==================== design 1
**Design 1: power grid**

The bar under the picture is 20 um long. Pins as bars on the die edge.
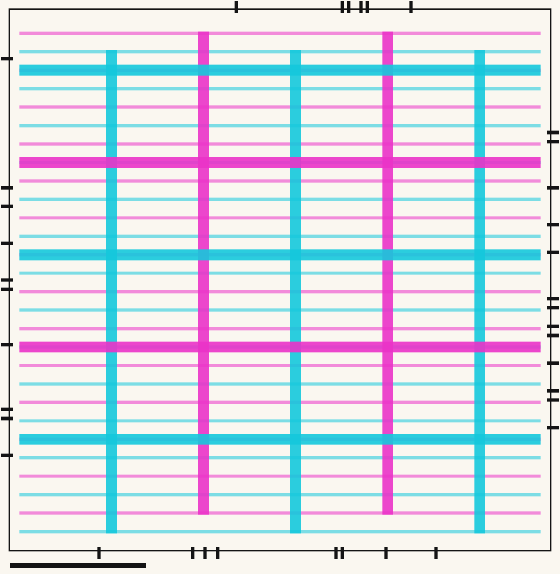

<file path="config.mk">
export PLATFORM = sky130hd
export DESIGN_NAME = spi_tx_master
export DESIGN_NICKNAME = d
export VERILOG_FILES = /design/src/rtl/spi_pkg.sv /design/src/rtl/spi_edge_timer.sv /design/src/rtl/spi_tx_master.sv
export SDC_FILE = /design/constraint.sdc
export NUM_CORES = 1
export LEC_CHECK = 0
export ABC_AREA = 1
export CAP_MARGIN = 20
export CORE_MARGIN = 1
export CORE_UTILIZATION = 40
export CTS_BUF_LIST = sky130_fd_sc_hd__clkbuf_8
export DETAILED_ROUTE_END_ITERATION = 7
export RECOVER_POWER = 50
export SYNTH_ARGS = -nofsm -noshare
export SYNTH_HDL_FRONTEND = slang
export SYNTH_SLANG_ARGS = --single-unit
</file>
<file path="constraint.sdc">
create_clock -name clock -period 1.95 [get_ports clock]
set_input_delay 0.195 -clock clock [delete_from_list [all_inputs] [get_ports clock]]
set_output_delay 0.195 -clock clock [all_outputs]
set_load 0.03 [all_outputs]
</file>
<file path="src/rtl/spi_pkg.sv">
// spi_pkg: shared FSM states, latched-mode bit indices and a frame-length helper
package spi_pkg;
    typedef enum logic [2:0] {S_IDLE, S_LOAD, S_SETUP, S_SHIFT, S_HOLD, S_GAP} state_t;
    localparam int MODE_CPOL = 0;
    localparam int MODE_CPHA = 1;
    localparam int MODE_LSB = 2;
    localparam int MODE_W = 3;
    function automatic int frame_cycles(input int w, input int div, input int gap);
        return 1 + (2 * w + 2) * div + gap;
    endfunction
endpackage

</file>
<file path="src/rtl/spi_edge_timer.sv">
// spi_edge_timer: CLK_DIV-cycle half-period counter emitting a one-cycle tick while enabled
module spi_edge_timer #(
    parameter int CLK_DIV = 1
) (
    input  logic clock,
    input  logic reset,
    input  logic en,
    input  logic clr,
    output logic tick
);
    localparam int TW = $clog2(CLK_DIV + 1);
    localparam logic [TW-1:0] LAST = TW'(CLK_DIV - 1);
    logic [TW-1:0] cnt;
    always_comb tick = en && cnt == LAST;
    always_ff @(posedge clock)
        cnt <= (reset || clr || tick) ? '0 : en ? cnt + TW'(1) : cnt;
endmodule

</file>
<file path="src/rtl/spi_tx_master.sv">
// spi_tx_master: FWFT-fed SPI transmitter with runtime CPOL/CPHA/bit order and back-to-back streaming
module spi_tx_master
    import spi_pkg::*;
#(
    parameter int DATA_WIDTH = 24,
    parameter int CLK_DIV = 1,
    parameter int CS_GAP = 1
) (
    input  logic                  clock,
    input  logic                  reset,
    input  logic [DATA_WIDTH-1:0] data,
    input  logic                  fifo_empty,
    input  logic                  start_transmit,
    input  logic                  cpol,
    input  logic                  cpha,
    input  logic                  lsb_first,
    output logic                  fifo_read,
    output logic                  sdo,
    output logic                  sclk,
    output logic                  sync_n,
    output logic                  spi_busy,
    output logic                  frame_done
);
    localparam int EW = $clog2(2 * DATA_WIDTH + 1);
    localparam int GW = $clog2(CS_GAP + 1);
    localparam logic [EW-1:0] LAST_EDGE = EW'(2 * DATA_WIDTH);
    localparam logic [GW-1:0] LAST_GAP = GW'(CS_GAP - 1);
    state_t state;
    logic [DATA_WIDTH-1:0] sr, sr_shift;
    logic [MODE_W-1:0] mode;
    logic [EW-1:0] edge_cnt, edge_nxt;
    logic [GW-1:0] gap_cnt;
    logic timed, tick, lsb, cur_bit, nxt_bit, advance;
    always_comb begin
        timed = state inside {S_SETUP, S_SHIFT, S_HOLD};
        lsb = mode[MODE_LSB];
        edge_nxt = edge_cnt + EW'(1);
        cur_bit = lsb ? sr[0] : sr[DATA_WIDTH-1];
        nxt_bit = lsb ? sr[1] : sr[DATA_WIDTH-2];
        sr_shift = lsb ? sr >> 1 : sr << 1;
        advance = mode[MODE_CPHA] ? edge_nxt[0] : !edge_nxt[0] && edge_nxt != LAST_EDGE;
    end
    spi_edge_timer #(.CLK_DIV(CLK_DIV)) u_timer (
        .clock(clock),
        .reset(reset),
        .en(timed),
        .clr(!timed),
        .tick(tick)
    );
    always_ff @(posedge clock) begin
        if (reset) begin
            state <= S_IDLE;
            sr <= '0;
            mode <= '0;
            edge_cnt <= '0;
            gap_cnt <= '0;
            fifo_read <= 1'b0;
            sdo <= 1'b0;
            sclk <= 1'b0;
            sync_n <= 1'b1;
            spi_busy <= 1'b0;
            frame_done <= 1'b0;
        end else begin
            fifo_read <= 1'b0;
            frame_done <= 1'b0;
            case (state)
                S_IDLE: if (start_transmit && !fifo_empty) begin
                    state <= S_LOAD;
                    fifo_read <= 1'b1;
                    spi_busy <= 1'b1;
                end
                S_LOAD: begin
                    state <= S_SETUP;
                    sr <= data;
                    mode[MODE_CPOL] <= cpol;
                    mode[MODE_CPHA] <= cpha;
                    mode[MODE_LSB] <= lsb_first;
                    sclk <= cpol;
                    sync_n <= 1'b0;
                    sdo <= cpha ? 1'b0 : lsb_first ? data[0] : data[DATA_WIDTH-1];
                    edge_cnt <= '0;
                end
                S_SETUP: if (tick) state <= S_SHIFT;
                S_SHIFT: if (tick) begin
                    edge_cnt <= edge_nxt;
                    sclk <= edge_nxt == LAST_EDGE ? mode[MODE_CPOL] : ~sclk;
                    state <= edge_nxt == LAST_EDGE ? S_HOLD : S_SHIFT;
                    if (advance) begin
                        sr <= sr_shift;
                        sdo <= mode[MODE_CPHA] ? cur_bit : nxt_bit;
                    end
                end
                S_HOLD: if (tick) begin
                    state <= S_GAP;
                    sync_n <= 1'b1;
                    sdo <= 1'b0;
                    frame_done <= 1'b1;
                    gap_cnt <= '0;
                end
                S_GAP: if (gap_cnt == LAST_GAP) begin
                    state <= fifo_empty ? S_IDLE : S_LOAD;
                    fifo_read <= !fifo_empty;
                    spi_busy <= !fifo_empty;
                end else begin
                    gap_cnt <= gap_cnt + GW'(1);
                end
                default: state <= S_IDLE;
            endcase
        end
    end
endmodule
</file>
==================== design 2
<file path="config.mk">
export PLATFORM = sky130hd
export DESIGN_NAME = lwe_op_sequencer
export DESIGN_NICKNAME = d
export VERILOG_FILES = /design/src/rtl/enclave_pkg.sv /design/src/rtl/ctrl_beat_counter.sv /design/src/rtl/lwe_op_sequencer.sv
export SDC_FILE = /design/constraint.sdc
export NUM_CORES = 1
export LEC_CHECK = 0
export CORE_MARGIN = 2
export CORE_UTILIZATION = 44
export DETAILED_ROUTE_END_ITERATION = 10
export PLACE_DENSITY_LB_ADDON = 0.2
export SYNTH_ARGS = -nofsm -noshare
export SYNTH_HDL_FRONTEND = slang
export SYNTH_HIERARCHICAL = 1
export SYNTH_SLANG_ARGS = --single-unit
</file>
<file path="constraint.sdc">
create_clock -name clk -period 1.85 [get_ports clk]
set_input_delay 0.185 -clock clk [delete_from_list [all_inputs] [get_ports clk]]
set_output_delay 0.185 -clock clk [all_outputs]
set_load 0.005 [all_outputs]
</file>
<file path="src/rtl/enclave_pkg.sv">
// enclave_pkg: opcodes, sequencer state encoding and lane-mask helper shared by the LWE datapath control.
`default_nettype none
package enclave_pkg;

  localparam logic [1:0] OP_ENCRYPT = 2'd0;
  localparam logic [1:0] OP_DECRYPT = 2'd1;
  localparam logic [1:0] OP_ADD     = 2'd2;
  localparam logic [1:0] OP_MULT    = 2'd3;

  localparam int MAX_LANES = 32;

  typedef enum logic [2:0] {
    ST_IDLE    = 3'd0,
    ST_ISSUE_A = 3'd1,
    ST_ISSUE_B = 3'd2,
    ST_DRAIN   = 3'd3,
    ST_DONE    = 3'd4
  } state_t;

  // A remainder of zero means the final beat is full.
  function automatic logic [MAX_LANES-1:0] lane_mask_fn(input int unsigned rem,
                                                         input int unsigned lanes);
    logic [MAX_LANES-1:0] m;
    int                   n;
    n = (rem == 0) ? int'(lanes) : int'(rem);
    m = '0;
    for (int i = 0; i < MAX_LANES; i++) begin
      if (i < n) m[i] = 1'b1;
    end
    return m;
  endfunction

endpackage
`default_nettype wire

</file>
<file path="src/rtl/ctrl_beat_counter.sv">
// ctrl_beat_counter: beat index, last-beat flag and per-beat lane mask for one operand stream.
`default_nettype none
module ctrl_beat_counter
  import enclave_pkg::*;
#(
  parameter int DIM_WIDTH = 4,
  parameter int LANES     = 1
) (
  input  logic                 clk,
  input  logic                 rst_n,
  input  logic                 load,
  input  logic                 restart,
  input  logic                 advance,
  input  logic                 clear,
  input  logic [DIM_WIDTH-1:0] dim,
  output logic                 last_beat,
  output logic [LANES-1:0]     lane_mask
);

  logic [DIM_WIDTH-1:0] beat;
  logic [DIM_WIDTH-1:0] last_idx;
  logic [DIM_WIDTH-1:0] new_last;
  logic [DIM_WIDTH-1:0] next_beat;
  logic [LANES-1:0]     tail_mask;
  logic [LANES-1:0]     new_tail;
  logic [DIM_WIDTH:0]   n_elems;

  always_comb begin
    n_elems   = {1'b0, dim} + 1'b1;
    new_last  = DIM_WIDTH'(32'(dim) / LANES);
    new_tail  = LANES'(lane_mask_fn(32'(n_elems) % LANES, LANES));
    next_beat = beat + 1'b1;
  end

  // restart replays the latched geometry for the second MULT stream.
  always_ff @(posedge clk) begin
    if (!rst_n) begin
      beat      <= '0;
      last_idx  <= '0;
      tail_mask <= '0;
      last_beat <= 1'b0;
      lane_mask <= '0;
    end else if (load) begin
      beat      <= '0;
      last_idx  <= new_last;
      tail_mask <= new_tail;
      last_beat <= (new_last == '0);
      lane_mask <= (new_last == '0) ? new_tail : '1;
    end else if (restart) begin
      beat      <= '0;
      last_beat <= (last_idx == '0);
      lane_mask <= (last_idx == '0) ? tail_mask : '1;
    end else if (advance) begin
      beat      <= next_beat;
      last_beat <= (next_beat == last_idx);
      lane_mask <= (next_beat == last_idx) ? tail_mask : '1;
    end else if (clear) begin
      last_beat <= 1'b0;
      lane_mask <= '0;
    end
  end

endmodule
`default_nettype wire

</file>
<file path="src/rtl/lwe_op_sequencer.sv">
// lwe_op_sequencer: descriptor-driven operand/result address walker for the LWE datapath.
// Optional CTRL_PERF_CNT_EN adds perf_cycles/perf_stalls counters.
`default_nettype none
module lwe_op_sequencer
  import enclave_pkg::*;
#(
  parameter int ADDR_WIDTH = 10,
  parameter int DIM_WIDTH  = 4,
  parameter int MAX_DIM    = 10,
  parameter int LANES      = 1,
  parameter int PIPE_DEPTH = 2
) (
  input  logic                  clk,
  input  logic                  rst_n,
  input  logic                  cfg_valid,
  output logic                  cfg_ready,
  input  logic [1:0]            opcode,
  input  logic [ADDR_WIDTH-1:0] op1_base,
  input  logic [ADDR_WIDTH-1:0] op2_base,
  input  logic [ADDR_WIDTH-1:0] out_base,
  input  logic [DIM_WIDTH-1:0]  dim,
  input  logic                  stall,
  output logic [1:0]            opcode_out,
  output logic [ADDR_WIDTH-1:0] op1_addr,
  output logic [ADDR_WIDTH-1:0] op2_addr,
  output logic [ADDR_WIDTH-1:0] out_addr,
  output logic [DIM_WIDTH-1:0]  row,
  output logic [LANES-1:0]      lane_mask,
  output logic                  op_select,
  output logic                  en,
  output logic                  busy,
  output logic                  done,
`ifdef CTRL_PERF_CNT_EN
  output logic [31:0]           perf_cycles,
  output logic [31:0]           perf_stalls,
`endif
  output logic                  err
);

  localparam logic [ADDR_WIDTH-1:0] ASTEP = ADDR_WIDTH'(LANES);
  localparam logic [DIM_WIDTH-1:0]  RSTEP = DIM_WIDTH'(LANES);
  localparam int                    DCW   = (PIPE_DEPTH > 1) ? $clog2(PIPE_DEPTH) : 1;

  state_t         state;
  logic [DCW-1:0] drain_cnt;
  logic           last_beat;
  logic           accept, dim_ok, consume, load, restart, advance, clear;

  assign cfg_ready = (state == ST_IDLE) || (state == ST_DONE);

  always_comb begin
    accept  = cfg_valid && cfg_ready;
    dim_ok  = (32'(dim) <= MAX_DIM);
    consume = en && !stall;
    load    = accept && dim_ok;
    restart = (state == ST_ISSUE_A) && consume && last_beat && (opcode_out == OP_MULT);
    advance = consume && !last_beat;
    clear   = consume && last_beat && !restart;
  end

  ctrl_beat_counter #(
    .DIM_WIDTH (DIM_WIDTH),
    .LANES     (LANES)
  ) u_beat_counter (
    .clk       (clk),
    .rst_n     (rst_n),
    .load      (load),
    .restart   (restart),
    .advance   (advance),
    .clear     (clear),
    .dim       (dim),
    .last_beat (last_beat),
    .lane_mask (lane_mask)
  );

  always_ff @(posedge clk) begin
    if (!rst_n) begin
      state      <= ST_IDLE;
      drain_cnt  <= '0;
      opcode_out <= '0;
      op1_addr   <= '0;
      op2_addr   <= '0;
      out_addr   <= '0;
      row        <= '0;
      op_select  <= 1'b0;
      en         <= 1'b0;
      busy       <= 1'b0;
      done       <= 1'b0;
      err        <= 1'b0;
    end else begin
      done <= 1'b0;
      err  <= 1'b0;
      case (state)
        ST_ISSUE_A, ST_ISSUE_B: begin
          if (consume) begin
            if (restart) begin
              // op2_addr still holds op2_base: MULT phase A never advances it.
              state     <= ST_ISSUE_B;
              op_select <= 1'b1;
              row       <= '0;
              out_addr  <= out_addr + ASTEP;
            end else if (last_beat) begin
              en        <= 1'b0;
              drain_cnt <= '0;
              if (PIPE_DEPTH == 0) begin
                state <= ST_DONE;
                busy  <= 1'b0;
                done  <= 1'b1;
              end else begin
                state <= ST_DRAIN;
              end
            end else begin
              row <= row + RSTEP;
              if (state == ST_ISSUE_B) begin
                op2_addr <= op2_addr + ASTEP;
                out_addr <= out_addr + ASTEP;
              end else begin
                case (opcode_out)
                  OP_ENCRYPT, OP_DECRYPT: begin
                    op1_addr <= op1_addr + ASTEP;
                    op2_addr <= op2_addr + ASTEP;
                  end
                  OP_ADD: begin
                    op1_addr <= op1_addr + ASTEP;
                    op2_addr <= op2_addr + ASTEP;
                    out_addr <= out_addr + ASTEP;
                  end
                  default: begin
                    op1_addr <= op1_addr + ASTEP;
                    out_addr <= out_addr + ASTEP;
                  end
                endcase
              end
            end
          end
        end
        ST_DRAIN: begin
          if (!stall) begin
            if (drain_cnt == DCW'(PIPE_DEPTH - 1)) begin
              state <= ST_DONE;
              busy  <= 1'b0;
              done  <= 1'b1;
            end else begin
              drain_cnt <= drain_cnt + 1'b1;
            end
          end
        end
        ST_DONE: state <= ST_IDLE;
        default: ;
      endcase
      if (accept) begin
        if (!dim_ok) begin
          err <= 1'b1;
        end else begin
          state      <= ST_ISSUE_A;
          opcode_out <= opcode;
          op1_addr   <= op1_base;
          op2_addr   <= op2_base;
          out_addr   <= out_base;
          row        <= '0;
          op_select  <= 1'b0;
          en         <= 1'b1;
          busy       <= 1'b1;
        end
      end
    end
  end

`ifdef CTRL_PERF_CNT_EN
  always_ff @(posedge clk) begin
    if (!rst_n) begin
      perf_cycles <= '0;
      perf_stalls <= '0;
    end else if (accept) begin
      perf_cycles <= '0;
      perf_stalls <= '0;
    end else if (state != ST_IDLE) begin
      perf_cycles <= perf_cycles + 32'd1;
      if (en && stall) perf_stalls <= perf_stalls + 32'd1;
    end
  end
`else
  // Performance counters are not built in this configuration.
`endif

endmodule
`default_nettype wire

</file>
==================== design 3
<file path="src/rtl/gb_int_pkg.sv">
// Shared constants, source enumeration and vector helper for the DMG interrupt controller.
package gb_int_pkg;

  localparam int N_SRC = 5;
  localparam int IDX_W = 3;

  localparam logic [15:0] ADDR_IF  = 16'hFF0F;
  localparam logic [15:0] ADDR_IE  = 16'hFFFF;
  localparam logic [15:0] VEC_BASE = 16'h0040;

  typedef enum logic [IDX_W-1:0] {
    INT_VBLANK = 3'd0,
    INT_STAT   = 3'd1,
    INT_TIMER  = 3'd2,
    INT_SERIAL = 3'd3,
    INT_JOYPAD = 3'd4
  } int_src_e;

  // Each source owns an 8-byte slot above VEC_BASE.
  function automatic logic [15:0] vector_of(input logic [IDX_W-1:0] idx);
    return VEC_BASE + {10'd0, idx, 3'b000};
  endfunction

endpackage

</file>
<file path="src/rtl/gb_interrupt_ctrl_if.sv">
// CPU-side memory bus as seen by the interrupt controller: address, write data/strobe, read data.
interface gb_interrupt_ctrl_if;
  logic [15:0] addr_i;
  logic [7:0]  data_i;
  logic        wr_en_i;
  logic [7:0]  data_o;
  logic        rd_hit_o;

  modport master (output addr_i, output data_i, output wr_en_i,
                  input data_o, input rd_hit_o);
  modport slave  (input addr_i, input data_i, input wr_en_i,
                  output data_o, output rd_hit_o);
endinterface

</file>
<file path="src/rtl/gb_int_prio_enc.sv">
// Fixed-priority encoder: lowest set request bit wins; idx is 0 when nothing is requested.
module gb_int_prio_enc #(
  parameter int WIDTH = 5,
  parameter int IDX_W = 3
) (
  input  logic [WIDTH-1:0] req_i,
  output logic             valid_o,
  output logic [IDX_W-1:0] idx_o
);

  // Scan from the top down so the lowest set bit is the last one to overwrite idx_o.
  always_comb begin
    valid_o = |req_i;
    idx_o   = '0;
    for (int k = WIDTH - 1; k >= 0; k--) begin
      if (req_i[k]) idx_o = IDX_W'(k);
    end
  end

endmodule

</file>
<file path="src/rtl/gb_interrupt_ctrl.sv">
// DMG interrupt controller: IF/IE registers, source edge detection, bus access and priority resolution.
module gb_interrupt_ctrl
  import gb_int_pkg::*;
(
  input  logic                  clk,
  input  logic                  reset,
  gb_interrupt_ctrl_if.slave    bus,
  input  logic [N_SRC-1:0]      irq_src_i,
  input  logic                  int_ack_i,
  input  logic [IDX_W-1:0]      int_ack_idx_i,
  output logic [7:0]            reg_IF,
  output logic [7:0]            reg_IE,
  output logic                  irq_pending_o,
  output logic [IDX_W-1:0]      irq_idx_o,
  output logic [15:0]           irq_vector_o
);

  logic [N_SRC-1:0] if_q, if_d;
  logic [7:0]       ie_q, ie_d;
  logic [N_SRC-1:0] src_q;

  logic             wrIf;
  logic             wrIe;
  logic [N_SRC-1:0] edgeMask;
  logic [N_SRC-1:0] ackMask;

  assign wrIf     = bus.wr_en_i && (bus.addr_i == ADDR_IF);
  assign wrIe     = bus.wr_en_i && (bus.addr_i == ADDR_IE);
  assign edgeMask = irq_src_i & ~src_q;

  // Ack clears one IF bit; out-of-range indices match no bit and so change nothing.
  always_comb begin
    ackMask = '0;
    for (int k = 0; k < N_SRC; k++) begin
      ackMask[k] = int_ack_i && (int_ack_idx_i == IDX_W'(k));
    end
  end

  // Write replaces IF, ack then clears, and a fresh edge is ORed last so it is never lost.
  always_comb begin
    if_d = ((wrIf ? bus.data_i[N_SRC-1:0] : if_q) & ~ackMask) | edgeMask;
    ie_d = wrIe ? bus.data_i : ie_q;
  end

  // Register update; reset samples the sources so a level held through reset raises nothing.
  always_ff @(posedge clk) begin
    if (!reset) begin
      if_q  <= '0;
      ie_q  <= '0;
      src_q <= irq_src_i;
    end else begin
      if_q  <= if_d;
      ie_q  <= ie_d;
      src_q <= irq_src_i;
    end
  end

  // Register read port; a write cycle never reports a read hit.
  always_comb begin
    bus.data_o   = 8'h00;
    bus.rd_hit_o = 1'b0;
    if (!bus.wr_en_i) begin
      if (bus.addr_i == ADDR_IF) begin
        bus.data_o   = {3'b111, if_q};
        bus.rd_hit_o = 1'b1;
      end else if (bus.addr_i == ADDR_IE) begin
        bus.data_o   = ie_q;
        bus.rd_hit_o = 1'b1;
      end
    end
  end

  assign reg_IF = {3'b111, if_q};
  assign reg_IE = ie_q;

  gb_int_prio_enc #(
    .WIDTH (N_SRC),
    .IDX_W (IDX_W)
  ) u_prio (
    .req_i   (if_q & ie_q[N_SRC-1:0]),
    .valid_o (irq_pending_o),
    .idx_o   (irq_idx_o)
  );

  assign irq_vector_o = vector_of(irq_idx_o);

endmodule

</file>
<file path="src/flat_wrapper.sv">
// flat-port wrapper written by rule: the top's interface ports become plain ports
module gb_interrupt_ctrl_flat import gb_int_pkg::*;
  (clk, reset, irq_src_i, int_ack_i, int_ack_idx_i, reg_IF, reg_IE, irq_pending_o, irq_idx_o, irq_vector_o, bus_addr_i, bus_data_i, bus_wr_en_i, bus_data_o, bus_rd_hit_o);
  gb_interrupt_ctrl_if bus_i ();
  input  logic clk;
  input  logic reset;
  input  logic [N_SRC-1:0] irq_src_i;
  input  logic int_ack_i;
  input  logic [IDX_W-1:0] int_ack_idx_i;
  output logic [7:0] reg_IF;
  output logic [7:0] reg_IE;
  output logic irq_pending_o;
  output logic [IDX_W-1:0] irq_idx_o;
  output logic [15:0] irq_vector_o;
  input wire logic [$bits(bus_i.addr_i)-1:0] bus_addr_i;
  input wire logic [$bits(bus_i.data_i)-1:0] bus_data_i;
  input wire logic [$bits(bus_i.wr_en_i)-1:0] bus_wr_en_i;
  output wire logic [$bits(bus_i.data_o)-1:0] bus_data_o;
  output wire logic [$bits(bus_i.rd_hit_o)-1:0] bus_rd_hit_o;
  assign bus_i.addr_i = bus_addr_i;
  assign bus_i.data_i = bus_data_i;
  assign bus_i.wr_en_i = bus_wr_en_i;
  assign bus_data_o = bus_i.data_o;
  assign bus_rd_hit_o = bus_i.rd_hit_o;
  gb_interrupt_ctrl u_core (.clk(clk), .reset(reset), .bus(bus_i), .irq_src_i(irq_src_i), .int_ack_i(int_ack_i), .int_ack_idx_i(int_ack_idx_i), .reg_IF(reg_IF), .reg_IE(reg_IE), .irq_pending_o(irq_pending_o), .irq_idx_o(irq_idx_o), .irq_vector_o(irq_vector_o));
endmodule
</file>
<file path="config.mk">
export PLATFORM = sky130hd
export DESIGN_NAME = gb_interrupt_ctrl_flat
export DESIGN_NICKNAME = d
export VERILOG_FILES = /design/src/rtl/gb_int_pkg.sv /design/src/rtl/gb_interrupt_ctrl_if.sv /design/src/rtl/gb_int_prio_enc.sv /design/src/rtl/gb_interrupt_ctrl.sv /design/src/flat_wrapper.sv
export SDC_FILE = /design/constraint.sdc
export NUM_CORES = 1
export LEC_CHECK = 0
export CORE_MARGIN = 1.5
export CORE_UTILIZATION = 30
export DETAILED_ROUTE_END_ITERATION = 7
export PLACE_DENSITY = 0.72
export SETUP_SLACK_MARGIN = 0.02
export SYNTH_ARGS = -nofsm -noshare
export SYNTH_HDL_FRONTEND = slang
export SYNTH_SLANG_ARGS = --single-unit
</file>
<file path="constraint.sdc">
create_clock -name clk -period 2.2 [get_ports clk]
set_input_delay 0.33 -clock clk [delete_from_list [all_inputs] [get_ports clk]]
set_output_delay 0.33 -clock clk [all_outputs]
set_load 0.1 [all_outputs]
</file>
**Design 3: signal wires on met2**

The bar under the picture is 20 um long.
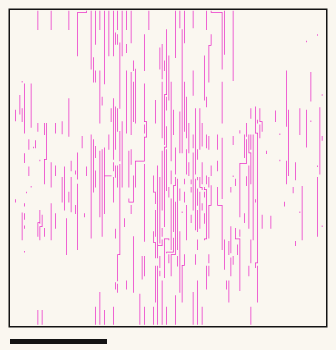
- share of all routed wire: 50%
- longest straight run: 26.9 um
- wire length on this layer: 1,650 um
- nets with wire on the layer: 220

**Design 3: signal wires on met3**

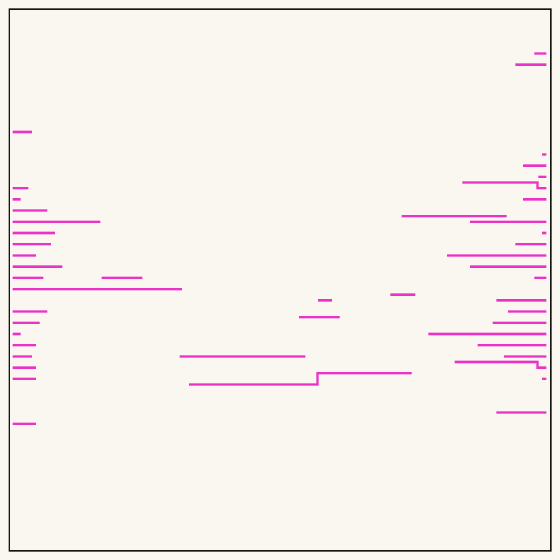
- wire length on this layer: 265 um
- longest straight run: 20.2 um
- main direction: horizontal
- share of all routed wire: 8.0%

==> notes.org, design 3 <==
#+TITLE: Physical design notes

** Outcome
- The run finished, with violations left.
- The checks that failed: negative setup slack.

** Pwr
- Of the total power, combinational logic draws 33.7%.
- Power in combinational cells :: a little under 300 uW
- In this run, power in the clock network comes to 235 uW.

** Layout
- Final-layout fill cell count :: 342

** Global routing
- Recorded from the global router log, the overflow total was 0.
- Most used routing layer :: met2
- Maximum number of pins on one net before global-route repair :: 14

** Final timing
- Per the finish-stage timing summary, setup violations number 3.
- The critical path in the final layout is reported with a setup slack of -0.0158 ns.

** Placement
- The number of placed instances, taps included, is roughly 250.

** Yosys
- Summing every instance area after synthesis gives ~1200 sq um.
- Tally of yosys warning messages :: 0
- Per the synthesis report, the simple-gate share of the synthesized area is 29.6%.

** Clock tree
- TritonCTS built the clock tree.

** Setup path
- Max stage delay cell, worst path :: or4_4
## design 3: layout by cell type, fill, tap and decap left out, types with 5 or more instances in the layout
master / n
buf_6: 9
a21oi_1: 8
nor2_4: 5
nor2b_1: 6
dfxtp_2: 6
buf_4: 26
conb_1: 16
clkdlybuf4s50_1: 20
dfxtp_1: 8
buf_12: 13
dlygate4sd2_1: 7
a22oi_2: 5
nand2_1: 6
o21ai_0: 8
nand2b_1: 5
nand3_1: 11
a221oi_1: 5
## design 3: worst min path at each step
stage	to	slack (ns)
final	u_core.reg_IE[1]$_SDFFE_PN0P_	0.52
after detailed placement	u_core.reg_IE[5]$_SDFFE_PN0P_	0.49
after global placement	u_core.reg_IE[7]$_SDFFE_PN0P_	0.49
after floorplan	u_core.src_q[0]$_DFF_P_	0.36
after global routing	u_core.if_q[3]$_SDFF_PN0_	0.54
after CTS	u_core.reg_IE[1]$_SDFFE_PN0P_	0.51
## design 3: stage by stage
step                setup TNS (ns)  hold WS (ns)
floorplan                    -4.80         0.358
global placement             -2.83         0.486
detailed placement           -3.18         0.494
CTS                        -0.0518         0.514
global route                -0.448         0.544
finish                     -0.0393         0.516
**Design 1: routed metal, one colour a layer**

The bar under the picture is 20 um long. Two of the layers only.
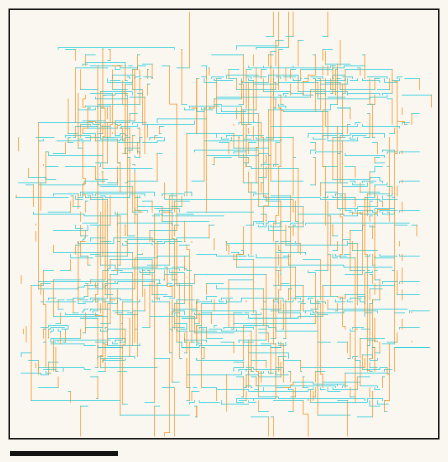
- cyan: M1 (wire length 2,730 um)
- orange: M2 (wire length 2,550 um)

**Design 1: signal wires on met2**

The bar under the picture is 20 um long.
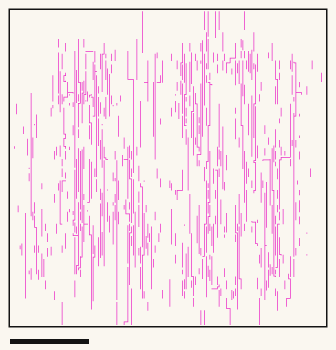
- share of all routed wire: 46%
- nets with wire on the layer: 309

Notes on 'power grid' of design 1 above:
- cyan: VSS
- magenta: VDD
- signal pins: 37
- rows: 27
- met4 straps: 5

==> notes.org, design 1 <==
#+TITLE: Physical design notes

** Yosys
- Tally of yosys warning messages :: 0
- Counting flops with a built-in enable in the synthesized netlist gives 0.

** Clock tree
- Total clock buffers created by CTS :: 5
- TritonCTS built the clock tree.
- Root buf cell :: clkbuf_8

** Layout
- In the final layout, the registers with the most flip-flops are sr (24), edge_cnt (6).
- FF/Latch Area :: approximately 860 sq um
- Multi-input gate share of the layout cell area :: between 40% and 50%
- Largest register FFs :: 24
- # nets final :: approximately 460

** Job
- Tally of OpenROAD warnings :: 26

** Hold path
- Looking at hold timing, the worst path starts from spi_busy$_SDFFE_PP0P_.
- Hold Path Depth :: 2

** Final timing
- At the pin with the least slew margin, the transition time is 0.533 ns.
- The final timing report counts setup violations totalling 0.

** Outcome
- Run status :: complete, no violations

** Global routing
- Entering global routing, the biggest net connects 49 pins.
==> design 1: metrics by stage <==
stage	instance area (sq um)	util, %
2_1_floorplan	2410	-
3_3_place_gp	2860	50.6
3_5_place_dp	2860	50.6
4_1_cts	2940	52.1
5_1_grt	2960	52.5
6_report	2960	52.5
==> design 1: kinds of logic after synthesis <==
family                     share of synthesized area (%)
AOI/OAI and AO/OA                                   13.4
adders and majority gates                          0.519
buffers and inverters                               11.0
DFF                                                 35.7
other                                              0.156
and+or+nand+nor                                     39.2
==> design 1: metal layers <==
metal / GRT usage [%] / routed length [um] / up-vias
met5: 0 / 0 / -
met2: 31.6 / 2550 / 47
met4: 7.45 / 78 / 0
li1: - / - / 1311
met1: 23.8 / 2730 / 1052
met3: 2.51 / 233 / 7
==> design 1: tightest hold or removal path, delay by kind of cell, from the launching register on <==
| kind | cells | cell delay [ns] |
|---|---|---|
| AND-OR/OR-AND | 1 | 0.05 |
| AND/OR/NAND/NOR | 1 | 0.06 |
| flip-flops | 1 | 0.31 |
==> design 1: report_power, final <==
part	switching, mW	internal, mW
sequential	0.148	1.05
clock	0.312	0.246
combinational	0.560	0.384
**Design 2: signal wires on met2**

The bar under the picture is 20 um long.
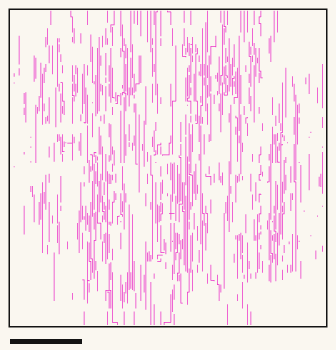
- nets with wire on the layer: 429
- wire length on this layer: 3,580 um

==> notes.org, design 2 <==
#+TITLE: Physical design notes

** Outcome
- Run status :: complete, no violations

** Setup path
- On the worst path, the slowest cell contributes a delay of 0.39 ns.
- Top fanout value on the critical path :: 5
- Path type of the worst setup path :: register to register
- The OpenROAD report gives the critical path a data arrival time of between 1.5 and 2 ns.
- In this design, the largest share of critical-path delay is due to AND-OR/OR-AND gates.
- Crit. Startpoint :: state[2]$_SDFF_PN0_

** Pwr
- Reported leakage power :: 1.55 nW
- Per the OpenROAD power report, switching power amounts to 740 uW.
- The final power report lists total power as approximately 2.6 mW.
- Share of power burned in registers :: 52.1%

** Yosys
- Yosys reported a register bit count of about 56.
- Main flop type after synthesis :: dfxtp_1
- After synthesis, the largest area contributor takes up 36.8% of total cell area.
- Measured against the total synthesized area, the mux share comes to under 10%.

** Final timing
- Actual slew at the worst max-slew pin :: 0.430 ns
- On the final layout, the worst clock skew is roughly 0.010 ns.
- Maximum achievable frequency :: 569 MHz

** Global routing
- Entering global routing, the biggest net connects 65 pins.
- The number of global-route vias before repair is 2,666.
- Antenna violations before repair :: 0

** Layout
- Looking at the area split, the leading class of cells is logic gates.
- At the end of the flow, the number of nets in the layout was around 500.
- The area taken by sequential standard cells is reported as 1130 sq um.
- Summing all non-filler instances in the final layout gives an area of 4320 sq um.
- Of the total standard cell area in the layout, the sequential portion is roughly a quarter.
- Per the run report, area growth between synthesis and finish was 41.8%.

** Route
- DR vias :: around 2,800
- The routed design shows a via density per instance of roughly 5.3.
- Tally of nets with antenna violations remaining after routing :: 0

** Placement
- Summing all placed instances gives a cell area of 4200 sq um.
- Input and output buffers added on the ports amount to approximately 82.

** Clock tree
- Looking at the clock tree report, the root buffer type is clkbuf_8.

** Floorplan
- Per the OpenROAD floorplan log, the height of the die is approximately 87 um.
[design 2: flip-flops by register name, indices dropped and copies added (netlist names), 2 cells and up]
name / flops
u_beat_counter/last_idx: 4
out_addr: 10
state: 3
row: 4
op2_addr: 10
opcode_out: 2
u_beat_counter/beat: 4
op1_addr: 10
[design 2: repair_timing]
action / CTS / global route
buffers inserted: 0 / 1
pin swaps: 0 / 4
gates resized: 1 / 9
hold buffers: 0 / 0
endpoints found under the setup margin: 1 / 14
[design 2: final timing paths]
kind	to	slack [ns]
max	u_beat_counter/lane_mask$_SDFFE_PN0P_	0.09
min	state[1]$_SDFF_PN0_	0.36
min reg2reg	busy$_SDFF_PN0_	0.46
max reg2reg	u_beat_counter/lane_mask$_SDFFE_PN0P_	0.09
[design 2: cells in the mapped netlist, drive strengths merged (4+ instances only)]
cell type / n
dfxtp: 56
inv: 6
o21ai: 26
nor4: 5
mux2i: 7
nand4: 8
nand3: 17
nor2: 27
a211oi: 11
nand2: 31
ha: 5
buf: 4
xnor2: 27
a21oi: 35
nor3: 10
a31oi: 5
xor2: 10
clkbuf: 14
nor2b: 7

==> screenshots <==
Clock wiring as the flow saved it.
picture 1
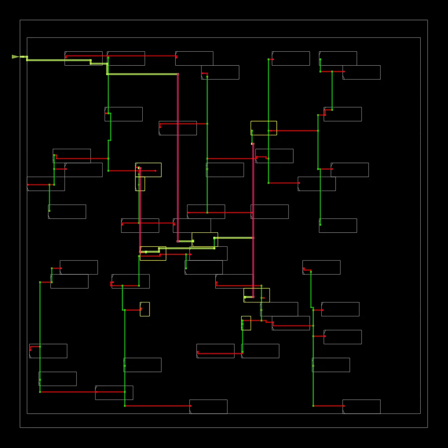
picture 2
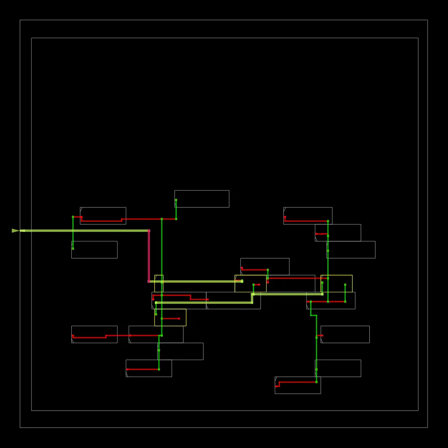
picture 3
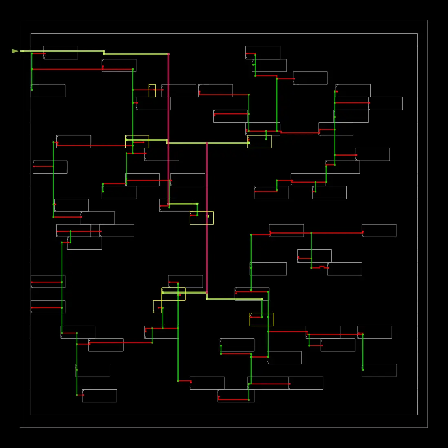
Design 1 is picture 1.
Design 2 is picture 3.
Design 3 is picture 2.
The one with the most sequential cells is picture 3.


==================== design 4
**Design 4: clock wiring as the flow saved it**

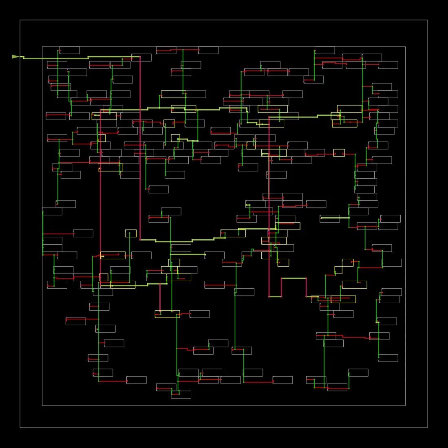

## src/rtl/neighbor_sink_scan.sv

```systemverilog
// Walks the neighbor/cluster tables, compares each neighbor ID against the sink list and
// writes an aggregation flag and match count. NSCAN_SINK_CACHE_EN keeps sinks after neighbor 0.
module neighbor_sink_scan #(
  parameter int unsigned           WORD_WIDTH = 16,
  parameter int unsigned           MAX_COUNT  = 32,
  parameter logic [WORD_WIDTH-1:0] ADDR_KSC   = 'h688,
  parameter logic [WORD_WIDTH-1:0] ADDR_NC    = 'h68A,
  parameter logic [WORD_WIDTH-1:0] ADDR_NID   = 'h48,
  parameter logic [WORD_WIDTH-1:0] ADDR_CID   = 'hC8,
  parameter logic [WORD_WIDTH-1:0] ADDR_SINK  = 'h8,
  parameter logic [WORD_WIDTH-1:0] ADDR_FLAG  = 'h2,
  parameter logic [WORD_WIDTH-1:0] ADDR_MCNT  = 'h4
) (
  input  logic                  clock,
  input  logic                  rst,
  input  logic                  start,
  input  logic                  scan_all,
  input  logic [WORD_WIDTH-1:0] my_cluster_id,
  input  logic [WORD_WIDTH-1:0] data_in,
  output logic [WORD_WIDTH-1:0] address,
  output logic                  wr_en,
  output logic [WORD_WIDTH-1:0] data_out,
  output logic                  busy,
  output logic                  done,
  output logic                  for_aggregation,
  output logic [WORD_WIDTH-1:0] match_count
);

  localparam int unsigned           IDX_W = (MAX_COUNT > 1) ? $clog2(MAX_COUNT) : 1;
  localparam logic [WORD_WIDTH-1:0] MAX_W = WORD_WIDTH'(MAX_COUNT);
  localparam logic [WORD_WIDTH-1:0] ONE   = WORD_WIDTH'(1);

  typedef enum logic [3:0] {
    IDLE, RD_KSC, RD_NC, RD_NID, RD_CID, CMP, WR_FLAG, WR_CNT, DONE
  } state_t;

  state_t                  state, state_nxt;
  logic [WORD_WIDTH-1:0]   address_nxt, data_out_nxt, match_count_nxt;
  logic                    wr_en_nxt, busy_nxt, done_nxt, flag_nxt;
  logic [WORD_WIDTH-1:0]   k, k_nxt, n, n_nxt, i, i_nxt, j, j_nxt;
  logic [WORD_WIDTH-1:0]   nid, nid_nxt, cid, cid_nxt, my_id, my_id_nxt;
  logic                    all_q, all_nxt;
  logic [WORD_WIDTH-1:0]   clamped, hits, inc, cached_hits;
  logic [WORD_WIDTH:0]     sum;
  logic                    use_cache, last_sink, hit;

  assign clamped = (data_in > MAX_W) ? MAX_W : data_in;

`ifdef NSCAN_SINK_CACHE_EN
  logic [WORD_WIDTH-1:0] cache [MAX_COUNT];

  // Sinks seen while scanning neighbor 0 are reused for every later neighbor.
  always_ff @(posedge clock) begin
    if (state == CMP && i == '0) cache[IDX_W'(j)] <= data_in;
  end

  always_comb begin
    cached_hits = '0;
    for (int unsigned s = 0; s < MAX_COUNT; s++) begin
      if (WORD_WIDTH'(s) < k && cache[IDX_W'(s)] == nid) cached_hits = cached_hits + ONE;
    end
  end

  assign use_cache = (i != '0);
`else
  assign cached_hits = '0;
  assign use_cache   = 1'b0;
`endif

  assign hits      = use_cache ? cached_hits : ((data_in == nid) ? ONE : '0);
  assign last_sink = use_cache || (j == k - ONE);
  assign hit       = (hits != '0) && (cid != my_id);
  assign inc       = all_q ? hits : ONE;
  assign sum       = {1'b0, match_count} + {1'b0, inc};

  // Next-state and next-output logic; every register is loaded from its *_nxt value.
  always_comb begin
    state_nxt       = state;
    address_nxt     = address;
    wr_en_nxt       = 1'b0;
    data_out_nxt    = '0;
    flag_nxt        = for_aggregation;
    match_count_nxt = match_count;
    k_nxt           = k;
    n_nxt           = n;
    i_nxt           = i;
    j_nxt           = j;
    nid_nxt         = nid;
    cid_nxt         = cid;
    my_id_nxt       = my_id;
    all_nxt         = all_q;

    case (state)
      IDLE: begin
        if (start) begin
          state_nxt       = RD_KSC;
          address_nxt     = ADDR_KSC;
          flag_nxt        = 1'b0;
          match_count_nxt = '0;
          all_nxt         = scan_all;
          my_id_nxt       = my_cluster_id;
        end
      end
      RD_KSC: begin
        k_nxt       = clamped;
        address_nxt = ADDR_NC;
        state_nxt   = RD_NC;
      end
      RD_NC: begin
        n_nxt = clamped;
        if (clamped == '0 || k == '0) begin
          state_nxt = WR_FLAG;
        end else begin
          i_nxt       = '0;
          address_nxt = ADDR_NID;
          state_nxt   = RD_NID;
        end
      end
      RD_NID: begin
        nid_nxt     = data_in;
        address_nxt = ADDR_CID + (i << 1);
        state_nxt   = RD_CID;
      end
      RD_CID: begin
        cid_nxt     = data_in;
        j_nxt       = '0;
        address_nxt = ADDR_SINK;
        state_nxt   = CMP;
      end
      CMP: begin
        if (hit) begin
          flag_nxt        = 1'b1;
          match_count_nxt = sum[WORD_WIDTH] ? '1 : sum[WORD_WIDTH-1:0];
        end
        if (hit && !all_q) begin
          state_nxt = WR_FLAG;
        end else if (last_sink) begin
          if (i == n - ONE) begin
            state_nxt = WR_FLAG;
          end else begin
            i_nxt       = i + ONE;
            address_nxt = ADDR_NID + (i_nxt << 1);
            state_nxt   = RD_NID;
          end
        end else begin
          j_nxt       = j + ONE;
          address_nxt = ADDR_SINK + (j_nxt << 1);
        end
      end
      WR_FLAG: state_nxt = WR_CNT;
      WR_CNT:  state_nxt = DONE;
      DONE:    state_nxt = IDLE;
      default: state_nxt = IDLE;
    endcase

    // Write strobes are registered, so they are set up on entry to the write states.
    if (state_nxt == WR_FLAG) begin
      address_nxt  = ADDR_FLAG;
      wr_en_nxt    = 1'b1;
      data_out_nxt = WORD_WIDTH'(flag_nxt);
    end
    if (state_nxt == WR_CNT) begin
      address_nxt  = ADDR_MCNT;
      wr_en_nxt    = 1'b1;
      data_out_nxt = match_count_nxt;
    end
    busy_nxt = (state_nxt != IDLE);
    done_nxt = (state_nxt == DONE);
  end

  always_ff @(posedge clock) begin
    if (rst) begin
      state           <= IDLE;
      address         <= ADDR_KSC;
      wr_en           <= 1'b0;
      data_out        <= '0;
      busy            <= 1'b0;
      done            <= 1'b0;
      for_aggregation <= 1'b0;
      match_count     <= '0;
      k               <= '0;
      n               <= '0;
      i               <= '0;
      j               <= '0;
      nid             <= '0;
      cid             <= '0;
      my_id           <= '0;
      all_q           <= 1'b0;
    end else begin
      state           <= state_nxt;
      address         <= address_nxt;
      wr_en           <= wr_en_nxt;
      data_out        <= data_out_nxt;
      busy            <= busy_nxt;
      done            <= done_nxt;
      for_aggregation <= flag_nxt;
      match_count     <= match_count_nxt;
      k               <= k_nxt;
      n               <= n_nxt;
      i               <= i_nxt;
      j               <= j_nxt;
      nid             <= nid_nxt;
      cid             <= cid_nxt;
      my_id           <= my_id_nxt;
      all_q           <= all_nxt;
    end
  end

endmodule

```

## config.mk

```make
export PLATFORM = sky130hd
export DESIGN_NAME = neighbor_sink_scan
export DESIGN_NICKNAME = d
export VERILOG_FILES = /design/src/rtl/neighbor_sink_scan.sv
export SDC_FILE = /design/constraint.sdc
export NUM_CORES = 1
export LEC_CHECK = 0
export ABC_CLOCK_PERIOD_IN_PS = 6800
export CORE_MARGIN = 8
export CORE_UTILIZATION = 55
export DETAILED_ROUTE_END_ITERATION = 8
export PLACE_DENSITY = 0.77
export REMOVE_ABC_BUFFERS = 1
export SKIP_CTS_REPAIR_TIMING = 1
export SYNTH_ARGS = -nofsm -noshare
export SYNTH_HDL_FRONTEND = slang
export SYNTH_SLANG_ARGS = --single-unit
```

## constraint.sdc

```tcl
create_clock -name clock -period 6.8 [get_ports clock]
set_input_delay 1.7 -clock clock [delete_from_list [all_inputs] [get_ports clock]]
set_output_delay 1.7 -clock clock [all_outputs]
set_load 0.01 [all_outputs]
```

==================== design 5
===== src/rtl/gbf_fill_arbiter.sv =====
// gbf_fill_arbiter
//
// Picks the next burst for the off-chip port. It watches the six global
// buffers (flag/weight, weight, flag/act, act, flag/ofm, ofm) and a pending
// config request. It issues a one-cycle IF_Req that carries the buffer code
// and direction. It re-arbitrates only after the granted burst has moved all
// of its words.
//
// Build option:
//   ARB_RR_EN  Defined: round-robin among the four input buffers.
//              Undefined: fixed priority FLGWEI > WEI > FLGACT > ACT.
//
// Ports:
//   clk, rst_n                    clock, async active-low reset
//   Reset                         sync clear: FSM idle, pending cfg and counter cleared
//   Reset_WEI/ACT/OFM             per-class pointer clear; masks the class for 2 cycles
//   IF_Val                        host link enabled; gates new grants
//   CFG_Req / CFG_Val             config request pulse / config word accepted
//   GBF*_AddrWr / GBF*_AddrRd     buffer write/read pointers
//   GBF*_EnWr / GBF*_EnRd         per-buffer word strobes (burst progress)
//   IF_Rdy                        interface can take a new request
//   IF_Req                        grant pulse
//   IF_Cfg                        buffer code: CFG 0, ACT 2, FLGACT 4, WEI 6,
//                                 FLGWEI 8, FLGOFM 10, OFM 11
//   IF_RdWr                       1 = host->chip, 0 = chip->host
//   ARB_Busy                      burst in progress
module gbf_fill_arbiter #(
    parameter int unsigned FLG_AW    = 5,
    parameter int unsigned DAT_AW    = 9,
    parameter int unsigned BURST_LEN = 16,
    parameter int unsigned CFG_LEN   = 8
) (
    input  logic              clk,
    input  logic              rst_n,
    input  logic              Reset,
    input  logic              Reset_WEI,
    input  logic              Reset_ACT,
    input  logic              Reset_OFM,
    input  logic              IF_Val,
    input  logic              CFG_Req,
    input  logic              CFG_Val,
    input  logic [FLG_AW-1:0] GBFFLGWEI_AddrWr,
    input  logic [FLG_AW-1:0] GBFFLGWEI_AddrRd,
    input  logic [FLG_AW-1:0] GBFFLGACT_AddrWr,
    input  logic [FLG_AW-1:0] GBFFLGACT_AddrRd,
    input  logic [FLG_AW-1:0] GBFFLGOFM_AddrWr,
    input  logic [FLG_AW-1:0] GBFFLGOFM_AddrRd,
    input  logic [DAT_AW-1:0] GBFWEI_AddrWr,
    input  logic [DAT_AW-1:0] GBFWEI_AddrRd,
    input  logic [DAT_AW-1:0] GBFACT_AddrWr,
    input  logic [DAT_AW-1:0] GBFACT_AddrRd,
    input  logic [DAT_AW-1:0] GBFOFM_AddrWr,
    input  logic [DAT_AW-1:0] GBFOFM_AddrRd,
    input  logic              GBFFLGWEI_EnWr,
    input  logic              GBFWEI_EnWr,
    input  logic              GBFFLGACT_EnWr,
    input  logic              GBFACT_EnWr,
    input  logic              GBFFLGOFM_EnRd,
    input  logic              GBFOFM_EnRd,
    input  logic              IF_Rdy,
    output logic              IF_Req,
    output logic [3:0]        IF_Cfg,
    output logic              IF_RdWr,
    output logic              ARB_Busy
);

    localparam logic [3:0] CODE_CFG    = 4'd0;
    localparam logic [3:0] CODE_ACT    = 4'd2;
    localparam logic [3:0] CODE_FLGACT = 4'd4;
    localparam logic [3:0] CODE_WEI    = 4'd6;
    localparam logic [3:0] CODE_FLGWEI = 4'd8;
    localparam logic [3:0] CODE_FLGOFM = 4'd10;
    localparam logic [3:0] CODE_OFM    = 4'd11;

    localparam int unsigned MAX_LEN = (BURST_LEN > CFG_LEN) ? BURST_LEN : CFG_LEN;
    localparam int unsigned CNT_W   = $clog2(MAX_LEN + 1);

    localparam logic [CNT_W-1:0]  BURST_LAST = CNT_W'(BURST_LEN - 1);
    localparam logic [CNT_W-1:0]  CFG_LAST   = CNT_W'(CFG_LEN - 1);
    localparam logic [FLG_AW-1:0] FLG_THR    = FLG_AW'(BURST_LEN);
    localparam logic [DAT_AW-1:0] DAT_THR    = DAT_AW'(BURST_LEN);
    localparam logic [FLG_AW-1:0] FLG_MAX    = '1;
    localparam logic [DAT_AW-1:0] DAT_MAX    = '1;

    typedef enum logic [1:0] {StIdle, StGrant, StBusy} state_e;

    state_e           state_q;
    logic [CNT_W-1:0] cnt_q;
    logic             cfg_pend_q;
    logic             rst_wei_q, rst_act_q, rst_ofm_q;

    // Occupancy at each buffer's own width; the subtraction wraps naturally.
    logic [FLG_AW-1:0] occ_flgwei, occ_flgact, occ_flgofm;
    logic [DAT_AW-1:0] occ_wei, occ_act, occ_ofm;

    assign occ_flgwei = GBFFLGWEI_AddrWr - GBFFLGWEI_AddrRd;
    assign occ_flgact = GBFFLGACT_AddrWr - GBFFLGACT_AddrRd;
    assign occ_flgofm = GBFFLGOFM_AddrWr - GBFFLGOFM_AddrRd;
    assign occ_wei    = GBFWEI_AddrWr - GBFWEI_AddrRd;
    assign occ_act    = GBFACT_AddrWr - GBFACT_AddrRd;
    assign occ_ofm    = GBFOFM_AddrWr - GBFOFM_AddrRd;

    // A class stays masked in the cycle its clear is seen and in the next one.
    logic blk_wei, blk_act, blk_ofm;
    assign blk_wei = Reset_WEI | rst_wei_q;
    assign blk_act = Reset_ACT | rst_act_q;
    assign blk_ofm = Reset_OFM | rst_ofm_q;

    // Input order: 0 FLGWEI, 1 WEI, 2 FLGACT, 3 ACT.
    logic [3:0] in_elig;
    logic       elig_flgofm, elig_ofm;

    assign in_elig[0]  = ((FLG_MAX - occ_flgwei) >= FLG_THR) && !blk_wei;
    assign in_elig[1]  = ((DAT_MAX - occ_wei) >= DAT_THR) && !blk_wei;
    assign in_elig[2]  = ((FLG_MAX - occ_flgact) >= FLG_THR) && !blk_act;
    assign in_elig[3]  = ((DAT_MAX - occ_act) >= DAT_THR) && !blk_act;
    assign elig_flgofm = (occ_flgofm >= FLG_THR) && !blk_ofm;
    assign elig_ofm    = (occ_ofm >= DAT_THR) && !blk_ofm;

    // Search start for the input group: rotating under round-robin, else FLGWEI.
    logic [1:0] rr_base;
`ifdef ARB_RR_EN
    logic [1:0] rr_q;
    assign rr_base = rr_q;
`else
    assign rr_base = 2'd0;
`endif

    logic       in_any;
    logic [1:0] in_sel;
    logic [3:0] in_code;

    always_comb begin
        in_any = 1'b0;
        in_sel = rr_base;
        for (int k = 0; k < 4; k++) begin
            if (!in_any && in_elig[rr_base + 2'(k)]) begin
                in_any = 1'b1;
                in_sel = rr_base + 2'(k);
            end
        end
    end

    always_comb begin
        unique case (in_sel)
            2'd0:    in_code = CODE_FLGWEI;
            2'd1:    in_code = CODE_WEI;
            2'd2:    in_code = CODE_FLGACT;
            default: in_code = CODE_ACT;
        endcase
    end

    // Winner: pending config, then outputs (flag first), then the input group.
    logic       win_any, win_rdwr, win_input;
    logic [3:0] win_code;

    always_comb begin
        win_any   = 1'b1;
        win_input = 1'b0;
        win_code  = CODE_CFG;
        win_rdwr  = 1'b1;
        if (cfg_pend_q) begin
            win_code = CODE_CFG;
        end else if (elig_flgofm) begin
            win_code = CODE_FLGOFM;
            win_rdwr = 1'b0;
        end else if (elig_ofm) begin
            win_code = CODE_OFM;
            win_rdwr = 1'b0;
        end else if (in_any) begin
            win_code  = in_code;
            win_input = 1'b1;
        end else begin
            win_any = 1'b0;
        end
    end

    // IF_Cfg holds the current winner, so it also selects the counted strobe.
    logic             strobe;
    logic [CNT_W-1:0] burst_last;

    always_comb begin
        case (IF_Cfg)
            CODE_CFG:    strobe = CFG_Val;
            CODE_ACT:    strobe = GBFACT_EnWr;
            CODE_FLGACT: strobe = GBFFLGACT_EnWr;
            CODE_WEI:    strobe = GBFWEI_EnWr;
            CODE_FLGWEI: strobe = GBFFLGWEI_EnWr;
            CODE_FLGOFM: strobe = GBFFLGOFM_EnRd;
            CODE_OFM:    strobe = GBFOFM_EnRd;
            default:     strobe = 1'b0;
        endcase
    end

    assign burst_last = (IF_Cfg == CODE_CFG) ? CFG_LAST : BURST_LAST;

    always_ff @(posedge clk or negedge rst_n) begin
        if (!rst_n) begin
            state_q    <= StIdle;
            cnt_q      <= '0;
            cfg_pend_q <= 1'b0;
            rst_wei_q  <= 1'b0;
            rst_act_q  <= 1'b0;
            rst_ofm_q  <= 1'b0;
            IF_Req     <= 1'b0;
            IF_Cfg     <= CODE_CFG;
            IF_RdWr    <= 1'b1;
            ARB_Busy   <= 1'b0;
`ifdef ARB_RR_EN
            rr_q       <= 2'd0;
`endif
        end else begin
            rst_wei_q <= Reset_WEI;
            rst_act_q <= Reset_ACT;
            rst_ofm_q <= Reset_OFM;
            if (CFG_Req) begin
                cfg_pend_q <= 1'b1;
            end

            if (Reset) begin
                state_q    <= StIdle;
                cnt_q      <= '0;
                cfg_pend_q <= 1'b0;
                IF_Req     <= 1'b0;
                ARB_Busy   <= 1'b0;
            end else begin
                case (state_q)
                    StIdle: begin
                        if (IF_Val && IF_Rdy && win_any) begin
                            state_q  <= StGrant;
                            cnt_q    <= '0;
                            IF_Req   <= 1'b1;
                            IF_Cfg   <= win_code;
                            IF_RdWr  <= win_rdwr;
                            ARB_Busy <= 1'b1;
`ifdef ARB_RR_EN
                            if (win_input) begin
                                rr_q <= in_sel + 2'd1;
                            end
`endif
                        end
                    end
                    StGrant: begin
                        state_q <= StBusy;
                        IF_Req  <= 1'b0;
                        // A new request in the same cycle keeps the pending flag set.
                        if (IF_Cfg == CODE_CFG) begin
                            cfg_pend_q <= CFG_Req;
                        end
                    end
                    StBusy: begin
                        if (strobe) begin
                            if (cnt_q == burst_last) begin
                                state_q  <= StIdle;
                                cnt_q    <= '0;
                                ARB_Busy <= 1'b0;
                            end else begin
                                cnt_q <= cnt_q + CNT_W'(1);
                            end
                        end
                    end
                    default: state_q <= StIdle;
                endcase
            end
        end
    end

`ifndef ARB_RR_EN
    // Only the round-robin build advances a pointer from the input winner.
    logic unused_win_input;
    assign unused_win_input = win_input;
`endif

endmodule

===== config.mk =====
export PLATFORM = sky130hd
export DESIGN_NAME = gbf_fill_arbiter
export DESIGN_NICKNAME = d
export VERILOG_FILES = /design/src/rtl/gbf_fill_arbiter.sv
export SDC_FILE = /design/constraint.sdc
export NUM_CORES = 1
export LEC_CHECK = 0
export CAP_MARGIN = 20
export CORE_MARGIN = 2
export CORE_UTILIZATION = 47
export CTS_BUF_LIST = sky130_fd_sc_hd__clkbuf_16
export CTS_CLUSTER_DIAMETER = 80
export DETAILED_ROUTE_END_ITERATION = 6
export PLACE_DENSITY = 0.95
export SYNTH_ARGS = -nofsm -noshare
export SYNTH_HDL_FRONTEND = slang
export SYNTH_SLANG_ARGS = --single-unit
export TNS_END_PERCENT = 50

===== constraint.sdc =====
create_clock -name clk -period 6 [get_ports clk]
set_input_delay 1.8 -clock clk [delete_from_list [all_inputs] [get_ports clk]]
set_output_delay 1.8 -clock clk [all_outputs]
set_load 0.01 [all_outputs]

**Design 4: power grid**

The bar under the picture is 50 um long. Pins as bars on the die edge.
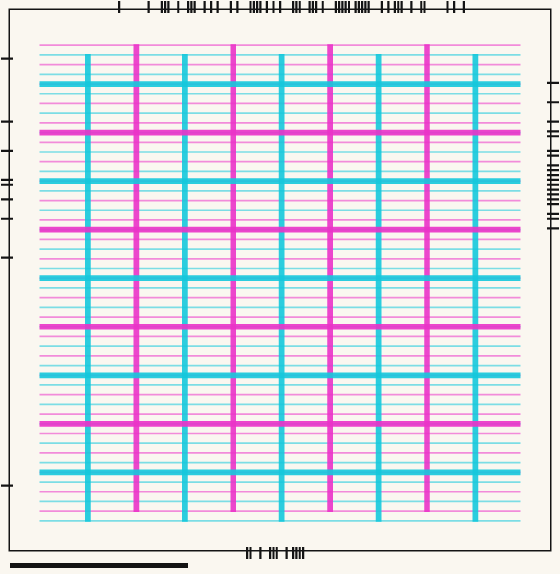
- magenta: VDD
- cyan: VSS
- met5 straps: 9
- rows: 49
- met4 straps: 9
- met1 rails: 50

Notes on 'clock wiring as the flow saved it' of design 4 above:
clock distribution power: 995 uW
layout clock buffer count: 17
number of sequential storage elements: 168

==> notes.org, design 4 <==
#+TITLE: Physical design notes

** Outcome
- Run status :: complete, no violations

** Global routing
- The global route stage reports its total congestion overflow as 0.

** Layout
- The post-route netlist has 6.32% of its cells at a drive strength greater than 1.
- Final instance area :: 11,500 sq um

** Route
- The detailed router finished its first iteration with between 1,000 and 1,500 violations.

** Yosys
- The synthesis report gives the async set-or-reset register share as 0%.
- Counting every instance in the synthesized netlist gives 1,308.
- Main flop type after synthesis :: dfxtp_1
- Among the non-sequential cells, simple AND/OR/NAND/NOR gates take the most area.
- The synthesized design contains around 170 register bits.

** Final timing
- The transition time recorded at the tightest slew-check pin is roughly 1.3 ns.
- Final setup fails :: 0

** Clock tree
- H-Tree Level Count :: 4
- TritonCTS built the clock tree.
- Per the CTS log, the buffer count on the longest clock path is 2.

** Placement
- Post-place setup slack :: 1.17 ns
- Placement-stage cell area :: ~11,000 sq um

** Setup path
- R2R depth :: 11
- Path type of the worst setup path :: primary input to register
==> design 4: critical path: cells and delay by family <==
kind	cells	cell delay (ns)
XOR/XNOR	1	0.23
buffers and inverters	1	0.56
AND-OR/OR-AND	2	0.70
AND/OR/NAND/NOR	6	2.38
==> design 4: cell type report <==
| class | count | area share [%] |
|---|---|---|
| Clock buffer | 17 | 3.69 |
| Clock inverter | 15 | 1.56 |
| Inverter | 34 | 1.11 |
| Multi-Input combinational cell | 1013 | 53.8 |
| Sequential cell | 168 | 29.2 |
| Tap cell | 229 | 2.49 |
| Timing Repair Buffer | 98 | 8.23 |
==> design 4: layer usage <==
metal / vias up / routed length (um) / track usage, %
met1: 4682 / 12300 / 32.7
met2: 435 / 14100 / 41.8
met4: 2 / 804 / 9.75
met5: - / 18 / 0
met3: 69 / 2280 / 4.48
li1: 4749 / - / -
==> design 4: report_power, final <==
| part | internal [mW] | switching [mW] | total, mW |
|---|---|---|---|
| clock network | 0.529 | 0.466 | 0.995 |
| registers | 1.07 | 0.0987 | 1.17 |
| logic | 0.318 | 0.557 | 0.875 |
**Design 5: clock wiring as the flow saved it**

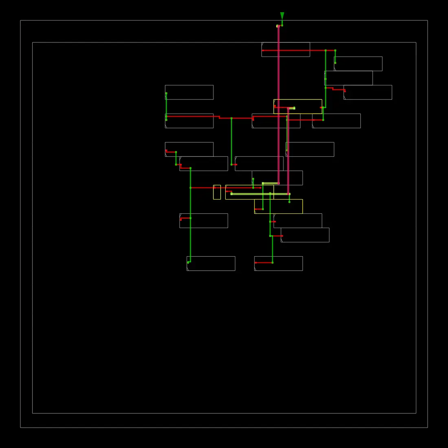
clock distribution power: 134 uW
clock sink count: 18
number of sequential storage elements: 18

**Design 5: power grid**

The bar under the picture is 20 um long. Pins as bars on the die edge.
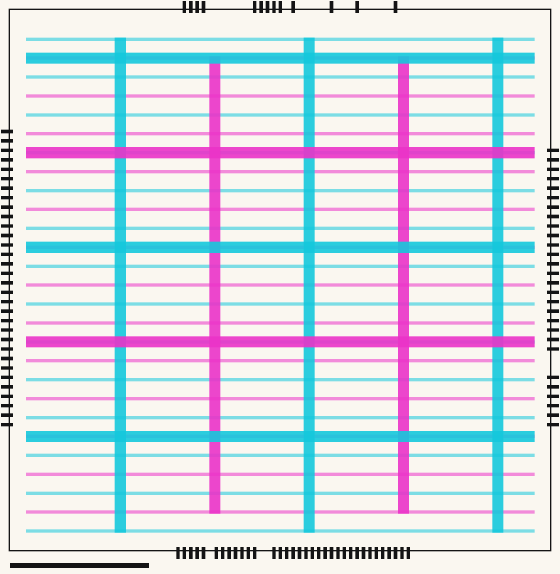
- cyan: VSS
- magenta: VDD
- signal pins: 107
- met4 straps: 5
- met5 straps: 5

==> notes.org, design 5 <==
#+TITLE: Physical design notes

** Layout
- Diode insertion count for antenna repair :: 0
- # nets final :: ~560
- Final-layout fill cell count :: about 400
- Summing all flip-flop and latch instances after layout gives 452 sq um.

** Global routing
- Entering global routing, the biggest net connects 19 pins.

** Clock tree
- Maximum buffer depth of the clock tree :: 2
- Clock slew seen by the registers of the worst setup and hold paths :: 0.05 ns

** Setup path
- Among all stages on the critical path, the maximum delay recorded is 0.45 ns.

** Yosys
- Area of the mapped netlist :: 2550 sq um
- The post-synth register bit count is 18.
- Chip area line of the yosys report :: roughly 2500 sq um

** Route
- First-pass iteration count of the detailed router :: 4
- Drt via density :: 5.65

** Hold path
- Hold Path Depth :: 1
- Worst min path class :: register to register

** Outcome
- Run status :: complete, no violations

** Final timing
- Number of endpoints with negative hold slack in the final report :: 0
- Max Clock Skew :: 0.00506 ns

** Pwr
- Of the total power, the share spent switching nets is 33.3%.

** Job
- Tally of OpenROAD warnings :: 32
## design 5: cells in the final DEF, fill, tap and decap left out, types with 4 or more instances in the layout
cell / instances
a211oi_1: 6
a21o_1: 4
a21oi_1: 21
a31oi_1: 7
clkdlybuf4s50_1: 106
dfrtp_1: 17
ha_1: 34
inv_1: 48
mux2_4: 5
mux2i_1: 4
nand2_1: 16
nand2b_1: 8
nand3_1: 8
nand3b_1: 6
nor2_1: 19
nor2b_1: 8
nor3_1: 13
o211ai_1: 6
o21ai_0: 9
o22ai_1: 4
xnor2_1: 10
xor2_1: 4
## design 5: area by class of cell
cell class,instances,share of cell area [%]
well taps,70,2.34
multi-input cells,246,50.3
clock inverters,1,0.100
clock buffers,3,2.01
flip-flops and latches,18,12.1
repair buffers,106,28.4
inverters,48,4.81
## design 5: cell families after synthesis
kind of cell	synth area share, %
AND/OR/NAND/NOR	20.4
AND-OR/OR-AND	25.1
buffers and inverters	8.39
adder cells (fa/ha/maj)	19.0
flip-flops	17.7
XOR/XNOR	4.81
multiplexers	4.52
## design 5: metal layers
metal	GRT usage [%]	vias up	wire length (um)
li1	-	1360	-
met1	24.3	1311	2790
met5	0	-	0
met3	3.37	14	371
met4	8.04	0	138
met2	44.7	97	3520

==> layout pictures side by side <==
Routed metal, one colour a layer.
shot_01.png
The bar under the picture is 20 um long. Two of the layers only.
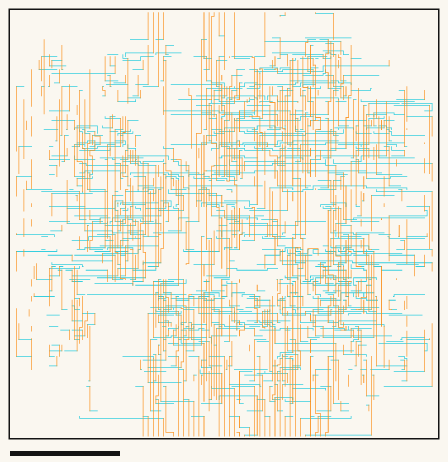
shot_02.png
The bar under the picture is 50 um long. Two of the layers only.
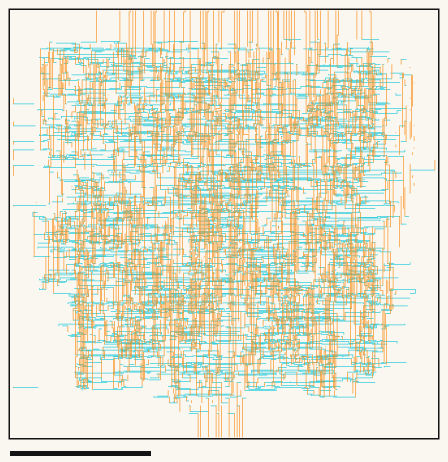
- largest die: shot_02.png
- most wire: shot_02.png
design 4 -> shot_02.png
design 5 -> shot_01.png

Key to shot_02.png:
- orange: M2 (wire length 14,100 um)
- cyan: M1 (wire length 12,300 um)


==================== design 6
**Design 6: clock wiring as the flow saved it**

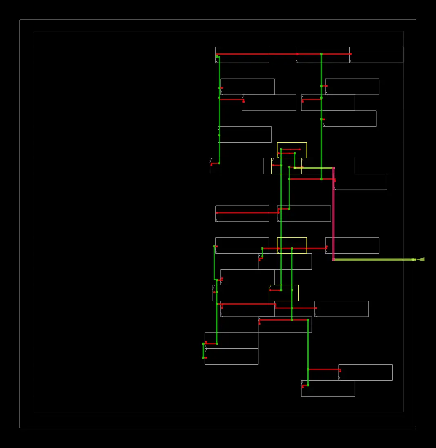

`src/rtl/logic_gate_pkg.sv`:
```
// Shared definitions for the logic gate unit: the 3-bit operation select type
// and the encoding of each bitwise operation.
package logic_gate_pkg;

    typedef logic [2:0] op_t;

    localparam op_t OP_AND  = 3'd0;
    localparam op_t OP_OR   = 3'd1;
    localparam op_t OP_XOR  = 3'd2;
    localparam op_t OP_NAND = 3'd3;
    localparam op_t OP_NOR  = 3'd4;
    localparam op_t OP_XNOR = 3'd5;
    localparam op_t OP_ANDN = 3'd6;
    localparam op_t OP_PASS = 3'd7;

endpackage

```
`src/rtl/logic_gate_alu.sv`:
```
// Purely combinational bitwise operation decode; the handshake register that
// captures the result lives in the top level.
module logic_gate_alu
    import logic_gate_pkg::*;
#(
    parameter int WIDTH = 8
) (
    input  logic [WIDTH-1:0] i_a,
    input  logic [WIDTH-1:0] i_b,
    input  op_t              i_op,
    output logic [WIDTH-1:0] o_result
);

    // Select the bitwise operation applied across all operand bits
    always_comb begin
        o_result = '0;
        case (i_op)
            OP_AND:  o_result = i_a & i_b;
            OP_OR:   o_result = i_a | i_b;
            OP_XOR:  o_result = i_a ^ i_b;
            OP_NAND: o_result = ~(i_a & i_b);
            OP_NOR:  o_result = ~(i_a | i_b);
            OP_XNOR: o_result = ~(i_a ^ i_b);
            OP_ANDN: o_result = i_a & ~i_b;
            OP_PASS: o_result = i_a;
            default: o_result = '0;
        endcase
    end

endmodule

```
`src/rtl/logic_gate_unit.sv`:
```
// Bitwise logic unit with a one-entry valid/ready output register and a
// transfer counter. Define LOGIC_GATE_UNIT_REDUCE_EN to add red_and/red_or/red_xor.
module logic_gate_unit
    import logic_gate_pkg::*;
#(
    parameter int WIDTH = 8,
    parameter int CNT_W = 16
) (
    input  logic             clk,
    input  logic             rst_n,
    input  logic [WIDTH-1:0] a,
    input  logic [WIDTH-1:0] b,
    input  logic [2:0]       op,
    input  logic             in_valid,
    output logic             in_ready,
    output logic [WIDTH-1:0] y,
    output logic             y_zero,
    output logic             out_valid,
    input  logic             out_ready,
    output logic [CNT_W-1:0] xfer_cnt
`ifdef LOGIC_GATE_UNIT_REDUCE_EN
    ,
    output logic             red_and,
    output logic             red_or,
    output logic             red_xor
`endif
);

    logic [WIDTH-1:0] w_result;
    logic             w_in_xfer;
    logic             w_out_xfer;

    logic [WIDTH-1:0] r_y;
    logic             r_y_zero;
    logic             r_out_valid;
    logic [CNT_W-1:0] r_xfer_cnt;

    logic_gate_alu #(
        .WIDTH (WIDTH)
    ) u_alu (
        .i_a      (a),
        .i_b      (b),
        .i_op     (op_t'(op)),
        .o_result (w_result)
    );

    // Register may take a new operand when empty or being drained this cycle
    assign in_ready   = !r_out_valid || out_ready;
    assign w_in_xfer  = in_valid && in_ready;
    assign w_out_xfer = r_out_valid && out_ready;

    // Result register: load on input transfer, retain data when only drained
    always_ff @(posedge clk or negedge rst_n) begin
        if (!rst_n) begin
            r_y         <= '0;
            r_y_zero    <= 1'b1;
            r_out_valid <= 1'b0;
        end else if (w_in_xfer) begin
            r_y         <= w_result;
            r_y_zero    <= ~|w_result;
            r_out_valid <= 1'b1;
        end else if (w_out_xfer) begin
            r_out_valid <= 1'b0;
        end else begin
            r_out_valid <= r_out_valid;
        end
    end

    // Completed output transfers, wrapping naturally at the counter width
    always_ff @(posedge clk or negedge rst_n) begin
        if (!rst_n) begin
            r_xfer_cnt <= '0;
        end else if (w_out_xfer) begin
            r_xfer_cnt <= r_xfer_cnt + CNT_W'(1);
        end else begin
            r_xfer_cnt <= r_xfer_cnt;
        end
    end

    assign y         = r_y;
    assign y_zero    = r_y_zero;
    assign out_valid = r_out_valid;
    assign xfer_cnt  = r_xfer_cnt;

`ifdef LOGIC_GATE_UNIT_REDUCE_EN
    logic r_red_and;
    logic r_red_or;
    logic r_red_xor;

    // Reduction flags travel with the result they describe
    always_ff @(posedge clk or negedge rst_n) begin
        if (!rst_n) begin
            r_red_and <= 1'b0;
            r_red_or  <= 1'b0;
            r_red_xor <= 1'b0;
        end else if (w_in_xfer) begin
            r_red_and <= &w_result;
            r_red_or  <= |w_result;
            r_red_xor <= ^w_result;
        end else begin
            r_red_and <= r_red_and;
        end
    end

    assign red_and = r_red_and;
    assign red_or  = r_red_or;
    assign red_xor = r_red_xor;
`endif

endmodule

```
`config.mk`:
```
export PLATFORM = sky130hd
export DESIGN_NAME = logic_gate_unit
export DESIGN_NICKNAME = d
export VERILOG_FILES = /design/src/rtl/logic_gate_pkg.sv /design/src/rtl/logic_gate_alu.sv /design/src/rtl/logic_gate_unit.sv
export SDC_FILE = /design/constraint.sdc
export NUM_CORES = 1
export LEC_CHECK = 0
export ABC_CLOCK_PERIOD_IN_PS = 3400
export CAP_MARGIN = 40
export CORE_AREA = 2 2 66 68
export DETAILED_ROUTE_END_ITERATION = 7
export DIE_AREA = 0 0 68 70
export GPL_TIMING_DRIVEN = 0
export MAX_ROUTING_LAYER = met4
export PLACE_DENSITY = 0.82
export SYNTH_ARGS = -nofsm -noshare
export SYNTH_HDL_FRONTEND = slang
export SYNTH_SLANG_ARGS = --single-unit
```
`constraint.sdc`:
```
create_clock -name clk -period 3.4 [get_ports clk]
set_clock_uncertainty 0.1 [all_clocks]
set_input_delay 1.02 -clock clk [delete_from_list [all_inputs] [get_ports clk]]
set_output_delay 1.02 -clock clk [all_outputs]
set_load 0.05 [all_outputs]
```
==================== design 7
## src/rtl/ram_port_arbiter.sv

```systemverilog
// Round-robin front end sharing one RAM write port and one read port between two
// writers and two readers; a read that collides with the granted write is stalled.
module ram_port_arbiter #(
    parameter int WORD_SIZE = 8,
    parameter int RAM_SIZE  = 1024,
    localparam int ADDR_BITW = $clog2(RAM_SIZE)
) (
    input  logic                 clock,
    input  logic                 n_rst,
    input  logic                 w0_req,
    input  logic                 w1_req,
    input  logic [ADDR_BITW-1:0] w0_addr,
    input  logic [ADDR_BITW-1:0] w1_addr,
    input  logic [WORD_SIZE-1:0] w0_data,
    input  logic [WORD_SIZE-1:0] w1_data,
    output logic                 w0_gnt,
    output logic                 w1_gnt,
    input  logic                 r0_req,
    input  logic                 r1_req,
    input  logic [ADDR_BITW-1:0] r0_addr,
    input  logic [ADDR_BITW-1:0] r1_addr,
    output logic                 r0_gnt,
    output logic                 r1_gnt,
    output logic [WORD_SIZE-1:0] rd_data,
    output logic                 rd_valid,
    output logic                 rd_id,
    output logic                 ram_wr_en,
    output logic [ADDR_BITW-1:0] ram_wr_addr,
    output logic [WORD_SIZE-1:0] ram_wr_data,
    output logic [ADDR_BITW-1:0] ram_rd_addr,
    input  logic [WORD_SIZE-1:0] ram_rd_data
);

    logic                 w_last_q, w_last_d;
    logic                 r_last_q, r_last_d;
    logic                 p_valid_q, p_id_q;
    logic                 rd_valid_q, rd_id_q;
    logic [WORD_SIZE-1:0] rd_data_q, rd_data_d;

    logic w_sel, r_sel;
    logic w_go, r_go;
    logic collide;

    // With both requesting, the one not granted last wins.
    always_comb begin
        w_sel    = (w0_req && w1_req) ? ~w_last_q : w1_req;
        r_sel    = (r0_req && r1_req) ? ~r_last_q : r1_req;
        w_go     = n_rst && (w0_req || w1_req);
        collide  = w_go && (ram_rd_addr == ram_wr_addr);
        r_go     = n_rst && (r0_req || r1_req) && !collide;
        w_last_d = w_go ? w_sel : w_last_q;
        r_last_d = r_go ? r_sel : r_last_q;
        rd_data_d = p_valid_q ? ram_rd_data : rd_data_q;
    end

    assign ram_wr_en   = w_go;
    assign ram_wr_addr = w_sel ? w1_addr : w0_addr;
    assign ram_wr_data = w_sel ? w1_data : w0_data;
    assign ram_rd_addr = r_sel ? r1_addr : r0_addr;

    assign w0_gnt = w_go && !w_sel;
    assign w1_gnt = w_go && w_sel;
    assign r0_gnt = r_go && !r_sel;
    assign r1_gnt = r_go && r_sel;

    assign rd_data  = rd_data_q;
    assign rd_valid = rd_valid_q;
    assign rd_id    = rd_id_q;

    always_ff @(posedge clock or negedge n_rst) begin
        if (!n_rst) begin
            w_last_q   <= 1'b1;
            r_last_q   <= 1'b1;
            p_valid_q  <= 1'b0;
            p_id_q     <= 1'b0;
            rd_valid_q <= 1'b0;
            rd_id_q    <= 1'b0;
            rd_data_q  <= '0;
        end else begin
            w_last_q   <= w_last_d;
            r_last_q   <= r_last_d;
            p_valid_q  <= r_go;
            p_id_q     <= r_sel;
            rd_valid_q <= p_valid_q;
            rd_id_q    <= p_id_q;
            rd_data_q  <= rd_data_d;
        end
    end

endmodule

```

## config.mk

```make
export PLATFORM = sky130hd
export DESIGN_NAME = ram_port_arbiter
export DESIGN_NICKNAME = d
export VERILOG_FILES = /design/src/rtl/ram_port_arbiter.sv
export SDC_FILE = /design/constraint.sdc
export NUM_CORES = 1
export LEC_CHECK = 0
export CELL_PAD_IN_SITES_DETAIL_PLACEMENT = 0
export CELL_PAD_IN_SITES_GLOBAL_PLACEMENT = 1
export CORE_MARGIN = 1.5
export CORE_UTILIZATION = 20
export CTS_CLUSTER_DIAMETER = 30
export DETAILED_ROUTE_END_ITERATION = 8
export GPL_TIMING_DRIVEN = 1
export HOLD_SLACK_MARGIN = 0.05
export PLACE_DENSITY = 0.92
export SYNTH_ARGS = -nofsm -noshare
export SYNTH_HDL_FRONTEND = slang
export SYNTH_SLANG_ARGS = --single-unit
```

## constraint.sdc

```tcl
create_clock -name clock -period 8.8 [get_ports clock]
set_clock_uncertainty 0.05 [all_clocks]
set_input_delay 1.76 -clock clock [delete_from_list [all_inputs] [get_ports clock]]
set_output_delay 1.76 -clock clock [all_outputs]
set_load 0.01 [all_outputs]
```

==================== design 8
## config.mk

```make
export PLATFORM = sky130hd
export DESIGN_NAME = max_pool_2x2
export DESIGN_NICKNAME = d
export VERILOG_FILES = /design/src/rtl/max_pool_2x2.sv
export SDC_FILE = /design/constraint.sdc
export NUM_CORES = 1
export LEC_CHECK = 0
export ABC_CLOCK_PERIOD_IN_PS = 4430
export CORE_MARGIN = 2
export CORE_UTILIZATION = 44
export CTS_BUF_LIST = sky130_fd_sc_hd__clkbuf_8 sky130_fd_sc_hd__clkbuf_16
export DETAILED_ROUTE_END_ITERATION = 7
export PLACE_DENSITY = 0.71
export SYNTH_ARGS = -nofsm -noshare
export SYNTH_HDL_FRONTEND = slang
export SYNTH_SLANG_ARGS = --single-unit
export TNS_END_PERCENT = 1
```

## constraint.sdc

```tcl
create_clock -name clk -period 4.43 [get_ports clk]
set_clock_uncertainty 0.15 [all_clocks]
set_input_delay 0.6645 -clock clk [delete_from_list [all_inputs] [get_ports clk]]
set_output_delay 0.6645 -clock clk [all_outputs]
set_load 0.1 [all_outputs]
```

## src/rtl/max_pool_2x2.sv

```systemverilog
// Streaming 2x2 / stride-2 max-pool stage for one row-major feature map.
// Even-column pixels are parked in pair_max. Odd-column pixels close a
// horizontal pair. On even rows the pair maximum is stored in the line
// buffer. On odd rows it is compared with the stored top-row maximum to
// produce one pooled output.
// Optional build macro MAXPOOL_ARGMAX_EN adds out_idx, the position of the
// maximum inside the window: 0=TL, 1=TR, 2=BL, 3=BR. Ties go to the lowest index.
module max_pool_2x2 #(
    parameter int DATA_W = 16,
    parameter int IMG_W  = 28,
    parameter int IMG_H  = 28
) (
    input  logic                     clk,
    input  logic                     rst_n,
    input  logic signed [DATA_W-1:0] in_data,
    input  logic                     valid_in,
    output logic signed [DATA_W-1:0] out_data,
    output logic                     valid_out,
    output logic                     frame_done
`ifdef MAXPOOL_ARGMAX_EN
    ,
    output logic [1:0]               out_idx
`endif
);

    localparam int LB_D  = IMG_W / 2;
    localparam int LB_AW = (LB_D > 1) ? $clog2(LB_D) : 1;
    localparam int LB_N  = 1 << LB_AW;
    localparam int COL_W = LB_AW + 1;
    localparam int ROW_W = (IMG_H > 2) ? $clog2(IMG_H) : 1;
`ifdef MAXPOOL_ARGMAX_EN
    localparam int LB_W  = DATA_W + 1;   // extra bit: top-row winner was the right pixel
`else
    localparam int LB_W  = DATA_W;
`endif

    if ((IMG_W % 2) != 0 || (IMG_H % 2) != 0 || IMG_W < 2 || IMG_H < 2) begin : g_bad_cfg
        $error("max_pool_2x2: IMG_W and IMG_H must be even and at least 2");
    end

    logic [COL_W-1:0]         col_q, col_d;
    logic [ROW_W-1:0]         row_q, row_d;
    logic signed [DATA_W-1:0] pair_max_q, pair_max_d;
    logic signed [DATA_W-1:0] out_data_q, out_data_d;
    logic                     valid_out_q, valid_out_d;
    logic                     frame_done_q, frame_done_d;
`ifdef MAXPOOL_ARGMAX_EN
    logic [1:0]               out_idx_q, out_idx_d;
`endif

    logic [LB_W-1:0]          lb_q [LB_N];
    logic [LB_AW-1:0]         lb_idx;
    logic [LB_W-1:0]          lb_rd, lb_wr;
    logic                     lb_we;
    logic signed [DATA_W-1:0] top_max, pair_m, win_m;
    logic                     pair_keep, win_keep, col_last, row_last;

    // Next-state: counters, pair/window maxima, output registers.
    always_comb begin
        col_d        = col_q;
        row_d        = row_q;
        pair_max_d   = pair_max_q;
        out_data_d   = out_data_q;
        valid_out_d  = 1'b0;
        frame_done_d = 1'b0;
        lb_we        = 1'b0;
        lb_idx       = col_q[LB_AW:1];
        lb_rd        = lb_q[lb_idx];
        top_max      = lb_rd[DATA_W-1:0];
        col_last     = (col_q == COL_W'(IMG_W - 1));
        row_last     = (row_q == ROW_W'(IMG_H - 1));
        // Ties keep the earlier (lower-index) candidate.
        pair_keep    = (pair_max_q >= in_data);
        pair_m       = pair_keep ? pair_max_q : in_data;
        win_keep     = (top_max >= pair_m);
        win_m        = win_keep ? top_max : pair_m;
`ifdef MAXPOOL_ARGMAX_EN
        lb_wr        = {~pair_keep, pair_m};
        out_idx_d    = out_idx_q;
`else
        lb_wr        = pair_m;
`endif
        if (valid_in) begin
            if (col_last) begin
                col_d = '0;
                row_d = row_last ? '0 : row_q + ROW_W'(1);
            end else begin
                col_d = col_q + COL_W'(1);
            end
            if (!col_q[0]) begin
                pair_max_d = in_data;
            end else if (!row_q[0]) begin
                lb_we = 1'b1;
            end else begin
                out_data_d   = win_m;
                valid_out_d  = 1'b1;
                frame_done_d = row_last && col_last;
`ifdef MAXPOOL_ARGMAX_EN
                out_idx_d    = win_keep ? {1'b0, lb_rd[DATA_W]} : {1'b1, ~pair_keep};
`endif
            end
        end
    end

    // State and output registers with asynchronous reset.
    always_ff @(posedge clk or negedge rst_n) begin
        if (!rst_n) begin
            col_q        <= '0;
            row_q        <= '0;
            pair_max_q   <= '0;
            out_data_q   <= '0;
            valid_out_q  <= 1'b0;
            frame_done_q <= 1'b0;
`ifdef MAXPOOL_ARGMAX_EN
            out_idx_q    <= 2'd0;
`endif
        end else begin
            col_q        <= col_d;
            row_q        <= row_d;
            pair_max_q   <= pair_max_d;
            out_data_q   <= out_data_d;
            valid_out_q  <= valid_out_d;
            frame_done_q <= frame_done_d;
`ifdef MAXPOOL_ARGMAX_EN
            out_idx_q    <= out_idx_d;
`endif
        end
    end

    // Line buffer of top-row pair maxima; every entry is written on an even row before it is read.
    always_ff @(posedge clk) begin
        if (lb_we) begin
            lb_q[lb_idx] <= lb_wr;
        end
    end

    assign out_data   = out_data_q;
    assign valid_out  = valid_out_q;
    assign frame_done = frame_done_q;
`ifdef MAXPOOL_ARGMAX_EN
    assign out_idx    = out_idx_q;
`endif

endmodule

```

==================== design 9
### config.mk
export PLATFORM = sky130hd
export DESIGN_NAME = max_pool2x2
export DESIGN_NICKNAME = d
export VERILOG_FILES = /design/src/rtl/pool_pkg.sv /design/src/rtl/pool_line_buf.sv /design/src/rtl/max_pool2x2.sv
export SDC_FILE = /design/constraint.sdc
export NUM_CORES = 1
export LEC_CHECK = 0
export ABC_AREA = 1
export CORE_UTILIZATION = 55
export DETAILED_ROUTE_END_ITERATION = 10
export PLACE_DENSITY = 0.81
export SETUP_SLACK_MARGIN = 0.3
export SKIP_LAST_GASP = 1
export SLEW_MARGIN = 25
export SYNTH_ARGS = -nofsm -noshare
export SYNTH_HDL_FRONTEND = slang
export SYNTH_SLANG_ARGS = --single-unit
### constraint.sdc
create_clock -name clk -period 8.9 [get_ports clk]
set_input_delay 2.67 -clock clk [delete_from_list [all_inputs] [get_ports clk]]
set_output_delay 2.67 -clock clk [all_outputs]
set_load 0.01 [all_outputs]
### src/rtl/pool_pkg.sv
// Shared constants, sample type and signed max helper for the 2x2 max-pool stage.
package pool_pkg;

    localparam int POOL_DW    = 32;
    localparam int POOL_IMG_W = 26;
    localparam int POOL_IMG_H = 26;

    typedef logic signed [POOL_DW-1:0] pool_sample_t;

    // Wide enough for any DW up to 64, so one helper serves every instance width.
    typedef logic signed [63:0] pool_wide_t;

    typedef enum logic {
        EVEN_ROW = 1'b0,
        ODD_ROW  = 1'b1
    } pool_state_e;

    function automatic pool_wide_t smax(input pool_wide_t a, input pool_wide_t b);
        return (a > b) ? a : b;
    endfunction

endpackage

### src/rtl/pool_line_buf.sv
// Half-width line buffer holding the horizontal maxima of the last even row.
module pool_line_buf #(
    parameter int DW    = 32,
    parameter int DEPTH = 13,
    parameter int AW    = 4
) (
    input  logic          clk,
    input  logic          we_i,
    input  logic [AW-1:0] waddr_i,
    input  logic [DW-1:0] wdata_i,
    input  logic [AW-1:0] raddr_i,
    output logic [DW-1:0] rdata_o
);

    logic [DW-1:0] mem_q [DEPTH];

    always_ff @(posedge clk) begin
        if (we_i) begin
            mem_q[waddr_i] <= wdata_i;
        end
    end

    assign rdata_o = mem_q[raddr_i];

endmodule

### src/rtl/max_pool2x2.sv
// Streaming 2x2 stride-2 max-pool behind conv1; no frame storage, one half-width line buffer.
// Define MAX_POOL_RELU_EN to clamp negative inputs to zero before pooling (fused ReLU).
module max_pool2x2
    import pool_pkg::*;
#(
    parameter int DW    = POOL_DW,
    parameter int IMG_W = POOL_IMG_W,
    parameter int IMG_H = POOL_IMG_H
) (
    input  logic                 clk,
    input  logic                 rst,
    input  logic signed [DW-1:0] din,
    input  logic                 din_valid,
    output logic signed [DW-1:0] dout,
    output logic                 dout_valid,
    output logic                 frame_done
);

    localparam int CW       = $clog2(IMG_W);
    localparam int RW       = $clog2(IMG_H);
    localparam int AW       = CW - 1;
    localparam int LB_DEPTH = IMG_W / 2;

    localparam logic [CW-1:0] COL_LAST     = CW'(IMG_W - 1);
    localparam logic [RW-1:0] ROW_LAST     = RW'(IMG_H - 1);
    localparam logic [CW-1:0] COL_WIN_LAST = CW'(2 * (IMG_W / 2) - 1);
    localparam logic [RW-1:0] ROW_WIN_LAST = RW'(2 * (IMG_H / 2) - 1);

    logic [CW-1:0]        col_q, col_d;
    logic [RW-1:0]        row_q, row_d;
    logic signed [DW-1:0] h_reg_q;
    logic signed [DW-1:0] dout_q;
    logic                 dout_valid_q;
    logic                 frame_done_q;

    logic signed [DW-1:0] din_eff;
    logic signed [DW-1:0] hmax;
    logic signed [DW-1:0] win_max;
    logic signed [DW-1:0] lb_rdata_s;
    logic [DW-1:0]        lb_rdata;
    logic                 lb_we;
    logic                 last_win;
    pool_state_e          state;

`ifdef MAX_POOL_RELU_EN
    assign din_eff = din[DW-1] ? '0 : din;
`else
    assign din_eff = din;
`endif

    assign state      = pool_state_e'(row_q[0]);
    assign lb_rdata_s = $signed(lb_rdata);
    assign hmax       = DW'(smax(pool_wide_t'(h_reg_q), pool_wide_t'(din_eff)));
    assign win_max    = DW'(smax(pool_wide_t'(lb_rdata_s), pool_wide_t'(hmax)));
    assign last_win   = (row_q == ROW_WIN_LAST) && (col_q == COL_WIN_LAST);

    // An odd trailing column has col[0]=0 and an odd trailing row is even, so neither is ever pooled.
    assign lb_we = din_valid && !rst && (state == EVEN_ROW) && col_q[0];

    always_comb begin
        col_d = col_q;
        row_d = row_q;
        if (din_valid) begin
            if (col_q == COL_LAST) begin
                col_d = '0;
                row_d = (row_q == ROW_LAST) ? '0 : row_q + 1'b1;
            end else begin
                col_d = col_q + 1'b1;
            end
        end
    end

    always_ff @(posedge clk) begin
        if (rst) begin
            col_q        <= '0;
            row_q        <= '0;
            h_reg_q      <= '0;
            dout_q       <= '0;
            dout_valid_q <= 1'b0;
            frame_done_q <= 1'b0;
        end else begin
            col_q        <= col_d;
            row_q        <= row_d;
            dout_valid_q <= 1'b0;
            frame_done_q <= 1'b0;
            if (din_valid && !col_q[0]) begin
                h_reg_q <= din_eff;
            end
            if (din_valid && col_q[0] && (state == ODD_ROW)) begin
                dout_q       <= win_max;
                dout_valid_q <= 1'b1;
                frame_done_q <= last_win;
            end
        end
    end

    pool_line_buf #(
        .DW    (DW),
        .DEPTH (LB_DEPTH),
        .AW    (AW)
    ) u_line_buf (
        .clk     (clk),
        .we_i    (lb_we),
        .waddr_i (col_q[CW-1:1]),
        .wdata_i (hmax),
        .raddr_i (col_q[CW-1:1]),
        .rdata_o (lb_rdata)
    );

    assign dout       = dout_q;
    assign dout_valid = dout_valid_q;
    assign frame_done = frame_done_q;

endmodule

**Design 7: signal wires on met3**

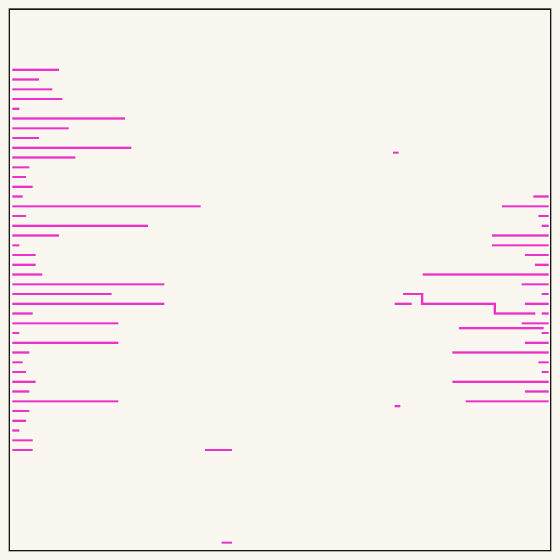
- wire length on this layer: 409 um
- share of all routed wire: 12%
- main direction: horizontal
- longest straight run: 26.0 um
- nets with wire on the layer: 64

==> notes.org, design 7 <==
#+TITLE: Physical design notes

** Floorplan
- Top Ports :: 113
- According to the floorplan report, the total die area is between 5000 and 6000 sq um.
- For this configuration, the core starts out at a cell density of 20.6%.

** Placement
- Placement-stage cell area :: 2250 sq um
- Input and output buffers added on the ports amount to 112.

** Global routing
- Entering global routing, the biggest net connects 21 pins.
- For this run, the total global-route usage over all layers was measured as 11.4%.

** Route
- Final wirelength :: 3.32 mm
- Iteration-0 DRC count of the detailed router :: about 54
- Drt via density :: 4.05

** Yosys
- dfrtp_1 takes more of the synthesized area than any other cell.
- After synthesis the cells add up to 1050 sq um.
- Chip area line of the yosys report :: 1050 sq um
- Main flop type after synthesis :: dfrtp_1

** Setup path
- Critical Path End Type :: output port
- Tracing the worst setup path back leads to its startpoint at r1_req.

** Final timing
- For the pin with the worst max-slew slack, the measured transition is 0.369 ns.

** Layout
- Per the layout report, the design carries 115 non-clock buffers.
- Per the cell usage report, the commonest logic cells after layout are clkdlybuf4s50_1 (112), mux2_2 (25), dfrtp_1 (12).
- The flow measured a signed area growth from synthesis to layout of 120%.

** Outcome
- The run finished with clean final reports.

** Clock tree
- Clock sink count :: 14
- # Post-CTS Setup Buffers :: 0
design 7: flip-flops by register name, indices dropped and copies added, names as in the netlist:
| register | count |
|---|---|
| rd_data | 8 |
| r_last_q | 1 |
| rd_valid | 1 |
| p_valid_q | 1 |
| w_last_q | 1 |
| rd_id | 1 |
| p_id_q | 1 |
design 7: power by group:
group | switching (mW) | internal (mW) | leakage [nW]
clock network | 0.0212 | 0.0396 | 0.0288
logic | 0.0437 | 0.0854 | 0.739
registers | 0.00453 | 0.0735 | 0.164
design 7: kinds of logic after synthesis:
logic type / share of synthesized area, %
AND-OR/OR-AND: 6.34
buffers and inverters: 5.74
multiplexers: 39.8
AND/OR/NAND/NOR: 5.98
flip-flops: 33.7
XOR/XNOR: 8.37
design 7: per-layer routing:
metal  global-route usage [%]  up-vias
li1                         -      541
met3                     5.16        7
met4                     5.95        0
met1                     11.1      492
met5                        0        -
met2                     20.2       69
design 7: critical path: cells and delay by family:
| kind | cells | cell delay (ns) |
|---|---|---|
| AOI/OAI and AO/OA | 2 | 0.51 |
| xor gates and xnor gates | 1 | 0.16 |
| buffers and inverters | 3 | 1.24 |
| muxes | 1 | 0.37 |
| and+or+nand+nor | 2 | 0.65 |
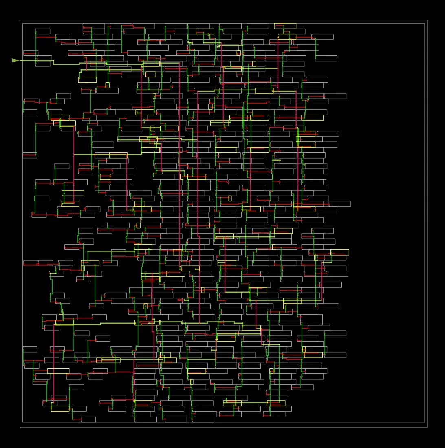
**Above:** design 9 (clock wiring as the flow saved it).
number of sequential storage elements: 496
layout clock buffer count: 58
clock sink count: 496
total clock buffers created by CTS: 46

==> notes.org, design 9 <==
#+TITLE: Physical design notes

** Outcome
- The flow ran to the end, and the final reports show no timing, DRC or antenna violations.

** Hold path
- Per the hold report, the tightest min-delay path originates at dout[26]$_SDFFE_PP0P_.
- Destination of the worst hold path :: dout[26]$_SDFFE_PP0P_

** Setup path
- The timing report gives the worst reg2reg path a setup slack of 3.27 ns.
- Critical path startpoint category :: primary input

** Global routing
- Number of global-route vias before repair :: 15,900
- The total overflow left after global routing is 0.
- Maximum number of pins on one net before global-route repair :: 80

** Pwr
- Total power normalized to cell area comes to roughly 210 nW/um^2.

** Yosys
- AO/OA Area Share :: 12.2%
- Number of cell instances after yosys synthesis :: 2,111
- The synthesized netlist devotes 3.73% of its cell area to adder and majority cells.
- The area recorded from the Yosys report for this design is roughly 23,000 sq um.
- Cell with the most instances after synthesis :: edfxtp_1

** Clock tree
- Clock slew seen by the registers of the worst setup and hold paths :: 0.06 ns
- TritonCTS built the clock tree.
- Post-cts sizing count :: 0

** Route
- The script logs the mean routed wire length per placed instance as 20.6 um.
- Post-route DRC :: 0

** Final timing
- The worst path needs roughly 8.0 ns of the cycle, external delays included.
- Maximum achievable frequency :: 125 MHz
## design 9: cells by family after synthesis
group,count (synthesis)
AOI/OAI and AO/OA,474
xor gates and xnor gates,2
adders and majority gates,68
buffers and inverters,308
DFF,496
and+or+nand+nor,763
## design 9: sequential cells by signal, summed over array words and instances (netlist names), named ones only
name,flops
dout_valid,1
row_q,5
frame_done,1
dout,32
col_q,5
u_line_buf.mem_q,416
h_reg_q,32
## design 9: worst min-delay path: stages (launching register included)
cell	delay [ns]
dfxtp_1	0.32
nand2_1	0.08
a21oi_2	0.05
## design 9: metal layers
metal | global-route usage (%) | share of wire, %
met1 | 35.0 | 40
met2 | 43.4 | 47
met3 | 4.66 | 9.5
met4 | 11.1 | 3.6
met5 | 0 | 0
## design 9: through the flow
step	hold WS [ns]	area (sq um)	setup slack [ns]	power [mW]
global route	0.509	25400	0.461	5.51
floorplan	0.448	22800	2.85	3.21
finish	0.488	25400	0.888	5.35
detailed placement	0.471	23900	0.409	3.37
global placement	0.473	23900	0.513	3.33
CTS	0.488	25400	0.953	5.34
## design 9: report_power, final
group	internal [mW]	switching (mW)
clock	1.18	0.838
combinational	0.210	0.494
sequential	2.61	0.0182
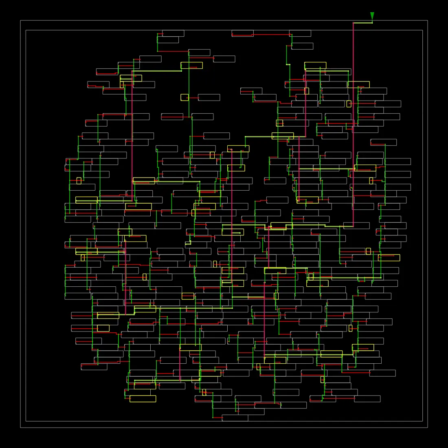
**Above:** design 8 (clock wiring as the flow saved it).
number of sequential storage elements: 300
clock latency at the later pin of the worst-skew pair: 0.56 ns
clock sink count: 300
total clock buffers created by CTS: 29
clock distribution power: 2.39 mW

==> notes.org, design 8 <==
#+TITLE: Physical design notes

** Setup path
- The timing report gives the biggest stage delay along the critical path as 0.41 ns.
- The critical path starts at pair_max_q[1]$_DFFE_PN0P_.
- In this run the register-to-register setup slack is -0.17 ns.
- Logic depth along the worst register-to-register path is recorded as 17.

** Placement
- The placed instances occupy a cell area of 14,100 sq um.
- In this run the tool buffered the top-level ports with 36 buffer cells.
- Number of cells in the design after placement :: 1,142
- Routability congestion estimate from global placement :: 0.880

** Outcome
- Run status :: complete, but fails checks
- The checks that failed: negative setup slack.

** Clock tree
- H-Tree Level Count :: 1
- Post-CTS repair changed the size of 41 cells.
- The report puts the hold buffer count at CTS at 0.

** Yosys
- The warning tally printed by Yosys for this design is 0.
- Number of cell instances after yosys synthesis :: 671

** Pwr
- The dominant power group in this design is combinational logic.
- Share of power burned in registers :: 37.4%
- Sw Share :: between 30% and 40%
- Worst-case vdd ir drop :: about 0.00039 V

** Final timing
- Worst-case setup margin in the final layout :: -0.172 ns
- From the final report, the count of setup violators was given as 16.

** Route
- The script parses the final routing iteration and logs DRC violations as 0.
- Detailed routing placed a total of 15.5 mm of wire on met2.

** Global routing
- Total routing usage reported by global routing :: between 15 and 20%
- The number of global-route vias before repair was around 7,400.

** Floorplan
- Top Ports :: 37
- The initialized floorplan defines just over 60 standard-cell rows.

** Layout
- Summing all multi-input logic gate instances after layout gives approximately 3800 sq um.
- In the layout the tool counted multi-input logic cells amounting to between 300 and 400.
## design 8: cells in the mapped netlist
cell / count / area [sq um]
a2111oi_2: 1 / 15.0
a211oi_1: 2 / 15.0
a21o_1: 4 / 30.0
a21oi_1: 11 / 55.1
a221o_1: 17 / 170
a22o_1: 1 / 8.76
and3_1: 17 / 106
and4_1: 3 / 26.3
buf_1: 3 / 11.3
buf_2: 8 / 40.0
buf_6: 1 / 11.3
clkbuf_1: 19 / 71.3
dfrtp_1: 44 / 1100
edfxtp_1: 256 / 7690
ha_1: 34 / 425
inv_1: 36 / 135
mux2_2: 9 / 101
mux2_4: 11 / 165
mux4_2: 80 / 1800
nand2_1: 32 / 120
nand2b_1: 3 / 18.8
nand3_1: 13 / 65.1
nand3b_1: 1 / 7.51
nand4_1: 7 / 43.8
nand4b_1: 1 / 8.76
nor2_1: 16 / 60.1
nor2b_1: 3 / 18.8
nor3_1: 7 / 35.0
nor3b_1: 1 / 7.51
nor4b_1: 1 / 8.76
o211ai_1: 2 / 15.0
o21ai_0: 22 / 110
o31ai_1: 1 / 7.51
o41ai_1: 1 / 8.76
or3_1: 2 / 12.5
xor2_1: 1 / 8.76
**Design 6: routed metal, one colour a layer**

The bar under the picture is 20 um long. Two of the layers only.
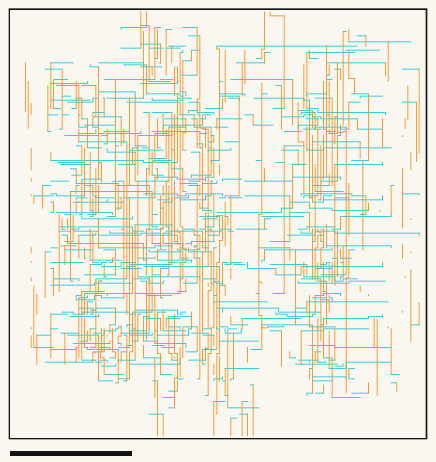
- orange: M2 (wire length 2,190 um)
- cyan: M1 (wire length 1,740 um)

Notes on 'clock wiring as the flow saved it' of design 6 above:
clock latency at the later pin of the worst-skew pair: 0.26 ns
clock sink count: 26
clock distribution power: 193 uW

==> notes.org, design 6 <==
#+TITLE: Physical design notes

** Layout
- Post-route core utilization :: 64.6%

** Setup path
- At the worst endpoint, the required time is 2.28 ns.
- Cells along the critical path :: clkdlybuf4s50_1, or2b_2, dlygate4sd2_1
- The capture point of the critical path was reported as in_ready.
- Path type of the worst setup path :: primary input to output port
- Combined buffer and inverter count along the critical path :: 2
- STA classifies the critical path startpoint as a primary input.
- Top fanout value on the critical path :: 4

** Placement
- HPWL reported at the end of detailed placement :: 3.51 mm

** Yosys
- Chip area line of the yosys report :: 2060 sq um
- Sorting the synthesized cells by area gives the leading types as dfrtp_1 (30%), ha_1 (15%), xnor2_1 (5.5%).
- Area fraction in mux cells :: 10.3%
- Post-synth tally of flip-flops with integrated enable :: 0

** Route
- For this sky-water flow run, the detailed-routed wirelength per cell is reported as 13.2 um.
- The first TritonRoute pass finished after 4 iterations.

** Clock tree
- # Post-CTS Setup Buffers :: 0
- The longest clock path from root to sink contains 2 buffers.

** Pwr
- P per Cell Area :: between 400 and 500 nW/um^2
- The leakage power in the latest report is 1.21 nW.
- Worst-case vdd ir drop :: between 0.0002 and 0.0003 V

** Global routing
- The first global-routing pass estimated slightly above 7 mm of wire.
- The number of global-route vias before repair came to 1,714.
- Total routing usage reported by global routing :: around a fifth

** Floorplan
- The floorplan step records an initial core utilization of 49.8%.

** Final timing
- Number of endpoints with negative hold slack in the final report :: 0
- Maximum achievable frequency :: 298 MHz

** Hold path
- The startpoint identified for the worst hold timing path is y[4]$_DFFE_PN0P_.

** Outcome
- Run status :: complete, no violations
[design 6: flip-flops by register name, indices dropped and copies added, names as in the netlist]
register	count
y	8
y_zero	1
out_valid	1
xfer_cnt	16
[design 6: area by class of cell]
cell class | count | area [sq um]
buffer | 9 | 88.8
clock buffer | 4 | 55.1
fill | 371 | 1470
inverter | 21 | 78.8
multi-input combinational | 159 | 1240
sequential | 26 | 652
tap | 52 | 65.1
timing repair buffer | 49 | 494
[design 6: timing repair]
item	in CTS	in global routing
resized	1	0
hold buffers	0	0
setup endpoints to repair	1	0
[design 6: power breakdown]
group / switching, mW / total [mW] / internal [mW]
sequential: 0.0550 / 0.415 / 0.360
combinational: 0.314 / 0.518 / 0.204
clock: 0.0894 / 0.193 / 0.103
[design 6: worst reg2reg max path, delay by kind of cell (launching register included)]
kind            cells  cell delay [ns]
compound gates      1             0.18
flops               1             0.40
simple gates        5             1.33
[design 6: metrics by stage]
stage	std cells	hold WS (ns)	cell area (sq um)	setup TNS [ns]
floorplan	215	0.571	2060	0
global placement	315	0.360	2610	-0.238
detailed placement	316	0.369	2620	-0.252
CTS	320	0.389	2680	0
global route	320	0.400	2680	0
finish	320	0.381	2680	0

==================== design 10
**Design 10: routed metal, one colour a layer**

The bar under the picture is 10 um long. Two of the layers only.
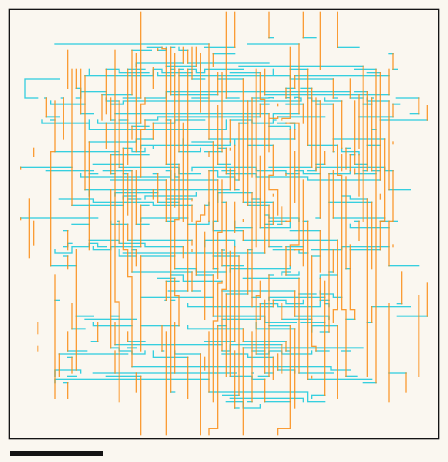

`config.mk`:
```
export PLATFORM = sky130hd
export DESIGN_NAME = updown_step_counter
export DESIGN_NICKNAME = d
export VERILOG_FILES = /design/src/rtl/vm_counter_pkg.sv /design/src/rtl/range_step_calc.sv /design/src/rtl/updown_step_counter.sv
export SDC_FILE = /design/constraint.sdc
export NUM_CORES = 1
export LEC_CHECK = 0
export CORE_MARGIN = 1.5
export CORE_UTILIZATION = 44
export DETAILED_ROUTE_END_ITERATION = 10
export PLACE_DENSITY = 0.74
export SETUP_SLACK_MARGIN = 0.3
export SYNTH_ARGS = -nofsm -noshare
export SYNTH_HDL_FRONTEND = slang
export SYNTH_SLANG_ARGS = --single-unit
```
`constraint.sdc`:
```
create_clock -name clk -period 2.3 [get_ports clk]
set_input_delay 0.575 -clock clk [delete_from_list [all_inputs] [get_ports clk]]
set_output_delay 0.575 -clock clk [all_outputs]
set_load 0.03 [all_outputs]
```
`src/rtl/vm_counter_pkg.sv`:
```
// Shared constants for the vending-machine counter family.
// Mode and direction encodings used by counters and step calculators.
package vm_counter_pkg;

  localparam logic CNT_WRAP = 1'b0;
  localparam logic CNT_SAT  = 1'b1;

  localparam logic DIR_UP   = 1'b0;
  localparam logic DIR_DOWN = 1'b1;

endpackage

```
`src/rtl/range_step_calc.sv`:
```
// Combinational next-value calculator for a bounded up/down step.
// Wraps or clamps inside [MIN_VAL..MAX_VAL] and flags crossings.
module range_step_calc
  import vm_counter_pkg::*;
#(
  parameter int WIDTH   = 8,
  parameter int STEP_W  = 2,
  parameter int MIN_VAL = 0,
  parameter int MAX_VAL = 2**WIDTH-1
) (
  input  logic [WIDTH-1:0]  count,
  input  logic [STEP_W-1:0] step,
  input  logic              dir,
  input  logic              mode,
  output logic [WIDTH-1:0]  nxt,
  output logic              ovf,
  output logic              unf
);

  localparam int EW =
    ((STEP_W > WIDTH) ? STEP_W : WIDTH) + 2;

  localparam logic [EW-1:0] MIN_E = EW'(MIN_VAL);
  localparam logic [EW-1:0] MAX_E = EW'(MAX_VAL);
  localparam logic [EW-1:0] RNG_E =
    EW'(MAX_VAL - MIN_VAL + 1);

  logic [EW-1:0] cnt_e;
  logic [EW-1:0] stp_e;
  logic [EW-1:0] s_e;
  logic [EW-1:0] raw_up;
  logic [EW-1:0] nxt_e;

  // Limit the step to one full range, then wrap or clamp.
  always_comb begin
    cnt_e  = EW'(count);
    stp_e  = EW'(step);
    s_e    = (stp_e > RNG_E) ? RNG_E : stp_e;
    raw_up = cnt_e + s_e;
    nxt_e  = cnt_e;
    ovf    = 1'b0;
    unf    = 1'b0;
    if (dir == DIR_UP) begin
      if (raw_up > MAX_E) begin
        ovf   = 1'b1;
        nxt_e = (mode == CNT_SAT) ? MAX_E
                                  : raw_up - RNG_E;
      end else begin
        nxt_e = raw_up;
      end
    end else begin
      if (cnt_e < MIN_E + s_e) begin
        unf   = 1'b1;
        nxt_e = (mode == CNT_SAT) ? MIN_E
                                  : cnt_e + RNG_E - s_e;
      end else begin
        nxt_e = cnt_e - s_e;
      end
    end
    nxt = WIDTH'(nxt_e);
  end

endmodule

```
`src/rtl/updown_step_counter.sv`:
```
// Bounded up/down step counter with load, wrap/saturate
// and boundary flags for the vending-machine datapath.
module updown_step_counter
  import vm_counter_pkg::*;
#(
  parameter int WIDTH     = 8,
  parameter int STEP_W    = 2,
  parameter int MIN_VAL   = 0,
  parameter int MAX_VAL   = 2**WIDTH-1,
  parameter int RESET_VAL = 0,
  parameter int SATURATE  = 0
) (
  input  logic              clk,
  input  logic              rst,
  input  logic              en,
  input  logic              up_down,
  input  logic [STEP_W-1:0] step,
  input  logic              load,
  input  logic [WIDTH-1:0]  load_val,
  output logic [WIDTH-1:0]  count,
  output logic              at_max,
  output logic              at_min,
  output logic              ovf,
  output logic              unf
);

  generate
    if (MIN_VAL >= MAX_VAL) begin : g_bad_range
      $error("updown_step_counter: MIN_VAL >= MAX_VAL");
    end
    if (MIN_VAL < 0) begin : g_bad_min
      $error("updown_step_counter: MIN_VAL negative");
    end
    if (RESET_VAL < MIN_VAL || RESET_VAL > MAX_VAL)
    begin : g_bad_rst
      $error("updown_step_counter: RESET_VAL out of range");
    end
    if (longint'(MAX_VAL) >= (longint'(1) << WIDTH))
    begin : g_bad_max
      $error("updown_step_counter: MAX_VAL too wide");
    end
  endgenerate

  localparam logic [WIDTH-1:0] MIN_C = WIDTH'(MIN_VAL);
  localparam logic [WIDTH-1:0] MAX_C = WIDTH'(MAX_VAL);
  localparam logic [WIDTH-1:0] RST_C = WIDTH'(RESET_VAL);
  localparam logic MODE_C =
    (SATURATE != 0) ? CNT_SAT : CNT_WRAP;

  logic [WIDTH-1:0] count_q, count_d;
  logic             ovf_q, ovf_d;
  logic             unf_q, unf_d;
  logic [WIDTH-1:0] calc_nxt;
  logic             calc_ovf;
  logic             calc_unf;
  logic [WIDTH-1:0] load_clamp;

  range_step_calc #(
    .WIDTH   (WIDTH),
    .STEP_W  (STEP_W),
    .MIN_VAL (MIN_VAL),
    .MAX_VAL (MAX_VAL)
  ) u_calc (
    .count (count_q),
    .step  (step),
    .dir   (up_down),
    .mode  (MODE_C),
    .nxt   (calc_nxt),
    .ovf   (calc_ovf),
    .unf   (calc_unf)
  );

  // Load value forced into the legal range.
  always_comb begin
    load_clamp = load_val;
    if (load_val < MIN_C) begin
      load_clamp = MIN_C;
    end else if (load_val > MAX_C) begin
      load_clamp = MAX_C;
    end
  end

  // Next state: load beats count enable beats hold.
  always_comb begin
    count_d = count_q;
    ovf_d   = 1'b0;
    unf_d   = 1'b0;
    if (load) begin
      count_d = load_clamp;
    end else if (en) begin
      count_d = calc_nxt;
      ovf_d   = calc_ovf;
      unf_d   = calc_unf;
    end
  end

  // Count and crossing-pulse registers.
  always_ff @(posedge clk or posedge rst) begin
    if (rst) begin
      count_q <= RST_C;
      ovf_q   <= 1'b0;
      unf_q   <= 1'b0;
    end else begin
      count_q <= count_d;
      ovf_q   <= ovf_d;
      unf_q   <= unf_d;
    end
  end

  assign count  = count_q;
  assign ovf    = ovf_q;
  assign unf    = unf_q;
  assign at_max = (count_q == MAX_C);
  assign at_min = (count_q == MIN_C);

endmodule

```
==================== design 11
## src/rtl/dot_acc_4bit.sv

```systemverilog
// dot_acc_4bit: streaming dot-product accumulator of 4-bit unsigned operand pairs
// with valid/ready handshakes on both sides, sticky overflow and a saturating beat count.
module dot_acc_4bit #(
  parameter logic [11:0] INIT_ACC = 12'd0
) (
  input  logic        clk,
  input  logic        rst_n,
  input  logic        clr,
  input  logic        in_valid,
  output logic        in_ready,
  input  logic [3:0]  in_a,
  input  logic [3:0]  in_b,
  input  logic        in_last,
  output logic        out_valid,
  input  logic        out_ready,
  output logic [11:0] out_data,
  output logic        out_ovf,
  output logic [7:0]  out_count
);
  typedef enum logic [1:0] {IDLE, ACC, DONE} state_t;
  state_t      state;
  logic [11:0] acc;
  logic        ovf;
  logic [7:0]  count;
  logic [7:0]  prod;
  logic [12:0] sum;
  logic        take;
  // the first beat of a vector restarts from INIT_ACC instead of the stale result
  always_comb begin
    prod = in_a * in_b;
    sum  = {1'b0, (state == IDLE) ? INIT_ACC : acc} + {5'd0, prod};
    take = in_valid && in_ready;
  end
  assign in_ready  = state != DONE;
  assign out_valid = state == DONE;
  assign out_data  = acc;
  assign out_ovf   = ovf;
  assign out_count = count;
  always_ff @(posedge clk or negedge rst_n) begin
    if (!rst_n) begin
      state <= IDLE;
      acc   <= '0;
      ovf   <= 1'b0;
      count <= '0;
    end else if (clr) begin
      state <= IDLE;
      acc   <= '0;
      ovf   <= 1'b0;
      count <= '0;
    end else if (take) begin
      acc   <= sum[11:0];
      ovf   <= sum[12] | ((state == ACC) & ovf);
      count <= (state == IDLE) ? 8'd1 : count + {7'd0, count != 8'hff};
      state <= in_last ? DONE : ACC;
    end else if (state == DONE && out_ready) begin
      state <= IDLE;
    end
  end
endmodule

```

## config.mk

```make
export PLATFORM = sky130hd
export DESIGN_NAME = dot_acc_4bit
export DESIGN_NICKNAME = d
export VERILOG_FILES = /design/src/rtl/dot_acc_4bit.sv
export SDC_FILE = /design/constraint.sdc
export NUM_CORES = 1
export LEC_CHECK = 0
export ABC_AREA = 1
export CAP_MARGIN = 20
export CORE_UTILIZATION = 50
export CTS_CLUSTER_DIAMETER = 80
export DETAILED_ROUTE_END_ITERATION = 8
export HOLD_SLACK_MARGIN = 0.05
export PLACE_DENSITY = 0.85
export SETUP_SLACK_MARGIN = 0.05
export SLEW_MARGIN = 10
export SYNTH_ARGS = -nofsm -noshare
export SYNTH_HDL_FRONTEND = slang
export SYNTH_SLANG_ARGS = --single-unit
```

## constraint.sdc

```tcl
create_clock -name clk -period 3.4 [get_ports clk]
set_clock_uncertainty 0.05 [all_clocks]
set_input_delay 0.85 -clock clk [delete_from_list [all_inputs] [get_ports clk]]
set_output_delay 0.85 -clock clk [all_outputs]
set_load 0.005 [all_outputs]
```

==================== design 12
**src/rtl/mem_access_pkg.sv**
```systemverilog
`default_nettype none
// ============================================================================
//  Module      : mem_access_pkg
//  Description : Shared definitions for the memory-access pipeline stage:
//                opcode and funct3 encodings, exception codes, FSM state
//                type and the access-legality helper.
//  Revision    : 1.0 - initial release
// ============================================================================
package mem_access_pkg;

    localparam int OPC_W = 5;
    localparam int F3_W  = 3;
    localparam int REG_W = 5;

    // Major opcodes (instruction bits [6:2])
    localparam logic [OPC_W-1:0] OPC_LOAD  = 5'b00000;
    localparam logic [OPC_W-1:0] OPC_STORE = 5'b01000;

    // Load/store size and sign encodings
    localparam logic [F3_W-1:0] F3_BYTE  = 3'd0;
    localparam logic [F3_W-1:0] F3_HALF  = 3'd1;
    localparam logic [F3_W-1:0] F3_WORD  = 3'd2;
    localparam logic [F3_W-1:0] F3_BYTEU = 3'd4;
    localparam logic [F3_W-1:0] F3_HALFU = 3'd5;

    // Exception codes
    localparam logic [3:0] EXC_LOAD_MISALIGN  = 4'd4;
    localparam logic [3:0] EXC_LOAD_FAULT     = 4'd5;
    localparam logic [3:0] EXC_STORE_MISALIGN = 4'd6;
    localparam logic [3:0] EXC_STORE_FAULT    = 4'd7;

    typedef enum logic [0:0] {
        ST_IDLE = 1'b0,
        ST_WAIT = 1'b1
    } state_t;

    // True when funct3 names a legal size for the access kind and the
    // address is naturally aligned for it. Undefined encodings are illegal
    // and are reported as misaligned.
    function automatic logic access_ok(input logic [F3_W-1:0] f3,
                                       input logic [1:0]      addr_lo,
                                       input logic            is_store);
        logic ok;
        ok = 1'b0;
        case (f3)
            F3_BYTE:  ok = 1'b1;
            F3_HALF:  ok = ~addr_lo[0];
            F3_WORD:  ok = (addr_lo == 2'b00);
            F3_BYTEU: ok = ~is_store;
            F3_HALFU: ok = ~is_store & ~addr_lo[0];
            default:  ok = 1'b0;
        endcase
        return ok;
    endfunction

endpackage
`default_nettype wire

```
**src/rtl/mem_access_load_align.sv**
```systemverilog
`default_nettype none
// ============================================================================
//  Module      : mem_access_load_align
//  Description : Combinational load lane selection. Picks the byte or
//                halfword addressed by i_addr_lo out of the read word and
//                sign- or zero-extends it according to i_funct3.
//  Ports       : i_rdata   - read word from data memory
//                i_addr_lo - low two address bits of the access
//                i_funct3  - load size/sign encoding
//                o_result  - aligned, extended load value
//  Revision    : 1.0 - initial release
// ============================================================================
module mem_access_load_align
    import mem_access_pkg::*;
#(
    parameter int DATA_W = 32
) (
    input  logic [DATA_W-1:0] i_rdata,
    input  logic [1:0]        i_addr_lo,
    input  logic [F3_W-1:0]   i_funct3,
    output logic [DATA_W-1:0] o_result
);

    logic [DATA_W-1:0] w_shifted;
    logic [7:0]        w_byte;
    logic [15:0]       w_half;

    // Shifting the addressed lane down to bit 0 serves both sizes: halfword
    // accesses are known to be 2-byte aligned by the time they get here.
    assign w_shifted = i_rdata >> {i_addr_lo, 3'b000};
    assign w_byte    = w_shifted[7:0];
    assign w_half    = w_shifted[15:0];

    always_comb begin
        o_result = i_rdata;
        case (i_funct3)
            F3_BYTE:  o_result = {{(DATA_W-8){w_byte[7]}}, w_byte};
            F3_BYTEU: o_result = {{(DATA_W-8){1'b0}}, w_byte};
            F3_HALF:  o_result = {{(DATA_W-16){w_half[15]}}, w_half};
            F3_HALFU: o_result = {{(DATA_W-16){1'b0}}, w_half};
            default:  o_result = i_rdata;
        endcase
    end

endmodule
`default_nettype wire

```
**src/rtl/mem_access.sv**
```systemverilog
`default_nettype none
// ============================================================================
//  Module      : mem_access
//  Description : Memory-access pipeline stage. Passes non-memory work to
//                writeback after one cycle, checks load/store alignment,
//                issues a single outstanding data-memory request and holds
//                it until acknowledged, then forms the writeback result.
//  Ports       : clk, reset (sync, active-low)
//                in_*    - instruction from execute (valid/ready handshake)
//                dmem_*  - data-memory request/response
//                wb_*    - registered writeback-stage inputs, wb_valid pulses
//  Revision    : 1.0 - initial release
// ============================================================================
module mem_access
    import mem_access_pkg::*;
#(
    parameter int ADDR_W = 32,
    parameter int DATA_W = 32,
    parameter int EX_W   = 4
) (
    input  logic               clk,
    input  logic               reset,
    // execute-stage input
    input  logic               in_valid,
    output logic               in_ready,
    input  logic [OPC_W-1:0]   in_opcode,
    input  logic [F3_W-1:0]    in_funct3,
    input  logic               in_nop,
    input  logic [DATA_W-1:0]  in_result,
    input  logic [DATA_W-1:0]  in_store_data,
    input  logic [REG_W-1:0]   in_rd_addr,
    input  logic               in_exception_valid,
    input  logic [EX_W-1:0]    in_exception,
    input  logic               in_halt,
    // data memory
    output logic               dmem_req,
    output logic               dmem_we,
    output logic [ADDR_W-1:0]  dmem_addr,
    output logic [DATA_W-1:0]  dmem_wdata,
    output logic [3:0]         dmem_be,
    input  logic               dmem_ack,
    input  logic               dmem_err,
    input  logic [DATA_W-1:0]  dmem_rdata,
    // writeback stage
    output logic               wb_valid,
    output logic [OPC_W-1:0]   wb_opcode,
    output logic               wb_nop,
    output logic [DATA_W-1:0]  wb_result,
    output logic [REG_W-1:0]   wb_rd_addr,
    output logic               wb_exception_valid,
    output logic [EX_W-1:0]    wb_exception,
    output logic               wb_halt
);

    state_t             r_state;
    state_t             w_state_next;

    // transaction context held across the WAIT state
    logic [ADDR_W-1:0]  r_addr;
    logic [F3_W-1:0]    r_funct3;
    logic               r_is_store;
    logic [OPC_W-1:0]   r_opcode;
    logic [REG_W-1:0]   r_rd_addr;

    logic               r_dmem_req;
    logic               r_dmem_we;
    logic [ADDR_W-1:0]  r_dmem_addr;
    logic [DATA_W-1:0]  r_dmem_wdata;
    logic [3:0]         r_dmem_be;

    logic               r_wb_valid;
    logic [OPC_W-1:0]   r_wb_opcode;
    logic               r_wb_nop;
    logic [DATA_W-1:0]  r_wb_result;
    logic [REG_W-1:0]   r_wb_rd_addr;
    logic               r_wb_exception_valid;
    logic [EX_W-1:0]    r_wb_exception;
    logic               r_wb_halt;

    logic               w_accept;
    logic               w_is_mem;
    logic               w_is_store;
    logic               w_access_ok;
    logic               w_start;
    logic               w_done;
    logic [3:0]         w_be;
    logic [DATA_W-1:0]  w_wdata;
    logic [DATA_W-1:0]  w_load_data;

    assign in_ready = (r_state == ST_IDLE);
    assign w_accept = in_valid && in_ready;

    // Anything flagged upstream (exception, NOP, halt) bypasses memory.
    assign w_is_mem    = !in_nop && !in_exception_valid && !in_halt &&
                         ((in_opcode == OPC_LOAD) || (in_opcode == OPC_STORE));
    assign w_is_store  = (in_opcode == OPC_STORE);
    assign w_access_ok = access_ok(in_funct3, in_result[1:0], w_is_store);
    assign w_start     = w_accept && w_is_mem && w_access_ok;
    assign w_done      = (r_state == ST_WAIT) && dmem_ack;

    // store lane enables and replicated write data
    always_comb begin
        w_be    = 4'b1111;
        w_wdata = in_store_data;
        case (in_funct3)
            F3_BYTE: begin
                w_be    = 4'b0001 << in_result[1:0];
                w_wdata = {(DATA_W/8){in_store_data[7:0]}};
            end
            F3_HALF: begin
                w_be    = 4'b0011 << in_result[1:0];
                w_wdata = {(DATA_W/16){in_store_data[15:0]}};
            end
            default: begin
                w_be    = 4'b1111;
                w_wdata = in_store_data;
            end
        endcase
    end

    mem_access_load_align #(
        .DATA_W    (DATA_W)
    ) u_load_align (
        .i_rdata   (dmem_rdata),
        .i_addr_lo (r_addr[1:0]),
        .i_funct3  (r_funct3),
        .o_result  (w_load_data)
    );

    // ---------------------------------------------------------------- FSM
    always_ff @(posedge clk) begin
        if (!reset) begin
            r_state <= ST_IDLE;
        end else begin
            r_state <= w_state_next;
        end
    end

    always_comb begin
        w_state_next = r_state;
        case (r_state)
            ST_IDLE: if (w_start)  w_state_next = ST_WAIT;
            ST_WAIT: if (dmem_ack) w_state_next = ST_IDLE;
            default:               w_state_next = ST_IDLE;
        endcase
    end

    // ---------------------------------------------- memory request / context
    always_ff @(posedge clk) begin
        if (!reset) begin
            r_dmem_req   <= 1'b0;
            r_dmem_we    <= 1'b0;
            r_dmem_addr  <= '0;
            r_dmem_wdata <= '0;
            r_dmem_be    <= 4'b0000;
            r_addr       <= '0;
            r_funct3     <= '0;
            r_is_store   <= 1'b0;
            r_opcode     <= '0;
            r_rd_addr    <= '0;
        end else if (w_start) begin
            r_dmem_req   <= 1'b1;
            r_dmem_we    <= w_is_store;
            r_dmem_addr  <= {in_result[ADDR_W-1:2], 2'b00};
            r_dmem_wdata <= w_is_store ? w_wdata : '0;
            r_dmem_be    <= w_is_store ? w_be : 4'b0000;
            r_addr       <= in_result[ADDR_W-1:0];
            r_funct3     <= in_funct3;
            r_is_store   <= w_is_store;
            r_opcode     <= in_opcode;
            r_rd_addr    <= in_rd_addr;
        end else if (w_done) begin
            r_dmem_req   <= 1'b0;
            r_dmem_we    <= 1'b0;
            r_dmem_be    <= 4'b0000;
        end
    end

    // ----------------------------------------------------------- writeback
    always_ff @(posedge clk) begin
        if (!reset) begin
            r_wb_valid           <= 1'b0;
            r_wb_opcode          <= '0;
            r_wb_nop             <= 1'b0;
            r_wb_result          <= '0;
            r_wb_rd_addr         <= '0;
            r_wb_exception_valid <= 1'b0;
            r_wb_exception       <= '0;
            r_wb_halt            <= 1'b0;
        end else begin
            r_wb_valid <= 1'b0;
            if (w_accept && !w_start) begin
                // bypass path: plain pass-through or a misaligned access
                r_wb_valid   <= 1'b1;
                r_wb_opcode  <= in_opcode;
                r_wb_nop     <= in_nop;
                r_wb_result  <= in_result;
                r_wb_rd_addr <= in_rd_addr;
                r_wb_halt    <= in_halt;
                if (w_is_mem) begin
                    r_wb_exception_valid <= 1'b1;
                    r_wb_exception       <= w_is_store ? EX_W'(EXC_STORE_MISALIGN)
                                                       : EX_W'(EXC_LOAD_MISALIGN);
                end else begin
                    r_wb_exception_valid <= in_exception_valid;
                    r_wb_exception       <= in_exception;
                end
            end else if (w_done) begin
                r_wb_valid   <= 1'b1;
                r_wb_opcode  <= r_opcode;
                r_wb_nop     <= 1'b0;
                r_wb_rd_addr <= r_rd_addr;
                r_wb_halt    <= 1'b0;
                if (dmem_err) begin
                    r_wb_exception_valid <= 1'b1;
                    r_wb_exception       <= r_is_store ? EX_W'(EXC_STORE_FAULT)
                                                       : EX_W'(EXC_LOAD_FAULT);
                    r_wb_result          <= DATA_W'(r_addr);
                end else begin
                    r_wb_exception_valid <= 1'b0;
                    r_wb_exception       <= '0;
                    r_wb_result          <= r_is_store ? DATA_W'(r_addr) : w_load_data;
                end
            end
        end
    end

    assign dmem_req           = r_dmem_req;
    assign dmem_we            = r_dmem_we;
    assign dmem_addr          = r_dmem_addr;
    assign dmem_wdata         = r_dmem_wdata;
    assign dmem_be            = r_dmem_be;

    assign wb_valid           = r_wb_valid;
    assign wb_opcode          = r_wb_opcode;
    assign wb_nop             = r_wb_nop;
    assign wb_result          = r_wb_result;
    assign wb_rd_addr         = r_wb_rd_addr;
    assign wb_exception_valid = r_wb_exception_valid;
    assign wb_exception       = r_wb_exception;
    assign wb_halt            = r_wb_halt;

endmodule
`default_nettype wire

```
**config.mk**
```make
export PLATFORM = sky130hd
export DESIGN_NAME = mem_access
export DESIGN_NICKNAME = d
export VERILOG_FILES = /design/src/rtl/mem_access_pkg.sv /design/src/rtl/mem_access_load_align.sv /design/src/rtl/mem_access.sv
export SDC_FILE = /design/constraint.sdc
export NUM_CORES = 1
export LEC_CHECK = 0
export CELL_PAD_IN_SITES_DETAIL_PLACEMENT = 1
export CELL_PAD_IN_SITES_GLOBAL_PLACEMENT = 1
export CORE_MARGIN = 2
export CORE_UTILIZATION = 25
export DETAILED_ROUTE_END_ITERATION = 8
export HOLD_SLACK_MARGIN = 0.02
export PLACE_DENSITY = 0.68
export SYNTH_ARGS = -nofsm -noshare
export SYNTH_HDL_FRONTEND = slang
export SYNTH_SLANG_ARGS = --single-unit
```
**constraint.sdc**
```tcl
create_clock -name clk -period 4.05 [get_ports clk]
set_clock_uncertainty 0.1 [all_clocks]
set_input_delay 0.405 -clock clk [delete_from_list [all_inputs] [get_ports clk]]
set_output_delay 0.405 -clock clk [all_outputs]
set_load 0.02 [all_outputs]
```
**Design 12: routed metal, one colour a layer**

The bar under the picture is 50 um long. Two of the layers only.
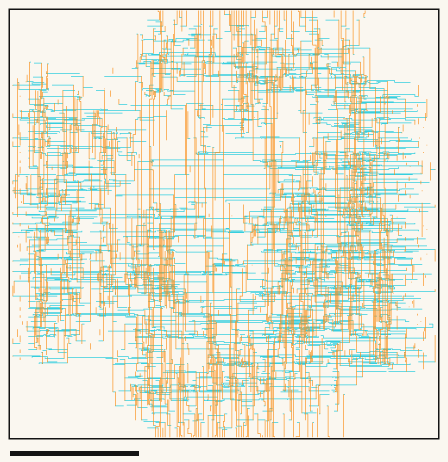
- orange: M2 (wire length 12,000 um)
- cyan: M1 (wire length 11,500 um)

**Design 12: signal wires on met3**

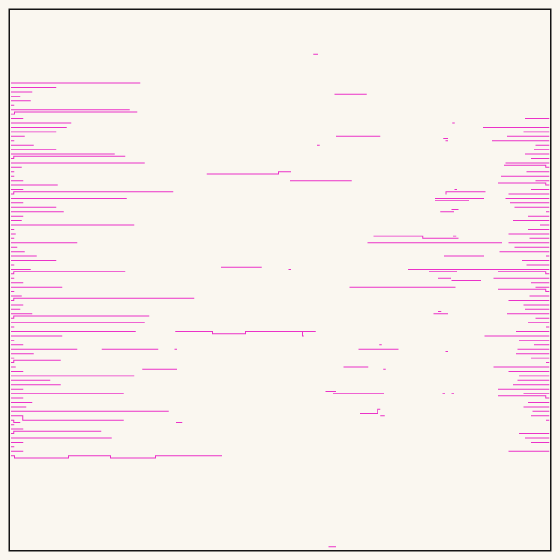
- wire length on this layer: 2,300 um
- share of all routed wire: 8.7%
- main direction: horizontal
- longest straight run: 55.2 um
- nets with wire on the layer: 183

==> notes.org, design 12 <==
#+TITLE: Physical design notes

** Pwr
- Per report_power, the Clock row totals about 1.8 mW.
- Per report_power, the Combinational row totals roughly 420 uW.
- In this run switching power makes up 24.6% of total power.
- Switching Power :: between 800 and 900 uW
- Per report_power, the Sequential row totals 1.37 mW.

** Layout
- Non-clock buffers in the final layout number roughly 260.
- Multi-input gate share of the layout cell area :: 34.2%
- Per the final layout report, the fraction of cells sized above drive strength 1 comes to 8.56%.
- Max-area cell class :: logic gates

** Placement
- The post-placement cell area is between 8000 and 9000 sq um.
- Once placement completed, the tool counted placed cells totaling 1,284.

** Yosys
- Sorting the synthesis cell report by count puts at the top nand2_1.
- Area fraction in full adders, half adders and majority gates :: 0%
- Main flop type after synthesis :: dfxtp_1
- Share of the yosys chip area belonging to registers :: 41.4%
- The cell-mix breakdown from Yosys lists the XOR/XNOR area share as 0%.

** Clock tree
- After clock tree synthesis, the flow added hold-fix buffers numbering 0.
- The clock passes through at most 2 buffers.
- Counting the buffers created by CTS gives 17.

** Job
- The tool flagged a number of max-cap violations equal to 0.

** Setup path
- Max stage delay cell, worst path :: clkdlybuf4s50_1

** Route
- Tally of nets with antenna violations remaining after routing :: 0
- Post-route DRC :: 0

** Hold path
- Worst min path class :: register to register

** Outcome
- Run status :: complete, no violations
==> design 12: stage by stage <==
| step | setup slack [ns] | hold WS [ns] | power, mW |
|---|---|---|---|
| floorplan | 2.09 | 0.331 | 1.57 |
| global placement | 0.981 | 0.330 | 1.83 |
| detailed placement | 0.926 | 0.338 | 1.83 |
| CTS | 1.33 | 0.346 | 3.59 |
| global route | 1.15 | 0.366 | 3.68 |
| finish | 1.31 | 0.340 | 3.54 |
==> design 12: registers in the layout, indices dropped and copies added, names as in the netlist <==
register	flops
dmem_req	1
dmem_wdata	32
r_addr	32
wb_halt	1
wb_exception	4
r_is_store	1
wb_opcode	5
r_state	1
dmem_we	1
wb_result	32
dmem_be	4
r_rd_addr	5
r_opcode	5
wb_rd_addr	5
r_funct3	3
wb_valid	1
wb_nop	1
wb_exception_valid	1
==> design 12: per-layer routing <==
metal  share of wire (%)  track usage, %  vias up
li1                    -               -     3145
met5                   0               0        -
met4                 2.0            5.45        0
met3                 8.7            6.69       29
met2                  46            31.1      222
met1                  44            23.8     3117
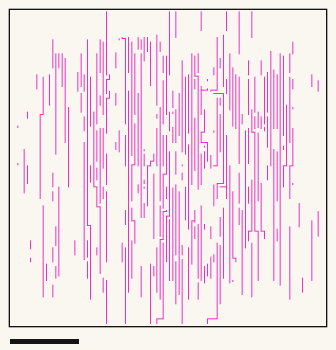
**Above:** design 10 (signal wires on met2).
The bar under the picture is 10 um long.
- wire length on this layer: 1,440 um
- longest straight run: 33.7 um
- main direction: vertical
- nets with wire on the layer: 151

Notes on 'routed metal, one colour a layer' of design 10 above:
- cyan: M1 (wire length 1,150 um)
- orange: M2 (wire length 1,440 um)

==> notes.org, design 10 <==
#+TITLE: Physical design notes

** Final timing
- The final timing report gives a worst setup slack of -0.118 ns.
- For the final routed database, the setup TNS stands at -0.118 ns.
- Per the finish-stage timing summary, setup violations number 1.
- Worst relative slew slack :: 71.0%
- Hold-check failures listed in the final report amount to 0.

** Pwr
- Worst-case vdd ir drop :: 0.000337 V

** Outcome
- Run status :: complete, but fails checks
- Failing checks :: negative setup slack

** Layout
- Per the cell usage report, the commonest logic cell in the layout is buf_4.
- Diode insertion count for antenna repair :: 0
- Final instance area :: about 1400 sq um

** Global routing
- Global routing used 34.9% of the available met1 tracks.
- The initial antenna violation count came to 0.

** Route
- DR vias :: about 970
- Detail Route met2 WL :: around 1.4 mm

** Yosys
- Per the synth stats, the proportion of register bits with asynchronous set or reset is 100%.

** Setup path
- The number of buffers and inverters on the critical path is 1.
## design 10: synthesized netlist by cell type, types with 2 or more instances
cell / n / share of area (%)
nor2_1: 9 / 4.2
nor2b_1: 3 / 2.3
or2_2: 2 / 1.5
clkbuf_1: 3 / 1.4
nor3_1: 4 / 2.5
inv_1: 9 / 4.2
a21oi_1: 5 / 3.1
o211ai_1: 2 / 1.8
xor2_1: 2 / 2.2
dfrtp_1: 10 / 31
mux2_2: 2 / 2.8
ha_1: 4 / 6.2
nand2b_1: 2 / 1.5
o21ai_0: 7 / 4.3
a211oi_1: 3 / 2.8
fa_1: 2 / 4.9
nand2_1: 11 / 5.1
## design 10: power by group
group | internal, mW | switching [mW]
Combinational | 0.157 | 0.166
Sequential | 0.195 | 0.0267
Clock | 0.0961 | 0.0688
Total | 0.449 | 0.262
## design 10: cell type report
type | count | area, sq um | share of cell area [%]
multi-input cells | 76 | 621 | 44.0
inverters | 9 | 33.8 | 2.39
well taps | 25 | 31.3 | 2.22
repair buffers | 50 | 432 | 30.6
flip-flops and latches | 10 | 258 | 18.3
clock buffers | 4 | 36.3 | 2.57
## design 10: registers in the layout (all words and copies together), names as in the netlist
name and cells:
count 8, ovf 1, unf 1
**Design 11: signal wires on met2**

The bar under the picture is 20 um long.
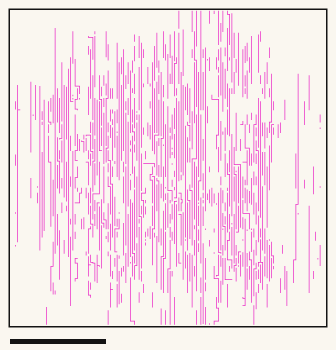
- share of all routed wire: 49%
- nets with wire on the layer: 351
- main direction: vertical
- longest straight run: 46.9 um
- wire length on this layer: 3,280 um

==> notes.org, design 11 <==
#+TITLE: Physical design notes

** Outcome
- Failing checks :: negative setup slack
- The flow ran to the end, but the final reports show violations.

** Final timing
- Post-route minimum period :: 3.44 ns
- Final setup fails :: 3
- Worst-case setup margin in the final layout :: -0.0395 ns
- Summed over all failing endpoints, the final setup total negative slack is -0.0727 ns.

** Global routing
- Entering global routing, the biggest net connects 24 pins.

** Setup path
- Counting buffers and inverters, the worst setup path is 13 cells deep.
- For reference, the critical path is launched at in_b[1].
- The report shows a maximum critical-path fanout of 4.

** Layout
- Area growth from synthesis to layout :: 43.9%
- Clock distribution area overhead in the final layout :: about 1.5%
- In the final layout, multi-input gates take up roughly half of the cell area.
- FF/Latch Area :: 576 sq um

** Placement
- Before CTS, the worst setup slack after placement is -0.815 ns.
- Once detailed placement completed, the half-perimeter wirelength came to 3.94 mm.

** Route
- WL/cell :: 16.9 um
- The routed layout has 2,271 vias.

** Yosys
- Number of cell instances after yosys synthesis :: 294
- The synthesized instance count is 294.
- Tally of yosys warning messages :: 0
- Share of the yosys chip area belonging to registers :: ~28%
- The area recorded from the Yosys report for this design is 2040 sq um.

** Pwr
- The power report puts the net switching power at between 300 and 400 uW.

** Floorplan
- In this run the standard cell core region covers 3800 sq um.

** Clock tree
- The number of clock buffers added by TritonCTS is 3.
[design 11: Yosys cell counts, drive strengths merged]
master  instances  area (sq um)
o22ai           2          12.5
nand4           2          12.5
buf             4          22.5
or4             1          7.51
xor2            2          17.5
nor3            2          15.0
or2             1          6.26
inv            64           240
a21oi           7          35.0
ha             20           250
dfrtp          23           576
fa              9           180
o21ai          20           100
nand2          89           342
nand3          18          90.1
a31o            1          8.76
and2            1          6.26
nor3b           2          15.0
nor2           26           103
[design 11: cells by family (layout without fill, tap and decap cells)]
group                      count (synthesis)  after routing
adders and majority gates                 29             29
buffers and inverters                     68            126
AOI/OAI and AO/OA                         30             30
and+or+nand+nor                          142            142
xor gates and xnor gates                   2              2
DFF                                       23             23
[design 11: cells in the final DEF, fill, tap and decap left out, drive strengths merged]
master	Yosys	layout
a21oi	7	7
a31o	1	1
and2	1	1
buf	4	28
clkbuf	0	5
clkdlybuf4s50	0	28
dfrtp	23	23
dlymetal6s2s	0	1
fa	9	9
ha	20	20
inv	64	64
nand2	89	89
nand3	18	18
nand4	2	2
nor2	26	26
nor3	2	2
nor3b	2	2
o21ai	20	20
o22ai	2	2
or2	1	1
or4	1	1
xor2	2	2

==================== design 13
File: src/rtl/alu_result_stage.sv
// ALU result stage: captures the 64-bit Z result and keeps the ZLO/ZHI and HI/LO registers.
// Derives the zero/negative flags and streams the result onto the 32-bit bus over valid/ready.
//
// state     | meaning
// ----------+---------------------------------------------------------------
// S_EMPTY   | nothing to send; a new result can always be captured
// S_HOLD_LO | presenting zlo; if pending_hi is set, zhi is sent after it
// S_HOLD_HI | presenting zhi, the second word of a mul/div result
module alu_result_stage #(
    parameter int DATA_W = 32,
    parameter int OP_W   = 4
) (
    input  logic                  Clk,
    input  logic                  Clear_n,
    input  logic [2*DATA_W-1:0]   z_in,
    input  logic [OP_W-1:0]       z_op,
    input  logic                  z_inc_pc,
    input  logic                  z_valid,
    output logic                  z_ready,
    output logic [DATA_W-1:0]     out_data,
    output logic                  out_is_hi,
    output logic                  out_valid,
    input  logic                  out_ready,
    output logic [DATA_W-1:0]     zlo,
    output logic [DATA_W-1:0]     zhi,
    output logic [DATA_W-1:0]     hi_reg,
    output logic [DATA_W-1:0]     lo_reg,
    output logic                  flag_zero,
    output logic                  flag_neg,
    output logic                  overrun,
    input  logic                  clr_overrun
);

    typedef enum logic [1:0] {
        S_EMPTY   = 2'd0,
        S_HOLD_LO = 2'd1,
        S_HOLD_HI = 2'd2
    } state_t;

    state_t state;
    state_t state_next;
    logic   pending_hi;
    logic   capture;
    logic   two_word;

    // Multiply and divide produce a two-word result unless it is a PC increment.
    assign two_word = (z_op <= OP_W'(1)) && !z_inc_pc;

    always_comb begin
        z_ready = 1'b0;
        unique case (state)
            S_EMPTY:   z_ready = 1'b1;
            S_HOLD_LO: z_ready = !pending_hi && out_ready;
            S_HOLD_HI: z_ready = out_ready;
            default:   z_ready = 1'b0;
        endcase
    end

    assign capture = z_valid && z_ready;

    always_ff @(posedge Clk or negedge Clear_n) begin
        if (!Clear_n) begin
            state <= S_EMPTY;
        end else begin
            state <= state_next;
        end
    end

    always_comb begin
        state_next = state;
        unique case (state)
            S_EMPTY: begin
                if (capture) state_next = S_HOLD_LO;
            end
            S_HOLD_LO: begin
                if (out_ready) begin
                    if (pending_hi)   state_next = S_HOLD_HI;
                    else if (capture) state_next = S_HOLD_LO;
                    else              state_next = S_EMPTY;
                end
            end
            S_HOLD_HI: begin
                if (out_ready) state_next = capture ? S_HOLD_LO : S_EMPTY;
            end
            default: state_next = S_EMPTY;
        endcase
    end

    always_comb begin
        out_valid = 1'b0;
        out_is_hi = 1'b0;
        out_data  = '0;
        unique case (state)
            S_HOLD_LO: begin
                out_valid = 1'b1;
                out_data  = zlo;
            end
            S_HOLD_HI: begin
                out_valid = 1'b1;
                out_is_hi = 1'b1;
                out_data  = zhi;
            end
            default: begin
                out_valid = 1'b0;
            end
        endcase
    end

    always_ff @(posedge Clk or negedge Clear_n) begin
        if (!Clear_n) begin
            zlo        <= '0;
            zhi        <= '0;
            hi_reg     <= '0;
            lo_reg     <= '0;
            flag_zero  <= 1'b0;
            flag_neg   <= 1'b0;
            pending_hi <= 1'b0;
        end else if (capture) begin
            zlo        <= z_in[DATA_W-1:0];
            zhi        <= z_in[2*DATA_W-1:DATA_W];
            pending_hi <= two_word;
            if (two_word) begin
                lo_reg    <= z_in[DATA_W-1:0];
                hi_reg    <= z_in[2*DATA_W-1:DATA_W];
                flag_zero <= (z_in == '0);
                flag_neg  <= z_in[2*DATA_W-1];
            end else begin
                flag_zero <= (z_in[DATA_W-1:0] == '0);
                flag_neg  <= z_in[DATA_W-1];
            end
        end
    end

    // A dropped capture on the same edge as a clear leaves overrun set.
    always_ff @(posedge Clk or negedge Clear_n) begin
        if (!Clear_n) begin
            overrun <= 1'b0;
        end else if (z_valid && !z_ready) begin
            overrun <= 1'b1;
        end else if (clr_overrun) begin
            overrun <= 1'b0;
        end
    end

endmodule

File: config.mk
export PLATFORM = sky130hd
export DESIGN_NAME = alu_result_stage
export DESIGN_NICKNAME = d
export VERILOG_FILES = /design/src/rtl/alu_result_stage.sv
export SDC_FILE = /design/constraint.sdc
export NUM_CORES = 1
export LEC_CHECK = 0
export ABC_AREA = 1
export CAP_MARGIN = 20
export CORE_UTILIZATION = 47
export DETAILED_ROUTE_END_ITERATION = 6
export GPL_TIMING_DRIVEN = 0
export PLACE_DENSITY = 0.95
export SYNTH_ARGS = -nofsm -noshare
export SYNTH_HDL_FRONTEND = slang
export SYNTH_SLANG_ARGS = --single-unit
File: constraint.sdc
create_clock -name Clk -period 4 [get_ports Clk]
set_input_delay 0.6 -clock Clk [delete_from_list [all_inputs] [get_ports Clk]]
set_output_delay 0.6 -clock Clk [all_outputs]
set_load 0.005 [all_outputs]
==================== design 14
--- config.mk ---
export PLATFORM = sky130hd
export DESIGN_NAME = level_sequencer
export DESIGN_NICKNAME = d
export VERILOG_FILES = /design/src/rtl/level_sequencer.sv
export SDC_FILE = /design/constraint.sdc
export NUM_CORES = 1
export LEC_CHECK = 0
export CAP_MARGIN = 5
export CORE_MARGIN = 5
export CORE_UTILIZATION = 45
export CTS_CLUSTER_DIAMETER = 50
export DETAILED_ROUTE_END_ITERATION = 12
export PLACE_DENSITY = 0.71
export SETUP_SLACK_MARGIN = 0.4
export SLEW_MARGIN = 25
export SYNTH_ARGS = -nofsm -noshare
export SYNTH_HDL_FRONTEND = slang
export SYNTH_SLANG_ARGS = --single-unit
--- constraint.sdc ---
create_clock -name Clk100M -period 4.5 [get_ports Clk100M]
set_input_delay 0.9 -clock Clk100M [delete_from_list [all_inputs] [get_ports Clk100M]]
set_output_delay 0.9 -clock Clk100M [all_outputs]
set_load 0.02 [all_outputs]
--- src/rtl/level_sequencer.sv ---
// rtl/level_sequencer.sv - level/round sequencer for a timed game.
// Counts down a per-level timer, requests a judge verdict, advances, retries or ends the game.
module level_sequencer #(
  parameter int TICK_DIV        = 100000000,
  parameter int ROUND_TIME      = 30,
  parameter int MAX_LEVEL       = 15,
  parameter int VERDICT_TIMEOUT = 4
) (
  input  logic       Clk100M,
  input  logic       Reset,
  input  logic       start,
  input  logic       roundDone,
  input  logic       incLevel,
  input  logic       lose,
  output logic       levelComplete,
  output logic [3:0] level,
  output logic [5:0] timeLeft,
  output logic       playing,
  output logic       gameOver,
  output logic       win,
  output logic       newLevel
);

  localparam int              PW         = (TICK_DIV > 1) ? $clog2(TICK_DIV) : 1;
  localparam logic [PW-1:0]   PRESC_LAST = PW'(TICK_DIV - 1);
  localparam logic [5:0]      TIME_INIT  = 6'(ROUND_TIME);
  localparam logic [3:0]      LVL_MAX    = 4'(MAX_LEVEL);
  localparam logic [3:0]      VCNT_LAST  = 4'(VERDICT_TIMEOUT - 1);

  typedef enum logic [2:0] {
    S_IDLE, S_PLAY, S_JUDGE, S_WAIT, S_OVER, S_WIN
  } state_t;

  state_t        state_q, state_d;
  logic [3:0]    level_q, level_d;
  logic [5:0]    time_q, time_d;
  logic [PW-1:0] presc_q, presc_d;
  logic [3:0]    vcnt_q, vcnt_d;
  logic          lc_q, lc_d;
  logic          new_q, new_d;
  logic          playing_q, gameover_q, win_q;
  logic          enter_play;

  always_comb begin
    state_d    = state_q;
    level_d    = level_q;
    time_d     = time_q;
    presc_d    = '0;
    vcnt_d     = vcnt_q;
    lc_d       = 1'b0;
    new_d      = 1'b0;
    enter_play = 1'b0;

    case (state_q)
      S_IDLE, S_OVER, S_WIN: begin
        if (start) begin
          enter_play = 1'b1;
          level_d    = 4'd1;
        end
      end
      S_PLAY: begin
        // A finished round beats a same-cycle expiry; the timer freezes here.
        if (roundDone) begin
          state_d = S_JUDGE;
          lc_d    = 1'b1;
        end else if (presc_q == PRESC_LAST) begin
          if (time_q <= 6'd1) begin
            time_d  = 6'd0;
            state_d = S_OVER;
          end else begin
            time_d = time_q - 6'd1;
          end
        end else begin
          presc_d = presc_q + PW'(1);
        end
      end
      S_JUDGE: begin
        state_d = S_WAIT;
        vcnt_d  = 4'd0;
      end
      S_WAIT: begin
        if (lose) begin
          state_d = S_OVER;
        end else if (incLevel) begin
          if (level_q < LVL_MAX) begin
            level_d    = level_q + 4'd1;
            enter_play = 1'b1;
          end else begin
            state_d = S_WIN;
          end
        end else if (vcnt_q == VCNT_LAST) begin
          enter_play = 1'b1;
        end else begin
          vcnt_d = vcnt_q + 4'd1;
        end
      end
      default: state_d = S_IDLE;
    endcase

    if (enter_play) begin
      state_d = S_PLAY;
      time_d  = TIME_INIT;
      new_d   = 1'b1;
    end
  end

  always_ff @(posedge Clk100M) begin
    if (Reset) begin
      state_q    <= S_IDLE;
      level_q    <= 4'd1;
      time_q     <= TIME_INIT;
      presc_q    <= '0;
      vcnt_q     <= 4'd0;
      lc_q       <= 1'b0;
      new_q      <= 1'b0;
      playing_q  <= 1'b0;
      gameover_q <= 1'b0;
      win_q      <= 1'b0;
    end else begin
      state_q    <= state_d;
      level_q    <= level_d;
      time_q     <= time_d;
      presc_q    <= presc_d;
      vcnt_q     <= vcnt_d;
      lc_q       <= lc_d;
      new_q      <= new_d;
      playing_q  <= (state_d == S_PLAY);
      gameover_q <= (state_d == S_OVER);
      win_q      <= (state_d == S_WIN);
    end
  end

  assign levelComplete = lc_q;
  assign level         = level_q;
  assign timeLeft      = time_q;
  assign playing       = playing_q;
  assign gameOver      = gameover_q;
  assign win           = win_q;
  assign newLevel      = new_q;

endmodule

==================== design 15
<file path="config.mk">
export PLATFORM = sky130hd
export DESIGN_NAME = id_stage
export DESIGN_NICKNAME = d
export VERILOG_FILES = /design/src/rtl/id_stage_pkg.sv /design/src/rtl/id_stage_register_file.sv /design/src/rtl/id_stage.sv
export SDC_FILE = /design/constraint.sdc
export NUM_CORES = 2
export LEC_CHECK = 0
export CAP_MARGIN = 20
export CORE_MARGIN = 2
export CORE_UTILIZATION = 59
export CTS_BUF_LIST = sky130_fd_sc_hd__clkbuf_8
export CTS_CLUSTER_SIZE = 28
export DETAILED_ROUTE_END_ITERATION = 12
export PLACE_DENSITY = 0.85
export SLEW_MARGIN = 25
export SYNTH_ARGS = -nofsm -noshare
export SYNTH_HDL_FRONTEND = slang
export SYNTH_SLANG_ARGS = --single-unit
export TNS_END_PERCENT = 5
</file>
<file path="constraint.sdc">
create_clock -name i_clk -period 2.6 [get_ports i_clk]
set_input_delay 0.26 -clock i_clk [delete_from_list [all_inputs] [get_ports i_clk]]
set_output_delay 0.26 -clock i_clk [all_outputs]
set_load 0.01 [all_outputs]
</file>
<file path="src/rtl/id_stage_pkg.sv">
// Shared decode definitions for the MIPS ID stage: opcodes, ALU-op encodings
// and the control bundle carried from decode into ID/EX.
package id_stage_pkg;

    localparam int REG_AW = 5;

    localparam logic [5:0] OP_RTYPE = 6'b000000;
    localparam logic [5:0] OP_LW    = 6'b100011;
    localparam logic [5:0] OP_SW    = 6'b101011;
    localparam logic [5:0] OP_BEQ   = 6'b000100;
    localparam logic [5:0] OP_ADDI  = 6'b001000;
    localparam logic [5:0] OP_HALT  = 6'b111111;

    localparam logic [1:0] ALUOP_ADD   = 2'b00;
    localparam logic [1:0] ALUOP_SUB   = 2'b01;
    localparam logic [1:0] ALUOP_FUNCT = 2'b10;

    typedef struct packed {
        logic       reg_dst;
        logic       alu_src;
        logic       branch;
        logic       mem_read;
        logic       mem_write;
        logic       mem_to_reg;
        logic       reg_write;
        logic [1:0] alu_op;
    } ctrl_t;

    localparam ctrl_t CTRL_NONE = ctrl_t'(9'd0);

endpackage

</file>
<file path="src/rtl/id_stage_register_file.sv">
// 2-read / 1-write register file with r0 hardwired to zero and same-cycle
// write-through from the writeback port.
module register_file
    import id_stage_pkg::*;
#(
    parameter int NBITS = 32,
    parameter int NREGS = 32
) (
    input  logic                i_clk,
    input  logic                i_reset,
    input  logic                i_enable,
    input  logic                i_we,
    input  logic [REG_AW-1:0]   i_waddr,
    input  logic [NBITS-1:0]    i_wdata,
    input  logic [REG_AW-1:0]   i_raddr1,
    input  logic [REG_AW-1:0]   i_raddr2,
    output logic [NBITS-1:0]    o_rdata1,
    output logic [NBITS-1:0]    o_rdata2
);

    logic [NBITS-1:0] regs_q [NREGS];
    logic [NBITS-1:0] regs_d [NREGS];

    // Next register contents: single write port, r0 never written
    always_comb begin
        regs_d = regs_q;
        if (i_enable && i_we && (i_waddr != {REG_AW{1'b0}})) begin
            regs_d[i_waddr] = i_wdata;
        end else begin
            regs_d = regs_q;
        end
    end

    // Register storage
    always_ff @(posedge i_clk or negedge i_reset) begin
        if (!i_reset) begin
            for (int i = 0; i < NREGS; i++) begin
                regs_q[i] <= {NBITS{1'b0}};
            end
        end else begin
            regs_q <= regs_d;
        end
    end

    // Read port 1; the bypass lets a writeback feed decode in the same cycle
    always_comb begin
        if (i_raddr1 == {REG_AW{1'b0}}) begin
            o_rdata1 = {NBITS{1'b0}};
        end else if (i_we && (i_waddr == i_raddr1)) begin
            o_rdata1 = i_wdata;
        end else begin
            o_rdata1 = regs_q[i_raddr1];
        end
    end

    // Read port 2
    always_comb begin
        if (i_raddr2 == {REG_AW{1'b0}}) begin
            o_rdata2 = {NBITS{1'b0}};
        end else if (i_we && (i_waddr == i_raddr2)) begin
            o_rdata2 = i_wdata;
        end else begin
            o_rdata2 = regs_q[i_raddr2];
        end
    end

endmodule

</file>
<file path="src/rtl/id_stage.sv">
// MIPS instruction-decode stage: IF/ID latch, register file, control decode,
// load-use hazard detection and the registered ID/EX bundle.
module id_stage
    import id_stage_pkg::*;
#(
    parameter int NBITS = 32,
    parameter int NREGS = 32
) (
    input  logic                i_clk,
    input  logic                i_reset,
    input  logic                i_enable,
    input  logic [NBITS-1:0]    i_instruction,
    input  logic [NBITS-1:0]    i_PC_4,
    input  logic                i_flush,
    input  logic                i_wb_regWrite,
    input  logic [4:0]          i_wb_addr,
    input  logic [NBITS-1:0]    i_wb_data,
    input  logic                i_ex_memRead,
    input  logic [4:0]          i_ex_rt,
    output logic                o_stall,
    output logic [NBITS-1:0]    o_PC_4,
    output logic [NBITS-1:0]    o_readData1,
    output logic [NBITS-1:0]    o_readData2,
    output logic [NBITS-1:0]    o_immExt,
    output logic [4:0]          o_rs,
    output logic [4:0]          o_rt,
    output logic [4:0]          o_rd,
    output logic                o_regDst,
    output logic                o_aluSrc,
    output logic                o_branch,
    output logic                o_memRead,
    output logic                o_memWrite,
    output logic                o_memToReg,
    output logic                o_regWrite,
    output logic [1:0]          o_aluOp,
    output logic                o_halt,
    output logic                o_valid
);

    logic [NBITS-1:0] ifid_instr_q, ifid_instr_d, ifid_pc4_q, ifid_pc4_d;
    logic             ifid_valid_q, ifid_valid_d;

    logic [5:0]       opcode_s;
    logic [4:0]       rs_s, rt_s, rd_s;
    logic [NBITS-1:0] rdata1_s, rdata2_s, imm_ext_s;
    ctrl_t            dec_ctrl_s;
    logic             dec_halt_s, stall_s, issue_s;

    logic [NBITS-1:0] pc4_q, pc4_d, rd1_q, rd1_d, rd2_q, rd2_d, imm_q, imm_d;
    logic [4:0]       rs_q, rs_d, rt_q, rt_d, rd_q, rd_d;
    ctrl_t            ctrl_q, ctrl_d;
    logic             valid_q, valid_d, halt_q, halt_d;

    assign opcode_s  = ifid_instr_q[31:26];
    assign rs_s      = ifid_instr_q[25:21];
    assign rt_s      = ifid_instr_q[20:16];
    assign rd_s      = ifid_instr_q[15:11];
    assign imm_ext_s = {{(NBITS-16){ifid_instr_q[15]}}, ifid_instr_q[15:0]};

    register_file #(.NBITS(NBITS), .NREGS(NREGS)) u_regfile (
        .i_clk    (i_clk),
        .i_reset  (i_reset),
        .i_enable (i_enable),
        .i_we     (i_wb_regWrite),
        .i_waddr  (i_wb_addr),
        .i_wdata  (i_wb_data),
        .i_raddr1 (rs_s),
        .i_raddr2 (rt_s),
        .o_rdata1 (rdata1_s),
        .o_rdata2 (rdata2_s)
    );

    // Main control decoder
    always_comb begin
        dec_ctrl_s = CTRL_NONE;
        dec_halt_s = 1'b0;
        case (opcode_s)
            OP_RTYPE: begin
                dec_ctrl_s.reg_dst   = 1'b1;
                dec_ctrl_s.reg_write = 1'b1;
                dec_ctrl_s.alu_op    = ALUOP_FUNCT;
            end
            OP_LW: begin
                dec_ctrl_s.alu_src    = 1'b1;
                dec_ctrl_s.mem_to_reg = 1'b1;
                dec_ctrl_s.reg_write  = 1'b1;
                dec_ctrl_s.mem_read   = 1'b1;
                dec_ctrl_s.alu_op     = ALUOP_ADD;
            end
            OP_SW: begin
                dec_ctrl_s.alu_src   = 1'b1;
                dec_ctrl_s.mem_write = 1'b1;
                dec_ctrl_s.alu_op    = ALUOP_ADD;
            end
            OP_BEQ: begin
                dec_ctrl_s.branch = 1'b1;
                dec_ctrl_s.alu_op = ALUOP_SUB;
            end
            OP_ADDI: begin
                dec_ctrl_s.alu_src   = 1'b1;
                dec_ctrl_s.reg_write = 1'b1;
                dec_ctrl_s.alu_op    = ALUOP_ADD;
            end
            OP_HALT:  dec_halt_s = 1'b1;
            default:  dec_ctrl_s = CTRL_NONE;
        endcase
    end

    assign stall_s = ifid_valid_q && i_ex_memRead && (i_ex_rt != 5'd0)
                     && ((i_ex_rt == rs_s) || (i_ex_rt == rt_s));
    assign issue_s = ifid_valid_q && !i_flush && !stall_s && !halt_q;
    assign o_stall = stall_s;

    // IF/ID latch next state; flush outranks stall
    always_comb begin
        ifid_instr_d = ifid_instr_q;
        ifid_pc4_d   = ifid_pc4_q;
        ifid_valid_d = ifid_valid_q;
        if (!i_enable) begin
            ifid_valid_d = ifid_valid_q;
        end else if (i_flush) begin
            ifid_instr_d = {NBITS{1'b0}};
            ifid_valid_d = 1'b0;
        end else if (stall_s) begin
            ifid_valid_d = ifid_valid_q;
        end else begin
            ifid_instr_d = i_instruction;
            ifid_pc4_d   = i_PC_4;
            ifid_valid_d = 1'b1;
        end
    end

    // ID/EX next state: data always advances, control becomes a bubble unless issuing
    always_comb begin
        pc4_d   = pc4_q;
        rd1_d   = rd1_q;
        rd2_d   = rd2_q;
        imm_d   = imm_q;
        rs_d    = rs_q;
        rt_d    = rt_q;
        rd_d    = rd_q;
        ctrl_d  = ctrl_q;
        valid_d = valid_q;
        halt_d  = halt_q;
        if (i_enable) begin
            pc4_d = ifid_pc4_q;
            rd1_d = rdata1_s;
            rd2_d = rdata2_s;
            imm_d = imm_ext_s;
            rs_d  = rs_s;
            rt_d  = rt_s;
            rd_d  = rd_s;
            if (issue_s) begin
                ctrl_d  = dec_ctrl_s;
                valid_d = 1'b1;
                halt_d  = halt_q | dec_halt_s;
            end else begin
                ctrl_d  = CTRL_NONE;
                valid_d = 1'b0;
                halt_d  = halt_q;
            end
        end else begin
            halt_d = halt_q;
        end
    end

    // Pipeline state registers
    always_ff @(posedge i_clk or negedge i_reset) begin
        if (!i_reset) begin
            ifid_instr_q <= {NBITS{1'b0}};
            ifid_pc4_q   <= {NBITS{1'b0}};
            ifid_valid_q <= 1'b0;
            pc4_q        <= {NBITS{1'b0}};
            rd1_q        <= {NBITS{1'b0}};
            rd2_q        <= {NBITS{1'b0}};
            imm_q        <= {NBITS{1'b0}};
            rs_q         <= 5'd0;
            rt_q         <= 5'd0;
            rd_q         <= 5'd0;
            ctrl_q       <= CTRL_NONE;
            valid_q      <= 1'b0;
            halt_q       <= 1'b0;
        end else begin
            ifid_instr_q <= ifid_instr_d;
            ifid_pc4_q   <= ifid_pc4_d;
            ifid_valid_q <= ifid_valid_d;
            pc4_q        <= pc4_d;
            rd1_q        <= rd1_d;
            rd2_q        <= rd2_d;
            imm_q        <= imm_d;
            rs_q         <= rs_d;
            rt_q         <= rt_d;
            rd_q         <= rd_d;
            ctrl_q       <= ctrl_d;
            valid_q      <= valid_d;
            halt_q       <= halt_d;
        end
    end

    assign o_PC_4      = pc4_q;
    assign o_readData1 = rd1_q;
    assign o_readData2 = rd2_q;
    assign o_immExt    = imm_q;
    assign o_rs        = rs_q;
    assign o_rt        = rt_q;
    assign o_rd        = rd_q;
    assign o_regDst    = ctrl_q.reg_dst;
    assign o_aluSrc    = ctrl_q.alu_src;
    assign o_branch    = ctrl_q.branch;
    assign o_memRead   = ctrl_q.mem_read;
    assign o_memWrite  = ctrl_q.mem_write;
    assign o_memToReg  = ctrl_q.mem_to_reg;
    assign o_regWrite  = ctrl_q.reg_write;
    assign o_aluOp     = ctrl_q.alu_op;
    assign o_halt      = halt_q;
    assign o_valid     = valid_q;

endmodule
</file>
==================== design 16
## config.mk

```make
export PLATFORM = sky130hd
export DESIGN_NAME = cim_act_packer_flat
export DESIGN_NICKNAME = d
export VERILOG_FILES = /design/src/rtl/cim_pkg.sv /design/src/rtl/cim_act_packer_if.sv /design/src/rtl/cim_requant.sv /design/src/rtl/cim_act_packer.sv /design/src/flat_wrapper.sv
export SDC_FILE = /design/constraint.sdc
export NUM_CORES = 1
export LEC_CHECK = 0
export CAP_MARGIN = 10
export CORE_MARGIN = 2
export CORE_UTILIZATION = 47
export CTS_BUF_LIST = sky130_fd_sc_hd__clkbuf_2 sky130_fd_sc_hd__clkbuf_4 sky130_fd_sc_hd__clkbuf_8
export CTS_CLUSTER_SIZE = 16
export DETAILED_ROUTE_END_ITERATION = 12
export PLACE_DENSITY = 0.8
export SYNTH_ARGS = -nofsm -noshare
export SYNTH_HDL_FRONTEND = slang
export SYNTH_HIERARCHICAL = 1
export SYNTH_SLANG_ARGS = --single-unit
export TNS_END_PERCENT = 1
```

## constraint.sdc

```tcl
create_clock -name clk -period 2.04 [get_ports clk]
set_input_delay 0.408 -clock clk [delete_from_list [all_inputs] [get_ports clk]]
set_output_delay 0.408 -clock clk [all_outputs]
set_load 0.02 [all_outputs]
```

## src/rtl/cim_pkg.sv

```systemverilog
// rtl/cim_pkg.sv - shared CIM widths, activation limits, types and packer state encoding
package cim_pkg;
  localparam int NEURON_W = 12;
  localparam int ACT_W    = 9;
  localparam int WEIGHT_W = 2;
  localparam int N_LANES  = 8;
  localparam int IDX_W    = $clog2(N_LANES);
  localparam int SAT_W    = $clog2(N_LANES + 1);

  localparam int ACT_MAX_I = 2 ** (ACT_W - 1) - 1;
  localparam int ACT_MIN_I = -(2 ** (ACT_W - 1));

  typedef logic signed [NEURON_W-1:0] neuron_t;
  typedef logic signed [ACT_W-1:0]    act_t;

  localparam act_t ACT_MAX = act_t'(ACT_MAX_I);
  localparam act_t ACT_MIN = act_t'(ACT_MIN_I);

  typedef enum logic {FILL, EMIT} pack_state_e;
endpackage

```

## src/rtl/cim_act_packer_if.sv

```systemverilog
// rtl/cim_act_packer_if.sv - neuron-sample input and activation-vector output handshakes of the packer
interface cim_act_packer_if;
  import cim_pkg::*;

  logic                     s_valid;
  logic                     s_ready;
  neuron_t                  s_data;
  logic                     flush;
  logic                     m_valid;
  logic                     m_ready;
  logic [N_LANES*ACT_W-1:0] m_act;
  logic [SAT_W-1:0]         m_sat;

  modport slave (
    input  s_valid, s_data, flush, m_ready,
    output s_ready, m_valid, m_act, m_sat
  );

  modport master (
    output s_valid, s_data, flush, m_ready,
    input  s_ready, m_valid, m_act, m_sat
  );
endinterface

```

## src/rtl/cim_requant.sv

```systemverilog
// rtl/cim_requant.sv - round, arithmetic shift, optional ReLU (CIM_RELU_EN) and saturate one neuron output
module cim_requant import cim_pkg::*; #(
  parameter int SHIFT = 2
) (
  input  neuron_t data_i,
  output act_t    act_o,
  output logic    sat_o
);
  localparam int RND_I = (SHIFT > 0) ? 2 ** (SHIFT - 1) : 0;
  localparam logic signed [NEURON_W:0] RND = (NEURON_W + 1)'(RND_I);
  localparam logic signed [NEURON_W:0] HI  = (NEURON_W + 1)'(ACT_MAX_I);
  localparam logic signed [NEURON_W:0] LO  = (NEURON_W + 1)'(ACT_MIN_I);

  logic signed [NEURON_W:0] sum;
  logic signed [NEURON_W:0] shifted;
  logic signed [NEURON_W:0] clipped_in;

  // One extra bit keeps the rounding add of a full-scale input from wrapping.
  assign sum     = {data_i[NEURON_W-1], data_i} + RND;
  assign shifted = sum >>> SHIFT;

`ifdef CIM_RELU_EN
  assign clipped_in = shifted[NEURON_W] ? '0 : shifted;
`else
  assign clipped_in = shifted;
`endif

  always_comb begin
    act_o = clipped_in[ACT_W-1:0];
    sat_o = 1'b0;
    if (clipped_in > HI) begin
      act_o = ACT_MAX;
      sat_o = 1'b1;
    end else if (clipped_in < LO) begin
      act_o = ACT_MIN;
      sat_o = 1'b1;
    end
  end
endmodule

```

## src/rtl/cim_act_packer.sv

```systemverilog
// rtl/cim_act_packer.sv - packs requantized neuron outputs into N_LANES-wide activation vectors
// Build option: CIM_RELU_EN selects ReLU before saturation in cim_requant.
module cim_act_packer import cim_pkg::*; #(
  parameter int SHIFT = 2
) (
  input logic             clk,
  input logic             rst_n,
  cim_act_packer_if.slave bus
);
  pack_state_e      state_q;
  logic [IDX_W-1:0] idx_q;
  act_t             act_q [N_LANES];
  logic [SAT_W-1:0] sat_q;
  logic             m_valid_q;

  act_t rq_act;
  logic rq_sat;
  logic accept;
  logic last_lane;

  cim_requant #(.SHIFT(SHIFT)) u_requant (
    .data_i (bus.s_data),
    .act_o  (rq_act),
    .sat_o  (rq_sat)
  );

  assign accept    = bus.s_valid && (state_q == FILL);
  assign last_lane = (idx_q == IDX_W'(N_LANES - 1));

  always_ff @(posedge clk or negedge rst_n) begin
    if (!rst_n) begin
      state_q   <= FILL;
      idx_q     <= '0;
      sat_q     <= '0;
      m_valid_q <= 1'b0;
      for (int k = 0; k < N_LANES; k++) act_q[k] <= '0;
    end else begin
      case (state_q)
        FILL: begin
          if (accept) begin
            act_q[idx_q] <= rq_act;
            sat_q        <= sat_q + SAT_W'(rq_sat);
          end
          if ((accept && last_lane) || (bus.flush && (accept || idx_q != '0))) begin
            // Lanes past the last stored sample are padded so a flushed vector never carries stale data.
            for (int k = 0; k < N_LANES; k++) begin
              if (IDX_W'(k) > idx_q || (IDX_W'(k) == idx_q && !accept)) act_q[k] <= '0;
            end
            state_q   <= EMIT;
            m_valid_q <= 1'b1;
            idx_q     <= '0;
          end else if (accept) begin
            idx_q <= idx_q + IDX_W'(1);
          end
        end
        EMIT: begin
          if (bus.m_ready) begin
            state_q   <= FILL;
            m_valid_q <= 1'b0;
            sat_q     <= '0;
            for (int k = 0; k < N_LANES; k++) act_q[k] <= '0;
          end
        end
        default: state_q <= FILL;
      endcase
    end
  end

  assign bus.s_ready = (state_q == FILL);
  assign bus.m_valid = m_valid_q;
  assign bus.m_sat   = sat_q;

  for (genvar g = 0; g < N_LANES; g++) begin : g_lane
    assign bus.m_act[g*ACT_W +: ACT_W] = act_q[g];
  end
endmodule
```

## src/flat_wrapper.sv

```systemverilog
// flat-port wrapper written by rule: the top's interface ports become plain ports
module cim_act_packer_flat import cim_pkg::*;
#(
  parameter int SHIFT = 2
)
  (clk, rst_n, bus_s_valid, bus_s_data, bus_flush, bus_m_ready, bus_s_ready, bus_m_valid, bus_m_act, bus_m_sat);
  cim_act_packer_if bus_i ();
  input logic clk;
  input logic rst_n;
  input wire logic [$bits(bus_i.s_valid)-1:0] bus_s_valid;
  input wire logic [$bits(bus_i.s_data)-1:0] bus_s_data;
  input wire logic [$bits(bus_i.flush)-1:0] bus_flush;
  input wire logic [$bits(bus_i.m_ready)-1:0] bus_m_ready;
  output wire logic [$bits(bus_i.s_ready)-1:0] bus_s_ready;
  output wire logic [$bits(bus_i.m_valid)-1:0] bus_m_valid;
  output wire logic [$bits(bus_i.m_act)-1:0] bus_m_act;
  output wire logic [$bits(bus_i.m_sat)-1:0] bus_m_sat;
  assign bus_i.s_valid = bus_s_valid;
  assign bus_i.s_data = bus_s_data;
  assign bus_i.flush = bus_flush;
  assign bus_i.m_ready = bus_m_ready;
  assign bus_s_ready = bus_i.s_ready;
  assign bus_m_valid = bus_i.m_valid;
  assign bus_m_act = bus_i.m_act;
  assign bus_m_sat = bus_i.m_sat;
  cim_act_packer #(.SHIFT(SHIFT)) u_core (.clk(clk), .rst_n(rst_n), .bus(bus_i));
endmodule
```


==> layout pictures side by side <==
Signal wires on met3.
panel A
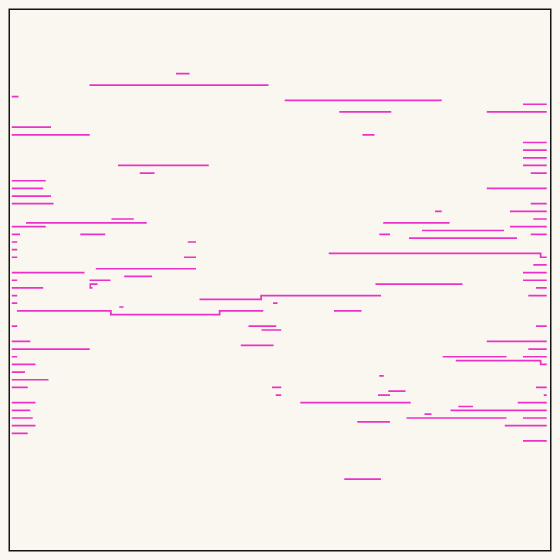
panel B
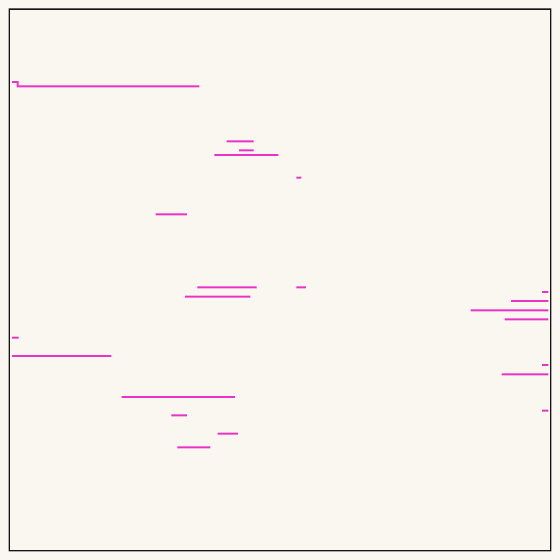
panel C
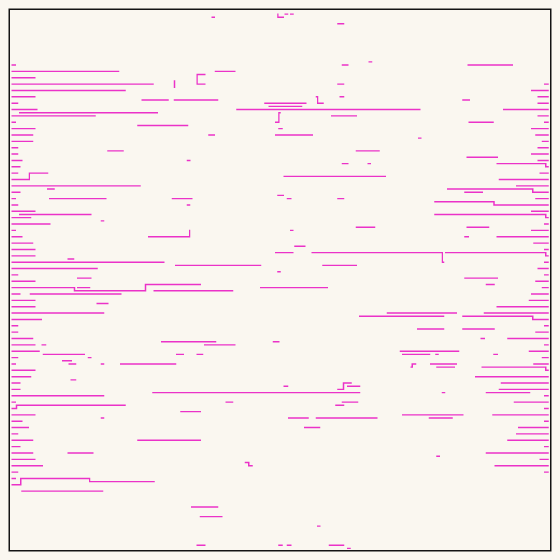
panel D
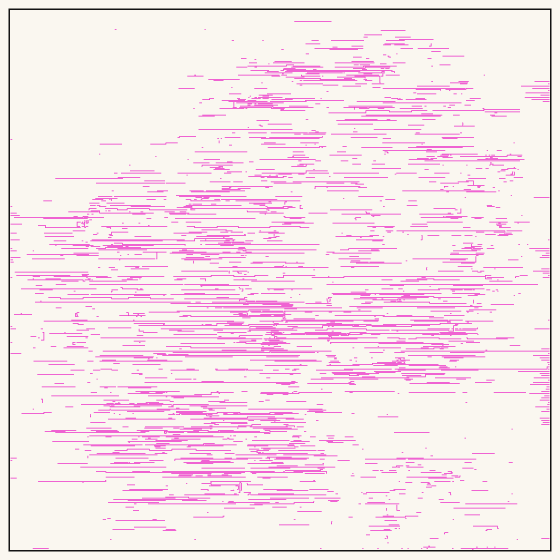
design 14: panel B
design 16: panel A
design 13: panel C
design 15: panel D

**Design 14: power grid**

The bar under the picture is 20 um long. Pins as bars on the die edge.
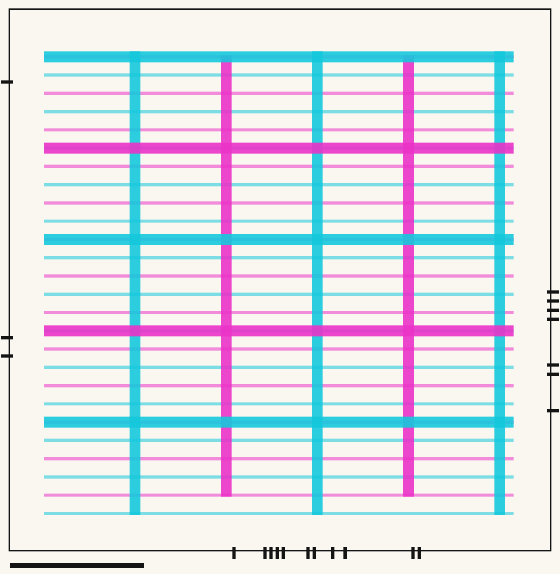
- cyan: VSS
- magenta: VDD
- signal pins: 21
- met4 straps: 5
- met1 rails: 26
- rows: 25

**Design 14: signal wires on met2**

The bar under the picture is 20 um long.
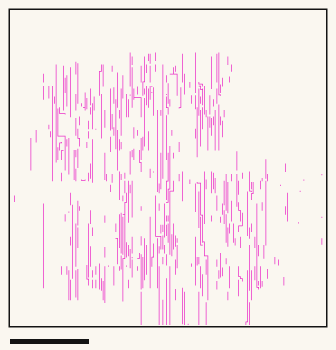
- wire length on this layer: 1,800 um
- main direction: vertical

==> notes.org, design 14 <==
#+TITLE: Physical design notes

** Yosys
- The gate-level netlist out of Yosys references 39 unique cell types.
- Fraction of the mapped netlist area in simple logic gates :: 31.3%

** Layout
- # nets final :: 292
- The non-clock inverters instantiated in the layout total 6.
- Among logic cells in the layout, the one with the most instances is dfxtp_1.
- Diode insertion count for antenna repair :: 0
- Register bank with the most flops :: presc_q
- Area growth from synthesis to layout :: 16.2%

** Final timing
- The last timing report of the flow puts the setup violation total at 0.

** Setup path
- Looking at the critical path, the highest net fanout was 26.
- For the worst reg-to-reg path, the endpoint reported by OpenROAD is presc_q[12]$_SDFF_PP0_.
- Max incr delay on CP :: 0.65 ns

** Global routing
- Global routing usage on met2 :: 21.9%
- Overall routing resource usage recorded by global route was 14.9%.

** Pwr
- Power in sequential cells :: 450 uW
- Summed over the clock group, the power is 266 uW.
- Total power for the finished layout comes to slightly below 800 uW.

** Hold path
- Checking hold timing, the worst path is listed with class register to register.

** Route
- Final wirelength :: 4.12 mm

** Outcome
- Run status :: complete, no violations
design 14: cell usage after synthesis, drive strengths merged:
library cell / n / area share (%)
nand3: 16 / 3.6
clkbuf: 6 / 1.0
mux2i: 2 / 0.90
o31ai: 1 / 0.34
buf: 1 / 0.50
and3: 4 / 1.1
o21a: 1 / 0.34
a311oi: 1 / 0.39
or4b: 2 / 0.90
o21ai: 6 / 1.3
or3: 8 / 2.3
nand3b: 2 / 0.67
nand2: 21 / 3.5
a21oi: 7 / 1.6
o221ai: 1 / 0.39
inv: 6 / 1.0
a21o: 1 / 0.34
nand4: 9 / 2.5
and3b: 1 / 0.39
and4: 1 / 0.39
and2: 1 / 0.28
or4: 8 / 2.9
nor4: 5 / 1.4
nor3: 6 / 1.3
nand2b: 5 / 1.4
o21bai: 1 / 0.34
nor3b: 1 / 0.34
nor2: 44 / 7.4
nor2b: 3 / 0.84
o22ai: 1 / 0.28
a21boi: 3 / 1.0
xor2: 19 / 7.5
xnor2: 11 / 4.3
dfxtp: 49 / 44
ha: 5 / 2.8
o311ai: 1 / 0.39
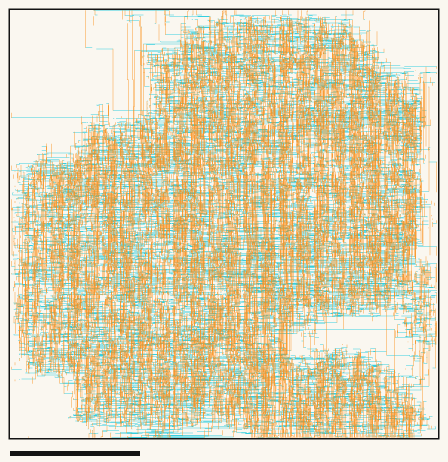
**Above:** design 15 (routed metal, one colour a layer).
The bar under the picture is 100 um long. Two of the layers only.
- cyan: M1 (wire length 70.9 mm)
- orange: M2 (wire length 91.2 mm)

**Design 15: power grid**

The bar under the picture is 100 um long. Pins as bars on the die edge.
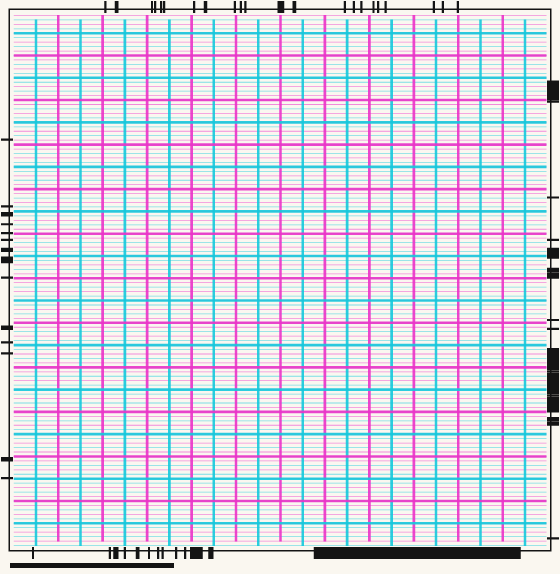
- cyan: VSS
- magenta: VDD
- met4 straps: 23
- rows: 119
- met1 rails: 120

==> notes.org, design 15 <==
#+TITLE: Physical design notes

** Outcome
- Run status :: complete, no violations

** Pwr
- Sw Share :: 28.7%
- The highest supply drop recorded on VDD is 0.000466 V.
- Cell-internal power :: 36.2 mW

** Placement
- After legalization and detailed placement, the total HPWL measured 118 mm.

** Floorplan
- Core outline area :: ~110,000 sq um
- For this floorplan the total number of well-tap instances is 1,391.

** Route
- DR vias :: between 40,000 and 50,000
- The routed design uses 91.2 mm of met2 wire.
- WL/cell :: about 31 um
- Iteration-0 DRC count of the detailed router :: between 5,000 and 6,000

** Layout
- Layout clock buffer count :: 247
- Cells with a size suffix above 1 make up 43.5% of the layout.

** Yosys
- The synthesis log from Yosys contains 0 warnings.
- In the synthesized netlist, the cells that appear most often are dfrtp_1 (1,220), mux2_2 (1,067), mux4_2 (384).
- Flops out of synthesis :: 1,220

** Hold path
- Min-delay src :: i_instruction[3]
- The report gives the cell count of the worst hold path as 3.
- According to the hold report, the worst path is of the primary input to register type.

** Setup path
- STA classifies the critical path startpoint as a register.
- R2R depth :: 6
- Following the worst setup path forward leads to its endpoint at o_stall.

** Global routing
- The first global-routing pass estimated between 200 and 300 mm of wire.
- Number of global-route vias before repair :: 46,900

** Final timing
- Looking at the max-slew report, the worst-margin pin has a slew of 0.901 ns.
[design 15: layer usage]
metal / global-route usage (%) / up-vias
li1: - / 17600
met1: 45.8 / 23200
met2: 55.4 / 3017
met3: 9.66 / 872
met4: 22.6 / 6
met5: 0 / -
[design 15: cells by family (layout without fill, tap and decap cells)]
kind of cell | after synthesis | in the layout | synth area share, %
multiplexers | 1722 | 1722 | 37.4
flip-flops | 1220 | 1220 | 48.8
AND-OR/OR-AND | 598 | 598 | 7.94
buffers and inverters | 548 | 1007 | 3.65
AND/OR/NAND/NOR | 266 | 266 | 1.98
XOR/XNOR | 20 | 20 | 0.280
other | 0 | 3 | 0
[design 15: layout by cell type, fill, tap and decap left out, types with 6 or more instances in the layout]
cell and n:
nor2_1 37, nand3_1 8, mux2_1 15, mux2_2 1067
or4_1 23, xnor2_1 15, o211ai_1 98, mux2i_1 256
a221oi_1 191, buf_12 106, o21a_1 64, dlygate4sd3_1 61
a22oi_1 31, nand2_2 11, a22o_1 74, clkbuf_8 247
a21o_1 32, clkinv_2 22, a222oi_1 32, mux4_2 384
nand2_1 128, nor2_4 16, buf_16 6, bufinv_16 7
o221ai_1 53, inv_1 98, buf_4 175, dfrtp_1 1211
clkdlybuf4s50_1 263
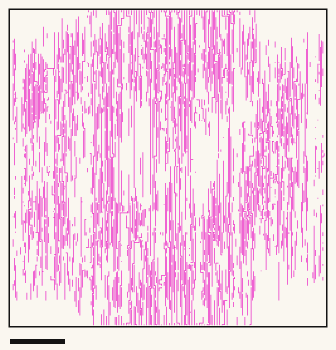
**Above:** design 13 (signal wires on met2).
The bar under the picture is 20 um long.
- nets with wire on the layer: 914
- main direction: vertical
- longest straight run: 43.5 um
- share of all routed wire: 49%

**Design 13: power grid**

The bar under the picture is 20 um long. Pins as bars on the die edge.
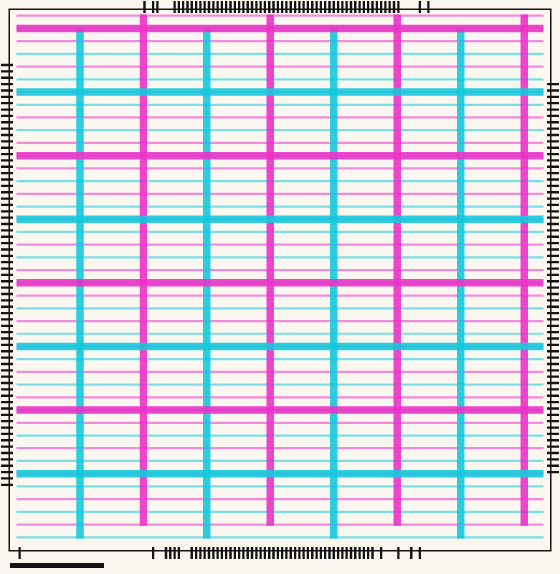
- magenta: VDD
- cyan: VSS
- met4 straps: 8
- met1 rails: 42
- rows: 41

==> notes.org, design 13 <==
#+TITLE: Physical design notes

** Setup path
- STA reports a reg2reg setup slack of 2.09 ns.
- Data arrives at the worst endpoint at about 2.6 ns.
- Max stage delay cell, worst path :: clkdlybuf4s50_1

** Layout
- The final antenna diode tally reported by the flow is 0.
- The final report gives the core utilization as between 70% and 80%.
- Fraction of layout cells with a size suffix above 1 :: 12.0%
- The finished layout holds 1,141 standard cells, fillers aside.
- Area growth from synthesis to layout :: 53.2%

** Global routing
- The first global-routing pass estimated around 33 mm of wire.
- Global routing used 7.53% of the available met3 tracks.

** Yosys
- Area leader, netlist :: dfrtp_1
- Fraction of the mapped netlist area in simple logic gates :: 20.0%
- Synth Net Count :: between 700 and 800
- Among the non-sequential cells, simple AND/OR/NAND/NOR gates take the most area.
- The commonest register cell is dfrtp_1.

** Clock tree
- Clock latency at the later pin of the worst-skew pair :: roughly 0.41 ns

** Final timing
- The last timing report of the flow puts the setup violation total at 0.

** Pwr
- The power report attributes to the combinational group a share of between 40% and 50%.

** Outcome
- Run status :: complete, no violations
design 13: power by group through the flow:
| stage | Combinational (mW) | Sequential, mW | Clock, mW |
|---|---|---|---|
| 2_1_floorplan | 1.09 | 2.38 | 0 |
| 3_3_place_gp | 2.93 | 2.49 | 0 |
| 3_5_place_dp | 3.04 | 2.49 | 0 |
| 4_1_cts | 3.07 | 2.49 | 1.57 |
| 5_1_grt | 3.33 | 2.56 | 1.63 |
| 6_report | 3.07 | 2.51 | 1.56 |
design 13: layout make-up:
class | count | area [sq um]
Multi-Input combinational cell | 460 | 2180
Clock inverter | 10 | 121
Tap cell | 172 | 215
Clock buffer | 22 | 474
Fill cell | 894 | 3300
Inverter | 65 | 246
Sequential cell | 134 | 3350
Timing Repair Buffer | 239 | 2410
Buffer | 39 | 272
design 13: layout by cell type (no fill, tap or decap), types with 14 or more instances in the layout:
master           instances
clkdlybuf4s50_1        237
nand2_1                259
clkbuf_16               17
buf_6                   14
inv_1                   64
o21ai_0                 14
o21ai_2                 52
dfrtp_1                134
a21oi_1                 33
o21ai_1                 44
nor2_1                  35
**Design 16: signal wires on met2**

The bar under the picture is 20 um long.
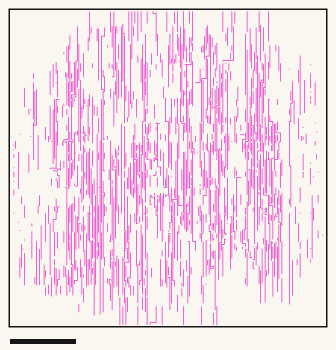
- main direction: vertical
- wire length on this layer: 5,490 um

==> notes.org, design 16 <==
#+TITLE: Physical design notes

** Setup path
- STA classifies the critical path startpoint as a register.
- Category of cells accounting for the largest share of critical-path delay :: AND-OR/OR-AND gates

** Clock tree
- Per the skew report, the later register of the worst-skew pair sees a clock latency of 0.35 ns.
- In this run the deepest clock path goes through 2 buffers.

** Global routing
- Global routing usage on met2 :: 41.1%
- Global-route track usage on met3 :: under 10%
- The number of global-route vias before repair is 3,490.

** Outcome
- The flow ran to the end, and the final reports show no timing, DRC or antenna violations.

** Final timing
- Static timing analysis puts the maximum clock frequency at 506 MHz.

** Yosys
- Largest type area fraction :: 51.0%
- Share of the yosys chip area belonging to registers :: 51.0%

** Pwr
- P per Cell Area :: 1070 nW/um^2

** Layout
- The post-route netlist has 23.9% of its cells at a drive strength greater than 1.
- Most used logic cell in the final layout :: clkdlybuf4s50_1
- The top cell types in the final layout, fill and taps aside, are clkdlybuf4s50_1 (82), dfrtp_1 (81), buf_4 (73).

** Route
- Tally of nets with antenna violations remaining after routing :: 0

** Placement
- Placement-stage cell area :: ~5500 sq um
design 16: stage by stage:
step / utilization (%) / TNS, ns
detailed placement: 67.4 / -28.73
floorplan: - / -0.0133
global route: 70.1 / -0.0360
finish: 70.1 / 0
CTS: 69.8 / 0
global placement: 67.4 / -25.25
design 16: routing by layer:
metal	wire, um	share of wire [%]	vias up
li1	-	-	1696
met1	5120	44	1819
met2	5490	48	143
met3	691	6.0	15
met4	211	1.8	0
met5	0	0	-
design 16: cell type report:
class,instances,share of cell area [%]
inverter,7,0.456
clock buffer,10,2.39
sequential,81,35.2
clock inverter,6,0.891
tap,105,2.28
multi-input combinational,244,32.9
timing repair buffer,167,25.9
design 16: synthesized netlist by cell type (all sizes together), types with 8 or more instances:
cell type / instances
dfrtp: 81
nand2: 35
o21ai: 34
a22o: 27
a32o: 18
a32oi: 18
clkbuf: 14
buf: 13
nor2: 13
nand3: 11
a221o: 9
and3: 9
o211ai: 8
design 16: where the power goes:
part / leakage (nW) / switching [mW] / internal (mW)
clock: 0.0870 / 0.623 / 0.490
sequential: 1.10 / 0.270 / 1.91
combinational: 1.37 / 1.58 / 1.28
total: 2.56 / 2.47 / 3.68


==> gallery <==
Signal wires on met3.
Plate I
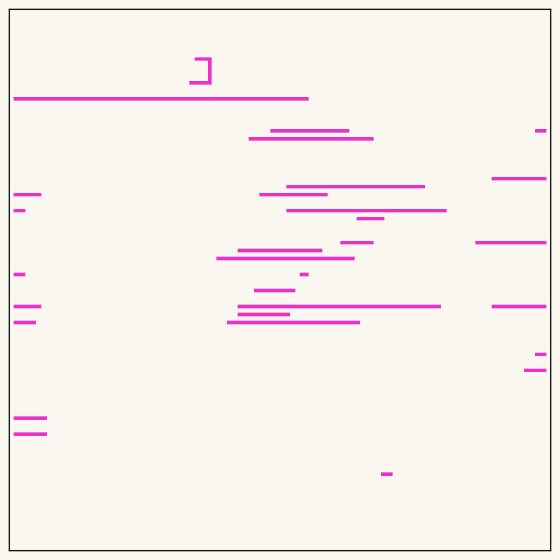
Plate II
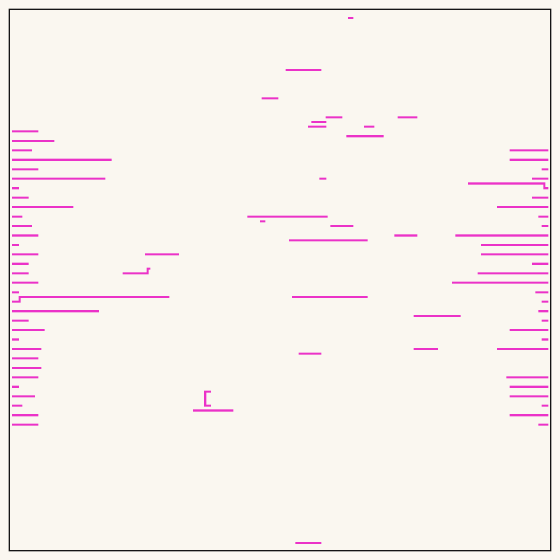
Plate III
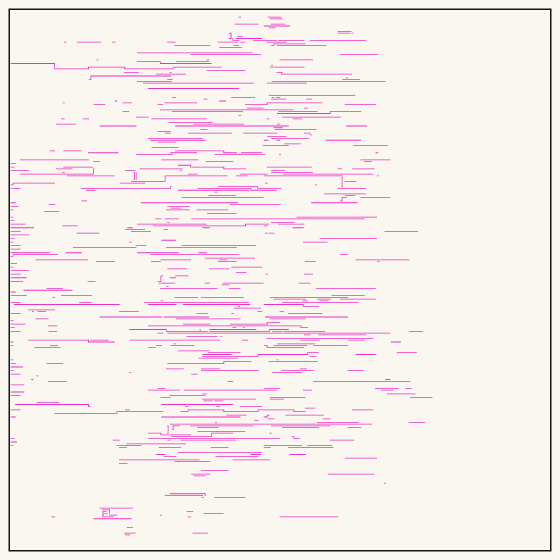
Plate IV
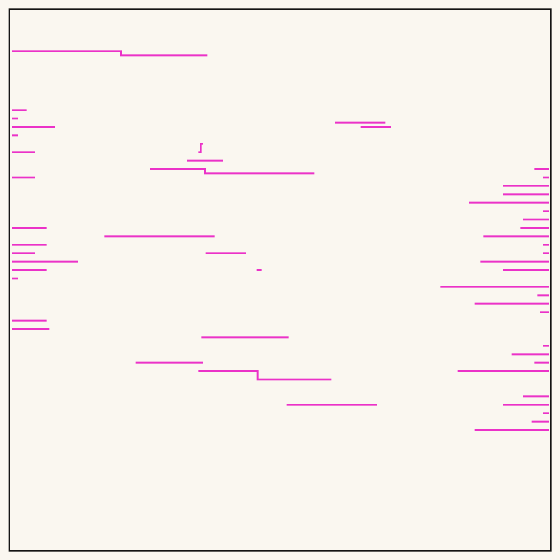
Plate V
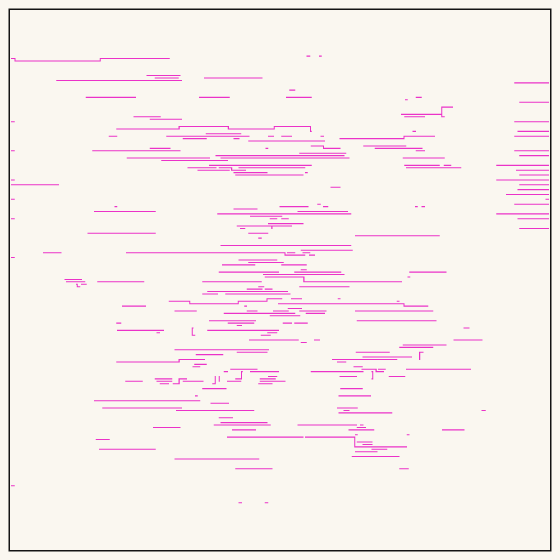
Plate VI
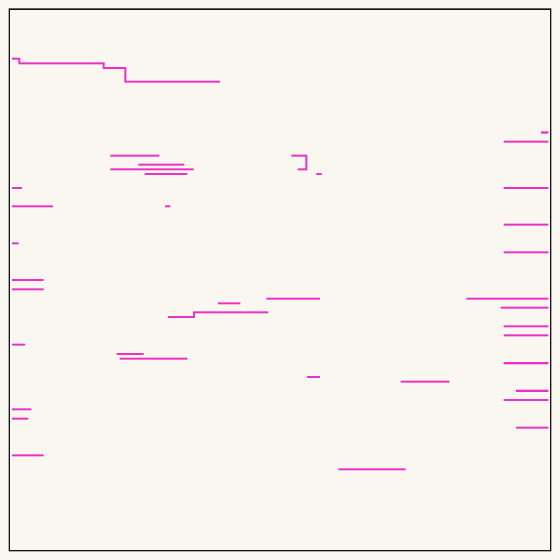
| from | picture |
|---|---|
| design 5 | Plate II |
| design 4 | Plate V |
| design 1 | Plate VI |
| design 2 | Plate IV |
| design 10 | Plate I |
| design 9 | Plate III |


==> layout pictures side by side <==
Signal wires on met3.
(a)
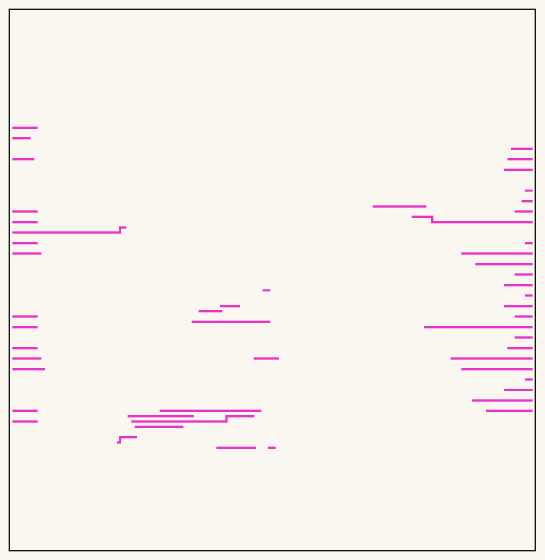
(b)
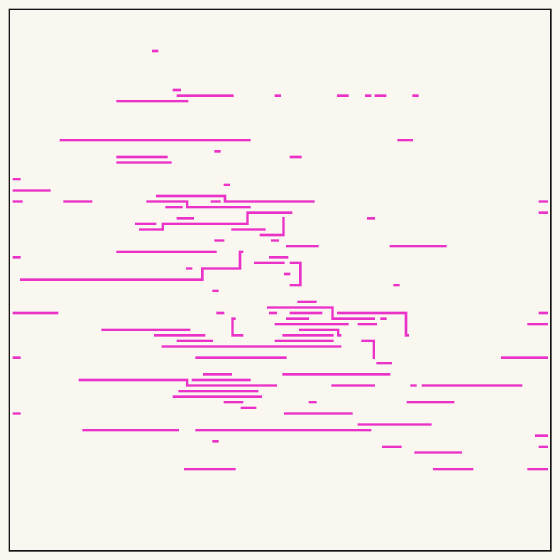
(c)
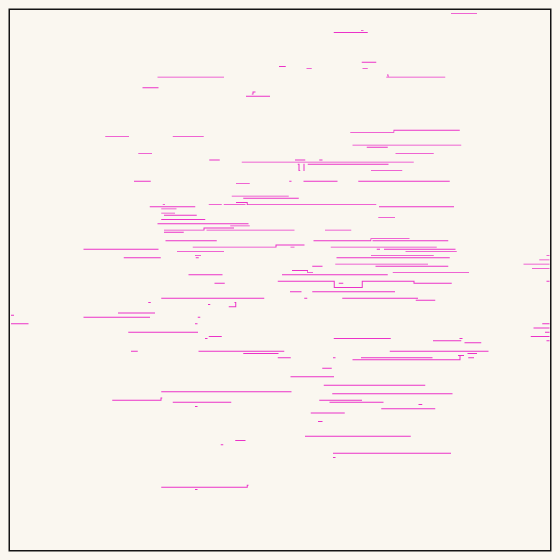
Design 11 is (b).
Design 8 is (c).
Design 6 is (a).

Power figures rest on the tool's default switching activity, not on a simulated workload.
